# ---- block 1 ----
==> config.mk <==
export PLATFORM = sky130hd
export DESIGN_NAME = lane_scan_controller
export DESIGN_NICKNAME = d
export VERILOG_FILES = /design/src/rtl/lane_scan_controller.sv
export SDC_FILE = /design/constraint.sdc
export NUM_CORES = 1
export LEC_CHECK = 0
export ABC_AREA = 1
export CORE_MARGIN = 3
export CORE_UTILIZATION = 52
export CTS_CLUSTER_DIAMETER = 200
export DETAILED_ROUTE_END_ITERATION = 6
export PLACE_DENSITY_LB_ADDON = 0.2
export SLEW_MARGIN = 0
export SYNTH_ARGS = -nofsm -noshare
export SYNTH_HDL_FRONTEND = slang
export SYNTH_SLANG_ARGS = --single-unit
==> constraint.sdc <==
create_clock -name clk -period 8.3 [get_ports clk]
set_input_delay 2.075 -clock clk [delete_from_list [all_inputs] [get_ports clk]]
set_output_delay 2.075 -clock clk [all_outputs]
set_load 0.05 [all_outputs]
==> src/rtl/lane_scan_controller.sv <==
// Scan sequencer for the 3-to-8 lane decoder: steps through enabled lanes
// with blanking and dwell, and swaps double-buffered frames at each scan wrap.
module lane_scan_controller #(
    parameter int         ROW_W        = 8,
    parameter int         DWELL_CYCLES = 1000,
    parameter int         BLANK_CYCLES = 4,
    parameter logic [7:0] LANE_ENABLE  = 8'h1F
) (
    input  logic               clk,
    input  logic               reset,
    input  logic               enable,
    input  logic [7:0]         lane_mask,
    input  logic [8*ROW_W-1:0] frame_data,
    input  logic               frame_valid,
    output logic               frame_ready,
    output logic [2:0]         sel,
    output logic               blank,
    output logic [ROW_W-1:0]   row_data,
    output logic               frame_start
);

    localparam int CMAX = (DWELL_CYCLES > BLANK_CYCLES) ? DWELL_CYCLES : BLANK_CYCLES;
    localparam int CW   = (CMAX > 1) ? $clog2(CMAX) : 1;
    localparam logic [CW-1:0] BLAST = CW'(BLANK_CYCLES - 1);
    localparam logic [CW-1:0] DLAST = CW'(DWELL_CYCLES - 1);

    typedef enum logic [1:0] {IDLE, BLANK, SHOW} state_t;

    state_t             state, state_n;
    logic [CW-1:0]      cnt, cnt_n;
    logic [2:0]         sel_n;
    logic               blank_n, fs_n;
    logic [ROW_W-1:0]   row_n;
    logic [8*ROW_W-1:0] active, active_n, pending;
    logic               pfull, pfull_n, xfer, swap;
    logic [7:0]         eff;
    logic [2:0]         low;
    logic [3:0]         above;

    assign eff  = lane_mask & LANE_ENABLE;
    assign xfer = frame_valid & frame_ready;
    assign swap = frame_start & pfull;

    always_comb begin
        low = '0;
        for (int i = 7; i >= 0; i--)
            if (eff[i]) low = 3'(i);
    end

    // {found, index} of the lowest enabled lane above sel
    always_comb begin
        above = '0;
        for (int i = 7; i >= 0; i--)
            if (eff[i] && (3'(i) > sel)) above = {1'b1, 3'(i)};
    end

    // Swap happens while frame_start is high, so it never races a transfer
    always_comb begin
        active_n = swap ? pending : active;
        pfull_n  = pfull;
        if (xfer)
            pfull_n = 1'b1;
        else if (swap)
            pfull_n = 1'b0;
    end

    always_comb begin
        state_n = state;
        cnt_n   = cnt;
        sel_n   = sel;
        blank_n = 1'b1;
        fs_n    = 1'b0;
        row_n   = '0;
        unique case (state)
            IDLE: begin
                sel_n = '0;
                if (enable && (eff != 8'h00)) begin
                    state_n = BLANK;
                    cnt_n   = '0;
                    sel_n   = low;
                    fs_n    = 1'b1;
                end
            end
            BLANK: begin
                if (!enable) begin
                    state_n = IDLE;
                    cnt_n   = '0;
                    sel_n   = '0;
                end else if (cnt == BLAST) begin
                    state_n = SHOW;
                    cnt_n   = '0;
                    blank_n = 1'b0;
                    row_n   = active_n[int'(sel)*ROW_W +: ROW_W];
                end else begin
                    cnt_n = cnt + CW'(1);
                end
            end
            SHOW: begin
                if (!enable) begin
                    state_n = IDLE;
                    cnt_n   = '0;
                    sel_n   = '0;
                end else if (cnt == DLAST) begin
                    cnt_n = '0;
                    if (eff == 8'h00) begin
                        state_n = IDLE;
                        sel_n   = '0;
                    end else if (above[3]) begin
                        state_n = BLANK;
                        sel_n   = above[2:0];
                    end else begin
                        state_n = BLANK;
                        sel_n   = low;
                        fs_n    = 1'b1;
                    end
                end else begin
                    cnt_n   = cnt + CW'(1);
                    blank_n = 1'b0;
                    row_n   = active_n[int'(sel)*ROW_W +: ROW_W];
                end
            end
            default: begin
                state_n = IDLE;
                cnt_n   = '0;
                sel_n   = '0;
            end
        endcase
    end

    always_ff @(posedge clk or posedge reset) begin
        if (reset) begin
            state       <= IDLE;
            cnt         <= '0;
            sel         <= '0;
            blank       <= 1'b1;
            row_data    <= '0;
            frame_start <= 1'b0;
            frame_ready <= 1'b1;
            active      <= '0;
            pending     <= '0;
            pfull       <= 1'b0;
        end else begin
            state       <= state_n;
            cnt         <= cnt_n;
            sel         <= sel_n;
            blank       <= blank_n;
            row_data    <= row_n;
            frame_start <= fs_n;
            frame_ready <= !pfull_n;
            active      <= active_n;
            pfull       <= pfull_n;
            if (xfer)
                pending <= frame_data;
        end
    end

endmodule

# ---- block 2 ----
$ cat src/rtl/dec_addr_sequencer_pkg.sv
// ============================================================================
// Module   : dec_addr_sequencer_pkg
// Brief    : Shared state encodings, index width and index limits for the
//            decoder address sequencer.
// Revision : 1.0 - initial release
// ============================================================================
`default_nettype none

package dec_addr_sequencer_pkg;

  localparam int                 c_idx_w   = 6;
  localparam logic [c_idx_w-1:0] c_idx_min = 6'd0;
  localparam logic [c_idx_w-1:0] c_idx_max = 6'd63;

  typedef enum logic [1:0] {
    ST_IDLE   = 2'd0,
    ST_SCAN   = 2'd1,
    ST_SINGLE = 2'd2
  } seq_state_t;

  function automatic logic [c_idx_w-1:0] step_idx(input logic [c_idx_w-1:0] idx,
                                                  input logic               down);
    return down ? (idx - 6'd1) : (idx + 6'd1);
  endfunction

endpackage

`default_nettype wire

$ cat src/rtl/dwell_cnt.sv
// ============================================================================
// Module   : dwell_cnt
// Brief    : Dwell counter; counts 0..limit and flags the terminal count.
// Revision : 1.0 - initial release
// ============================================================================
`default_nettype none

module dwell_cnt #(
  parameter int DWELL_W = 4
) (
  input  logic               clk,
  input  logic               rst,
  input  logic               load,
  input  logic               en,
  input  logic [DWELL_W-1:0] limit,
  output logic               term
);

  logic [DWELL_W-1:0] r_cnt;
  logic [DWELL_W-1:0] r_limit;

  // The limit is captured on load so later changes on the input are ignored.
  always_ff @(posedge clk or posedge rst) begin
    if (rst) begin
      r_cnt   <= '0;
      r_limit <= '0;
    end else if (load) begin
      r_cnt   <= '0;
      r_limit <= limit;
    end else if (en) begin
      r_cnt <= term ? '0 : (r_cnt + {{(DWELL_W-1){1'b0}}, 1'b1});
    end
  end

  assign term = (r_cnt == r_limit);

endmodule

`default_nettype wire

$ cat src/rtl/dec_addr_sequencer.sv
// ============================================================================
// Module   : dec_addr_sequencer
// Brief    : Drives En/w of a 6-to-64 decoder with full scans or single shots.
//            Optional macro SEQ_DOWN_EN adds a dir input for descending scans.
// Revision : 1.0 - initial release
// ============================================================================
`default_nettype none

module dec_addr_sequencer
  import dec_addr_sequencer_pkg::*;
#(
  parameter int DWELL_W = 4
) (
  input  logic               clk,
  input  logic               rst,
  input  logic               start,
  input  logic               stop,
  input  logic               loop,
`ifdef SEQ_DOWN_EN
  input  logic               dir,
`endif
  input  logic [DWELL_W-1:0] dwell,
  input  logic [c_idx_w-1:0] idx_in,
  input  logic               idx_valid,
  output logic               idx_ready,
  output logic               En,
  output logic [c_idx_w-1:0] w,
  output logic               busy,
  output logic               done,
  output logic               wrap
);

  seq_state_t         r_state, w_state_nxt;
  logic               r_en, w_en_nxt;
  logic [c_idx_w-1:0] r_idx, w_idx_nxt;
  logic               r_loop, w_loop_nxt;
  logic               r_down, w_down_nxt;
  logic               r_done, w_done_nxt;
  logic               r_wrap, w_wrap_nxt;
  logic               w_load;
  logic               w_term;
  logic               w_start_down;
  logic [c_idx_w-1:0] w_first;
  logic [c_idx_w-1:0] w_last;

`ifdef SEQ_DOWN_EN
  assign w_start_down = dir;
`else
  assign w_start_down = 1'b0;
`endif

  assign w_first = r_down ? c_idx_max : c_idx_min;
  assign w_last  = r_down ? c_idx_min : c_idx_max;

  dwell_cnt #(
    .DWELL_W (DWELL_W)
  ) u_dwell_cnt (
    .clk   (clk),
    .rst   (rst),
    .load  (w_load),
    .en    (busy),
    .limit (dwell),
    .term  (w_term)
  );

  always_ff @(posedge clk or posedge rst) begin
    if (rst) begin
      r_state <= ST_IDLE;
      r_en    <= 1'b0;
      r_idx   <= c_idx_min;
      r_loop  <= 1'b0;
      r_down  <= 1'b0;
      r_done  <= 1'b0;
      r_wrap  <= 1'b0;
    end else begin
      r_state <= w_state_nxt;
      r_en    <= w_en_nxt;
      r_idx   <= w_idx_nxt;
      r_loop  <= w_loop_nxt;
      r_down  <= w_down_nxt;
      r_done  <= w_done_nxt;
      r_wrap  <= w_wrap_nxt;
    end
  end

  always_comb begin
    w_state_nxt = r_state;
    w_en_nxt    = r_en;
    w_idx_nxt   = r_idx;
    w_loop_nxt  = r_loop;
    w_down_nxt  = r_down;
    w_done_nxt  = 1'b0;
    w_wrap_nxt  = 1'b0;
    w_load      = 1'b0;
    case (r_state)
      ST_IDLE: begin
        if (start) begin
          w_state_nxt = ST_SCAN;
          w_en_nxt    = 1'b1;
          w_idx_nxt   = w_start_down ? c_idx_max : c_idx_min;
          w_loop_nxt  = loop;
          w_down_nxt  = w_start_down;
          w_load      = 1'b1;
        end else if (idx_valid) begin
          w_state_nxt = ST_SINGLE;
          w_en_nxt    = 1'b1;
          w_idx_nxt   = idx_in;
          w_load      = 1'b1;
        end
      end
      ST_SCAN: begin
        // Abort outranks the dwell boundary: no done or wrap on stop.
        if (stop) begin
          w_state_nxt = ST_IDLE;
          w_en_nxt    = 1'b0;
        end else if (w_term) begin
          if (r_idx == w_last) begin
            if (r_loop) begin
              w_idx_nxt  = w_first;
              w_wrap_nxt = 1'b1;
            end else begin
              w_state_nxt = ST_IDLE;
              w_en_nxt    = 1'b0;
              w_done_nxt  = 1'b1;
            end
          end else begin
            w_idx_nxt = step_idx(r_idx, r_down);
          end
        end
      end
      ST_SINGLE: begin
        if (stop) begin
          w_state_nxt = ST_IDLE;
          w_en_nxt    = 1'b0;
        end else if (w_term) begin
          w_state_nxt = ST_IDLE;
          w_en_nxt    = 1'b0;
          w_done_nxt  = 1'b1;
        end
      end
      default: begin
        w_state_nxt = ST_IDLE;
        w_en_nxt    = 1'b0;
      end
    endcase
  end

  assign busy      = (r_state != ST_IDLE);
  assign idx_ready = (r_state == ST_IDLE) && !start;
  assign En        = r_en;
  assign w         = r_idx;
  assign done      = r_done;
  assign wrap      = r_wrap;

endmodule

`default_nettype wire

$ cat config.mk
export PLATFORM = sky130hd
export DESIGN_NAME = dec_addr_sequencer
export DESIGN_NICKNAME = d
export VERILOG_FILES = /design/src/rtl/dec_addr_sequencer_pkg.sv /design/src/rtl/dwell_cnt.sv /design/src/rtl/dec_addr_sequencer.sv
export SDC_FILE = /design/constraint.sdc
export NUM_CORES = 1
export LEC_CHECK = 0
export CAP_MARGIN = 25
export CORE_MARGIN = 5
export CORE_UTILIZATION = 50
export DETAILED_ROUTE_END_ITERATION = 6
export PLACE_DENSITY = 0.79
export SYNTH_ARGS = -nofsm -noshare
export SYNTH_HDL_FRONTEND = slang
export SYNTH_HIERARCHICAL = 1
export SYNTH_SLANG_ARGS = --single-unit
export TNS_END_PERCENT = 50
$ cat constraint.sdc
create_clock -name clk -period 2.41 [get_ports clk]
set_clock_uncertainty 0.05 [all_clocks]
set_input_delay 0.482 -clock clk [delete_from_list [all_inputs] [get_ports clk]]
set_output_delay 0.482 -clock clk [all_outputs]
set_load 0.01 [all_outputs]
# ---- block 3 ----
--- src/rtl/mem_ctrl_if.sv ---
// Bus bundle between mem_ctrl, its two clients (fetcher, load/store buffer)
// and the 8-bit RAM/IO port.
//
// Handshake: requests are levels. A client raises *_req with its address/len/
// data fields stable and holds them until it sees its one-cycle completion
// pulse (inst_MC_flag or ls_done). It drops the request during that pulse
// cycle. The controller may accept a new request at the edge that ends the
// pulse cycle. At most one pulse is high per cycle.
interface mem_ctrl_if #(
    parameter int ADDR_W = 32
);
    logic              rdy;
    logic              jump_wrong;
    logic              inst_MC_req;
    logic [ADDR_W-1:0] inst_MC_addr;
    logic              inst_MC_flag;
    logic [31:0]       inst_MC;
    logic              ls_req;
    logic              ls_wr;
    logic [1:0]        ls_len;
    logic [ADDR_W-1:0] ls_addr;
    logic [31:0]       ls_wdata;
    logic              ls_done;
    logic [31:0]       ls_rdata;
    logic              io_buffer_full;
    logic [7:0]        mem_din;
    logic [7:0]        mem_dout;
    logic [ADDR_W-1:0] mem_a;
    logic              mem_wr;
    logic [1:0]        dbg_state;   // controller FSM state, for observation only

    modport slave (
        input  rdy, jump_wrong,
        input  inst_MC_req, inst_MC_addr,
        output inst_MC_flag, inst_MC,
        input  ls_req, ls_wr, ls_len, ls_addr, ls_wdata,
        output ls_done, ls_rdata,
        input  io_buffer_full, mem_din,
        output mem_dout, mem_a, mem_wr,
        output dbg_state
    );

    modport master (
        output rdy, jump_wrong,
        output inst_MC_req, inst_MC_addr,
        input  inst_MC_flag, inst_MC,
        output ls_req, ls_wr, ls_len, ls_addr, ls_wdata,
        input  ls_done, ls_rdata,
        output io_buffer_full, mem_din,
        input  mem_dout, mem_a, mem_wr,
        input  dbg_state
    );
endinterface

--- src/rtl/mem_ctrl.sv ---
// Memory controller: serialises fetcher word reads and load/store accesses
// into byte cycles on the 8-bit RAM/IO bus, little-endian, LSB first.
// A read byte is sampled from mem_din at the edge that ends the cycle in
// which its address was driven; one extra cycle follows the last byte before
// the completion pulse.
module mem_ctrl #(
    parameter int ADDR_W = 32
) (
    input logic       clk,
    input logic       rst,
    mem_ctrl_if.slave bus
);
    typedef enum logic [1:0] {
        S_IDLE   = 2'd0,
        S_IFETCH = 2'd1,
        S_LOAD   = 2'd2,
        S_STORE  = 2'd3
    } state_t;

    state_t            state_q, state_d;
    logic [2:0]        cnt_q, cnt_d;
    logic [ADDR_W-1:0] addr_q, addr_d;
    logic [1:0]        len_q, len_d;
    logic [31:0]       wdata_q, wdata_d;
    logic [31:0]       buf_q, buf_d;
    logic              inst_flag_q, inst_flag_d;
    logic [31:0]       inst_data_q, inst_data_d;
    logic              ls_done_q, ls_done_d;
    logic [31:0]       ls_rdata_q, ls_rdata_d;
    logic              store_blocked;

    // IO window stores wait while the UART buffer is full
    assign store_blocked = (addr_q[17:16] == 2'b11) && bus.io_buffer_full;

    // State and datapath registers; rdy low freezes everything
    always_ff @(posedge clk or posedge rst) begin
        if (rst) begin
            state_q     <= S_IDLE;
            cnt_q       <= 3'd0;
            addr_q      <= '0;
            len_q       <= 2'd0;
            wdata_q     <= 32'd0;
            buf_q       <= 32'd0;
            inst_flag_q <= 1'b0;
            inst_data_q <= 32'd0;
            ls_done_q   <= 1'b0;
            ls_rdata_q  <= 32'd0;
        end else if (bus.rdy) begin
            state_q     <= state_d;
            cnt_q       <= cnt_d;
            addr_q      <= addr_d;
            len_q       <= len_d;
            wdata_q     <= wdata_d;
            buf_q       <= buf_d;
            inst_flag_q <= inst_flag_d;
            inst_data_q <= inst_data_d;
            ls_done_q   <= ls_done_d;
            ls_rdata_q  <= ls_rdata_d;
        end
    end

    // Next-state: arbitration, byte stepping, aborts and completion pulses
    always_comb begin
        state_d     = state_q;
        cnt_d       = cnt_q;
        addr_d      = addr_q;
        len_d       = len_q;
        wdata_d     = wdata_q;
        buf_d       = buf_q;
        inst_flag_d = 1'b0;
        inst_data_d = inst_data_q;
        ls_done_d   = 1'b0;
        ls_rdata_d  = ls_rdata_q;
        case (state_q)
            S_IDLE: begin
                // A flush in the same cycle suppresses any acceptance
                if (!bus.jump_wrong) begin
                    if (bus.ls_req) begin
                        state_d = bus.ls_wr ? S_STORE : S_LOAD;
                        addr_d  = bus.ls_addr;
                        len_d   = (bus.ls_len == 2'd2) ? 2'd3 : bus.ls_len;
                        wdata_d = bus.ls_wdata;
                        cnt_d   = 3'd0;
                        buf_d   = 32'd0;
                    end else if (bus.inst_MC_req) begin
                        state_d = S_IFETCH;
                        addr_d  = bus.inst_MC_addr;
                        len_d   = 2'd3;
                        cnt_d   = 3'd0;
                        buf_d   = 32'd0;
                    end
                end
            end
            S_IFETCH, S_LOAD: begin
                if (bus.jump_wrong) begin
                    // Speculative read dropped, partial bytes discarded
                    state_d = S_IDLE;
                    cnt_d   = 3'd0;
                    buf_d   = 32'd0;
                end else if (cnt_q <= {1'b0, len_q}) begin
                    buf_d[{cnt_q[1:0], 3'b000} +: 8] = bus.mem_din;
                    cnt_d = cnt_q + 3'd1;
                end else begin
                    // Bytes above len stay zero because buf was cleared on accept
                    state_d = S_IDLE;
                    cnt_d   = 3'd0;
                    if (state_q == S_IFETCH) begin
                        inst_flag_d = 1'b1;
                        inst_data_d = buf_q;
                    end else begin
                        ls_done_d  = 1'b1;
                        ls_rdata_d = buf_q;
                    end
                end
            end
            S_STORE: begin
                // Stores are committed: jump_wrong has no effect here
                if (!store_blocked) begin
                    if (cnt_q[1:0] == len_q) begin
                        state_d   = S_IDLE;
                        cnt_d     = 3'd0;
                        ls_done_d = 1'b1;
                    end else begin
                        cnt_d = cnt_q + 3'd1;
                    end
                end
            end
            default: state_d = S_IDLE;
        endcase
    end

    // Bus outputs: address/data per byte cycle, write strobe gated by rdy
    always_comb begin
        bus.mem_a    = '0;
        bus.mem_dout = 8'd0;
        bus.mem_wr   = 1'b0;
        case (state_q)
            S_IFETCH, S_LOAD: begin
                bus.mem_a = addr_q + ADDR_W'(cnt_q);
            end
            S_STORE: begin
                bus.mem_a    = addr_q + ADDR_W'(cnt_q);
                bus.mem_dout = wdata_q[{cnt_q[1:0], 3'b000} +: 8];
                bus.mem_wr   = bus.rdy && !store_blocked;
            end
            default: ;
        endcase
    end

    assign bus.inst_MC_flag = inst_flag_q;
    assign bus.inst_MC      = inst_data_q;
    assign bus.ls_done      = ls_done_q;
    assign bus.ls_rdata     = ls_rdata_q;
    assign bus.dbg_state    = state_q;
endmodule

--- src/flat_wrapper.sv ---
// flat-port wrapper written by rule: the top's interface ports become plain ports
module mem_ctrl_flat 
#(
    parameter int ADDR_W = 32
)
  (clk, rst, bus_rdy, bus_jump_wrong, bus_inst_MC_req, bus_inst_MC_addr, bus_inst_MC_flag, bus_inst_MC, bus_ls_req, bus_ls_wr, bus_ls_len, bus_ls_addr, bus_ls_wdata, bus_ls_done, bus_ls_rdata, bus_io_buffer_full, bus_mem_din, bus_mem_dout, bus_mem_a, bus_mem_wr, bus_dbg_state);
  mem_ctrl_if #(.ADDR_W(ADDR_W)) bus_i ();
  input logic clk;
  input logic rst;
  input wire logic [$bits(bus_i.rdy)-1:0] bus_rdy;
  input wire logic [$bits(bus_i.jump_wrong)-1:0] bus_jump_wrong;
  input wire logic [$bits(bus_i.inst_MC_req)-1:0] bus_inst_MC_req;
  input wire logic [$bits(bus_i.inst_MC_addr)-1:0] bus_inst_MC_addr;
  output wire logic [$bits(bus_i.inst_MC_flag)-1:0] bus_inst_MC_flag;
  output wire logic [$bits(bus_i.inst_MC)-1:0] bus_inst_MC;
  input wire logic [$bits(bus_i.ls_req)-1:0] bus_ls_req;
  input wire logic [$bits(bus_i.ls_wr)-1:0] bus_ls_wr;
  input wire logic [$bits(bus_i.ls_len)-1:0] bus_ls_len;
  input wire logic [$bits(bus_i.ls_addr)-1:0] bus_ls_addr;
  input wire logic [$bits(bus_i.ls_wdata)-1:0] bus_ls_wdata;
  output wire logic [$bits(bus_i.ls_done)-1:0] bus_ls_done;
  output wire logic [$bits(bus_i.ls_rdata)-1:0] bus_ls_rdata;
  input wire logic [$bits(bus_i.io_buffer_full)-1:0] bus_io_buffer_full;
  input wire logic [$bits(bus_i.mem_din)-1:0] bus_mem_din;
  output wire logic [$bits(bus_i.mem_dout)-1:0] bus_mem_dout;
  output wire logic [$bits(bus_i.mem_a)-1:0] bus_mem_a;
  output wire logic [$bits(bus_i.mem_wr)-1:0] bus_mem_wr;
  output wire logic [$bits(bus_i.dbg_state)-1:0] bus_dbg_state;
  assign bus_i.rdy = bus_rdy;
  assign bus_i.jump_wrong = bus_jump_wrong;
  assign bus_i.inst_MC_req = bus_inst_MC_req;
  assign bus_i.inst_MC_addr = bus_inst_MC_addr;
  assign bus_inst_MC_flag = bus_i.inst_MC_flag;
  assign bus_inst_MC = bus_i.inst_MC;
  assign bus_i.ls_req = bus_ls_req;
  assign bus_i.ls_wr = bus_ls_wr;
  assign bus_i.ls_len = bus_ls_len;
  assign bus_i.ls_addr = bus_ls_addr;
  assign bus_i.ls_wdata = bus_ls_wdata;
  assign bus_ls_done = bus_i.ls_done;
  assign bus_ls_rdata = bus_i.ls_rdata;
  assign bus_i.io_buffer_full = bus_io_buffer_full;
  assign bus_i.mem_din = bus_mem_din;
  assign bus_mem_dout = bus_i.mem_dout;
  assign bus_mem_a = bus_i.mem_a;
  assign bus_mem_wr = bus_i.mem_wr;
  assign bus_dbg_state = bus_i.dbg_state;
  mem_ctrl #(.ADDR_W(ADDR_W)) u_core (.clk(clk), .rst(rst), .bus(bus_i));
endmodule
--- config.mk ---
export PLATFORM = sky130hd
export DESIGN_NAME = mem_ctrl_flat
export DESIGN_NICKNAME = d
export VERILOG_FILES = /design/src/rtl/mem_ctrl_if.sv /design/src/rtl/mem_ctrl.sv /design/src/flat_wrapper.sv
export SDC_FILE = /design/constraint.sdc
export NUM_CORES = 1
export LEC_CHECK = 0
export ABC_CLOCK_PERIOD_IN_PS = 7800
export CAP_MARGIN = 10
export CORE_UTILIZATION = 49
export DETAILED_ROUTE_END_ITERATION = 10
export GPL_ROUTABILITY_DRIVEN = 0
export GPL_TIMING_DRIVEN = 0
export PLACE_DENSITY = 0.77
export SYNTH_ARGS = -nofsm -noshare
export SYNTH_HDL_FRONTEND = slang
export SYNTH_SLANG_ARGS = --single-unit
--- constraint.sdc ---
create_clock -name clk -period 7.8 [get_ports clk]
set_input_delay 1.56 -clock clk [delete_from_list [all_inputs] [get_ports clk]]
set_output_delay 1.56 -clock clk [all_outputs]
set_load 0.03 [all_outputs]
# ---- block 4 ----
<file path="config.mk">
export PLATFORM = sky130hd
export DESIGN_NAME = uart_msg_assembler
export DESIGN_NICKNAME = d
export VERILOG_FILES = /design/src/rtl/display_pkg.sv /design/src/rtl/rx_timeout_counter.sv /design/src/rtl/uart_msg_assembler.sv
export SDC_FILE = /design/constraint.sdc
export NUM_CORES = 1
export LEC_CHECK = 0
export CORE_ASPECT_RATIO = 1.4
export CORE_UTILIZATION = 50
export CTS_CLUSTER_DIAMETER = 120
export DETAILED_ROUTE_END_ITERATION = 8
export PLACE_DENSITY = 0.76
export SLEW_MARGIN = 20
export SYNTH_ARGS = -nofsm -noshare
export SYNTH_HDL_FRONTEND = slang
export SYNTH_SLANG_ARGS = --single-unit
</file>
<file path="constraint.sdc">
create_clock -name clk -period 3 [get_ports clk]
set_clock_uncertainty 0.05 [all_clocks]
set_input_delay 0.75 -clock clk [delete_from_list [all_inputs] [get_ports clk]]
set_output_delay 0.75 -clock clk [all_outputs]
set_load 0.01 [all_outputs]
</file>
<file path="src/rtl/display_pkg.sv">
// display_pkg: constants shared by the UART message path and the LED driver.
// Contents:
// - Nibble codes for the blank and dash digit glyphs.
// - The matching 16-bit display words.
// - The FSM encoding used by uart_msg_assembler.
package display_pkg;

  // Nibble codes understood by FourDigitLEDdriver.
  localparam logic [3:0]  BLANK      = 4'hC;
  localparam logic [3:0]  DASH       = 4'hA;

  // Whole-display patterns.
  localparam logic [15:0] BLANK_WORD = {4{BLANK}};
  localparam logic [15:0] DASH_WORD  = {4{DASH}};

  // FSM encoding.
  localparam logic ST_IDLE    = 1'b0;
  localparam logic ST_WAIT_LO = 1'b1;

  typedef enum logic {
    IDLE    = ST_IDLE,
    WAIT_LO = ST_WAIT_LO
  } msg_state_e;

  // Framing and parity errors are handled identically.
  function automatic logic rx_byte_bad(input logic ferror, input logic perror);
    return ferror | perror;
  endfunction

endpackage

</file>
<file path="src/rtl/rx_timeout_counter.sv">
// rx_timeout_counter: inter-byte watchdog for uart_msg_assembler.
// Ports:
//   clk      in   system clock
//   reset    in   asynchronous active-low reset
//   clear    in   force the count to zero (has priority over enable)
//   enable   in   advance the count by one this cycle
//   terminal out  high while the count equals TIMEOUT_CYCLES-1
module rx_timeout_counter #(
  parameter int TIMEOUT_CYCLES = 20000,
  parameter int CNT_W          = 16
) (
  input  logic clk,
  input  logic reset,
  input  logic clear,
  input  logic enable,
  output logic terminal
);

  logic [CNT_W-1:0] cnt_q;
  logic [CNT_W-1:0] cnt_d;

  always_comb begin
    cnt_d = cnt_q;
    if (clear) begin
      cnt_d = '0;
    end else if (enable) begin
      cnt_d = cnt_q + CNT_W'(1);
    end
  end

  always_ff @(posedge clk or negedge reset) begin
    if (!reset) begin
      cnt_q <= '0;
    end else begin
      cnt_q <= cnt_d;
    end
  end

  // The owner clears the count on terminal, so it never wraps.
  assign terminal = (cnt_q == CNT_W'(TIMEOUT_CYCLES - 1));

endmodule

</file>
<file path="src/rtl/uart_msg_assembler.sv">
// uart_msg_assembler: packs two UART bytes (high byte first) into the 16-bit
// word shown by FourDigitLEDdriver.
// Ports:
//   clk        in   system clock
//   reset      in   asynchronous active-low reset
//   Rx_DATA    in   received byte, qualified by Rx_VALID
//   Rx_VALID   in   one-cycle strobe per received byte
//   Rx_FERROR  in   framing error, qualified by Rx_VALID
//   Rx_PERROR  in   parity error, qualified by Rx_VALID
//   message    out  display word; nibble [15:12] is the leftmost digit
//   msg_valid  out  one-cycle pulse when message is updated
//   err_flag   out  sticky error indicator, cleared by the next good word
//   timeout    out  one-cycle pulse when a pending high byte is dropped
module uart_msg_assembler
  import display_pkg::*;
#(
  parameter int TIMEOUT_CYCLES = 20000,
  parameter int CNT_W          = 16
) (
  input  logic        clk,
  input  logic        reset,
  input  logic [7:0]  Rx_DATA,
  input  logic        Rx_VALID,
  input  logic        Rx_FERROR,
  input  logic        Rx_PERROR,
  output logic [15:0] message,
  output logic        msg_valid,
  output logic        err_flag,
  output logic        timeout
);

  msg_state_e  state_q, state_d;
  logic [7:0]  hold_q, hold_d;
  logic [15:0] message_q, message_d;
  logic        msg_valid_q, msg_valid_d;
  logic        err_flag_q, err_flag_d;
  logic        timeout_q, timeout_d;

  logic        cnt_clear;
  logic        cnt_en;
  logic        cnt_terminal;
  logic        rx_bad;

  assign rx_bad = rx_byte_bad(Rx_FERROR, Rx_PERROR);

  rx_timeout_counter #(
    .TIMEOUT_CYCLES (TIMEOUT_CYCLES),
    .CNT_W          (CNT_W)
  ) u_timeout_counter (
    .clk      (clk),
    .reset    (reset),
    .clear    (cnt_clear),
    .enable   (cnt_en),
    .terminal (cnt_terminal)
  );

  always_comb begin
    state_d     = state_q;
    hold_d      = hold_q;
    message_d   = message_q;
    msg_valid_d = 1'b0;
    err_flag_d  = err_flag_q;
    timeout_d   = 1'b0;
    // The counter only runs while a high byte waits with nothing arriving.
    cnt_clear   = 1'b1;
    cnt_en      = 1'b0;

    case (state_q)
      IDLE: begin
        if (Rx_VALID) begin
          if (rx_bad) begin
            message_d   = DASH_WORD;
            err_flag_d  = 1'b1;
            msg_valid_d = 1'b1;
          end else begin
            hold_d  = Rx_DATA;
            state_d = WAIT_LO;
          end
        end
      end

      WAIT_LO: begin
        // An arriving byte beats a coincident terminal count.
        if (Rx_VALID) begin
          state_d     = IDLE;
          hold_d      = '0;
          msg_valid_d = 1'b1;
          if (rx_bad) begin
            message_d  = DASH_WORD;
            err_flag_d = 1'b1;
          end else begin
            message_d  = {hold_q, Rx_DATA};
            err_flag_d = 1'b0;
          end
        end else if (cnt_terminal) begin
          timeout_d = 1'b1;
          hold_d    = '0;
          state_d   = IDLE;
        end else begin
          cnt_clear = 1'b0;
          cnt_en    = 1'b1;
        end
      end

      default: state_d = IDLE;
    endcase
  end

  always_ff @(posedge clk or negedge reset) begin
    if (!reset) begin
      state_q     <= IDLE;
      hold_q      <= '0;
      message_q   <= BLANK_WORD;
      msg_valid_q <= 1'b0;
      err_flag_q  <= 1'b0;
      timeout_q   <= 1'b0;
    end else begin
      state_q     <= state_d;
      hold_q      <= hold_d;
      message_q   <= message_d;
      msg_valid_q <= msg_valid_d;
      err_flag_q  <= err_flag_d;
      timeout_q   <= timeout_d;
    end
  end

  assign message   = message_q;
  assign msg_valid = msg_valid_q;
  assign err_flag  = err_flag_q;
  assign timeout   = timeout_q;

endmodule

</file>

==> layout pictures side by side <==
Signal wires on met2.
(a)
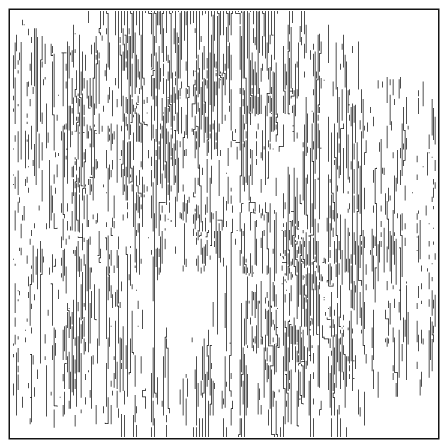
(b)
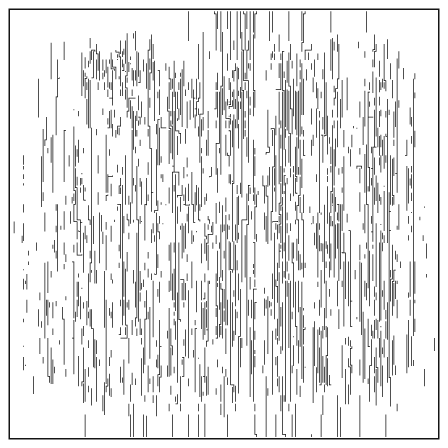
(c)
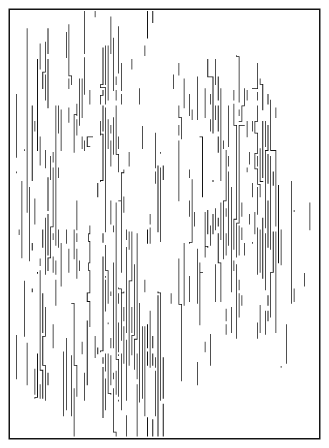
(d)
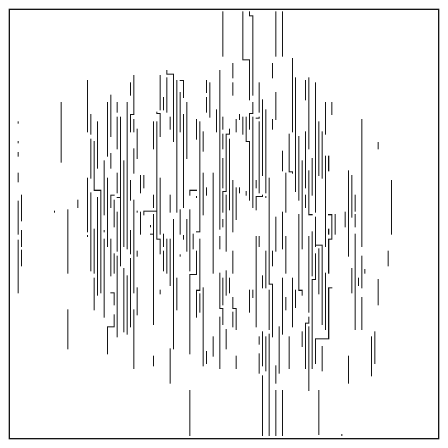
For block 4, see (c).
For block 3, see (a).
For block 1, see (b).
For block 2, see (d).

Key to (b):
nets with wire on the layer: 759
wire length on this layer: 7460 µm
share of all routed wire: 49%
longest straight run: 73.1 µm

### Clock routing, block 1

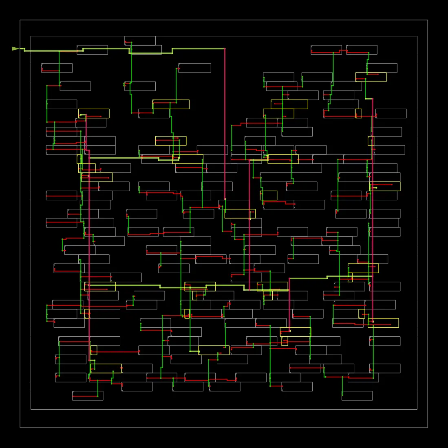
Clock Skew: 7.224 ps
Worst-Skew Late Latency: 430 ps

==> changes_impl.md, block 1 <==
### Changed

* P&R area growth vs syn at 22.00%
* Sw frac at a little under two fifths
* Met1 Wirelength at approximately 6700 µm
* Place WS at between 4000 and 5000 ps
* Final #Nets at about 1.1k
* Diodes inserted at 0
* GR met1 Demand/Resource at 29.27%
* WL met3 at between 700 and 800 µm
* Crit path largest cell delay at between 900 and 1000 ps
* CP top delay family: buffers and inverters
* Status: completed
* Worst hold path class: reg -> reg
* Clock power share at between 20% and 30%
* Synth Instances at approximately 900
* WHS Endpoint: active[49]$_DFF_PP0_
* Crit-path cells: clkdlybuf4s50_1
* Drt first pass iters at 5
* Int Power at 1.855 mW
* CORE AREA at 0.01288 mm²
* 1st-iter DRT viols at roughly 380
* Fp_density at around 54%
* CP Max Fanout at 22
* Comb/total area at between 30% and 40%
### Cells coloured by class, block 3

Scale bar: 50 µm. Fill, decap, tap and diode cells in grey.
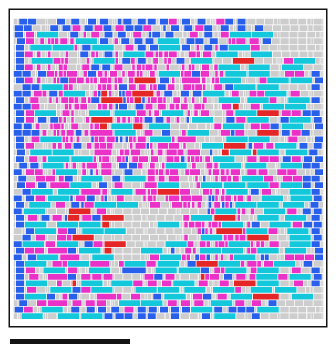
[flops] cyan | cells: 169 | share of their area: 38%
[other buffers and delay cells] blue | cells: 261 | share of their area: 22%
[clock drivers and dummy loads] red | cells: 31 | share of their area: 5.3%
[all other logic] magenta | cells: 494 | share of their area: 34%

==> changes_impl.md, block 3 <==
### Changed

* Reg2reg start: u_core.cnt_q[0]$_DFFE_PP0P_
* CP top delay family: buffers and inverters
* Hpwl dp at around 16000 µm
* CTS H-tree lvls at 4
* Commonest Layout Cell: clkdlybuf4s50_1
* Simple Share, Synth at approximately 11%
* Largest net degree at the start of global routing at 115
* Crit-path cells: clkbuf_1 > inv_1 > fa_1 > nor2b_1 > o2111ai_4 > or3_1 > a21oi_1 > clkdlybuf4s50_1
* FF/Latch Area at 0.004229 mm²
* Status: completed
* CTS sink cnt at between 150 and 200
* Tcrit/Tclk final at just over 70%
* Vias at between 6k and 7k
* Clock buffer cells at 18
* Synth Instances at about 700
* Global route hottest layer: met2
* Grt met2 use at 41.70%
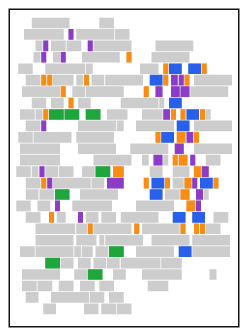
*Selected gate families, block 4*
[NAND gates] purple | cells: 25
[XOR/XNOR gates] blue | cells: 13
[multiplexers] green | cells: 8
[NOR gates] orange | cells: 35

==> changes_impl.md, block 4 <==
### Changed

* Status: completed
* Global-route total usage across every layer at 21.60%
* F_max at roughly 440 MHz
* Post-synth EDFFs at 0
* Critical Path RT at 3110 ps
* Comb. pwr at 0.141 mW
* Dominant register cell: dfrtp_1
* DIE HEIGHT at roughly 75 µm
* CP top delay family: simple AND/OR/NAND/NOR gates
* Place WS at between 500 and 600 ps
* Non-clock buffer share at approximately 13%
* Lkg Pwr at 0.9799 nW
* Flip-flops at approximately 44
* Yosys xor share at 5.955%
* Worst hold path class: reg -> reg
* Invs w/o clock at 4
* Max-cap violation count at 0
* TritonCTS clock tree: yes
* Post-synth top cells: dfrtp_1, nor2_1, nand2_1
* Least-Margin Pin Slew at 938.7 ps
* Setup ws final at 745.1 ps
* R2r worst-path depth at 4
* R2R Path End: hold_q[4]$_DFFE_PN0P_
* WL per Instance at between 15 and 20 µm
* Comb/total area at a little under a third
* CP Capture Point: hold_q[4]$_DFFE_PN0P_
* Chip width at roughly 54 µm
* Seq/Total Area, Yosys at 58.12%
* Met1 Wirelength at 1676 µm
* CTS clk-pin slew, worst paths at roughly 80 ps
* Worst-Skew Late Latency at roughly 290 ps
* Top class by area: flip-flops and latches
* Cell Type Count at 31
* Placed cells at between 200 and 250
* Power in sequential cells at 0.676 mW
* Hold depth at 1
* Stage-log warning count at 26
* Reg2reg start: u_timeout_counter.cnt_q[8]$_DFFE_PN0P_
* TAP cells at around 42
* Worst hold start: u_timeout_counter.cnt_q[0]$_DFFE_PN0P_
* FF+latch count, synth at around 44
* Total CTS buffers at 5
* Sw frac at 24.46%
* Top cell type by total area after synthesis: dfrtp_1
* Initial antenna violation count at 0
### Clock routing, block 2

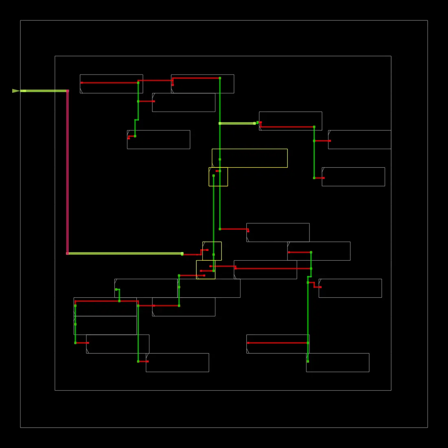
Clock buffer cells: 3
Worst-Skew Late Latency: 290 ps
total CTS buffers: 3
clock-net power: 0.273 mW
flip-flops: 20

### Selected gate families, block 2

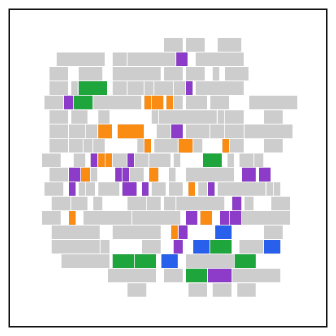
[NOR gates] orange | cells: 16 | where: middle
[NAND gates] purple | cells: 22
[multiplexers] green | cells: 8
[XOR/XNOR gates] blue | cells: 4

==> changes_impl.md, block 2 <==
### Changed

* Placed cells at ~180
* Final TNS setup at 0 ps
* Flop share of the area at between 30% and 40%
* Final core occ at around two thirds
* Via-to-Cell Ratio at slightly below 6
* Cell repeated most along the worst path: inv_1
* Global-route total usage across every layer at 18.08%
* IO Port Bufs at 26
* R2r worst-path depth at 7
* Relative slew slack at between 60% and 70%
* Power density cells at around 1200 mW/mm²
* Layout cell share with drive strength beyond 1 at between 10% and 20%
* Final #Nets at approximately 180
* GR met1 Demand/Resource at roughly 22%
* Worst Hold Slack at ~400 ps
* Top cells by area: dfrtp_1, ha_1, mux2_2, inv_1, a21oi_1
* Post_cts resized at 2
* Most common cell in the synthesized netlist: dfrtp_1
* DRC at 0
* Lkg Pwr at approximately 0.72 nW
* Worst Setup SP: r_state[0]$_DFFE_PP0P_
* Critical Path RT at around 1900 ps
* Stage-log warning count at 28
* WL per Instance at roughly 15 µm
* Max-cap violation count at 0
* Most frequent cells in the layout: clkdlybuf4s50_1, dfrtp_1, inv_1
* Reg power frac at a little under a third
* Status: completed
* Largest net degree at the start of global routing at 14
* Yosys warnings at 6
* WL final at between 2000 and 3000 µm
* Yosys cell count at between 100 and 150
* R2r setup slk at between 200 and 300 ps
* Yosys xor share at 2.846%
* Overall power at between 1.5 and 2 mW
* Yosys aoi share at about 16%
* Comb/total area at a little over two fifths
* Fin cells at ~190
* Rows at 18
* Max reg flops at 6
* VDD IR-drop max at around 730 µV
* Met1 Wirelength at 1230 µm
* CTS clk-pin slew, worst paths at 120 ps
* Worst path slowest cell: clkdlybuf4s50_1
* CP Capture Point: busy
* Worst Path Arrival at about 1800 ps
* Pwr top: combinational cells
* Setup ws final at ~110 ps
* Post-synth top cells: dfrtp_1, inv_1, nor2_1
* Setup repair after global routing missed its margin: no
* Worst path depth at 5
* Simple Share, Synth at 21.85%
* Invs w/o clock at 12
* Grt total ovfl at 0
* Top-area cell share at between 40% and 50%

# ---- block 5 ----
[config.mk]
export PLATFORM = sky130hd
export DESIGN_NAME = irq_priority_ctrl
export DESIGN_NICKNAME = d
export VERILOG_FILES = /design/src/rtl/irq_priority_ctrl.sv
export SDC_FILE = /design/constraint.sdc
export NUM_CORES = 1
export LEC_CHECK = 0
export CAP_MARGIN = 5
export CORE_MARGIN = 2
export CORE_UTILIZATION = 25
export DETAILED_ROUTE_END_ITERATION = 12
export GPL_TIMING_DRIVEN = 0
export SYNTH_ARGS = -nofsm -noshare
export SYNTH_HDL_FRONTEND = slang
export SYNTH_SLANG_ARGS = --single-unit
export TNS_END_PERCENT = 1
[constraint.sdc]
create_clock -name clk -period 0.9 [get_ports clk]
set_input_delay 0.225 -clock clk [delete_from_list [all_inputs] [get_ports clk]]
set_output_delay 0.225 -clock clk [all_outputs]
set_load 0.05 [all_outputs]
[src/rtl/irq_priority_ctrl.sv]
// irq_priority_ctrl: edge-latched, masked, fixed-priority non-nesting interrupt requester
//   clk, reset (sync, active-low) | irq_in raw lines | mask_we/mask_wdata enable mask
//   irq_ack / irq_done handshake pulses | interrupt, vec_addr, active_id, in_service, pending
module irq_priority_ctrl #(
  parameter int N_IRQ = 4,
  parameter int ID_W = 2,
  parameter logic [7:0] VEC_BASE = 8'hF0,
  parameter logic [7:0] VEC_STRIDE = 8'h02
) (
  input  logic             clk,
  input  logic             reset,
  input  logic [N_IRQ-1:0] irq_in,
  input  logic             mask_we,
  input  logic [N_IRQ-1:0] mask_wdata,
  input  logic             irq_ack,
  input  logic             irq_done,
  output logic             interrupt,
  output logic [7:0]       vec_addr,
  output logic [ID_W-1:0]  active_id,
  output logic             in_service,
  output logic [N_IRQ-1:0] pending
);
  typedef enum logic [1:0] {IDLE, REQ, SERVICE} state_t;
  state_t state, state_n;
  logic [N_IRQ-1:0] irq_prev, mask, req, clr;
  logic [ID_W-1:0] sel_id;
  logic [7:0] sel_vec;
  assign req = pending & mask;
  assign interrupt = state == REQ;
  assign in_service = state == SERVICE;
  // ack clears only the serviced bit; a same-cycle new edge is OR-ed back in, so set wins
  assign clr = (state == REQ && irq_ack) ? N_IRQ'(1) << active_id : '0;
  assign sel_vec = VEC_BASE + 8'(sel_id) * VEC_STRIDE;
  always_comb begin
    sel_id = '0;
    for (int i = N_IRQ - 1; i >= 0; i--)
      if (req[i]) sel_id = ID_W'(i);
  end
  always_comb begin
    state_n = IDLE;
    case (state)
      IDLE:    state_n = |req ? REQ : IDLE;
      REQ:     state_n = irq_ack ? SERVICE : REQ;
      SERVICE: state_n = irq_done ? IDLE : SERVICE;
      default: state_n = IDLE;
    endcase
  end
  always_ff @(posedge clk) begin
    if (!reset) begin
      state <= IDLE;
      irq_prev <= '0;
      mask <= '0;
      pending <= '0;
      active_id <= '0;
      vec_addr <= '0;
    end else begin
      state <= state_n;
      irq_prev <= irq_in;
      pending <= (pending & ~clr) | (irq_in & ~irq_prev);
      if (mask_we) mask <= mask_wdata;
      if (state == IDLE && |req) begin
        active_id <= sel_id;
        vec_addr <= sel_vec;
      end
    end
  end
endmodule
# ---- block 6 ----
$ cat config.mk
export PLATFORM = sky130hd
export DESIGN_NAME = alu_share_arb
export DESIGN_NICKNAME = d
export VERILOG_FILES = /design/src/rtl/alu_pkg.sv /design/src/rtl/alu.sv /design/src/rtl/alu_share_arb.sv
export SDC_FILE = /design/constraint.sdc
export NUM_CORES = 1
export LEC_CHECK = 0
export ABC_CLOCK_PERIOD_IN_PS = 9350
export CAP_MARGIN = 40
export CORE_ASPECT_RATIO = 0.75
export CORE_MARGIN = 4
export CORE_UTILIZATION = 41
export DETAILED_ROUTE_END_ITERATION = 16
export DONT_BUFFER_PORTS = 1
export PLACE_DENSITY = 0.57
export RECOVER_POWER = 50
export SYNTH_ARGS = -nofsm -noshare
export SYNTH_HDL_FRONTEND = slang
export SYNTH_SLANG_ARGS = --single-unit
$ cat constraint.sdc
create_clock -name clock -period 9.35 [get_ports clock]
set_input_delay 0.935 -clock clock [delete_from_list [all_inputs] [get_ports clock]]
set_output_delay 0.935 -clock clock [all_outputs]
set_load 0.05 [all_outputs]
$ cat src/rtl/alu_pkg.sv
// Shared ALU function codes, arbiter FSM states and the hamming-distance helper.
package alu_pkg;

  localparam logic [3:0] ALU_ADD     = 4'b0000;
  localparam logic [3:0] ALU_AND     = 4'b0001;
  localparam logic [3:0] ALU_XOR     = 4'b0010;
  localparam logic [3:0] ALU_SLL     = 4'b0011;
  localparam logic [3:0] ALU_SUB     = 4'b0100;
  localparam logic [3:0] ALU_OR      = 4'b0101;
  localparam logic [3:0] ALU_LUI     = 4'b0110;
  localparam logic [3:0] ALU_SRL     = 4'b0111;
  localparam logic [3:0] ALU_HAMD    = 4'b1001;
  localparam logic [3:0] ALU_ILLEGAL = 4'b1011;
  localparam logic [3:0] ALU_SRA     = 4'b1111;

  typedef enum logic [1:0] {
    IDLE = 2'd0,
    EXEC = 2'd1,
    DONE = 2'd2
  } state_t;

  function automatic logic [5:0] popcount32(input logic [31:0] x);
    logic [5:0] cnt;
    cnt = '0;
    for (int unsigned i = 0; i < 32; i++) cnt = cnt + 6'(x[i]);
    return cnt;
  endfunction

endpackage

$ cat src/rtl/alu.sv
// Combinational 32-bit ALU; shifts move b by a[4:0], undefined codes yield zero.
module alu
  import alu_pkg::*;
(
  input  logic [31:0] a,
  input  logic [31:0] b,
  input  logic [3:0]  aluc,
  output logic [31:0] s,
  output logic        z
);

  always_comb begin
    s = '0;
    case (aluc)
      ALU_ADD:  s = a + b;
      ALU_SUB:  s = a - b;
      ALU_AND:  s = a & b;
      ALU_OR:   s = a | b;
      ALU_XOR:  s = a ^ b;
      ALU_LUI:  s = {b[15:0], 16'h0000};
      ALU_SLL:  s = b << a[4:0];
      ALU_SRL:  s = b >> a[4:0];
      ALU_SRA:  s = $signed(b) >>> a[4:0];
      ALU_HAMD: s = {26'd0, popcount32(a ^ b)};
      default:  s = '0;
    endcase
  end

  assign z = (s == '0);

endmodule

$ cat src/rtl/alu_share_arb.sv
// Round-robin sharing of one ALU between two req/ack clients: IDLE grants and
// latches operands, EXEC evaluates and stores results, DONE pulses the ack.
module alu_share_arb
  import alu_pkg::*;
#(
  parameter bit RESET_PRIO = 1'b0
) (
  input  logic        clock,
  input  logic        reset,
  input  logic        req0,
  input  logic        req1,
  input  logic [31:0] a0,
  input  logic [31:0] b0,
  input  logic [31:0] a1,
  input  logic [31:0] b1,
  input  logic [3:0]  aluc0,
  input  logic [3:0]  aluc1,
  output logic        ack0,
  output logic        ack1,
  output logic [31:0] s0,
  output logic [31:0] s1,
  output logic        z0,
  output logic        z1,
  output logic        err0,
  output logic        err1,
  output logic        busy
);

  state_t      state, state_next;
  logic [31:0] op_a, op_b;
  logic [3:0]  op_c;
  logic        gnt, last;
  logic        grant, sel;
  logic [31:0] alu_s;
  logic        alu_z;

  alu u_alu (
    .a    (op_a),
    .b    (op_b),
    .aluc (op_c),
    .s    (alu_s),
    .z    (alu_z)
  );

  always_comb begin
    state_next = state;
    grant      = 1'b0;
    // Under contention the port not served last wins; otherwise the lone requester.
    sel        = (req0 && req1) ? ~last : req1;
    case (state)
      IDLE: if (req0 || req1) begin
        grant      = 1'b1;
        state_next = EXEC;
      end
      EXEC:    state_next = DONE;
      DONE:    state_next = IDLE;
      default: state_next = IDLE;
    endcase
  end

  always_ff @(posedge clock) begin
    if (reset) begin
      state <= IDLE;
      op_a  <= '0;
      op_b  <= '0;
      op_c  <= '0;
      gnt   <= 1'b0;
      last  <= ~RESET_PRIO;
      s0    <= '0;
      s1    <= '0;
      z0    <= 1'b0;
      z1    <= 1'b0;
      err0  <= 1'b0;
      err1  <= 1'b0;
    end else begin
      state <= state_next;
      if (grant) begin
        op_a <= sel ? a1 : a0;
        op_b <= sel ? b1 : b0;
        op_c <= sel ? aluc1 : aluc0;
        gnt  <= sel;
      end
      if (state == EXEC) begin
        last <= gnt;
        if (gnt) begin
          s1   <= alu_s;
          z1   <= alu_z;
          err1 <= (op_c == ALU_ILLEGAL);
        end else begin
          s0   <= alu_s;
          z0   <= alu_z;
          err0 <= (op_c == ALU_ILLEGAL);
        end
      end
    end
  end

  assign ack0 = (state == DONE) && !gnt;
  assign ack1 = (state == DONE) && gnt;
  assign busy = (state != IDLE);

endmodule

# ---- block 7 ----
--- config.mk ---
export PLATFORM = sky130hd
export DESIGN_NAME = pc_sequencer
export DESIGN_NICKNAME = d
export VERILOG_FILES = /design/src/rtl/pc_sequencer.sv
export SDC_FILE = /design/constraint.sdc
export NUM_CORES = 1
export LEC_CHECK = 0
export CELL_PAD_IN_SITES_DETAIL_PLACEMENT = 0
export CELL_PAD_IN_SITES_GLOBAL_PLACEMENT = 1
export CORE_MARGIN = 4
export CORE_UTILIZATION = 43
export DETAILED_ROUTE_END_ITERATION = 10
export GPL_TIMING_DRIVEN = 0
export PLACE_DENSITY = 0.81
export RECOVER_POWER = 50
export SYNTH_ARGS = -nofsm -noshare
export SYNTH_HDL_FRONTEND = slang
export SYNTH_SLANG_ARGS = --single-unit
--- constraint.sdc ---
create_clock -name clk -period 4.4 [get_ports clk]
set_input_delay 0.88 -clock clk [delete_from_list [all_inputs] [get_ports clk]]
set_output_delay 0.88 -clock clk [all_outputs]
set_load 0.02 [all_outputs]
--- src/rtl/pc_sequencer.sv ---
// Program-counter unit for the single-cycle MIPS datapath: holds the fetch PC,
// selects the next PC by request priority, captures EPC and keeps a circular RAS.
module pc_sequencer #(
  parameter int              XLEN         = 32,
  parameter logic [XLEN-1:0] RESET_VECTOR = '0,
  parameter logic [XLEN-1:0] EXC_VECTOR   = XLEN'(32'h8000_0180),
  parameter int              RAS_DEPTH    = 4
) (
  input  logic                         clk,
  input  logic                         reset,
  input  logic                         stall,
  input  logic                         exc,
  input  logic                         jr_ra,
  input  logic                         jr,
  input  logic [XLEN-1:0]              jr_target,
  input  logic                         jal,
  input  logic                         jump,
  input  logic [25:0]                  instr,
  input  logic                         pcsrc,
  input  logic [15:0]                  branch_imm,
  output logic [XLEN-1:0]              pc,
  output logic [XLEN-1:0]              pc_plus4,
  output logic [XLEN-1:0]              epc,
  output logic [$clog2(RAS_DEPTH):0]   ras_count,
  output logic                         ras_overflow
);

  localparam int              PTR_W    = $clog2(RAS_DEPTH);
  localparam int              CNT_W    = PTR_W + 1;
  localparam logic [CNT_W-1:0] RAS_FULL = CNT_W'(RAS_DEPTH);

  logic [XLEN-1:0]  pc_q, pc_d;
  logic [XLEN-1:0]  epc_q, epc_d;
  logic [PTR_W-1:0] ras_ptr_q, ras_ptr_d;
  logic [CNT_W-1:0] ras_count_q, ras_count_d;
  logic             ras_overflow_q, ras_overflow_d;

  logic             ras_push;
  logic [PTR_W-1:0] ras_top_idx;
  logic [XLEN-1:0]  ras_mem [RAS_DEPTH];

  logic [XLEN-1:0]  br_offset;
  logic [XLEN-1:0]  br_target;
  logic [XLEN-1:0]  jt_target;

  assign pc_plus4  = pc_q + XLEN'(4);
  assign br_offset = {{(XLEN-18){branch_imm[15]}}, branch_imm, 2'b00};
  assign br_target = pc_plus4 + br_offset;
  assign jt_target = {pc_plus4[XLEN-1:28], instr, 2'b00};

  // The pointer marks the next free slot, so the top of stack sits one below it.
  assign ras_top_idx = ras_ptr_q - PTR_W'(1);

  always_comb begin
    // NOTE: every output of this block is defaulted first so no path can infer a latch.
    pc_d           = pc_q;
    epc_d          = epc_q;
    ras_ptr_d      = ras_ptr_q;
    ras_count_d    = ras_count_q;
    ras_overflow_d = ras_overflow_q;
    ras_push       = 1'b0;

    if (exc) begin
      pc_d  = EXC_VECTOR;
      epc_d = pc_q;
    end else if (stall) begin
      pc_d = pc_q;
    end else if (jr_ra) begin
      if (ras_count_q != '0) begin
        pc_d        = ras_mem[ras_top_idx];
        ras_ptr_d   = ras_top_idx;
        ras_count_d = ras_count_q - CNT_W'(1);
      end else begin
        pc_d = jr_target;
      end
    end else if (jr) begin
      pc_d = jr_target;
    end else if (jal) begin
      pc_d      = jt_target;
      ras_push  = 1'b1;
      ras_ptr_d = ras_ptr_q + PTR_W'(1);
      // A full stack keeps its count; the oldest slot is the one being overwritten.
      if (ras_count_q == RAS_FULL) begin
        ras_overflow_d = 1'b1;
      end else begin
        ras_count_d = ras_count_q + CNT_W'(1);
      end
    end else if (jump) begin
      pc_d = jt_target;
    end else if (pcsrc) begin
      pc_d = br_target;
    end else begin
      pc_d = pc_plus4;
    end
  end

  // NOTE: sequential state uses non-blocking assignments so all flops see pre-edge values.
  always_ff @(posedge clk or posedge reset) begin
    if (reset) begin
      pc_q           <= RESET_VECTOR;
      epc_q          <= '0;
      ras_ptr_q      <= '0;
      ras_count_q    <= '0;
      ras_overflow_q <= 1'b0;
    end else begin
      pc_q           <= pc_d;
      epc_q          <= epc_d;
      ras_ptr_q      <= ras_ptr_d;
      ras_count_q    <= ras_count_d;
      ras_overflow_q <= ras_overflow_d;
    end
  end

  // NOTE: the RAS storage has no reset; ras_count alone decides which entries are valid.
  always_ff @(posedge clk) begin
    if (ras_push) begin
      ras_mem[ras_ptr_q] <= pc_plus4;
    end
  end

  assign pc           = pc_q;
  assign epc          = epc_q;
  assign ras_count    = ras_count_q;
  assign ras_overflow = ras_overflow_q;

endmodule

# ---- block 8 ----
==> src/rtl/rr_arb_mux.sv <==
// rr_arb_mux: registered N:1 round-robin arbitrating mux with valid/ready handshakes.
// The optional RR_ARB_MUX_LOCK_EN macro adds in_last/out_last and packet locking.
// With the macro undefined, every beat is arbitrated on its own.
module rr_arb_mux #(
  parameter int unsigned WIDTH = 64,
  parameter int unsigned N     = 4,
  localparam int unsigned SELW = (N > 1) ? $clog2(N) : 1
) (
  input  logic               clk,
  input  logic               rst_n,
  input  logic [N*WIDTH-1:0] in_data,
  input  logic [N-1:0]       in_valid,
  output logic [N-1:0]       in_ready,
  output logic [WIDTH-1:0]   out_data,
  output logic               out_valid,
  input  logic               out_ready,
`ifdef RR_ARB_MUX_LOCK_EN
  input  logic [N-1:0]       in_last,
  output logic               out_last,
`endif
  output logic [SELW-1:0]    out_sel
);

  logic             out_valid_q;
  logic [WIDTH-1:0] out_data_q;
  logic [SELW-1:0]  out_sel_q;
  logic [SELW-1:0]  ptr_q;
  logic             load;
  logic             gnt_found;
  logic [SELW-1:0]  gnt_idx;
  logic [SELW-1:0]  ptr_nxt;
  logic [WIDTH-1:0] sel_data;
`ifdef RR_ARB_MUX_LOCK_EN
  logic             lock_q;
  logic             out_last_q;
`endif

  // The output register may take a new beat when empty or being drained.
  assign load = !out_valid_q || out_ready;

  // Round-robin search starting at ptr; a locked packet pins the grant.
  always_comb begin
    int unsigned idx;
    logic [SELW-1:0] idx_sel;
    gnt_found = 1'b0;
    gnt_idx   = '0;
    idx       = 0;
    idx_sel   = '0;
    for (int unsigned k = 0; k < N; k++) begin
      idx = 32'(ptr_q) + k;
      if (idx >= N) idx = idx - N;
      idx_sel = idx[SELW-1:0];
      if (!gnt_found && in_valid[idx_sel]) begin
        gnt_found = 1'b1;
        gnt_idx   = idx_sel;
      end
    end
`ifdef RR_ARB_MUX_LOCK_EN
    if (lock_q) begin
      gnt_found = in_valid[out_sel_q];
      gnt_idx   = out_sel_q;
    end
`endif
  end

  // Data mux for the granted channel.
  always_comb begin
    sel_data = '0;
    for (int unsigned i = 0; i < N; i++) begin
      if (32'(gnt_idx) == i) sel_data = in_data[i*WIDTH +: WIDTH];
    end
  end

  // Pointer moves to the channel after the winner, wrapping at N-1.
  assign ptr_nxt = (32'(gnt_idx) == N - 1) ? '0 : gnt_idx + 1'b1;

  // One-hot accept towards the granted channel; silent while in reset.
  always_comb begin
    in_ready = '0;
    if (rst_n && load && gnt_found) in_ready[gnt_idx] = 1'b1;
  end

  // Output register, selection index and round-robin pointer.
  always_ff @(posedge clk or negedge rst_n) begin
    if (!rst_n) begin
      out_valid_q <= 1'b0;
      out_data_q  <= '0;
      out_sel_q   <= '0;
      ptr_q       <= '0;
`ifdef RR_ARB_MUX_LOCK_EN
      lock_q      <= 1'b0;
      out_last_q  <= 1'b0;
`endif
    end else if (load) begin
      out_valid_q <= gnt_found;
      if (gnt_found) begin
        out_data_q <= sel_data;
        out_sel_q  <= gnt_idx;
`ifdef RR_ARB_MUX_LOCK_EN
        out_last_q <= in_last[gnt_idx];
        if (in_last[gnt_idx]) begin
          lock_q <= 1'b0;
          ptr_q  <= ptr_nxt;
        end else begin
          lock_q <= 1'b1;
        end
`else
        ptr_q      <= ptr_nxt;
`endif
      end
    end
  end

  assign out_valid = out_valid_q;
  assign out_data  = out_data_q;
  assign out_sel   = out_sel_q;
`ifdef RR_ARB_MUX_LOCK_EN
  assign out_last  = out_last_q;
`endif

endmodule

==> config.mk <==
export PLATFORM = sky130hd
export DESIGN_NAME = rr_arb_mux
export DESIGN_NICKNAME = d
export VERILOG_FILES = /design/src/rtl/rr_arb_mux.sv
export SDC_FILE = /design/constraint.sdc
export NUM_CORES = 1
export LEC_CHECK = 0
export CORE_MARGIN = 8
export CORE_UTILIZATION = 30
export CTS_BUF_LIST = sky130_fd_sc_hd__clkbuf_8
export DETAILED_ROUTE_END_ITERATION = 10
export MAX_ROUTING_LAYER = met4
export PLACE_DENSITY = 0.78
export SLEW_MARGIN = 20
export SYNTH_ARGS = -nofsm -noshare
export SYNTH_HDL_FRONTEND = slang
export SYNTH_SLANG_ARGS = --single-unit
==> constraint.sdc <==
create_clock -name clk -period 2.3 [get_ports clk]
set_input_delay 0.46 -clock clk [delete_from_list [all_inputs] [get_ports clk]]
set_output_delay 0.46 -clock clk [all_outputs]
set_load 0.05 [all_outputs]
# ---- block 9 ----
===== config.mk =====
export PLATFORM = sky130hd
export DESIGN_NAME = uart_frac_baud_gen
export DESIGN_NICKNAME = d
export VERILOG_FILES = /design/src/rtl/uart_frac_baud_gen.sv
export SDC_FILE = /design/constraint.sdc
export NUM_CORES = 1
export LEC_CHECK = 0
export CAP_MARGIN = 10
export CORE_MARGIN = 2
export CORE_UTILIZATION = 50
export CTS_CLUSTER_SIZE = 30
export DETAILED_ROUTE_END_ITERATION = 12
export GPL_ROUTABILITY_DRIVEN = 0
export PLACE_DENSITY = 0.71
export SYNTH_ARGS = -nofsm -noshare
export SYNTH_HDL_FRONTEND = slang
export SYNTH_SLANG_ARGS = --single-unit

===== constraint.sdc =====
create_clock -name clk -period 3.6 [get_ports clk]
set_clock_uncertainty 0.05 [all_clocks]
set_input_delay 1.08 -clock clk [delete_from_list [all_inputs] [get_ports clk]]
set_output_delay 1.08 -clock clk [all_outputs]
set_load 0.1 [all_outputs]

===== src/rtl/uart_frac_baud_gen.sv =====
// Fractional baud generator: oversample/mid-bit/bit ticks, registered, first os_tick D cycles after load.
// No backpressure: enable low freezes all state, load restarts generation from phase 0.
`timescale 1ns/1ps
module uart_frac_baud_gen #(
    parameter int INT_W     = 16,
    parameter int FRAC_W    = 4,
    parameter int OSR       = 16,
    parameter int RESET_DIV = 27
) (
    input  logic                    clk,
    input  logic                    reset,
    input  logic                    enable,
    input  logic                    load,
    input  logic [INT_W-1:0]        divisor_int,
    input  logic [FRAC_W-1:0]       divisor_frac,
    output logic                    os_tick,
    output logic                    mid_tick,
    output logic                    bit_tick,
    output logic [$clog2(OSR)-1:0]  os_phase,
    output logic                    cfg_err
);

    localparam int PH_W = $clog2(OSR);
    localparam logic [PH_W-1:0] MID_LAST = PH_W'(OSR / 2 - 1);
    localparam logic [PH_W-1:0] BIT_LAST = PH_W'(OSR - 1);

    logic [INT_W-1:0]  div_int_q;
    logic [FRAC_W-1:0] div_frac_q;
    logic [INT_W:0]    cnt;
    logic [FRAC_W-1:0] acc;
    logic              carry_q;
    logic [PH_W-1:0]   os_cnt;

    logic [INT_W:0]    period;
    logic [INT_W:0]    last_cnt;
    logic              boundary;
    logic [FRAC_W:0]   acc_sum;

    // One extra period bit so the maximum divisor plus a dither carry cannot wrap.
    always_comb begin
        period   = {1'b0, div_int_q} + {{INT_W{1'b0}}, carry_q};
        last_cnt = period - 1'b1;
        boundary = (cnt == last_cnt);
        acc_sum  = {1'b0, acc} + {1'b0, div_frac_q};
    end

    always_ff @(posedge clk or posedge reset) begin
        if (reset) begin
            div_int_q  <= INT_W'(RESET_DIV);
            div_frac_q <= '0;
            cnt        <= '0;
            acc        <= '0;
            carry_q    <= 1'b0;
            os_cnt     <= '0;
            os_tick    <= 1'b0;
            mid_tick   <= 1'b0;
            bit_tick   <= 1'b0;
            cfg_err    <= (RESET_DIV == 0);
        end else if (load) begin
            div_int_q  <= divisor_int;
            div_frac_q <= divisor_frac;
            cnt        <= '0;
            acc        <= '0;
            carry_q    <= 1'b0;
            os_cnt     <= '0;
            os_tick    <= 1'b0;
            mid_tick   <= 1'b0;
            bit_tick   <= 1'b0;
            cfg_err    <= (divisor_int == '0);
        end else if (enable && !cfg_err) begin
            if (boundary) begin
                cnt      <= '0;
                os_tick  <= 1'b1;
                {carry_q, acc} <= acc_sum;
                os_cnt   <= os_cnt + 1'b1;
                mid_tick <= (os_cnt == MID_LAST);
                bit_tick <= (os_cnt == BIT_LAST);
            end else begin
                cnt      <= cnt + 1'b1;
                os_tick  <= 1'b0;
                mid_tick <= 1'b0;
                bit_tick <= 1'b0;
            end
        end else begin
            os_tick  <= 1'b0;
            mid_tick <= 1'b0;
            bit_tick <= 1'b0;
        end
    end

    assign os_phase = os_cnt;

endmodule


## Gallery

Sizing map.
image #1
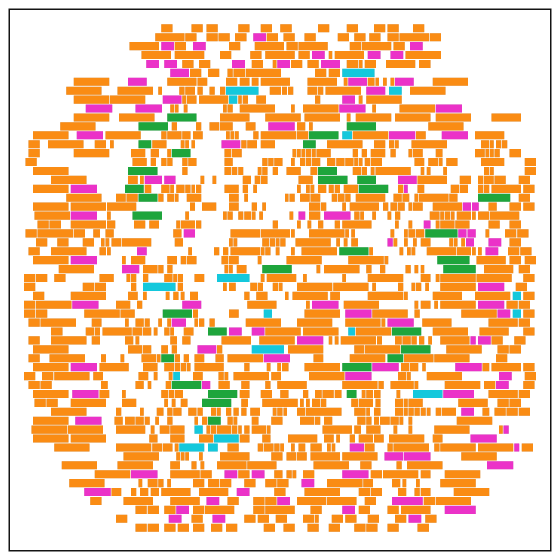
image #2
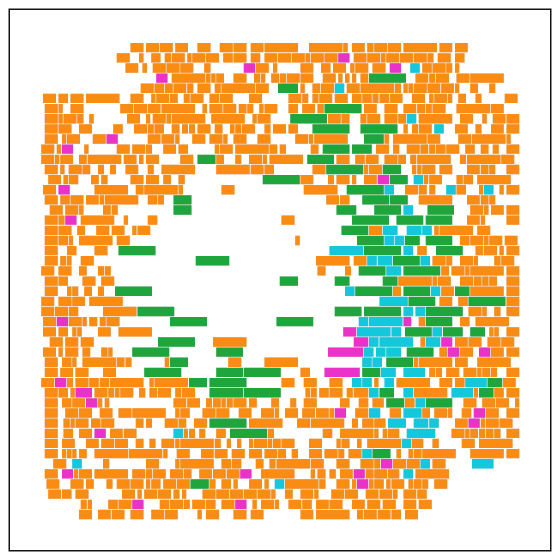
image #3
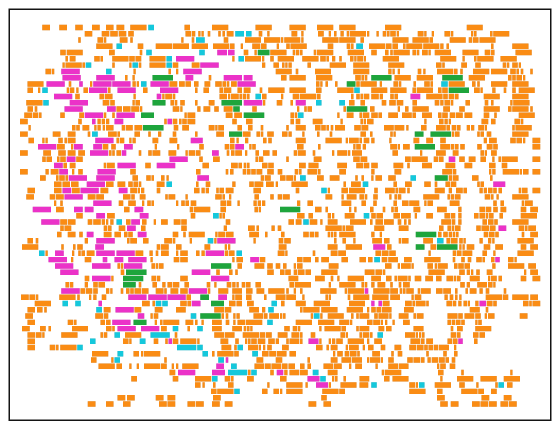
image #4
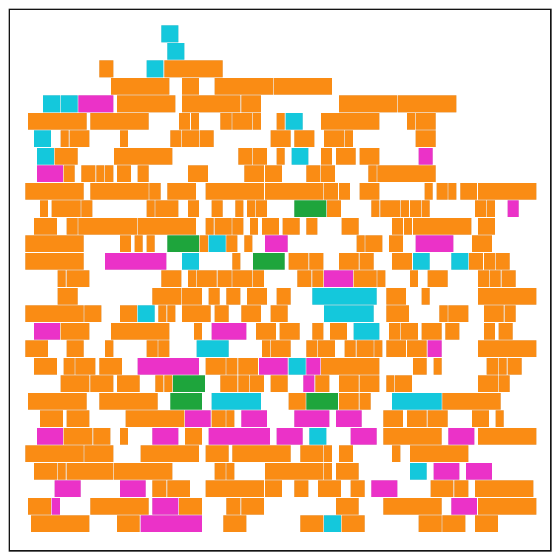
image #5
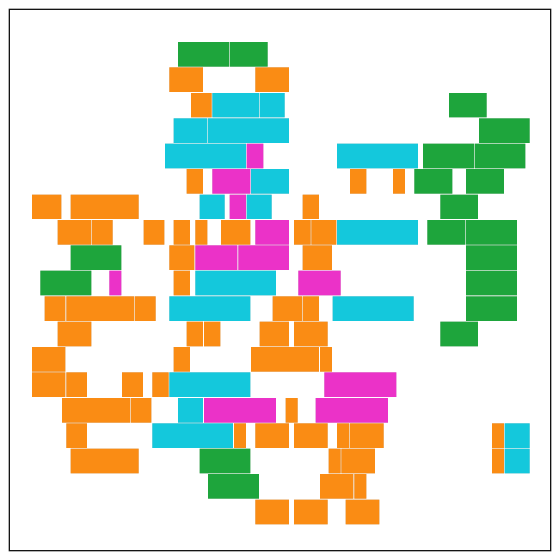
For block 7, see image #1.
For block 9, see image #4.
For block 5, see image #5.
For block 6, see image #3.
For block 8, see image #2.

Key to image #2:
[drive 1 or less] orange | cells: 833 | share: 83%
[drive 2] magenta | cells: 32 | share: 3.2%
[drive 3 to 4] cyan | cells: 62 | share: 6.2%
[drive 6 and up] green | cells: 79 | share: 7.9%

### Cells coloured by class, block 5

Scale bar: 20 µm. Fill, decap, tap and diode cells in grey.
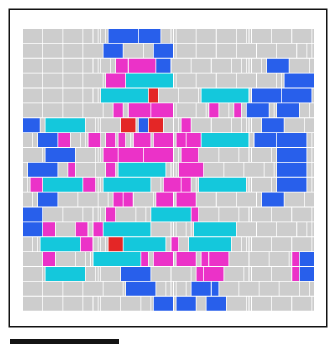
[clock drivers and dummy loads] red | cells: 4 | share of their area: 2.4%
[all other logic] magenta | cells: 49 | share of their area: 30%
[other buffers and delay cells] blue | cells: 35 | share of their area: 35%
[flops] cyan | cells: 17 | share of their area: 33%

==> changes_impl.md, block 5 <==
### Changed

* NetSw at between 0.6 and 0.7 mW
* Hold-fix buffers at CTS at 0
* Non-Clock Buffer Count at 35
* Worst Hold Slack at roughly 330 ps
* Fin cells at 136
* Postcts setup bufs at 1
* CTS max path bufs at 2
* CTS clk-pin slew, worst paths at 100 ps
* Adder Share, Synth at 0%
* Largest net degree at the start of global routing at 11
* 1st-iter DRT viols at 6
* Power density cells at 1573 mW/mm²
* Setup violators final at 22
* Yosys xor share at 0%
* Setup ws final at -358.1 ps
* WS Path Type: reg -> out
* CTS H-tree lvls at 1
* Seq/Total Area, Yosys at about 47%
* Final hold violation count at 0
* Most common cell in the synthesized netlist: dfxtp_1
* F_max at just under 800 MHz
* Top-area cell share at a little under half
* Yosys stat chip area at between 700 and 800 µm²
* Worst path depth at 2
* Failing checks: setup timing
* Global route hottest layer: met2
* Max-cap violation count at 0
* Via-to-Cell Ratio at approximately 4.5
* WL met2 at roughly 680 µm
* Non-clock buffer share at approximately a third
* Top cell type by total area after synthesis: dfxtp_1
* IO Port Bufs at 25
* CTS sink cnt at 17
* Reg power frac at 46.2%
* Place WS at -726.1 ps
* Worst-Skew Late Latency at 290 ps
* Yosys warnings at 0
* Rows at 19
* Synthesized area per cell at 9.773 µm²
* Worst hold start: mask_we
* Stage-log warning count at 29
* Clk root buf: clkbuf_4
* Cell Type Count at 25
* Reg2reg start: state[1]$_SDFF_PN0_
* Final clock-cell share at roughly 2.3%
* Design area at ~0.0012 mm²
* Status: complete, but fails checks
* Dominant register cell: dfxtp_1
* Commonest Layout Cell: buf_8
* Regs by FF count: irq_prev: 4 flops, mask: 4 flops, pending: 4 flops
* Clock-net power at approximately 0.41 mW
* Global-route wire length before repair at ~2500 µm
* TritonCTS clock tree: yes
* Fp_density at a little over a quarter
* CP top delay family: flip-flops
* Worst setup EP type: output port
* Power in sequential cells at approximately 0.86 mW
* R2R Path End: pending[0]$_SDFF_PN0_
* Logic pwr share at 32.0%
* Worst hold path class: in -> reg
* DRC at 0
* Clock buffer cells at 3
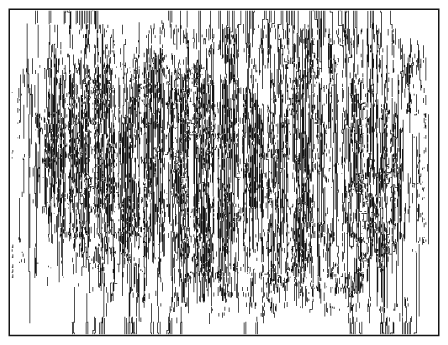
*Signal wires on met2, block 6*
main direction: vertical
nets with wire on the layer: 1744
longest straight run: 77.9 µm
grt met2 use: 50.96%
Vias: 16.46k

### Cells coloured by class, block 6

Scale bar: 50 µm. Fill, decap, tap and diode cells in grey.
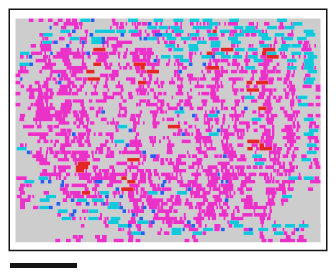
[all other logic] magenta | cells: 1627 | share of their area: 75%
[clock drivers and dummy loads] red | cells: 32 | share of their area: 3.8%
[other buffers and delay cells] blue | cells: 79 | share of their area: 3.5%
[flops] cyan | cells: 140 | share of their area: 17%
flop share of the area: 16.72%
design area: 0.01684 mm²
Rows: 61

==> changes_impl.md, block 6 <==
### Changed

* Status: complete, but fails checks
* FF+latch count, synth at 140
* Setup ws final at between 900 and 1000 ps
* Largest net degree at the start of global routing at between 100 and 150
* Top cells by area: dfxtp_1, mux4_2, ha_1, mux2i_1, a211oi_1
* CTS H-tree lvls at 4
* Final TNS setup at 0 ps
* Placed cells at around 2.3k
* Fin crit period at between 8000 and 9000 ps
* Lkg Pwr at 6.435 nW
* Logic pwr share at between 60% and 70%
* Top non-seq family: AND-OR/OR-AND gates
* Fin. max-slew vios at 139
* Comb/total area at 69.78%
* CP top delay family: adder cells
* Failing checks: capacitance limit, slew limit
* Met1 Wirelength at 31280 µm
* Nets at Floorplan at ~2.2k
* R2R Path End: z0$_SDFFE_PP0P_
* Ys async rst share at 0%
* Layout cell share with drive strength beyond 1 at between 10% and 20%
* Post-synth top cells: nor2_1, nand2_1, dfxtp_1
* CTS max path bufs at 2
* Most common cell in the synthesized netlist: nor2_1
* CORE AREA at 0.03747 mm²
* Max Used Layer: met5
* Max-cap violation count at 4
* Sw frac at roughly 52%
* CTS clk-pin slew, worst paths at ~70 ps
* Clock-net power at between 0.7 and 0.8 mW
* Relative slew slack at -146.4%
* Global-route total usage across every layer at between 30% and 40%
* CP Max Fanout at 11
* Least-Margin Pin Slew at about 3700 ps
* Fin cells at ~2.4k
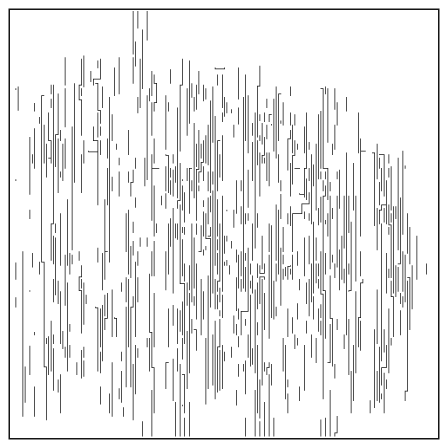
*Signal wires on met2, block 9*
share of all routed wire: 51%
main direction: vertical

==> changes_impl.md, block 9 <==
### Changed

* Status: completed
* Cell repeated most along the worst path: ha_1
* Critical Path RT at 3790 ps
* Max Used Layer: met4
* Int Power at approximately 0.83 mW
* Fillers at 555
* R2r setup slk at 400 ps
* Final #Nets at between 300 and 400
* Dominant register cell: dfrtp_1
* WL final at just over 7000 µm
* WL met3 at roughly 170 µm
* Global-route total usage across every layer at around 22%
* Design area at 0.003656 mm²
* Worst setup EP type: flip-flop
* Worst-Skew Late Latency at 310 ps
* P&R area growth vs syn at 14.41%
* Met1 Wirelength at 3360 µm
* Clock power share at a little under a third
* Worst path slowest cell: nor3b_2
* CTS max path bufs at 2
* VDD IR-drop max at approximately 220 µV
* Yosys stat chip area at about 0.0032 mm²
* GRT met3 Usage at approximately 3.3%
* Max-cap violation count at 0
* Setup repair after global routing missed its margin: no
* 1st-iter DRT viols at approximately 160
* CORE AREA at between 0.006 and 0.007 mm²
* Drt first pass iters at 4
* Final TNS setup at 0 ps
* R2r worst-path depth at 10
* Most frequent cells in the layout: dfrtp_1, nand2_1, clkdlybuf4s50_1
* Worst Setup SP: carry_q$_DFFE_PP0P_
* Non-Clock Buffer Count at 40
* Worst hold path class: reg -> reg
* Clk root buf: clkbuf_8
* Commonest Layout Cell: dfrtp_1
* Global-route wire length before repair at roughly 13000 µm
* Die Size at 0.007047 mm²
* CP Max Fanout at 12
* Power density cells at around 320 mW/mm²
* Yosys xor share at approximately 6%
* Total CTS buffers at 5
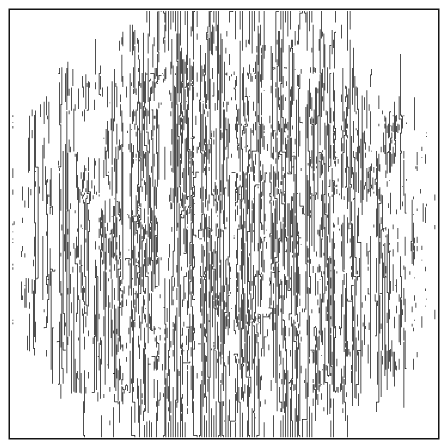
*Signal wires on met2, block 7*
nets with wire on the layer: 1038
longest straight run: 79.9 µm
wire length on this layer: 17000 µm
share of all routed wire: 48%
Vias: 8334
WL final: 35150 µm

==> changes_impl.md, block 7 <==
### Changed

* Non-Clock Buffer Count at between 200 and 250
* Reg2reg start: pc[4]$_DFFE_PP0P_
* DIE HEIGHT at between 150 and 200 µm
* Adder Share, Synth at around 5.1%
* Worst Hold Slack at just under 500 ps
* Invs w/o clock at 22
* 1st-iter DRT viols at 798
* Top cells by area: edfxtp_1, dfrtp_1, mux4_2, ha_1, mux2_2
* Final core occ at 56.77%
* Drt first pass iters at 6
* Die Size at roughly 0.027 mm²
* Largest reg by FF count: ras_mem
* Sw frac at a little under two fifths
* Worst hold path class: reg -> reg
* Status: completed
* Clock Skew at 17.72 ps
* Fin crit period at 4376 ps
* Fp_density at a little over two fifths
* Top non-seq family: AND-OR/OR-AND gates
* VDD IR-drop max at 233.9 µV
* Dominant register cell: edfxtp_1
* Tcrit/Tclk final at slightly below 100%
* Fin cells at about 1.4k
* Simple Share, Synth at between 10% and 20%
* Most common cell in the synthesized netlist: edfxtp_1
* Worst setup EP type: flip-flop
* IO Port Bufs at roughly 180
* Largest net degree at the start of global routing at around 46
* Hpwl dp at 25490 µm
* Rows at ~57
* CTS max path bufs at 2
* Place WS at -810.6 ps
* TAP cells at 324
* Non-clock buffer share at between 15 and 20%
* DRT antenna net count at 0
* Cell Type Count at approximately 60
### Selected gate families, block 8

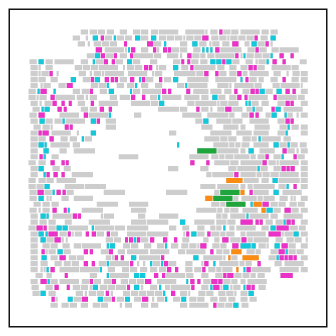
[adder and majority cells] green | cells: 4
[NOR gates] orange | cells: 9
[NAND gates] cyan | cells: 134 | where: all over the die
[inverting AOI/OAI gates] magenta | cells: 198 | where: all over the die

==> changes_impl.md, block 8 <==
### Changed

* FF+latch count, synth at 69
* Top cells by area: dfrtp_1, a21oi_1, a221o_1, nand3b_1, a31oi_1
* Initial antenna violation count at 1
* Adder Share, Synth at just over 1%
* Synthesized area per cell at roughly 8.0 µm²
* DIE HEIGHT at about 140 µm
* CORE AREA at 0.01641 mm²
* Overall power at between 10 and 15 mW
* Clock-net power at 1.01 mW
* CP Launch Type: flip-flop
* Comb/total area at between 20% and 30%
* Failing checks: setup timing
* Chip width at 144.7 µm
* Vias at 6967
* WL met2 at about 14000 µm
* Hold-fix buffers at CTS at 0
* Yosys cell count at 625
* Worst setup EP type: flip-flop
* Grt total ovfl at 0
* Setup ws final at -448.3 ps
* NetSw at slightly above 6 mW
* CTS H-tree lvls at 3
* TritonCTS clock tree: yes
* CP Max Fanout at 7
* Setup violators final at between 60 and 70
* Most frequent cells in the layout: clkdlybuf4s50_1, a21oi_1, nand2_1, inv_1, dfrtp_1
* Clock Skew at approximately 14 ps
* Logic pwr share at between 70% and 80%
* Cell repeated most along the worst path: buf_12
* Global route hottest layer: met2
* Post-synth top cells: a21oi_1, dfrtp_1, nand2_1
* R2r worst-path depth at 15
* Yosys aoi share at a little over a third
* Placed cells at approximately 1.2k
* Non-clock buffer share at 48.25%
* Status: complete, but fails checks
* Pwr top: combinational cells
* Layout cell share with drive strength beyond 1 at roughly 17%
* Yosys xor share at 0%
* CP Capture Point: out_data[57]$_DFFE_PN0P_
* Top non-seq family: AND-OR/OR-AND gates
* Largest net degree at the start of global routing at around 61
* WP buf/inv at 8
* DRC at 0
* P&R area growth vs syn at 109.7%
* Worst-Skew Late Latency at roughly 360 ps

# ---- block 10 ----
File: src/rtl/eth_mii_pkg.sv
// Shared MII/Ethernet definitions: FSM states, framing nibbles, CRC-32 constants
// and the byte-wise CRC-32 next-state function.
package eth_mii_pkg;

  typedef enum logic [1:0] {
    ST_IDLE     = 2'd0,
    ST_PREAMBLE = 2'd1,
    ST_DATA     = 2'd2,
    ST_DROP     = 2'd3
  } mii_state_e;

  localparam logic [3:0]  PREAMBLE_NIB  = 4'h5;
  localparam logic [3:0]  SFD_NIB       = 4'hD;
  localparam logic [31:0] CRC32_INIT    = 32'hFFFF_FFFF;
  localparam logic [31:0] CRC32_RESIDUE = 32'hC704_DD7B;
  localparam logic [31:0] CRC32_POLY    = 32'h04C1_1DB7;

  // The register is kept MSB-first with the normal polynomial while data bits are
  // consumed LSB-first, which is the bit-mirror of the reflected form. In this
  // orientation a good frame (FCS included) leaves exactly CRC32_RESIDUE behind.
  function automatic logic [31:0] crc32_d8(input logic [31:0] crc, input logic [7:0] data_byte);
    logic [31:0] c;
    logic        fb;
    c = crc;
    for (int i = 0; i < 8; i++) begin
      fb = c[31] ^ data_byte[i];
      c  = {c[30:0], 1'b0};
      if (fb) begin
        c = c ^ CRC32_POLY;
      end
    end
    return c;
  endfunction

endpackage

File: src/rtl/mii_frame_monitor_if.sv
// Bus bundle between the MII transmit source (master) and the frame monitor (slave).
interface mii_frame_monitor_if;

  logic        io_mii_en;
  logic [3:0]  io_mii_dat;
  logic        io_stats_clr;
  logic        io_byte_valid;
  logic [7:0]  io_byte_data;
  logic        io_frame_done;
  logic        io_frame_ok;
  logic [15:0] io_frame_len;
  logic [47:0] io_da;
  logic [47:0] io_sa;
  logic [15:0] io_etype;
  logic [31:0] io_good_cnt;
  logic [31:0] io_bad_cnt;

  modport master (
    output io_mii_en, io_mii_dat, io_stats_clr,
    input  io_byte_valid, io_byte_data, io_frame_done, io_frame_ok, io_frame_len,
    input  io_da, io_sa, io_etype, io_good_cnt, io_bad_cnt
  );

  modport slave (
    input  io_mii_en, io_mii_dat, io_stats_clr,
    output io_byte_valid, io_byte_data, io_frame_done, io_frame_ok, io_frame_len,
    output io_da, io_sa, io_etype, io_good_cnt, io_bad_cnt
  );

endinterface

File: src/rtl/crc32_d8_reg.sv
// Registered byte-wise CRC-32 with synchronous init and per-byte enable.
// Init has priority over enable; the register idles at CRC32_INIT after reset.
module crc32_d8_reg
  import eth_mii_pkg::*;
(
  input  logic        clock,
  input  logic        reset,
  input  logic        init,
  input  logic        enable,
  input  logic [7:0]  data,
  output logic [31:0] crc
);

  logic [31:0] crc_d;
  logic [31:0] crc_q;

  // Next CRC: restart, fold in one byte, or hold
  always_comb begin
    crc_d = crc_q;
    if (init) begin
      crc_d = CRC32_INIT;
    end else if (enable) begin
      crc_d = crc32_d8(crc_q, data);
    end
  end

  // CRC register with synchronous active-low reset
  always_ff @(posedge clock) begin
    if (!reset) begin
      crc_q <= CRC32_INIT;
    end else begin
      crc_q <= crc_d;
    end
  end

  assign crc = crc_q;

endmodule

File: src/rtl/mii_frame_monitor.sv
// MII transmit-stream frame monitor: strips preamble/SFD, assembles bytes,
// checks CRC-32, length and nibble alignment, captures DA/SA/EtherType.
// Optional frame counters are built when MII_FRAME_STATS_EN is defined.
module mii_frame_monitor
  import eth_mii_pkg::*;
#(
  parameter int unsigned MIN_LEN = 64,
  parameter int unsigned MAX_LEN = 1522
) (
  input logic                clock,
  input logic                reset,
  mii_frame_monitor_if.slave bus
);

  localparam logic [15:0] MIN_LEN16 = 16'(MIN_LEN);
  localparam logic [15:0] MAX_LEN16 = 16'(MAX_LEN);

  mii_state_e   state_d, state_q;
  logic [3:0]   lo_nib_d, lo_nib_q;
  logic         nib_odd_d, nib_odd_q;
  logic [15:0]  len_d, len_q;
  logic [111:0] hdr_d, hdr_q;
  logic         byte_valid_d, byte_valid_q;
  logic [7:0]   byte_data_d, byte_data_q;
  logic         done_d, done_q;
  logic         ok_d, ok_q;
  logic [15:0]  frame_len_d, frame_len_q;
  logic [47:0]  da_d, da_q;
  logic [47:0]  sa_d, sa_q;
  logic [15:0]  etype_d, etype_q;

  logic         crc_init;
  logic         crc_en;
  logic [7:0]   crc_byte;
  logic [31:0]  crc_val;

  crc32_d8_reg u_crc (
    .clock  (clock),
    .reset  (reset),
    .init   (crc_init),
    .enable (crc_en),
    .data   (crc_byte),
    .crc    (crc_val)
  );

  // Framing FSM next state plus byte assembly, header shadow and end-of-frame status
  always_comb begin
    state_d      = state_q;
    lo_nib_d     = lo_nib_q;
    nib_odd_d    = nib_odd_q;
    len_d        = len_q;
    hdr_d        = hdr_q;
    byte_valid_d = 1'b0;
    byte_data_d  = byte_data_q;
    done_d       = 1'b0;
    ok_d         = ok_q;
    frame_len_d  = frame_len_q;
    da_d         = da_q;
    sa_d         = sa_q;
    etype_d      = etype_q;
    crc_init     = 1'b0;
    crc_en       = 1'b0;
    crc_byte     = {bus.io_mii_dat, lo_nib_q};

    case (state_q)
      ST_IDLE: begin
        if (bus.io_mii_en) begin
          state_d = (bus.io_mii_dat == PREAMBLE_NIB) ? ST_PREAMBLE : ST_DROP;
        end
      end

      ST_PREAMBLE: begin
        if (!bus.io_mii_en) begin
          state_d = ST_IDLE;
        end else if (bus.io_mii_dat == SFD_NIB) begin
          state_d   = ST_DATA;
          crc_init  = 1'b1;
          len_d     = '0;
          nib_odd_d = 1'b0;
          hdr_d     = '0;
        end else if (bus.io_mii_dat != PREAMBLE_NIB) begin
          state_d = ST_DROP;
        end
      end

      ST_DATA: begin
        if (bus.io_mii_en) begin
          if (!nib_odd_q) begin
            lo_nib_d  = bus.io_mii_dat;
            nib_odd_d = 1'b1;
          end else begin
            nib_odd_d    = 1'b0;
            byte_valid_d = 1'b1;
            byte_data_d  = crc_byte;
            crc_en       = 1'b1;
            for (int i = 0; i < 14; i++) begin
              if (len_q == 16'(i)) begin
                hdr_d[8*(13-i) +: 8] = crc_byte;
              end
            end
            if (len_q != 16'hFFFF) begin
              len_d = len_q + 16'd1;
            end
          end
        end else begin
          state_d     = ST_IDLE;
          done_d      = 1'b1;
          ok_d        = (crc_val == CRC32_RESIDUE) && !nib_odd_q &&
                        (len_q >= MIN_LEN16) && (len_q <= MAX_LEN16);
          frame_len_d = len_q;
          da_d        = hdr_q[111:64];
          sa_d        = hdr_q[63:16];
          etype_d     = hdr_q[15:0];
        end
      end

      ST_DROP: begin
        if (!bus.io_mii_en) begin
          state_d = ST_IDLE;
        end
      end

      default: begin
        state_d = ST_IDLE;
      end
    endcase
  end

  // All FSM and output registers; reset discards any frame in progress
  always_ff @(posedge clock) begin
    if (!reset) begin
      state_q      <= ST_IDLE;
      lo_nib_q     <= '0;
      nib_odd_q    <= 1'b0;
      len_q        <= '0;
      hdr_q        <= '0;
      byte_valid_q <= 1'b0;
      byte_data_q  <= '0;
      done_q       <= 1'b0;
      ok_q         <= 1'b0;
      frame_len_q  <= '0;
      da_q         <= '0;
      sa_q         <= '0;
      etype_q      <= '0;
    end else begin
      state_q      <= state_d;
      lo_nib_q     <= lo_nib_d;
      nib_odd_q    <= nib_odd_d;
      len_q        <= len_d;
      hdr_q        <= hdr_d;
      byte_valid_q <= byte_valid_d;
      byte_data_q  <= byte_data_d;
      done_q       <= done_d;
      ok_q         <= ok_d;
      frame_len_q  <= frame_len_d;
      da_q         <= da_d;
      sa_q         <= sa_d;
      etype_q      <= etype_d;
    end
  end

  assign bus.io_byte_valid = byte_valid_q;
  assign bus.io_byte_data  = byte_data_q;
  assign bus.io_frame_done = done_q;
  assign bus.io_frame_ok   = ok_q;
  assign bus.io_frame_len  = frame_len_q;
  assign bus.io_da         = da_q;
  assign bus.io_sa         = sa_q;
  assign bus.io_etype      = etype_q;

`ifdef MII_FRAME_STATS_EN
  logic [31:0] good_cnt_d, good_cnt_q;
  logic [31:0] bad_cnt_d, bad_cnt_q;

  // Counters follow the visible done pulse so a clear on that cycle still keeps the new frame
  always_comb begin
    good_cnt_d = bus.io_stats_clr ? 32'd0 : good_cnt_q;
    bad_cnt_d  = bus.io_stats_clr ? 32'd0 : bad_cnt_q;
    if (done_q) begin
      if (ok_q) begin
        good_cnt_d = good_cnt_d + 32'd1;
      end else begin
        bad_cnt_d = bad_cnt_d + 32'd1;
      end
    end
  end

  // Frame counter registers
  always_ff @(posedge clock) begin
    if (!reset) begin
      good_cnt_q <= '0;
      bad_cnt_q  <= '0;
    end else begin
      good_cnt_q <= good_cnt_d;
      bad_cnt_q  <= bad_cnt_d;
    end
  end

  assign bus.io_good_cnt = good_cnt_q;
  assign bus.io_bad_cnt  = bad_cnt_q;
`else
  logic unused_stats_clr;
  assign unused_stats_clr = bus.io_stats_clr;
  assign bus.io_good_cnt  = '0;
  assign bus.io_bad_cnt   = '0;
`endif

endmodule

File: src/flat_wrapper.sv
// flat-port wrapper written by rule: the top's interface ports become plain ports
module mii_frame_monitor_flat import eth_mii_pkg::*;
#(
  parameter int unsigned MIN_LEN = 64,
  parameter int unsigned MAX_LEN = 1522
)
  (clock, reset, bus_io_mii_en, bus_io_mii_dat, bus_io_stats_clr, bus_io_byte_valid, bus_io_byte_data, bus_io_frame_done, bus_io_frame_ok, bus_io_frame_len, bus_io_da, bus_io_sa, bus_io_etype, bus_io_good_cnt, bus_io_bad_cnt);
  mii_frame_monitor_if bus_i ();
  input logic clock;
  input logic reset;
  input wire logic [$bits(bus_i.io_mii_en)-1:0] bus_io_mii_en;
  input wire logic [$bits(bus_i.io_mii_dat)-1:0] bus_io_mii_dat;
  input wire logic [$bits(bus_i.io_stats_clr)-1:0] bus_io_stats_clr;
  output wire logic [$bits(bus_i.io_byte_valid)-1:0] bus_io_byte_valid;
  output wire logic [$bits(bus_i.io_byte_data)-1:0] bus_io_byte_data;
  output wire logic [$bits(bus_i.io_frame_done)-1:0] bus_io_frame_done;
  output wire logic [$bits(bus_i.io_frame_ok)-1:0] bus_io_frame_ok;
  output wire logic [$bits(bus_i.io_frame_len)-1:0] bus_io_frame_len;
  output wire logic [$bits(bus_i.io_da)-1:0] bus_io_da;
  output wire logic [$bits(bus_i.io_sa)-1:0] bus_io_sa;
  output wire logic [$bits(bus_i.io_etype)-1:0] bus_io_etype;
  output wire logic [$bits(bus_i.io_good_cnt)-1:0] bus_io_good_cnt;
  output wire logic [$bits(bus_i.io_bad_cnt)-1:0] bus_io_bad_cnt;
  assign bus_i.io_mii_en = bus_io_mii_en;
  assign bus_i.io_mii_dat = bus_io_mii_dat;
  assign bus_i.io_stats_clr = bus_io_stats_clr;
  assign bus_io_byte_valid = bus_i.io_byte_valid;
  assign bus_io_byte_data = bus_i.io_byte_data;
  assign bus_io_frame_done = bus_i.io_frame_done;
  assign bus_io_frame_ok = bus_i.io_frame_ok;
  assign bus_io_frame_len = bus_i.io_frame_len;
  assign bus_io_da = bus_i.io_da;
  assign bus_io_sa = bus_i.io_sa;
  assign bus_io_etype = bus_i.io_etype;
  assign bus_io_good_cnt = bus_i.io_good_cnt;
  assign bus_io_bad_cnt = bus_i.io_bad_cnt;
  mii_frame_monitor #(.MIN_LEN(MIN_LEN), .MAX_LEN(MAX_LEN)) u_core (.clock(clock), .reset(reset), .bus(bus_i));
endmodule
File: config.mk
export PLATFORM = sky130hd
export DESIGN_NAME = mii_frame_monitor_flat
export DESIGN_NICKNAME = d
export VERILOG_FILES = /design/src/rtl/eth_mii_pkg.sv /design/src/rtl/mii_frame_monitor_if.sv /design/src/rtl/crc32_d8_reg.sv /design/src/rtl/mii_frame_monitor.sv /design/src/flat_wrapper.sv
export SDC_FILE = /design/constraint.sdc
export NUM_CORES = 1
export LEC_CHECK = 0
export CAP_MARGIN = 10
export CORE_ASPECT_RATIO = 1.4
export CORE_UTILIZATION = 34
export CTS_BUF_LIST = sky130_fd_sc_hd__clkbuf_4
export CTS_CLUSTER_DIAMETER = 200
export CTS_CLUSTER_SIZE = 16
export DETAILED_ROUTE_END_ITERATION = 7
export GPL_TIMING_DRIVEN = 0
export PLACE_DENSITY = 0.53
export SLEW_MARGIN = 10
export SYNTH_ARGS = -nofsm -noshare
export SYNTH_HDL_FRONTEND = slang
export SYNTH_SLANG_ARGS = --single-unit
File: constraint.sdc
create_clock -name clock -period 3.5 [get_ports clock]
set_input_delay 0.7 -clock clock [delete_from_list [all_inputs] [get_ports clock]]
set_output_delay 0.7 -clock clock [all_outputs]
set_load 0.02 [all_outputs]
# ---- block 11 ----
--- config.mk ---
export PLATFORM = sky130hd
export DESIGN_NAME = memory_arbiter
export DESIGN_NICKNAME = d
export VERILOG_FILES = /design/src/rtl/memory_arbiter.sv
export SDC_FILE = /design/constraint.sdc
export NUM_CORES = 1
export LEC_CHECK = 0
export CAP_MARGIN = 40
export CORE_MARGIN = 1.5
export CORE_UTILIZATION = 43
export CTS_BUF_LIST = sky130_fd_sc_hd__clkbuf_4 sky130_fd_sc_hd__clkbuf_8
export CTS_CLUSTER_DIAMETER = 40
export DETAILED_ROUTE_END_ITERATION = 8
export PLACE_DENSITY = 0.85
export RECOVER_POWER = 25
export SLEW_MARGIN = 10
export SYNTH_ARGS = -nofsm -noshare
export SYNTH_HDL_FRONTEND = slang
export SYNTH_SLANG_ARGS = --single-unit
export TNS_END_PERCENT = 20
--- constraint.sdc ---
create_clock -name clk -period 5.4 [get_ports clk]
set_input_delay 0.81 -clock clk [delete_from_list [all_inputs] [get_ports clk]]
set_output_delay 0.81 -clock clk [all_outputs]
set_load 0.05 [all_outputs]
--- src/rtl/memory_arbiter.sv ---
// memory_arbiter: shares one single-ported word memory between instruction fetch and load/store
// Ports:
//   clk, reset                 clock; asynchronous active-high reset
//   if_req_* / if_resp_*       fetch request handshake and one-cycle response pulse
//   dm_req_* / dm_resp_*       load/store request handshake and one-cycle response pulse
//                              (dm_resp_data is 0 for stores)
//   mem_*                      unified memory port; mem_data_out is valid READ_LATENCY
//                              cycles after mem_address is presented
module memory_arbiter #(
    parameter int XLEN            = 32,
    parameter int READ_LATENCY    = 1,
    parameter int MAX_DATA_STREAK = 4
) (
    input  logic            clk,
    input  logic            reset,
    input  logic            if_req_valid,
    output logic            if_req_ready,
    input  logic [XLEN-1:0] if_addr,
    output logic            if_resp_valid,
    output logic [XLEN-1:0] if_resp_data,
    input  logic            dm_req_valid,
    output logic            dm_req_ready,
    input  logic [XLEN-1:0] dm_addr,
    input  logic            dm_write_en,
    input  logic [XLEN-1:0] dm_wdata,
    output logic            dm_resp_valid,
    output logic [XLEN-1:0] dm_resp_data,
    output logic [XLEN-1:0] mem_address,
    output logic            mem_write_en,
    output logic [XLEN-1:0] mem_data_in,
    input  logic [XLEN-1:0] mem_data_out
);
    localparam int CW = (READ_LATENCY < 1) ? 1 : $clog2(READ_LATENCY + 1);
    typedef enum logic {IDLE, ACCESS} state_t;
    state_t          state_q, state_d;
    logic [CW-1:0]   cnt_q, cnt_d;
    logic [3:0]      streak_q, streak_d;
    logic            owner_dm_q, owner_dm_d;
    logic            store_q, store_d;
    logic [XLEN-1:0] mem_address_q, mem_address_d;
    logic [XLEN-1:0] mem_data_in_q, mem_data_in_d;
    logic            mem_write_en_q, mem_write_en_d;
    logic            if_resp_valid_q, if_resp_valid_d;
    logic            dm_resp_valid_q, dm_resp_valid_d;
    logic [XLEN-1:0] if_resp_data_q, if_resp_data_d;
    logic [XLEN-1:0] dm_resp_data_q, dm_resp_data_d;
    logic            grant_if, grant_dm, streak_full;

    always_comb begin
        streak_full     = streak_q == 4'(MAX_DATA_STREAK);
        // data wins ties unless fetch has already waited out a full streak
        grant_dm        = state_q == IDLE && !reset && dm_req_valid && !(if_req_valid && streak_full);
        grant_if        = state_q == IDLE && !reset && if_req_valid && !grant_dm;
        state_d         = state_q;
        cnt_d           = cnt_q;
        streak_d        = streak_q;
        owner_dm_d      = owner_dm_q;
        store_d         = store_q;
        mem_address_d   = mem_address_q;
        mem_data_in_d   = mem_data_in_q;
        mem_write_en_d  = 1'b0;
        if_resp_valid_d = 1'b0;
        dm_resp_valid_d = 1'b0;
        if_resp_data_d  = if_resp_data_q;
        dm_resp_data_d  = dm_resp_data_q;
        if (grant_dm || grant_if) begin
            state_d        = ACCESS;
            cnt_d          = CW'(READ_LATENCY);
            owner_dm_d     = grant_dm;
            store_d        = grant_dm && dm_write_en;
            mem_address_d  = grant_dm ? dm_addr : if_addr;
            mem_data_in_d  = grant_dm ? dm_wdata : mem_data_in_q;
            mem_write_en_d = grant_dm && dm_write_en;
            // a data grant over a waiting fetch can only happen below the limit, so +1 never overshoots
            streak_d       = (grant_dm && if_req_valid) ? streak_q + 4'd1 : 4'd0;
        end else if (state_q == ACCESS) begin
            if (cnt_q == '0) begin
                state_d         = IDLE;
                if_resp_valid_d = !owner_dm_q;
                dm_resp_valid_d = owner_dm_q;
                if_resp_data_d  = owner_dm_q ? if_resp_data_q : mem_data_out;
                dm_resp_data_d  = owner_dm_q ? (store_q ? '0 : mem_data_out) : dm_resp_data_q;
            end else begin
                cnt_d = cnt_q - CW'(1);
            end
        end
    end

    always_ff @(posedge clk or posedge reset) begin
        if (reset) begin
            state_q         <= IDLE;
            cnt_q           <= '0;
            streak_q        <= '0;
            owner_dm_q      <= 1'b0;
            store_q         <= 1'b0;
            mem_address_q   <= '0;
            mem_data_in_q   <= '0;
            mem_write_en_q  <= 1'b0;
            if_resp_valid_q <= 1'b0;
            dm_resp_valid_q <= 1'b0;
            if_resp_data_q  <= '0;
            dm_resp_data_q  <= '0;
        end else begin
            state_q         <= state_d;
            cnt_q           <= cnt_d;
            streak_q        <= streak_d;
            owner_dm_q      <= owner_dm_d;
            store_q         <= store_d;
            mem_address_q   <= mem_address_d;
            mem_data_in_q   <= mem_data_in_d;
            mem_write_en_q  <= mem_write_en_d;
            if_resp_valid_q <= if_resp_valid_d;
            dm_resp_valid_q <= dm_resp_valid_d;
            if_resp_data_q  <= if_resp_data_d;
            dm_resp_data_q  <= dm_resp_data_d;
        end
    end

    assign if_req_ready  = grant_if;
    assign dm_req_ready  = grant_dm;
    assign if_resp_valid = if_resp_valid_q;
    assign dm_resp_valid = dm_resp_valid_q;
    assign if_resp_data  = if_resp_data_q;
    assign dm_resp_data  = dm_resp_data_q;
    assign mem_address   = mem_address_q;
    assign mem_write_en  = mem_write_en_q;
    assign mem_data_in   = mem_data_in_q;
endmodule
### Cells coloured by class, block 10

Scale bar: 50 µm. Fill, decap, tap and diode cells in grey.
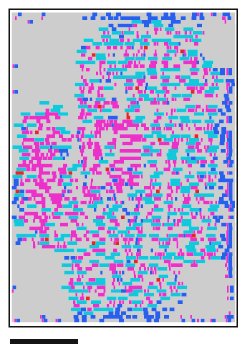
[flops] cyan | cells: 306 | share of their area: 41%
[other buffers and delay cells] blue | cells: 306 | share of their area: 16%
[all other logic] magenta | cells: 1010 | share of their area: 41%
[clock drivers and dummy loads] red | cells: 25 | share of their area: 1.3%
CORE AREA: 0.03763 mm²
Rows: 84

### Selected gate families, block 10

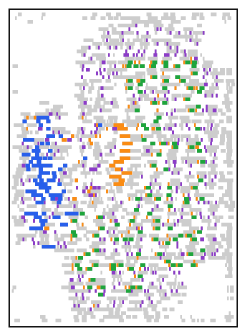
[NAND gates] purple | cells: 337 | where: all over the die
[multiplexers] green | cells: 116
[XOR/XNOR gates] blue | cells: 69 | where: left middle
[NOR gates] orange | cells: 152

==> changes_impl.md, block 10 <==
### Changed

* Status: completed
* Grt total ovfl at 0
* WHS Endpoint: u_core.bus.io_byte_data[7]$_SDFFE_PN0P_
* Mapped Area at between 0.01 and 0.015 mm²
* CTS clk-pin slew, worst paths at about 160 ps
* Worst Hold Slack at roughly 330 ps
* P&R area growth vs syn at 18.92%
* Hpwl dp at approximately 27000 µm
* Final clock-cell share at between 1 and 1.5%
* Least-Margin Pin Slew at ~920 ps
* Critical Path RT at ~4200 ps
* Yosys xor share at 6.442%
* Routability Congestion at a little under 0.9
* Design area at between 0.015 and 0.02 mm²
* Worst hold start: bus_io_mii_dat[3]
* Int Power at 3.995 mW
* Relative slew slack at about two fifths
* CP Max Fanout at 10
* Yosys warnings at 0
* Worst hold path class: in -> reg
* Adder Share, Synth at less than 1%
* Most frequent cells in the layout: nand2_1, dfxtp_1, a21oi_1
* CTS H-tree lvls at 1
* R2R Path End: u_core.hdr_q[50]$_SDFFE_PN0P_
* Comb/total area at about 40%
* Power density cells at between 300 and 400 mW/mm²
* Largest net degree at the start of global routing at 17
* Flip-flops at slightly above 300
* Invs w/o clock at 9
* Worst Setup SP: u_core.state_q[1]$_SDFFE_PN0P_
* Non-clock buffer share at 15.31%
* Diodes inserted at 1
* Clock power share at between 20% and 30%
* Postcts setup bufs at 0
* Tcrit/Tclk final at between 70% and 80%
* FF+latch count, synth at between 300 and 400
* Fin. max-slew vios at 0
* Pwr top: registers
* Yosys stat chip area at around 0.013 mm²
* Largest reg by FF count: u_core.hdr_q
* Final #Nets at between 1.5k and 2k
* DRT antenna net count at 0
* Fin cells at between 2k and 2.5k
* Simple Share, Synth at a little under a fifth
* Placed cells at approximately 2.1k
* Die Size at just under 0.04 mm²
* Power in sequential cells at between 3 and 4 mW
* Yosys aoi share at a little over a tenth
* GRT met3 Usage at approximately 2.2%
* Most common cell in the synthesized netlist: nand2_1
* WL per Instance at between 15 and 20 µm
* VDD IR-drop max at between 200 and 300 µV
* Max Used Layer: met5
* Mux share at 8.950%
* Clock-net power at 1.44 mW
* Global-route total usage across every layer at between 15 and 20%
* Top-area cell share at a little under half
* Place WS at between 300 and 400 ps
### Selected gate families, block 11

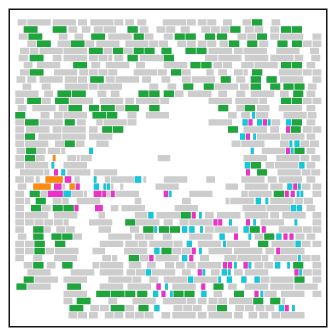
[inverting AOI/OAI gates] magenta | cells: 42
[NOR gates] orange | cells: 4 | where: left middle
[multiplexers] green | cells: 128 | where: all over the die
[NAND gates] cyan | cells: 73

==> changes_impl.md, block 11 <==
### Changed

* Status: complete, but fails checks
* Failing checks: capacitance limit, slew limit
* Final TNS setup at 0 ps
* Drt first pass iters at 4
* Worst Setup SP: reset
* WHS Endpoint: dm_resp_data[11]$_DFFE_PP0P_
* Worst setup EP type: output port
* Chip width at 120.3 µm
* WL per Instance at between 15 and 20 µm
* CP Capture Point: dm_req_ready
* MI comb area at around 0.0023 mm²
* CTS max path bufs at 2
* Grt total ovfl at 0
* Worst Path Arrival at between 3000 and 4000 ps
* Setup violators final at 0
* Invs w/o clock at 8
* CTS H-tree lvls at 4
* Power density cells at slightly above 700 mW/mm²
* Post-synth top cells: dfrtp_1, mux2_2, o21ai_0
* Postcts setup bufs at 0
* Yosys stat chip area at 0.005916 mm²
* Comb/total area at ~25%
* Ys async rst share at 100.0%
* Clock Skew at ~8.4 ps
* Nets at Floorplan at ~560
* 1st-iter DRT viols at 148
* Commonest Layout Cell: clkdlybuf4s50_1
* Most frequent cells in the layout: clkdlybuf4s50_1, dfrtp_1, mux2_2
* R2r setup slk at about 2500 ps
* Via-to-Cell Ratio at just under 5
* CTS clk-pin slew, worst paths at roughly 70 ps
* Global route hottest layer: met2
* Critical Path RT at around 4600 ps
* Dominant register cell: dfrtp_1
* Fillers at slightly below 1k
* Non-Clock Buffer Count at ~270
* WS Path Type: in -> out
* Global-route wire length before repair at ~24000 µm
* WP buf/inv at 4
* FF/Latch Area at ~0.0035 mm²
* Initial antenna violation count at 0
* Crit-path cells: dlygate4sd3_1 > nor3b_4 > o21ai_4 > buf_4 > inv_4 > clkdlybuf4s50_1
* Top class by area: flip-flops and latches
* Yosys xor share at 0%
* Yosys warnings at 0
* Synth Instances at between 400 and 500
* Max-cap violation count at 3
* Top-area cell share at 58.80%
* Simple Share, Synth at around 7.6%
* Top non-seq family: multiplexers
* Hold depth at 2
* CP Launch Type: input port
* Largest net degree at the start of global routing at around 90
* CP top delay family: buffers and inverters
* Placed cells at around 850
* Final clock-cell share at 4.087%
* Final hold violation count at 0
* Layout cell share with drive strength beyond 1 at approximately a quarter
* Logic pwr share at between 50% and 60%
* Setup ws final at around 1500 ps
* DIE HEIGHT at about 120 µm
* Fin. max-slew vios at ~190
* Worst-Skew Late Latency at between 400 and 500 ps
* Worst path depth at 6
* Cell Type Count at 29
* Lkg Pwr at approximately 3.8 nW
* TritonCTS clock tree: yes
* Int Power at 3.408 mW
* Yosys aoi share at 4.294%

==> layout pictures side by side <==
Clock routing.
panel A
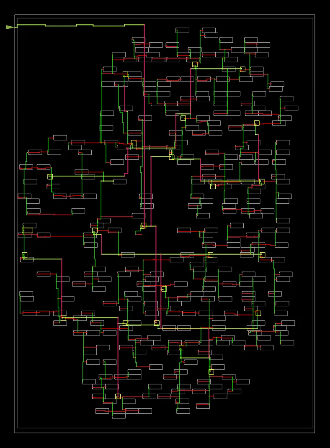
panel B
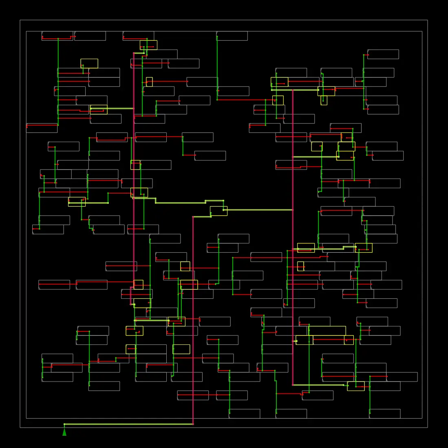
| from | picture |
|---|---|
| block 11 | panel B |
| block 10 | panel A |
Of these, most sequential cells: panel A


# ---- block 12 ----
[src/rtl/ddc_mixer_dec.sv]
// Digital down-converter: complex mix of a real ADC stream with an NCO, then integrate-and-dump decimation.
// Three-stage pipeline (multiply, round, accumulate/dump); clken=0 freezes every data register.
module ddc_mixer_dec #(
  parameter int DIN_W  = 14,
  parameter int NCO_W  = 14,
  parameter int DOUT_W = 16
) (
  input  logic                     clk,
  input  logic                     reset_n,
  input  logic                     clken,
  input  logic signed [DIN_W-1:0]  adc_i,
  input  logic                     adc_valid,
  input  logic signed [NCO_W-1:0]  nco_sin,
  input  logic signed [NCO_W-1:0]  nco_cos,
  input  logic                     nco_valid,
  input  logic [7:0]               dec_ratio,
  input  logic [3:0]               dec_shift,
  output logic signed [DOUT_W-1:0] i_out,
  output logic signed [DOUT_W-1:0] q_out,
  output logic                     out_valid,
  output logic                     ovf,
  input  logic                     ovf_clr
);
  localparam int P_W   = DIN_W + NCO_W;
  localparam int M_W   = P_W - 13;
  localparam int ACC_W = 24;
  localparam logic signed [P_W-1:0] RND = P_W'(4096);

  logic                     v1_q, v1_d, v2_q, v2_d;
  logic signed [P_W-1:0]    p_i_q, p_i_d, p_q_q, p_q_d;
  logic signed [M_W-1:0]    m_i_q, m_i_d, m_q_q, m_q_d;
  logic signed [ACC_W-1:0]  acc_i_q, acc_i_d, acc_q_q, acc_q_d;
  logic [7:0]               cnt_q, cnt_d, ratio_q, ratio_d;
  logic signed [DOUT_W-1:0] i_out_q, i_out_d, q_out_q, q_out_d;
  logic                     out_valid_q, out_valid_d, ovf_q, ovf_d;

  logic signed [P_W-1:0]    adc_x, sin_x, cos_x;
  logic signed [ACC_W-1:0]  sum_i, sum_q, sh_i, sh_q;
  logic signed [DOUT_W-1:0] sat_i, sat_q;
  logic [7:0]               ratio_eff;
  logic                     dump, clamp_i, clamp_q, ovf_set;

  // Returns {clamped, value}; in range iff all bits above the output sign bit agree.
  function automatic logic [DOUT_W:0] sat(input logic signed [ACC_W-1:0] x);
    logic [ACC_W-DOUT_W:0] hi;
    hi = x[ACC_W-1:DOUT_W-1];
    if (&hi || ~|hi) sat = {1'b0, x[DOUT_W-1:0]};
    else             sat = {1'b1, x[ACC_W-1], {(DOUT_W-1){~x[ACC_W-1]}}};
  endfunction

  assign adc_x = P_W'(adc_i);
  assign sin_x = P_W'(nco_sin);
  assign cos_x = P_W'(nco_cos);

  assign sum_i = acc_i_q + ACC_W'(m_i_q);
  assign sum_q = acc_q_q + ACC_W'(m_q_q);
  assign sh_i  = sum_i >>> dec_shift;
  assign sh_q  = sum_q >>> dec_shift;
  assign {clamp_i, sat_i} = sat(sh_i);
  assign {clamp_q, sat_q} = sat(sh_q);

  assign ratio_eff = (dec_ratio == 8'd0) ? 8'd1 : dec_ratio;
  // cnt_q stays below ratio_q, so the increment never wraps.
  assign dump = v2_q && ((cnt_q + 8'd1) == ratio_q);

  always_comb begin
    v1_d        = v1_q;
    v2_d        = v2_q;
    p_i_d       = p_i_q;
    p_q_d       = p_q_q;
    m_i_d       = m_i_q;
    m_q_d       = m_q_q;
    acc_i_d     = acc_i_q;
    acc_q_d     = acc_q_q;
    cnt_d       = cnt_q;
    ratio_d     = ratio_q;
    i_out_d     = i_out_q;
    q_out_d     = q_out_q;
    out_valid_d = 1'b0;
    ovf_set     = 1'b0;
    if (clken) begin
      v1_d = adc_valid & nco_valid;
      if (adc_valid && nco_valid) begin
        p_i_d = adc_x * cos_x;
        p_q_d = -(adc_x * sin_x);
      end
      v2_d  = v1_q;
      m_i_d = M_W'((p_i_q + RND) >>> 13);
      m_q_d = M_W'((p_q_q + RND) >>> 13);
      if (v2_q) begin
        if (dump) begin
          i_out_d     = sat_i;
          q_out_d     = sat_q;
          out_valid_d = 1'b1;
          ovf_set     = clamp_i | clamp_q;
          acc_i_d     = '0;
          acc_q_d     = '0;
          cnt_d       = 8'd0;
          ratio_d     = ratio_eff;
        end else begin
          acc_i_d = sum_i;
          acc_q_d = sum_q;
          cnt_d   = cnt_q + 8'd1;
        end
      end
    end
    // A set on the same edge as a clear wins.
    ovf_d = (ovf_q & ~ovf_clr) | ovf_set;
  end

  always_ff @(posedge clk) begin
    if (!reset_n) begin
      v1_q        <= 1'b0;
      v2_q        <= 1'b0;
      p_i_q       <= '0;
      p_q_q       <= '0;
      m_i_q       <= '0;
      m_q_q       <= '0;
      acc_i_q     <= '0;
      acc_q_q     <= '0;
      cnt_q       <= 8'd0;
      ratio_q     <= ratio_eff;
      i_out_q     <= '0;
      q_out_q     <= '0;
      out_valid_q <= 1'b0;
      ovf_q       <= 1'b0;
    end else begin
      v1_q        <= v1_d;
      v2_q        <= v2_d;
      p_i_q       <= p_i_d;
      p_q_q       <= p_q_d;
      m_i_q       <= m_i_d;
      m_q_q       <= m_q_d;
      acc_i_q     <= acc_i_d;
      acc_q_q     <= acc_q_d;
      cnt_q       <= cnt_d;
      ratio_q     <= ratio_d;
      i_out_q     <= i_out_d;
      q_out_q     <= q_out_d;
      out_valid_q <= out_valid_d;
      ovf_q       <= ovf_d;
    end
  end

  assign i_out     = i_out_q;
  assign q_out     = q_out_q;
  assign out_valid = out_valid_q;
  assign ovf       = ovf_q;
endmodule
[config.mk]
export PLATFORM = sky130hd
export DESIGN_NAME = ddc_mixer_dec
export DESIGN_NICKNAME = d
export VERILOG_FILES = /design/src/rtl/ddc_mixer_dec.sv
export SDC_FILE = /design/constraint.sdc
export NUM_CORES = 2
export LEC_CHECK = 0
export ABC_AREA = 1
export CAP_MARGIN = 20
export CORE_MARGIN = 5
export CORE_UTILIZATION = 50
export CTS_BUF_LIST = sky130_fd_sc_hd__clkbuf_4 sky130_fd_sc_hd__clkbuf_8
export DETAILED_ROUTE_END_ITERATION = 10
export PLACE_DENSITY = 0.67
export SETUP_SLACK_MARGIN = 0.4
export SLEW_MARGIN = 10
export SYNTH_ARGS = -nofsm -noshare
export SYNTH_HDL_FRONTEND = slang
export SYNTH_SLANG_ARGS = --single-unit
[constraint.sdc]
create_clock -name clk -period 9 [get_ports clk]
set_clock_uncertainty 0.05 [all_clocks]
set_input_delay 1.35 -clock clk [delete_from_list [all_inputs] [get_ports clk]]
set_output_delay 1.35 -clock clk [all_outputs]
set_load 0.1 [all_outputs]
# ---- block 13 ----
$ cat src/rtl/plab1_imul_int_div_iter.sv
// Iterative 32-bit restoring divider for signed and unsigned quotient and remainder.
// The core takes one request at a time and answers 33 cycles after accepting it.
module plab1_imul_int_div_iter (
  input  logic        clk,
  input  logic        reset,
  input  logic        in_val,
  output logic        in_rdy,
  input  logic [66:0] in_msg,
  output logic        out_val,
  input  logic        out_rdy,
  output logic [31:0] out_msg
);

  localparam int unsigned DW     = 32;
  localparam int unsigned FUNC_W = 3;
  localparam int unsigned CNT_W  = 5;

  localparam logic [FUNC_W-1:0] FN_DIV  = 3'd1;
  localparam logic [FUNC_W-1:0] FN_DIVU = 3'd2;
  localparam logic [FUNC_W-1:0] FN_REM  = 3'd3;
  localparam logic [FUNC_W-1:0] FN_REMU = 3'd4;

  typedef enum logic [1:0] {
    IDLE = 2'd0,
    CALC = 2'd1,
    DONE = 2'd2
  } state_t;

  state_t            state_q, state_d;
  logic [CNT_W-1:0]  cnt_q;
  logic [FUNC_W-1:0] func_q;
  logic              sign_a_q, sign_b_q, b_zero_q;
  logic [DW-1:0]     a_q, dvsr_q, rem_q, quo_q;

  logic [FUNC_W-1:0] req_func;
  logic [DW-1:0]     req_a, req_b;
  logic              req_signed;
  logic              in_go, out_go;

  assign req_func   = in_msg[66:64];
  assign req_a      = in_msg[63:32];
  assign req_b      = in_msg[31:0];
  assign req_signed = (req_func == FN_DIV) || (req_func == FN_REM);

  assign in_rdy  = !reset && (state_q == IDLE);
  assign out_val = !reset && (state_q == DONE);
  assign in_go   = in_val && in_rdy;
  assign out_go  = out_val && out_rdy;

  // Control state and step counter
  always_ff @(posedge clk) begin
    if (reset) begin
      state_q <= IDLE;
      cnt_q   <= '0;
    end else begin
      state_q <= state_d;
      if (in_go)
        cnt_q <= '0;
      else if (state_q == CALC)
        cnt_q <= cnt_q + CNT_W'(1);
    end
  end

  always_comb begin
    state_d = state_q;
    case (state_q)
      IDLE:    if (in_go) state_d = CALC;
      CALC:    if (cnt_q == CNT_W'(31)) state_d = DONE;
      DONE:    if (out_go) state_d = IDLE;
      default: state_d = IDLE;
    endcase
  end

  // One restoring step: the 33-bit partial remainder cannot overflow the compare
  logic [DW:0]   rem_sh;
  logic          rem_ge;
  logic [DW-1:0] rem_next;

  always_comb begin
    rem_sh   = {rem_q, quo_q[DW-1]};
    rem_ge   = rem_sh >= {1'b0, dvsr_q};
    rem_next = rem_ge ? DW'(rem_sh - {1'b0, dvsr_q}) : DW'(rem_sh);
  end

  always_ff @(posedge clk) begin
    if (in_go) begin
      func_q   <= req_func;
      a_q      <= req_a;
      sign_a_q <= req_a[DW-1];
      sign_b_q <= req_b[DW-1];
      b_zero_q <= (req_b == '0);
      quo_q    <= (req_signed && req_a[DW-1]) ? (~req_a + DW'(1)) : req_a;
      dvsr_q   <= (req_signed && req_b[DW-1]) ? (~req_b + DW'(1)) : req_b;
      rem_q    <= '0;
    end else if (state_q == CALC) begin
      rem_q <= rem_next;
      quo_q <= {quo_q[DW-2:0], rem_ge};
    end
  end

  // Sign fix-up and divide-by-zero overrides on the held result
  logic [DW-1:0] quo_s, rem_s;

  always_comb begin
    quo_s   = (sign_a_q ^ sign_b_q) ? (~quo_q + DW'(1)) : quo_q;
    rem_s   = sign_a_q ? (~rem_q + DW'(1)) : rem_q;
    out_msg = '0;
    case (func_q)
      FN_DIV:  out_msg = b_zero_q ? '1  : quo_s;
      FN_DIVU: out_msg = b_zero_q ? '1  : quo_q;
      FN_REM:  out_msg = b_zero_q ? a_q : rem_s;
      FN_REMU: out_msg = b_zero_q ? a_q : rem_q;
      default: out_msg = '0;
    endcase
  end

  a_ctrl_known: assert property (@(posedge clk) disable iff (reset)
    !$isunknown({in_val, out_rdy, in_rdy, out_val}));

  a_msg_known: assert property (@(posedge clk) disable iff (reset)
    out_val |-> !$isunknown(out_msg));

endmodule

$ cat config.mk
export PLATFORM = sky130hd
export DESIGN_NAME = plab1_imul_int_div_iter
export DESIGN_NICKNAME = d
export VERILOG_FILES = /design/src/rtl/plab1_imul_int_div_iter.sv
export SDC_FILE = /design/constraint.sdc
export NUM_CORES = 1
export LEC_CHECK = 0
export ABC_AREA = 1
export CAP_MARGIN = 5
export CORE_ASPECT_RATIO = 1.75
export CORE_MARGIN = 3
export CORE_UTILIZATION = 65
export CTS_CLUSTER_SIZE = 30
export DETAILED_ROUTE_END_ITERATION = 10
export PLACE_DENSITY = 0.89
export SYNTH_ARGS = -nofsm -noshare
export SYNTH_HDL_FRONTEND = slang
export SYNTH_SLANG_ARGS = --single-unit
$ cat constraint.sdc
create_clock -name clk -period 8.8 [get_ports clk]
set_input_delay 2.64 -clock clk [delete_from_list [all_inputs] [get_ports clk]]
set_output_delay 2.64 -clock clk [all_outputs]
set_load 0.01 [all_outputs]
# ---- block 14 ----
===== src/rtl/bifrost_pkg.sv =====
`default_nettype none
//------------------------------------------------------------------------------
// Package : bifrost_pkg
// Brief   : Shared constants for the Bifrost register window. These are the
//           interrupt-controller register offsets and the data width. The
//           top level and the software header generator use the same values.
// Rev     : 1.0 - initial release
//------------------------------------------------------------------------------
package bifrost_pkg;

  localparam int DATA_W = 8;

  localparam logic [2:0] IRQC_STATUS  = 3'd0;
  localparam logic [2:0] IRQC_PENDING = 3'd1;
  localparam logic [2:0] IRQC_MASK    = 3'd2;
  localparam logic [2:0] IRQC_MODE    = 3'd3;
  localparam logic [2:0] IRQC_VECTOR  = 3'd4;
  localparam logic [2:0] IRQC_FORCE   = 3'd5;

  // Index of the lowest set bit; 0 when nothing is set.
  function automatic logic [2:0] lowest_set(input logic [DATA_W-1:0] v);
    logic [2:0] idx;
    idx = 3'd0;
    for (int i = DATA_W - 1; i >= 0; i--) begin
      if (v[i]) idx = i[2:0];
    end
    return idx;
  endfunction

endpackage
`default_nettype wire


===== src/rtl/bifrost_irqc_irq_sync.sv =====
`default_nettype none
//------------------------------------------------------------------------------
// Module : irq_sync
// Brief  : Two-flop synchroniser for one active-low interrupt source. A third
//          flop holds the previous synchronised sample for falling-edge
//          detection. All flops reset to 1, which is the idle state of the line.
// Rev    : 1.0 - initial release
//------------------------------------------------------------------------------
module irq_sync (
  input  logic clock,
  input  logic reset_n,
  input  logic src_n,
  output logic level,
  output logic fall
);

  logic sync1_q, sync1_d;
  logic sync2_q, sync2_d;
  logic prev_q,  prev_d;

  // Next-state for the synchroniser chain and the previous-sample flop
  always_comb begin
    sync1_d = src_n;
    sync2_d = sync1_q;
    prev_d  = sync2_q;
  end

  // Synchroniser and previous-sample registers, idle-high after reset
  always_ff @(posedge clock or negedge reset_n) begin
    if (!reset_n) begin
      sync1_q <= 1'b1;
      sync2_q <= 1'b1;
      prev_q  <= 1'b1;
    end else begin
      sync1_q <= sync1_d;
      sync2_q <= sync2_d;
      prev_q  <= prev_d;
    end
  end

  assign level = ~sync2_q;
  assign fall  = prev_q & ~sync2_q;

endmodule
`default_nettype wire


===== src/rtl/bifrost_irqc.sv =====
`default_nettype none
//------------------------------------------------------------------------------
// Module : bifrost_irqc
// Brief  : Interrupt controller for up to 8 active-low sources. It provides
//          per-channel level or edge mode, a mask, forced pending bits, and
//          one registered active-low IRQ. CPU writes are captured during the
//          access and committed once after the access ends.
// Rev    : 1.0 - initial release
//------------------------------------------------------------------------------
module bifrost_irqc
  import bifrost_pkg::*;
#(
  parameter int               CHANNELS   = 3,
  parameter logic [DATA_W-1:0] MASK_RESET = 8'hFF
) (
  input  logic                clock,
  input  logic                reset_n,
  input  logic [CHANNELS-1:0] src_n,
  input  logic                cs_n,
  input  logic                rw,
  input  logic [2:0]          addr,
  input  logic [DATA_W-1:0]   data_in,
  output logic [DATA_W-1:0]   data_out,
  output logic                data_oe,
  output logic                irq_n
);

  localparam logic [DATA_W-1:0] CH_MASK = DATA_W'((1 << CHANNELS) - 1);

  logic [DATA_W-1:0] level;
  logic [DATA_W-1:0] fall;

  // One synchroniser per implemented channel; absent channels read as idle
  for (genvar i = 0; i < DATA_W; i++) begin : g_ch
    if (i < CHANNELS) begin : g_used
      irq_sync u_sync (
        .clock   (clock),
        .reset_n (reset_n),
        .src_n   (src_n[i]),
        .level   (level[i]),
        .fall    (fall[i])
      );
    end else begin : g_unused
      assign level[i] = 1'b0;
      assign fall[i]  = 1'b0;
    end
  end

  logic                wr_active;
  logic                cap_valid_q, cap_valid_d;
  logic [2:0]          cap_addr_q,  cap_addr_d;
  logic [DATA_W-1:0]   cap_data_q,  cap_data_d;
  logic                commit_q,    commit_d;

  assign wr_active = ~cs_n & ~rw;

  // Capture the latest address/data while the write is active. CPU data is
  // only valid late in phi2, so the last sample is the one that counts.
  always_comb begin
    cap_valid_d = cap_valid_q;
    cap_addr_d  = cap_addr_q;
    cap_data_d  = cap_data_q;
    commit_d    = 1'b0;
    if (wr_active) begin
      cap_valid_d = 1'b1;
      cap_addr_d  = addr;
      cap_data_d  = data_in;
    end else if (cap_valid_q) begin
      cap_valid_d = 1'b0;
      commit_d    = 1'b1;
    end
  end

  // Write-capture registers; reset discards any half-finished access
  always_ff @(posedge clock or negedge reset_n) begin
    if (!reset_n) begin
      cap_valid_q <= 1'b0;
      cap_addr_q  <= '0;
      cap_data_q  <= '0;
      commit_q    <= 1'b0;
    end else begin
      cap_valid_q <= cap_valid_d;
      cap_addr_q  <= cap_addr_d;
      cap_data_q  <= cap_data_d;
      commit_q    <= commit_d;
    end
  end

  logic [DATA_W-1:0] pend_q, pend_d;
  logic [DATA_W-1:0] mask_q, mask_d;
  logic [DATA_W-1:0] mode_q, mode_d;
  logic              irq_n_q, irq_n_d;
  logic [DATA_W-1:0] w1c;
  logic [DATA_W-1:0] force_set;

  // Register updates. Edge channels keep set-over-clear priority, and level
  // channels track the synchronised line.
  always_comb begin
    mask_d    = mask_q;
    mode_d    = mode_q;
    w1c       = '0;
    force_set = '0;
    if (commit_q) begin
      case (cap_addr_q)
        IRQC_MASK:    mask_d    = cap_data_q & CH_MASK;
        IRQC_MODE:    mode_d    = cap_data_q & CH_MASK;
        IRQC_PENDING: w1c       = cap_data_q;
        IRQC_FORCE:   force_set = cap_data_q;
        default:      ;
      endcase
    end
    pend_d  = CH_MASK & ((mode_q & (fall | force_set | (pend_q & ~w1c)))
                       | (~mode_q & level));
    irq_n_d = ~|(pend_q & mask_q);
  end

  // Interrupt state and the registered IRQ output
  always_ff @(posedge clock or negedge reset_n) begin
    if (!reset_n) begin
      pend_q  <= '0;
      mask_q  <= MASK_RESET & CH_MASK;
      mode_q  <= '0;
      irq_n_q <= 1'b1;
    end else begin
      pend_q  <= pend_d;
      mask_q  <= mask_d;
      mode_q  <= mode_d;
      irq_n_q <= irq_n_d;
    end
  end

  logic [DATA_W-1:0] active;
  assign active = pend_q & mask_q;

  // Side-effect-free read mux
  always_comb begin
    data_out = '0;
    case (addr)
      IRQC_STATUS:  data_out = level;
      IRQC_PENDING: data_out = pend_q;
      IRQC_MASK:    data_out = mask_q;
      IRQC_MODE:    data_out = mode_q;
      IRQC_VECTOR:  data_out = (|active) ? {1'b1, 4'b0000, lowest_set(active)} : '0;
      default:      data_out = '0;
    endcase
  end

  assign data_oe = ~cs_n & rw;
  assign irq_n   = irq_n_q;

endmodule
`default_nettype wire


===== config.mk =====
export PLATFORM = sky130hd
export DESIGN_NAME = bifrost_irqc
export DESIGN_NICKNAME = d
export VERILOG_FILES = /design/src/rtl/bifrost_pkg.sv /design/src/rtl/bifrost_irqc_irq_sync.sv /design/src/rtl/bifrost_irqc.sv
export SDC_FILE = /design/constraint.sdc
export NUM_CORES = 1
export LEC_CHECK = 0
export CORE_UTILIZATION = 43
export CTS_BUF_LIST = sky130_fd_sc_hd__clkbuf_4 sky130_fd_sc_hd__clkbuf_8 sky130_fd_sc_hd__clkbuf_16
export DETAILED_ROUTE_END_ITERATION = 12
export PLACE_DENSITY_LB_ADDON = 0.25
export SETUP_SLACK_MARGIN = 0.02
export SLEW_MARGIN = 5
export SYNTH_ARGS = -nofsm -noshare
export SYNTH_HDL_FRONTEND = slang
export SYNTH_SLANG_ARGS = --single-unit

===== constraint.sdc =====
create_clock -name clock -period 1.4 [get_ports clock]
set_clock_uncertainty 0.15 [all_clocks]
set_input_delay 0.28 -clock clock [delete_from_list [all_inputs] [get_ports clock]]
set_output_delay 0.28 -clock clock [all_outputs]
set_load 0.02 [all_outputs]

### Clock routing, block 12

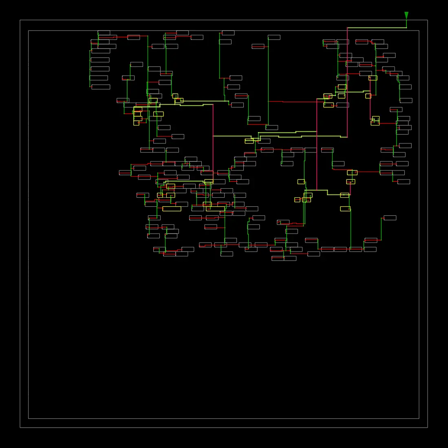
Worst-Skew Late Latency: 500 ps
clock-net power: 0.607 mW
flip-flops: 162
Clock buffer cells: 17
CTS sink cnt: 162

==> changes_impl.md, block 12 <==
### Changed

* Status: completed
* Largest net degree at the start of global routing at about 74
* Relative slew slack at between 30 and 40%
* Regs by FF count: acc_i_q: 24 flops, acc_q_q: 24 flops
* VDD IR-drop max at 564.0 µV
* Power in sequential cells at roughly 0.85 mW
* Post-synth top cells: nand2_1, inv_1, fa_1
* TAP cells at 748
* Worst path slowest cell: fa_1
* Cell Area, Placed at about 0.029 mm²
* Worst Setup SP: nco_sin[1]
* Initial antenna violation count at 0
* R2r worst-path depth at 13
* WHS Endpoint: q_out[5]$_SDFFE_PN0P_
* Worst hold start: q_out[5]$_SDFFE_PN0P_
* Fp_density at roughly half
* Die Size at between 0.06 and 0.07 mm²
* Int Power at roughly 5 mW
### Sizing map, block 13

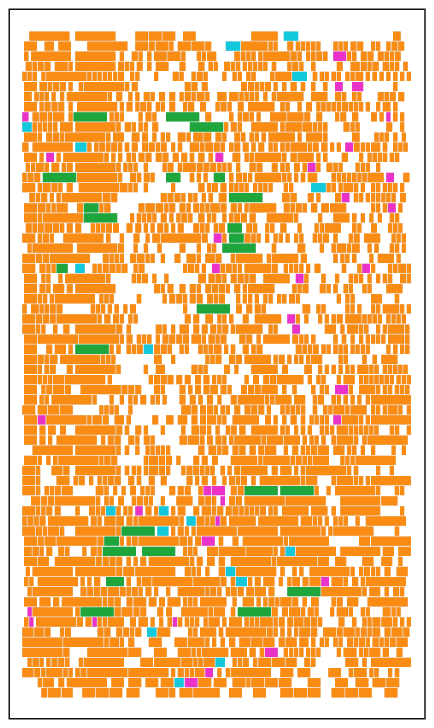
[drive 6 and up] green | cells: 25 | share: 1.2%
[drive 2] magenta | cells: 35 | share: 1.7%
[drive 3 to 4] cyan | cells: 18 | share: 0.85%
[drive 1 or less] orange | cells: 2032 | share: 96%

### Selected gate families, block 13

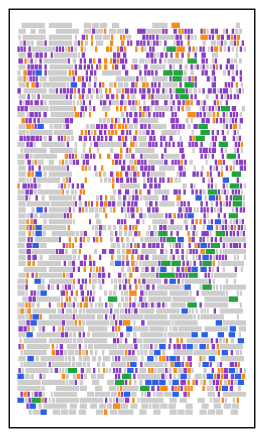
[NOR gates] orange | cells: 290 | where: all over the die
[XOR/XNOR gates] blue | cells: 66
[adder and majority cells] green | cells: 39
[NAND gates] purple | cells: 865 | where: all over the die

==> changes_impl.md, block 13 <==
### Changed

* Status: completed
* Setup ws final at 2130 ps
* Cell repeated most along the worst path: clkdlybuf4s50_1
* Cell Type Count at approximately 51
* CP Max Fanout at 5
* Place WS at ~2200 ps
* Hold-fix buffers at CTS at 0
* FF/Latch Area at 0.003814 mm²
* Critical Path RT at a little over 6000 ps
* CP Launch Type: input port
* Diodes inserted at 0
* Relative slew slack at a little under a quarter
* Fillers at approximately 1.5k
* Crit-path cells: clkdlybuf4s50_1 > nor3_1 > clkdlybuf4s50_1
* Comb. pwr at around 1.7 mW
* CP Capture Point: out_val
* WL met2 at ~21000 µm
* Reg2reg start: dvsr_q[28]$_DFFE_PP_
* MI comb area at 0.007445 mm²
* Pwr top: combinational cells
* Setup violators final at 0
* Setup repair after global routing missed its margin: no
* R2R Path End: quo_q[0]$_DFFE_PP_
* Clock buffer cells at 18
* Tcrit/Tclk final at around three quarters
* Final hold violation count at 0
* GR met1 Demand/Resource at 39.78%
* Hold depth at 2
* Die Size at 0.02125 mm²
* VDD IR-drop max at 167.2 µV
* WHS Endpoint: rem_q[26]$_SDFFE_PP0P_
* F_max at approximately 150 MHz
* Mapped Area at 0.01266 mm²
* Global-route total usage across every layer at 39.19%
* Non-Clock Buffer Count at approximately 110
### Clock routing, block 14

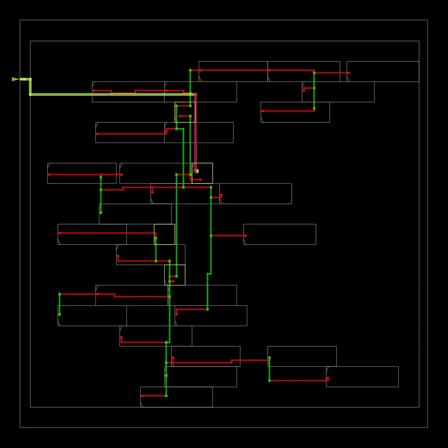
CTS sink cnt: 27
Clock buffer cells: 3
Worst-Skew Late Latency: 330 ps
flip-flops: 27
clock-net power: 0.343 mW

==> changes_impl.md, block 14 <==
### Changed

* Status: complete, but fails checks
* Failing checks: setup timing
* Grt total ovfl at 0
* Mux share at ~16%
* Yosys xor share at 0%
* Sw frac at between 30% and 40%
* Power in sequential cells at 1.16 mW
* VDD IR-drop max at 818.3 µV
* Met1 Wirelength at approximately 940 µm
* Design area at approximately 0.0016 mm²
* R2R Path End: mask_q[2]$_DFFE_PN1P_
* Final hold violation count at 0
* Comb/total area at a little under a third
* TAP cells at 30
* Setup repair after global routing missed its margin: yes
* Yosys stat chip area at ~0.0012 mm²
* WL final at about 2200 µm
* Ys async rst share at 100.0%
* Rows at 18
* Crit-path cells: inv_2 > mux4_2 > nor2b_4 > buf_6
* Grt met2 use at roughly 29%
* WL met2 at 1078 µm
* Placed cells at between 150 and 200
* Vias at approximately 800
* Top cells by area: dfrtp_1, dfstp_2, mux2_2, nand4b_1, mux2_1
* Synthesized area per cell at 13.31 µm²
* DRC at 0
* CTS H-tree lvls at 1
* Top non-seq family: multiplexers
* Final TNS setup at -2206 ps
* IO Pins at 28
* Crit path largest cell delay at approximately 570 ps
* WL met3 at approximately 120 µm
* CTS clk-pin slew, worst paths at 150 ps
* Place WS at -1148 ps
* Stage-log warning count at 34
* CORE AREA at about 0.0025 mm²
* Setup ws final at -638.9 ps
* WL per Instance at around 14 µm
* Worst Setup SP: g_ch[2].g_used.u_sync.prev_d$_DFF_PN1_
* Setup violators final at 5

# ---- block 15 ----
### Cells coloured by class, block 15

Scale bar: 100 µm. Fill, decap, tap and diode cells in grey.
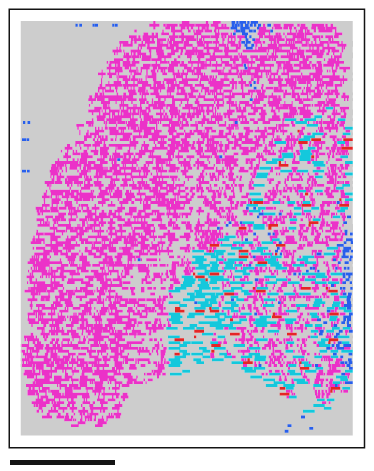

==> config.mk <==
export PLATFORM = sky130hd
export DESIGN_NAME = exec_muldiv_unit
export DESIGN_NICKNAME = d
export VERILOG_FILES = /design/src/rtl/exec_muldiv_unit.sv
export SDC_FILE = /design/constraint.sdc
export NUM_CORES = 2
export LEC_CHECK = 0
export CORE_ASPECT_RATIO = 1.25
export CORE_MARGIN = 10
export CORE_UTILIZATION = 43
export CTS_CLUSTER_DIAMETER = 60
export DETAILED_ROUTE_END_ITERATION = 12
export MAX_ROUTING_LAYER = met4
export SETUP_SLACK_MARGIN = 0.4
export SYNTH_ARGS = -nofsm -noshare
export SYNTH_HDL_FRONTEND = slang
export SYNTH_SLANG_ARGS = --single-unit
export TNS_END_PERCENT = 5
==> constraint.sdc <==
create_clock -name clk -period 16.95 [get_ports clk]
set_input_delay 1.695 -clock clk [delete_from_list [all_inputs] [get_ports clk]]
set_output_delay 1.695 -clock clk [all_outputs]
set_load 0.02 [all_outputs]
==> src/rtl/exec_muldiv_unit.sv <==
// Iterative RV32M/RV64M multiply/divide unit for the Execute stage; stalls the pipeline while busy.
// Optional build macro MULDIV_RADIX4_DIV_EN selects a radix-4 divider (two quotient bits per cycle).
module exec_muldiv_unit #(
   parameter int XLEN       = 32,
   parameter int MUL_STAGES = 2,
   parameter int RD_W       = 5
) (
   input  logic            clk,
   input  logic            reset,
   input  logic            start_e,
   input  logic            flush_e,
   input  logic [2:0]      md_op,
   input  logic [XLEN-1:0] src_a,
   input  logic [XLEN-1:0] src_b,
   input  logic [RD_W-1:0] rd_e,
   output logic            busy_e,
   output logic            done_e,
   output logic [XLEN-1:0] result_e,
   output logic [RD_W-1:0] rd_out
);

`ifdef MULDIV_RADIX4_DIV_EN
   localparam int DIV_ITERS = XLEN / 2;
`else
   localparam int DIV_ITERS = XLEN;
`endif
   localparam int MAX_CNT = (DIV_ITERS > MUL_STAGES) ? DIV_ITERS : MUL_STAGES;
   localparam int CNT_W   = $clog2(MAX_CNT + 1);

   localparam logic [1:0] ST_IDLE = 2'd0;
   localparam logic [1:0] ST_MUL  = 2'd1;
   localparam logic [1:0] ST_DIV  = 2'd2;
   localparam logic [1:0] ST_DONE = 2'd3;

   logic [1:0]       state_q, state_d;
   logic [CNT_W-1:0] cnt_q, cnt_d;

   logic [2:0]       op_q;
   logic [RD_W-1:0]  rdLatch_q, rdHold_q;
   logic [XLEN-1:0]  opA_q, resultHold_q;
   logic             special_q, divZero_q, negQ_q, negR_q;
   logic [XLEN-1:0]  divRem_q, divQuo_q, divisor_q;
   logic [2*XLEN-1:0] prodPipe_q [MUL_STAGES];

   logic             accept, isDiv, divSigned, aNeg, bNeg, bZero, ovf, special;
   logic [XLEN:0]    extA, extB;
   logic [2*XLEN-1:0] mulProd, step1, stepOut, mulDone;
   logic [XLEN-1:0]  quoFix, remFix, doneResult;

   // One restoring step: shift in the next dividend bit and subtract if it fits.
   function automatic logic [2*XLEN-1:0] divStep(input logic [XLEN-1:0] rem,
                                                 input logic [XLEN-1:0] quo,
                                                 input logic [XLEN-1:0] dvs);
      logic [XLEN:0] shifted;
      logic [XLEN:0] diff;
      shifted = {rem, quo[XLEN-1]};
      diff    = shifted - {1'b0, dvs};
      if (!diff[XLEN]) begin
         return {diff[XLEN-1:0], quo[XLEN-2:0], 1'b1};
      end
      return {shifted[XLEN-1:0], quo[XLEN-2:0], 1'b0};
   endfunction

   assign accept    = (state_q == ST_IDLE) && start_e && !flush_e;
   assign isDiv     = md_op[2];
   assign divSigned = !md_op[0];
   assign aNeg      = divSigned && src_a[XLEN-1];
   assign bNeg      = divSigned && src_b[XLEN-1];
   assign bZero     = (src_b == '0);
   assign ovf       = divSigned && (src_a == {1'b1, {(XLEN-1){1'b0}}}) && (&src_b);
   assign special   = bZero || ovf;

   // Operand extension to XLEN+1 bits chooses signed/unsigned; the wide product is then exact mod 2^(2*XLEN).
   assign extA    = {(md_op[1:0] != 2'b11) && src_a[XLEN-1], src_a};
   assign extB    = {!md_op[1] && src_b[XLEN-1], src_b};
   assign mulProd = {{(XLEN-1){extA[XLEN]}}, extA} * {{(XLEN-1){extB[XLEN]}}, extB};

   always_comb begin
      step1 = divStep(divRem_q, divQuo_q, divisor_q);
`ifdef MULDIV_RADIX4_DIV_EN
      stepOut = divStep(step1[2*XLEN-1:XLEN], step1[XLEN-1:0], divisor_q);
`else
      stepOut = step1;
`endif
   end

   always_comb begin
      state_d = state_q;
      cnt_d   = cnt_q;
      case (state_q)
         ST_IDLE: begin
            if (accept) begin
               if (!isDiv) begin
                  if (MUL_STAGES == 1) begin
                     state_d = ST_DONE;
                  end else begin
                     state_d = ST_MUL;
                     cnt_d   = CNT_W'(MUL_STAGES - 2);
                  end
               end else if (special) begin
                  state_d = ST_DONE;
               end else begin
                  state_d = ST_DIV;
                  cnt_d   = CNT_W'(DIV_ITERS - 1);
               end
            end
         end
         ST_MUL, ST_DIV: begin
            if (flush_e) begin
               state_d = ST_IDLE;
            end else if (cnt_q == '0) begin
               state_d = ST_DONE;
            end else begin
               cnt_d = cnt_q - CNT_W'(1);
            end
         end
         default: state_d = ST_IDLE;
      endcase
   end

   always_ff @(posedge clk) begin
      if (reset) begin
         state_q      <= ST_IDLE;
         cnt_q        <= '0;
         resultHold_q <= '0;
         rdHold_q     <= '0;
      end else begin
         state_q <= state_d;
         cnt_q   <= cnt_d;
         if (done_e) begin
            resultHold_q <= doneResult;
            rdHold_q     <= rdLatch_q;
         end
      end
   end

   // Datapath registers need no reset: they are always reloaded on accept before being observed.
   always_ff @(posedge clk) begin
      if (accept) begin
         op_q        <= md_op;
         rdLatch_q   <= rd_e;
         opA_q       <= src_a;
         special_q   <= special;
         divZero_q   <= bZero;
         negQ_q      <= aNeg ^ bNeg;
         negR_q      <= aNeg;
         divRem_q    <= '0;
         divQuo_q    <= aNeg ? -src_a : src_a;
         divisor_q   <= bNeg ? -src_b : src_b;
         prodPipe_q[0] <= mulProd;
      end else if (state_q == ST_DIV) begin
         divRem_q <= stepOut[2*XLEN-1:XLEN];
         divQuo_q <= stepOut[XLEN-1:0];
      end
      for (int k = 1; k < MUL_STAGES; k++) begin
         prodPipe_q[k] <= prodPipe_q[k-1];
      end
   end

   assign mulDone = prodPipe_q[MUL_STAGES-1];
   assign quoFix  = negQ_q ? -divQuo_q : divQuo_q;
   assign remFix  = negR_q ? -divRem_q : divRem_q;

   always_comb begin
      doneResult = '0;
      if (!op_q[2]) begin
         doneResult = (op_q[1:0] == 2'b00) ? mulDone[XLEN-1:0] : mulDone[2*XLEN-1:XLEN];
      end else if (special_q) begin
         if (divZero_q) begin
            doneResult = op_q[1] ? opA_q : '1;
         end else begin
            doneResult = op_q[1] ? '0 : opA_q;
         end
      end else begin
         doneResult = op_q[1] ? remFix : quoFix;
      end
   end

   assign busy_e   = accept || (state_q == ST_MUL) || (state_q == ST_DIV);
   assign done_e   = (state_q == ST_DONE) && !flush_e;
   assign result_e = done_e ? doneResult : resultHold_q;
   assign rd_out   = done_e ? rdLatch_q : rdHold_q;

endmodule

# ---- block 16 ----
$ cat src/rtl/uart_pkg.sv
// uart_pkg: shared UART frame encodings, receiver state type and helpers
package uart_pkg;
  localparam logic [1:0] DBITS_5 = 2'b00;
  localparam logic [1:0] DBITS_6 = 2'b01;
  localparam logic [1:0] DBITS_7 = 2'b10;
  localparam logic [1:0] DBITS_8 = 2'b11;
  localparam logic PAR_ODD = 1'b0;
  localparam logic PAR_EVEN = 1'b1;
  typedef enum logic [2:0] {IDLE, START, DATA, PARITY, STOP} rx_state_e;
  typedef struct packed {
    logic [1:0] dbits;
    logic       par_en;
    logic       par_type;
    logic       stop2;
  } rx_cfg_t;
  function automatic logic [3:0] num_data_bits(input logic [1:0] d);
    return 4'd5 + {2'b00, d};
  endfunction
endpackage

$ cat src/rtl/uart_rx_if.sv
// uart_rx_if: register-block side of the UART receiver
interface uart_rx_if;
  logic [1:0] data_bit_num_i;
  logic       parity_en_i;
  logic       parity_type_i;
  logic       stop_bit_num_i;
  logic       rx_read_i;
  logic [7:0] rx_data_o;
  logic       rx_valid_o;
  logic       parity_err_o;
  logic       frame_err_o;
  logic       overrun_err_o;
  modport slave (
    input  data_bit_num_i, parity_en_i, parity_type_i, stop_bit_num_i, rx_read_i,
    output rx_data_o, rx_valid_o, parity_err_o, frame_err_o, overrun_err_o
  );
  modport master (
    output data_bit_num_i, parity_en_i, parity_type_i, stop_bit_num_i, rx_read_i,
    input  rx_data_o, rx_valid_o, parity_err_o, frame_err_o, overrun_err_o
  );
endinterface

$ cat src/rtl/uart_sync.sv
// uart_sync: multi-flop synchronizer for an idle-high asynchronous input
module uart_sync #(
  parameter int STAGES = 2
) (
  input  logic clk,
  input  logic rst,
  input  logic d,
  output logic q
);
  logic [STAGES-1:0] ff;
  always_ff @(posedge clk) ff <= rst ? '1 : {ff[STAGES-2:0], d};
  assign q = ff[STAGES-1];
endmodule

$ cat src/rtl/uart_rx.sv
// uart_rx: oversampling UART receiver with parity/framing/overrun status
module uart_rx
  import uart_pkg::*;
#(
  parameter int OVERSAMPLE  = 16,
  parameter int SYNC_STAGES = 2
) (
  input  logic       clk,
  input  logic       rst,
  input  logic       rx_tick,
  input  logic       rx,
  output logic       rts_n,
  uart_rx_if.slave   bus
);
  localparam int TW = $clog2(OVERSAMPLE);
  localparam logic [TW-1:0] MID = TW'(OVERSAMPLE / 2 - 1);
  localparam logic [TW-1:0] LAST = TW'(OVERSAMPLE - 1);
  logic rx_s;
  rx_state_e state, state_n;
  logic [TW-1:0] tick_cnt, tick_n;
  logic [2:0] bit_cnt, bit_n;
  logic [7:0] shift, shift_n;
  logic perr, perr_n, ferr, ferr_n, stop_cnt, stop_n, hold, hold_n, done, at_bit;
  rx_cfg_t cfg, cfg_n;
  logic [7:0] data_q;
  logic valid_q, perr_q, ferr_q, ovr_q;
  uart_sync #(.STAGES(SYNC_STAGES)) u_sync (.clk(clk), .rst(rst), .d(rx), .q(rx_s));
  assign at_bit = tick_cnt == LAST;
  always_comb begin
    state_n = state;
    tick_n = tick_cnt;
    bit_n = bit_cnt;
    shift_n = shift;
    perr_n = perr;
    ferr_n = ferr;
    stop_n = stop_cnt;
    cfg_n = cfg;
    hold_n = hold;
    done = 1'b0;
    if (rx_tick) begin
      tick_n = at_bit ? '0 : tick_cnt + 1'b1;
      case (state)
        IDLE: begin
          hold_n = hold & ~rx_s;
          if (!hold && !rx_s) begin
            state_n = START;
            tick_n = '0;
            cfg_n = {bus.data_bit_num_i, bus.parity_en_i, bus.parity_type_i, bus.stop_bit_num_i};
            shift_n = '0;
            perr_n = 1'b0;
            ferr_n = 1'b0;
            stop_n = 1'b0;
          end
        end
        START: if (tick_cnt == MID) begin
          state_n = rx_s ? IDLE : DATA;
          tick_n = '0;
          bit_n = '0;
        end
        DATA: if (at_bit) begin
          shift_n[bit_cnt] = rx_s;
          bit_n = bit_cnt + 1'b1;
          if ({1'b0, bit_cnt} == num_data_bits(cfg.dbits) - 4'd1) state_n = cfg.par_en ? PARITY : STOP;
        end
        PARITY: if (at_bit) begin
          perr_n = rx_s != ((cfg.par_type == PAR_EVEN) ? ^shift : ~^shift);
          state_n = STOP;
        end
        STOP: if (at_bit) begin
          ferr_n = ferr | ~rx_s;
          stop_n = 1'b1;
          // a low final stop sample may be a break; wait for the line to idle before re-arming
          if (stop_cnt == cfg.stop2) begin
            done = 1'b1;
            state_n = IDLE;
            hold_n = ~rx_s;
          end
        end
        default: state_n = IDLE;
      endcase
    end
  end
  always_ff @(posedge clk) begin
    if (rst) begin
      state <= IDLE;
      tick_cnt <= '0;
      bit_cnt <= '0;
      shift <= '0;
      perr <= 1'b0;
      ferr <= 1'b0;
      stop_cnt <= 1'b0;
      cfg <= '0;
      hold <= 1'b0;
      data_q <= '0;
      valid_q <= 1'b0;
      perr_q <= 1'b0;
      ferr_q <= 1'b0;
      ovr_q <= 1'b0;
    end else begin
      state <= state_n;
      tick_cnt <= tick_n;
      bit_cnt <= bit_n;
      shift <= shift_n;
      perr <= perr_n;
      ferr <= ferr_n;
      stop_cnt <= stop_n;
      cfg <= cfg_n;
      hold <= hold_n;
      if (done) begin
        data_q <= shift_n;
        perr_q <= perr_n;
        ferr_q <= ferr_n;
        valid_q <= 1'b1;
        if (valid_q && !bus.rx_read_i) ovr_q <= 1'b1;
      end else if (bus.rx_read_i) begin
        valid_q <= 1'b0;
        perr_q <= 1'b0;
        ferr_q <= 1'b0;
        if (valid_q) ovr_q <= 1'b0;
      end
    end
  end
  assign bus.rx_data_o = data_q;
  assign bus.rx_valid_o = valid_q;
  assign bus.parity_err_o = perr_q;
  assign bus.frame_err_o = ferr_q;
  assign bus.overrun_err_o = ovr_q;
  assign rts_n = valid_q;
endmodule

$ cat src/flat_wrapper.sv
// flat-port wrapper written by rule: the top's interface ports become plain ports
module uart_rx_flat import uart_pkg::*;
#(
  parameter int OVERSAMPLE  = 16,
  parameter int SYNC_STAGES = 2
)
  (clk, rst, rx_tick, rx, rts_n, bus_data_bit_num_i, bus_parity_en_i, bus_parity_type_i, bus_stop_bit_num_i, bus_rx_read_i, bus_rx_data_o, bus_rx_valid_o, bus_parity_err_o, bus_frame_err_o, bus_overrun_err_o);
  uart_rx_if bus_i ();
  input  logic clk;
  input  logic rst;
  input  logic rx_tick;
  input  logic rx;
  output logic rts_n;
  input wire logic [$bits(bus_i.data_bit_num_i)-1:0] bus_data_bit_num_i;
  input wire logic [$bits(bus_i.parity_en_i)-1:0] bus_parity_en_i;
  input wire logic [$bits(bus_i.parity_type_i)-1:0] bus_parity_type_i;
  input wire logic [$bits(bus_i.stop_bit_num_i)-1:0] bus_stop_bit_num_i;
  input wire logic [$bits(bus_i.rx_read_i)-1:0] bus_rx_read_i;
  output wire logic [$bits(bus_i.rx_data_o)-1:0] bus_rx_data_o;
  output wire logic [$bits(bus_i.rx_valid_o)-1:0] bus_rx_valid_o;
  output wire logic [$bits(bus_i.parity_err_o)-1:0] bus_parity_err_o;
  output wire logic [$bits(bus_i.frame_err_o)-1:0] bus_frame_err_o;
  output wire logic [$bits(bus_i.overrun_err_o)-1:0] bus_overrun_err_o;
  assign bus_i.data_bit_num_i = bus_data_bit_num_i;
  assign bus_i.parity_en_i = bus_parity_en_i;
  assign bus_i.parity_type_i = bus_parity_type_i;
  assign bus_i.stop_bit_num_i = bus_stop_bit_num_i;
  assign bus_i.rx_read_i = bus_rx_read_i;
  assign bus_rx_data_o = bus_i.rx_data_o;
  assign bus_rx_valid_o = bus_i.rx_valid_o;
  assign bus_parity_err_o = bus_i.parity_err_o;
  assign bus_frame_err_o = bus_i.frame_err_o;
  assign bus_overrun_err_o = bus_i.overrun_err_o;
  uart_rx #(.OVERSAMPLE(OVERSAMPLE), .SYNC_STAGES(SYNC_STAGES)) u_core (.clk(clk), .rst(rst), .rx_tick(rx_tick), .rx(rx), .rts_n(rts_n), .bus(bus_i));
endmodule
$ cat config.mk
export PLATFORM = sky130hd
export DESIGN_NAME = uart_rx_flat
export DESIGN_NICKNAME = d
export VERILOG_FILES = /design/src/rtl/uart_pkg.sv /design/src/rtl/uart_rx_if.sv /design/src/rtl/uart_sync.sv /design/src/rtl/uart_rx.sv /design/src/flat_wrapper.sv
export SDC_FILE = /design/constraint.sdc
export NUM_CORES = 1
export LEC_CHECK = 0
export CAP_MARGIN = 5
export CORE_AREA = 5 5 75 77
export DETAILED_ROUTE_END_ITERATION = 12
export DIE_AREA = 0 0 80 82
export HOLD_SLACK_MARGIN = 0.02
export PLACE_DENSITY = 0.69
export SLEW_MARGIN = 20
export SYNTH_ARGS = -nofsm -noshare
export SYNTH_HDL_FRONTEND = slang
export SYNTH_SLANG_ARGS = --single-unit
$ cat constraint.sdc
create_clock -name clk -period 2 [get_ports clk]
set_clock_uncertainty 0.1 [all_clocks]
set_input_delay 0.4 -clock clk [delete_from_list [all_inputs] [get_ports clk]]
set_output_delay 0.4 -clock clk [all_outputs]
set_load 0.005 [all_outputs]
# ---- block 17 ----
File: src/rtl/btn_debounce_pulse.sv
// Push-button conditioner: per-channel synchroniser, stable-time debouncer and
// one-cycle press pulse generator feeding the ALU top's load/reset buttons.
module btn_debounce_pulse #(
   parameter int BTN_COUNT       = 4,
   parameter int DEBOUNCE_CYCLES = 1_000_000,
   parameter int SYNC_STAGES     = 2
) (
   input  logic                 i_clk,
   input  logic                 i_rst_n,
   input  logic [BTN_COUNT-1:0] i_btn,
   output logic [BTN_COUNT-1:0] o_btn_level,
   output logic [BTN_COUNT-1:0] o_btn_pulse
);

   localparam int CNT_W = $clog2(DEBOUNCE_CYCLES);
   localparam logic [CNT_W-1:0] CNT_MAX = CNT_W'(DEBOUNCE_CYCLES - 1);

   typedef enum logic [1:0] {
      S_LOW,
      S_RISE,
      S_HIGH,
      S_FALL
   } state_t;

   for (genvar g = 0; g < BTN_COUNT; g++) begin : g_chan
      logic [SYNC_STAGES-1:0] r_sync;
      logic [CNT_W-1:0]       r_cnt;
      state_t                 r_state;
      logic                   r_level;
      logic                   r_pulse;
      logic                   w_sync;

      assign w_sync         = r_sync[SYNC_STAGES-1];
      assign o_btn_level[g] = r_level;
      assign o_btn_pulse[g] = r_pulse;

      // Bit 0 is the metastability-exposed stage; only the last stage feeds the FSM.
      always_ff @(posedge i_clk) begin
         if (!i_rst_n) begin
            r_sync <= '0;
         end else begin
            r_sync <= {r_sync[SYNC_STAGES-2:0], i_btn[g]};
         end
      end

      // Any return to the old level while counting restarts from the stable state,
      // so the counter stops at CNT_MAX and never wraps.
      always_ff @(posedge i_clk) begin
         if (!i_rst_n) begin
            r_state <= S_LOW;
            r_cnt   <= '0;
            r_level <= 1'b0;
            r_pulse <= 1'b0;
         end else begin
            r_pulse <= 1'b0;
            case (r_state)
               S_LOW: begin
                  if (w_sync) begin
                     r_state <= S_RISE;
                     r_cnt   <= '0;
                  end
               end
               S_RISE: begin
                  if (!w_sync) begin
                     r_state <= S_LOW;
                     r_cnt   <= '0;
                  end else if (r_cnt == CNT_MAX) begin
                     r_state <= S_HIGH;
                     r_level <= 1'b1;
                     r_pulse <= 1'b1;
                  end else begin
                     r_cnt <= r_cnt + 1'b1;
                  end
               end
               S_HIGH: begin
                  if (!w_sync) begin
                     r_state <= S_FALL;
                     r_cnt   <= '0;
                  end
               end
               S_FALL: begin
                  if (w_sync) begin
                     r_state <= S_HIGH;
                     r_cnt   <= '0;
                  end else if (r_cnt == CNT_MAX) begin
                     r_state <= S_LOW;
                     r_level <= 1'b0;
                  end else begin
                     r_cnt <= r_cnt + 1'b1;
                  end
               end
               default: begin
                  r_state <= S_LOW;
                  r_cnt   <= '0;
               end
            endcase
         end
      end
   end

endmodule
File: config.mk
export PLATFORM = sky130hd
export DESIGN_NAME = btn_debounce_pulse
export DESIGN_NICKNAME = d
export VERILOG_FILES = /design/src/rtl/btn_debounce_pulse.sv
export SDC_FILE = /design/constraint.sdc
export NUM_CORES = 1
export LEC_CHECK = 0
export CAP_MARGIN = 20
export CELL_PAD_IN_SITES_DETAIL_PLACEMENT = 2
export CELL_PAD_IN_SITES_GLOBAL_PLACEMENT = 2
export CORE_UTILIZATION = 41
export CTS_BUF_LIST = sky130_fd_sc_hd__clkbuf_4 sky130_fd_sc_hd__clkbuf_8 sky130_fd_sc_hd__clkbuf_16
export CTS_CLUSTER_DIAMETER = 50
export CTS_CLUSTER_SIZE = 28
export DETAILED_ROUTE_END_ITERATION = 12
export PLACE_DENSITY = 0.92
export SLEW_MARGIN = 20
export SYNTH_ARGS = -nofsm -noshare
export SYNTH_HDL_FRONTEND = slang
export SYNTH_SLANG_ARGS = --single-unit
File: constraint.sdc
create_clock -name i_clk -period 4.62 [get_ports i_clk]
set_input_delay 1.155 -clock i_clk [delete_from_list [all_inputs] [get_ports i_clk]]
set_output_delay 1.155 -clock i_clk [all_outputs]
set_load 0.02 [all_outputs]
# ---- block 18 ----
### src/rtl/spi_aes_slave_if.sv
// rtl/spi_aes_slave_if.sv - SPI pin and AES core handshake bundle for spi_aes_slave
//
// Purpose : groups the 4-wire SPI link and the AES core start/done interface
//           so that the slave and its environment share one port.
// Params  : Nk - key length in 32-bit words (4/6/8), KEY_W = Nk*32
// Signals : sclk, cs_n, mosi, miso        SPI link (mode 0, MSB first)
//           core_start, core_mode         launch pulse, 0=encrypt 1=decrypt
//           core_data, core_key           operands held stable until next start
//           core_done, core_result        completion and 128-bit result
// Modports: slave  - the spi_aes_slave side
//           master - SPI master plus AES core side (testbench / system)

interface spi_aes_slave_if #(
  parameter int Nk = 4
);
  localparam int KEY_W = Nk * 32;

  logic             sclk;
  logic             cs_n;
  logic             mosi;
  logic             miso;
  logic             core_start;
  logic             core_mode;
  logic [127:0]     core_data;
  logic [KEY_W-1:0] core_key;
  logic             core_done;
  logic [127:0]     core_result;

  modport slave (
    input  sclk, cs_n, mosi, core_done, core_result,
    output miso, core_start, core_mode, core_data, core_key
  );

  modport master (
    output sclk, cs_n, mosi, core_done, core_result,
    input  miso, core_start, core_mode, core_data, core_key
  );
endinterface

### src/rtl/spi_aes_slave.sv
// rtl/spi_aes_slave.sv - SPI slave endpoint launching AES encrypt/decrypt on the core
//
// Purpose : parses SPI frames (cmd byte, 128-bit block, KEY_W-bit key), starts
//           one AES operation per accepted write frame and serves the result
//           (cmd 0x03) or a status byte (cmd 0x04) back over MISO.
// Macro   : SPI_SLAVE_STATUS_EN - when defined, cmd 0x04 returns
//           {6'b0, busy, done_out}; otherwise 0x04 is an unknown command.
// Ports   : i_clk_slave  system clock, rising edge
//           i_rst        asynchronous active-low reset
//           bus          spi_aes_slave_if.slave (SPI pins + core handshake)
//           o_done_out   result available in o_data_out
//           o_data_out   last core result
//           o_frame_err  one-cycle pulse on a rejected frame

module spi_aes_slave #(
  parameter int Nk = 4
) (
  input  logic                  i_clk_slave,
  input  logic                  i_rst,
  spi_aes_slave_if.slave        bus,
  output logic                  o_done_out,
  output logic [127:0]          o_data_out,
  output logic                  o_frame_err
);
  localparam int KEY_W = Nk * 32;
  localparam int RX_W  = 128 + KEY_W;

  typedef enum logic [2:0] {
    S_IDLE,
    S_RX_CMD,
    S_RX_DATA,
    S_RX_KEY,
    S_HOLD,
    S_TX
`ifdef SPI_SLAVE_STATUS_EN
    , S_TX_STAT
`endif
  } state_t;

  // [1:0] is the 2-flop synchronizer, [2] is the previous synchronized value
  logic [2:0]       r_sclk_sync;
  logic [2:0]       r_cs_sync;
  logic [1:0]       r_mosi_sync;

  state_t           r_state;
  state_t           w_state_next;
  logic [7:0]       r_bit_cnt;
  logic [7:0]       r_cmd;
  logic [RX_W-1:0]  r_rx;
  logic             r_frame_ok;
  logic [127:0]     r_tx;
  logic             r_miso;
  logic             r_busy;
  logic             r_cs_rise_pend;
  logic             r_core_start;
  logic             r_core_mode;
  logic [127:0]     r_core_data;
  logic [KEY_W-1:0] r_core_key;
  logic             r_done_out;
  logic [127:0]     r_data_out;
  logic             r_frame_err;

  logic             w_sclk_rise;
  logic             w_sclk_fall;
  logic             w_cs_fall;
  logic             w_cs_rise;
  logic             w_cs_rise_eff;
  logic             w_mosi;
  logic             w_done_take;
  logic [7:0]       w_cmd_next;

  logic             w_cmd_shift;
  logic             w_rx_shift;
  logic             w_cnt_clr;
  logic             w_frame_clr;
  logic             w_frame_ok_set;
  logic             w_start;
  logic             w_err;
  logic             w_tx_load_data;
  logic             w_tx_load_stat;
  logic             w_tx_shift;
  logic             w_miso_clr;

  assign w_sclk_rise = r_sclk_sync[1] & ~r_sclk_sync[2];
  assign w_sclk_fall = ~r_sclk_sync[1] & r_sclk_sync[2];
  assign w_cs_fall   = ~r_cs_sync[1] & r_cs_sync[2];
  assign w_cs_rise   = r_cs_sync[1] & ~r_cs_sync[2];
  assign w_mosi      = r_mosi_sync[1];
  assign w_cmd_next  = {r_cmd[6:0], w_mosi};

  // Ignore core_done in the start cycle so a level-type done left over from
  // the previous operation is not mistaken for completion of the new one.
  assign w_done_take = r_busy & bus.core_done & ~r_core_start;

  // core_done wins over a coincident cs_n rise: the rise is replayed one
  // cycle later, after busy has cleared.
  assign w_cs_rise_eff = (w_cs_rise & ~w_done_take) | r_cs_rise_pend;

  always_ff @(posedge i_clk_slave or negedge i_rst) begin
    if (!i_rst) begin
      r_sclk_sync <= 3'b000;
      r_cs_sync   <= 3'b111;
      r_mosi_sync <= 2'b00;
      r_state     <= S_IDLE;
    end else begin
      r_sclk_sync <= {r_sclk_sync[1:0], bus.sclk};
      r_cs_sync   <= {r_cs_sync[1:0], bus.cs_n};
      r_mosi_sync <= {r_mosi_sync[0], bus.mosi};
      r_state     <= w_state_next;
    end
  end

  // Frame parser. A running core operation is tracked by r_busy rather than
  // a state, so frames keep being parsed while the core works.
  always_comb begin
    w_state_next   = r_state;
    w_cmd_shift    = 1'b0;
    w_rx_shift     = 1'b0;
    w_cnt_clr      = 1'b0;
    w_frame_clr    = 1'b0;
    w_frame_ok_set = 1'b0;
    w_start        = 1'b0;
    w_err          = 1'b0;
    w_tx_load_data = 1'b0;
    w_tx_load_stat = 1'b0;
    w_tx_shift     = 1'b0;
    w_miso_clr     = 1'b0;
    case (r_state)
      S_IDLE: begin
        if (w_cs_fall) begin
          w_state_next = S_RX_CMD;
          w_cnt_clr    = 1'b1;
          w_frame_clr  = 1'b1;
        end
      end
      S_RX_CMD: begin
        if (w_cs_rise_eff) begin
          w_err        = 1'b1;
          w_state_next = S_IDLE;
        end else if (w_sclk_rise) begin
          w_cmd_shift = 1'b1;
          if (r_bit_cnt == 8'd7) begin
            w_cnt_clr = 1'b1;
            case (w_cmd_next)
              8'h01, 8'h02: w_state_next = S_RX_DATA;
              8'h03: begin
                w_state_next   = S_TX;
                w_tx_load_data = 1'b1;
              end
`ifdef SPI_SLAVE_STATUS_EN
              8'h04: begin
                w_state_next   = S_TX_STAT;
                w_tx_load_stat = 1'b1;
              end
`endif
              default: w_state_next = S_HOLD;
            endcase
          end
        end
      end
      S_RX_DATA: begin
        if (w_cs_rise_eff) begin
          w_err        = 1'b1;
          w_state_next = S_IDLE;
        end else if (w_sclk_rise) begin
          w_rx_shift = 1'b1;
          if (r_bit_cnt == 8'd127) begin
            w_cnt_clr    = 1'b1;
            w_state_next = S_RX_KEY;
          end
        end
      end
      S_RX_KEY: begin
        if (w_cs_rise_eff) begin
          w_err        = 1'b1;
          w_state_next = S_IDLE;
        end else if (w_sclk_rise) begin
          w_rx_shift = 1'b1;
          if (r_bit_cnt == 8'(KEY_W - 1)) begin
            w_frame_ok_set = 1'b1;
            w_state_next   = S_HOLD;
          end
        end
      end
      S_HOLD: begin
        if (w_cs_rise_eff) begin
          w_state_next = S_IDLE;
          if (r_frame_ok && !r_busy) w_start = 1'b1;
          else                       w_err   = 1'b1;
        end
      end
      S_TX
`ifdef SPI_SLAVE_STATUS_EN
      , S_TX_STAT
`endif
      : begin
        if (w_cs_rise_eff) begin
          w_state_next = S_IDLE;
          w_miso_clr   = 1'b1;
        end else if (w_sclk_fall) begin
          w_tx_shift = 1'b1;
        end
      end
      default: w_state_next = S_IDLE;
    endcase
  end

  always_ff @(posedge i_clk_slave or negedge i_rst) begin
    if (!i_rst) begin
      r_bit_cnt      <= '0;
      r_cmd          <= '0;
      r_rx           <= '0;
      r_frame_ok     <= 1'b0;
      r_tx           <= '0;
      r_miso         <= 1'b0;
      r_busy         <= 1'b0;
      r_cs_rise_pend <= 1'b0;
      r_core_start   <= 1'b0;
      r_core_mode    <= 1'b0;
      r_core_data    <= '0;
      r_core_key     <= '0;
      r_done_out     <= 1'b0;
      r_data_out     <= '0;
      r_frame_err    <= 1'b0;
    end else begin
      r_cs_rise_pend <= w_cs_rise & w_done_take;
      r_frame_err    <= w_err;
      r_core_start   <= w_start;

      if (w_cnt_clr)                     r_bit_cnt <= '0;
      else if (w_cmd_shift || w_rx_shift) r_bit_cnt <= r_bit_cnt + 8'd1;

      if (w_cmd_shift) r_cmd <= w_cmd_next;
      if (w_rx_shift)  r_rx  <= {r_rx[RX_W-2:0], w_mosi};

      if (w_frame_clr)         r_frame_ok <= 1'b0;
      else if (w_frame_ok_set) r_frame_ok <= 1'b1;

      // First falling edge after the cmd byte drives bit 127; zeros shift in
      // behind the payload so miso idles low after 128 bits.
      if (w_tx_load_data)      r_tx <= r_data_out;
      else if (w_tx_load_stat) r_tx <= {6'b0, r_busy, r_done_out, 120'b0};
      else if (w_tx_shift)     r_tx <= {r_tx[126:0], 1'b0};

      if (w_miso_clr)      r_miso <= 1'b0;
      else if (w_tx_shift) r_miso <= r_tx[127];

      if (w_start) begin
        r_busy      <= 1'b1;
        r_done_out  <= 1'b0;
        r_core_mode <= (r_cmd == 8'h02);
        r_core_data <= r_rx[RX_W-1:KEY_W];
        r_core_key  <= r_rx[KEY_W-1:0];
      end else if (w_done_take) begin
        r_busy     <= 1'b0;
        r_done_out <= 1'b1;
        r_data_out <= bus.core_result;
      end
    end
  end

  // Gate with the raw pin so miso is low as soon as cs_n is released.
  assign bus.miso       = r_miso & ~bus.cs_n;
  assign bus.core_start = r_core_start;
  assign bus.core_mode  = r_core_mode;
  assign bus.core_data  = r_core_data;
  assign bus.core_key   = r_core_key;
  assign o_done_out     = r_done_out;
  assign o_data_out     = r_data_out;
  assign o_frame_err    = r_frame_err;
endmodule

### src/flat_wrapper.sv
// flat-port wrapper written by rule: the top's interface ports become plain ports
module spi_aes_slave_flat 
#(
  parameter int Nk = 4
)
  (i_clk_slave, i_rst, o_done_out, o_data_out, o_frame_err, bus_sclk, bus_cs_n, bus_mosi, bus_core_done, bus_core_result, bus_miso, bus_core_start, bus_core_mode, bus_core_data, bus_core_key);
  spi_aes_slave_if #(.Nk(Nk)) bus_i ();
  input  logic i_clk_slave;
  input  logic i_rst;
  output logic o_done_out;
  output logic [127:0] o_data_out;
  output logic o_frame_err;
  input wire logic [$bits(bus_i.sclk)-1:0] bus_sclk;
  input wire logic [$bits(bus_i.cs_n)-1:0] bus_cs_n;
  input wire logic [$bits(bus_i.mosi)-1:0] bus_mosi;
  input wire logic [$bits(bus_i.core_done)-1:0] bus_core_done;
  input wire logic [$bits(bus_i.core_result)-1:0] bus_core_result;
  output wire logic [$bits(bus_i.miso)-1:0] bus_miso;
  output wire logic [$bits(bus_i.core_start)-1:0] bus_core_start;
  output wire logic [$bits(bus_i.core_mode)-1:0] bus_core_mode;
  output wire logic [$bits(bus_i.core_data)-1:0] bus_core_data;
  output wire logic [$bits(bus_i.core_key)-1:0] bus_core_key;
  assign bus_i.sclk = bus_sclk;
  assign bus_i.cs_n = bus_cs_n;
  assign bus_i.mosi = bus_mosi;
  assign bus_i.core_done = bus_core_done;
  assign bus_i.core_result = bus_core_result;
  assign bus_miso = bus_i.miso;
  assign bus_core_start = bus_i.core_start;
  assign bus_core_mode = bus_i.core_mode;
  assign bus_core_data = bus_i.core_data;
  assign bus_core_key = bus_i.core_key;
  spi_aes_slave #(.Nk(Nk)) u_core (.i_clk_slave(i_clk_slave), .i_rst(i_rst), .bus(bus_i), .o_done_out(o_done_out), .o_data_out(o_data_out), .o_frame_err(o_frame_err));
endmodule
### config.mk
export PLATFORM = sky130hd
export DESIGN_NAME = spi_aes_slave_flat
export DESIGN_NICKNAME = d
export VERILOG_FILES = /design/src/rtl/spi_aes_slave_if.sv /design/src/rtl/spi_aes_slave.sv /design/src/flat_wrapper.sv
export SDC_FILE = /design/constraint.sdc
export NUM_CORES = 1
export LEC_CHECK = 0
export ABC_AREA = 1
export CORE_MARGIN = 5
export CORE_UTILIZATION = 53
export CTS_CLUSTER_SIZE = 28
export DETAILED_ROUTE_END_ITERATION = 6
export PLACE_DENSITY = 0.88
export SETUP_SLACK_MARGIN = 0.4
export SLEW_MARGIN = 40
export SYNTH_ARGS = -nofsm -noshare
export SYNTH_HDL_FRONTEND = slang
export SYNTH_SLANG_ARGS = --single-unit
### constraint.sdc
create_clock -name i_clk_slave -period 2.2 [get_ports i_clk_slave]
set_input_delay 0.33 -clock i_clk_slave [delete_from_list [all_inputs] [get_ports i_clk_slave]]
set_output_delay 0.33 -clock i_clk_slave [all_outputs]
set_load 0.03 [all_outputs]
### Signal wires on met2, block 15

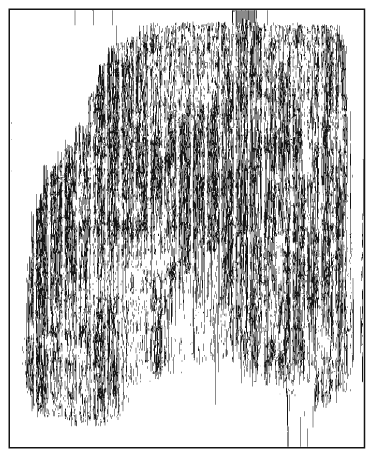
wire length on this layer: 84.3 mm
nets with wire on the layer: 6035
longest straight run: 133 µm
share of all routed wire: 48%
main direction: vertical

## Picture notes: 'Cells coloured by class' of block 15
[all other logic] magenta | cells: 5181 | share of their area: 81%
[other buffers and delay cells] blue | cells: 197 | share of their area: 2.7%
[clock drivers and dummy loads] red | cells: 63 | share of their area: 2.0%
[flops] cyan | cells: 313 | share of their area: 14%
CORE AREA: 0.1246 mm²
Rows: 145
flop share of the area: 13.97%
design area: 0.05718 mm²
final core occ: 45.88%

==> changes_impl.md, block 15 <==
### Changed

* Status: completed
* CP Launch Type: input port
* Top class by area: multi-input combinational cells
* Worst Setup SP: md_op[1]
* CTS H-tree lvls at 2
* TAP cells at around 1.6k
* Die Size at about 0.14 mm²
* Cell Type Count at between 80 and 90
* CTS sink cnt at 313
* Diodes inserted at 8
* Nets at Floorplan at ~7.3k
* FF+latch count, synth at ~310
* Flip-flops at roughly 310
* Worst hold start: prodPipe_q[0][14]$_DFFE_PP_
* CP Capture Point: prodPipe_q[0][62]$_DFFE_PP_
* Ys async rst share at 0%
* Seq/Total Area, Yosys at roughly 15%
* Final TNS setup at 0 ps
* Chip width at approximately 340 µm
* Most common cell in the synthesized netlist: inv_1
* WP buf/inv at 9
* Most frequent cells in the layout: inv_1, fa_1, nand2_1
* Stage-log warning count at 32
* Largest net degree at the start of global routing at roughly 93
* Clock buffer cells at around 50
* Global-route total usage across every layer at about a quarter
* WL met3 at roughly 13000 µm
* Setup repair after global routing missed its margin: no
* CP Max Fanout at 31
* Largest reg by FF count: prodPipe_q
* MI comb area at between 0.04 and 0.05 mm²
* Simple Share, Synth at 14.89%
* Top cells by area: fa_1, edfxtp_1, inv_1, nand2_1, ha_1
* Setup violators final at 0
* Adder Share, Synth at a little under half
* P&R area growth vs syn at 6.143%
* FF/Latch Area at between 0.007 and 0.008 mm²
* Worst-Skew Late Latency at 560 ps
* IO Pins at 115
* Commonest Layout Cell: inv_1
* CTS clk-pin slew, worst paths at around 70 ps
* Clk root buf: clkbuf_16
* R2r worst-path depth at 14
* IO Port Bufs at 114
* Grt met2 use at a little over two fifths
* Cell Area, Placed at roughly 0.056 mm²
* Max reg flops at approximately 130
* Worst path depth at 28
* Hold-fix buffers at CTS at 0
* Worst Hold Slack at between 300 and 400 ps
* Final hold violation count at 0
* Place WS at 6005 ps
* Non-clock buffer share at under 10%
* R2R Path End: divRem_q[19]$_SDFFE_PP0P_
### Signal wires on met2, block 16

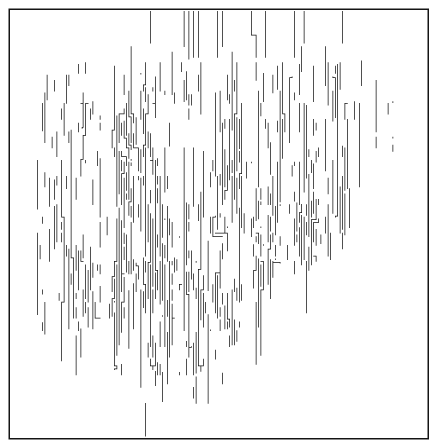
wire length on this layer: 2450 µm
main direction: vertical
nets with wire on the layer: 265
longest straight run: 35.0 µm
Vias: 1978
grt met2 use: 27.48%
WL final: 5014 µm

==> changes_impl.md, block 16 <==
### Changed

* CORE AREA at between 0.004 and 0.005 mm²
* GR met1 Demand/Resource at about a fifth
* MI comb area at 0.001212 mm²
* Die Size at between 0.006 and 0.007 mm²
* Largest net degree at the start of global routing at 33
* Final clock-cell share at between 3 and 4%
* CTS max path bufs at 2
* TritonCTS clock tree: yes
* Clock buffer cells at 5
* Grt total ovfl at 0
* Fin. max-slew vios at 0
* DRC at 0
* Crit-path cells: or3b_1 > or3_4 > nor2_4 > buf_12 > nor2_1 > a211oi_2
* Commonest Layout Cell: dfxtp_1
* Most frequent cells in the layout: dfxtp_1, nor2_1, nand2_1, a21oi_1, buf_4
* Setup repair after global routing missed its margin: no
* F_max at roughly 520 MHz
* Hold depth at 1
* Via-to-Cell Ratio at 5.360
* Status: completed
* Mapped Area at ~0.0021 mm²
* Placed cells at 362
* Cell Type Count at ~48
* Simple Share, Synth at between 20% and 30%
* Least-Margin Pin Slew at 433.2 ps
* WL met3 at approximately 230 µm
* Critical Path RT at 2120 ps
* CP Capture Point: u_core.bus.rx_data_o[6]$_SDFFE_PP0P_
* Fp_density at a little over two fifths
* Non-clock buffer share at between 10% and 20%
* Place WS at -304.1 ps
* CP top delay family: simple AND/OR/NAND/NOR gates
* Post-synth top cells: dfxtp_1, nor2_1, a21oi_1, nand2_1, o21ai_0
* Crit path largest cell delay at roughly 390 ps
* Multi-In Gates at approximately 200
* Synth Instances at 261
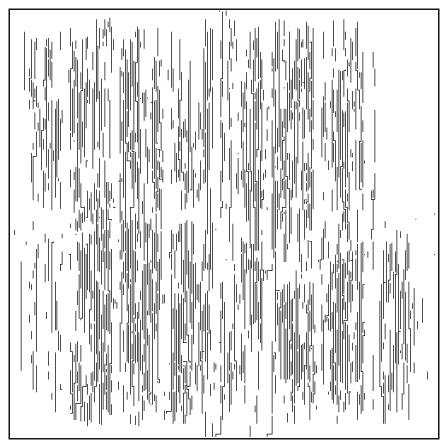
*Signal wires on met2, block 17*
longest straight run: 36.9 µm
share of all routed wire: 52%
nets with wire on the layer: 608
wire length on this layer: 8570 µm
main direction: vertical
Vias: 4876
WL final: 16450 µm
grt met2 use: 47.07%

==> changes_impl.md, block 17 <==
### Changed

* Status: completed
* TritonCTS clock tree: yes
* Worst Path Arrival at ~3200 ps
* Setup ws final at about 1800 ps
* Flip-flops at about 100
* CP top delay family: simple AND/OR/NAND/NOR gates
* Adder Share, Synth at 0.9519%
* Worst path slowest cell: nand3_1
* Ys async rst share at 0%
* Max Used Layer: met4
* IO Pins at 14
* Cell Area, Placed at 0.005461 mm²
* Global-route total usage across every layer at roughly 26%
* Die Size at 0.01328 mm²
* Fillers at between 1k and 1.5k
* Most common cell in the synthesized netlist: dfxtp_1
* Multi-In Gates at between 400 and 500
* Routability Congestion at 0.7746
### Sizing map, block 18

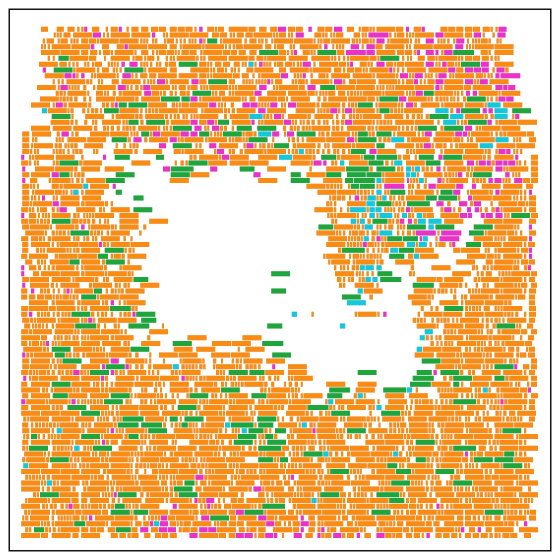
[drive 2] magenta | cells: 274 | share: 6.9%
[drive 6 and up] green | cells: 222 | share: 5.6%
[drive 3 to 4] cyan | cells: 78 | share: 2.0%
[drive 1 or less] orange | cells: 3423 | share: 86%

==> changes_impl.md, block 18 <==
### Changed

* WHS Endpoint: u_core.r_cs_sync[0]$_DFF_PN1_
* Status: completed
* Place WS at about 22 ps
* Global-route total usage across every layer at between 20% and 30%
* Final core occ at 72.52%
* Diodes inserted at 4
* Drt first pass iters at 6
* F_max at approximately 520 MHz
* WS Path Type: reg -> reg
* DIE HEIGHT at about 250 µm
* Final #Nets at approximately 4k
* Global-route wire length before repair at around 140000 µm
* Postcts setup bufs at 2
* Cell Area, Placed at 0.03775 mm²
* Ys async rst share at 100.0%
* Layout cell share with drive strength beyond 1 at between 10 and 15%
* Setup violators final at 0
* Top non-seq family: simple AND/OR/NAND/NOR gates
* Fillers at ~3.6k
* Relative slew slack at approximately 66%
* Synth Instances at 3379
* Post-synth top cells: nand2_1, dfrtp_1, o21ai_0


## Gallery

Signal wires on met2.
Plate I
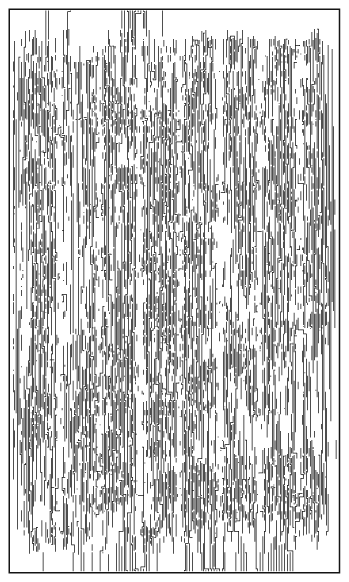
Plate II
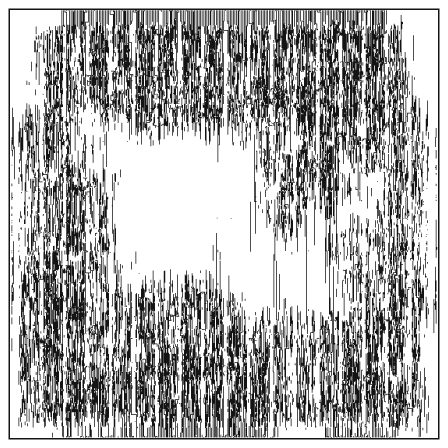
Plate III
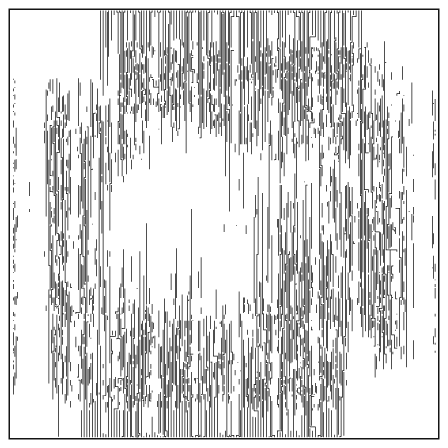
Plate IV
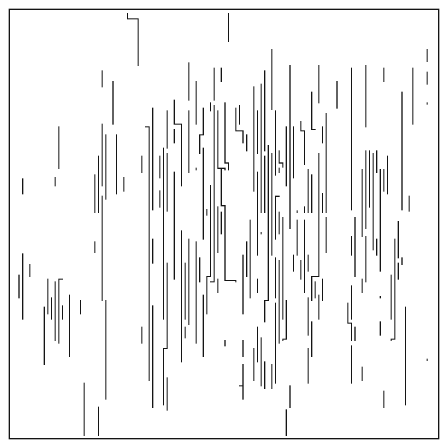
Plate V
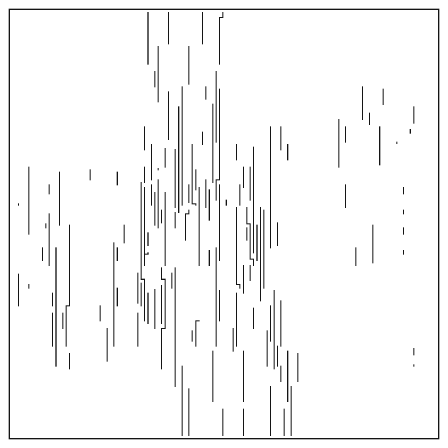
Plate VI
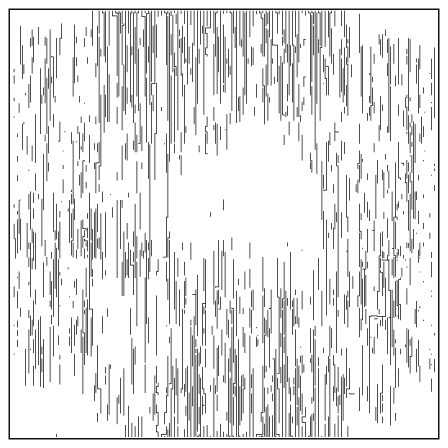
| from | picture |
|---|---|
| block 18 | Plate II |
| block 5 | Plate V |
| block 8 | Plate III |
| block 11 | Plate VI |
| block 13 | Plate I |
| block 14 | Plate IV |


==> layout pictures side by side <==
Clock routing.
shot_01.png
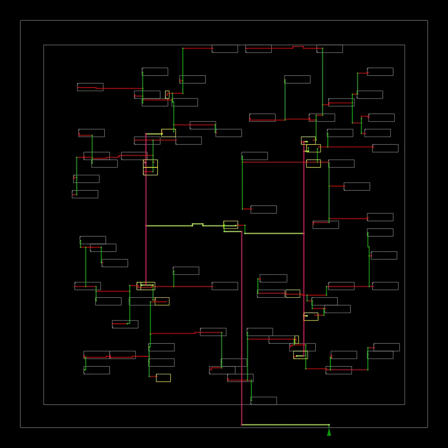
shot_02.png
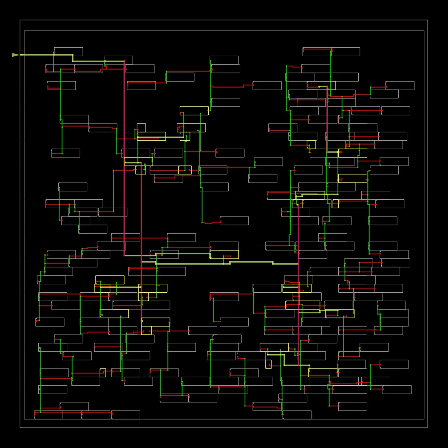
shot_03.png
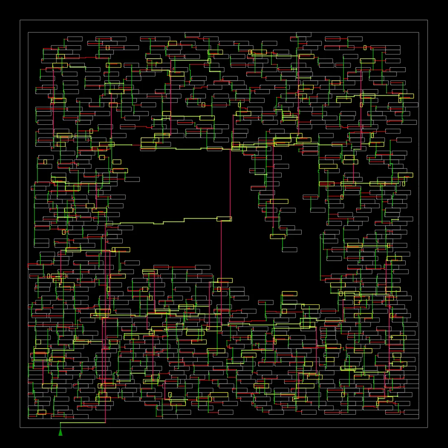
shot_04.png
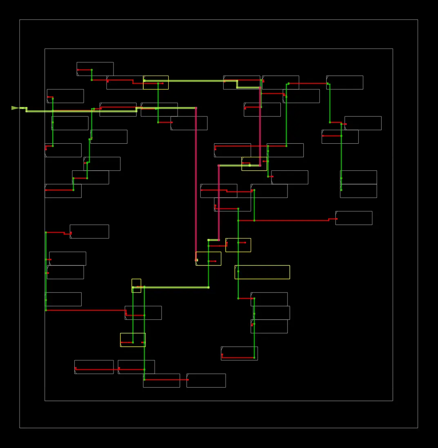
shot_05.png
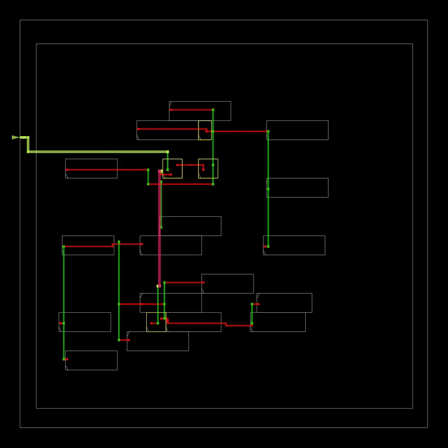
shot_06.png
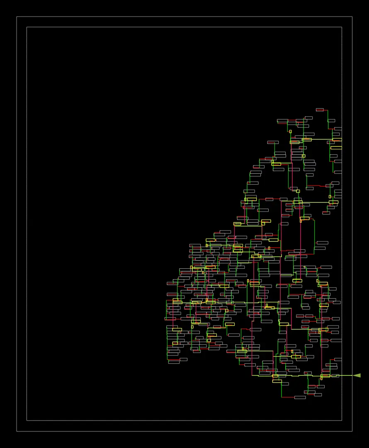
shot_05.png comes from block 5.
shot_03.png comes from block 18.
shot_01.png comes from block 8.
shot_02.png comes from block 3.
shot_06.png comes from block 15.
shot_04.png comes from block 16.
Of these, fewest sequential cells: shot_05.png
Of these, most clock buffers: shot_03.png

No activity file was given, so power comes from the tool's default toggle rates.
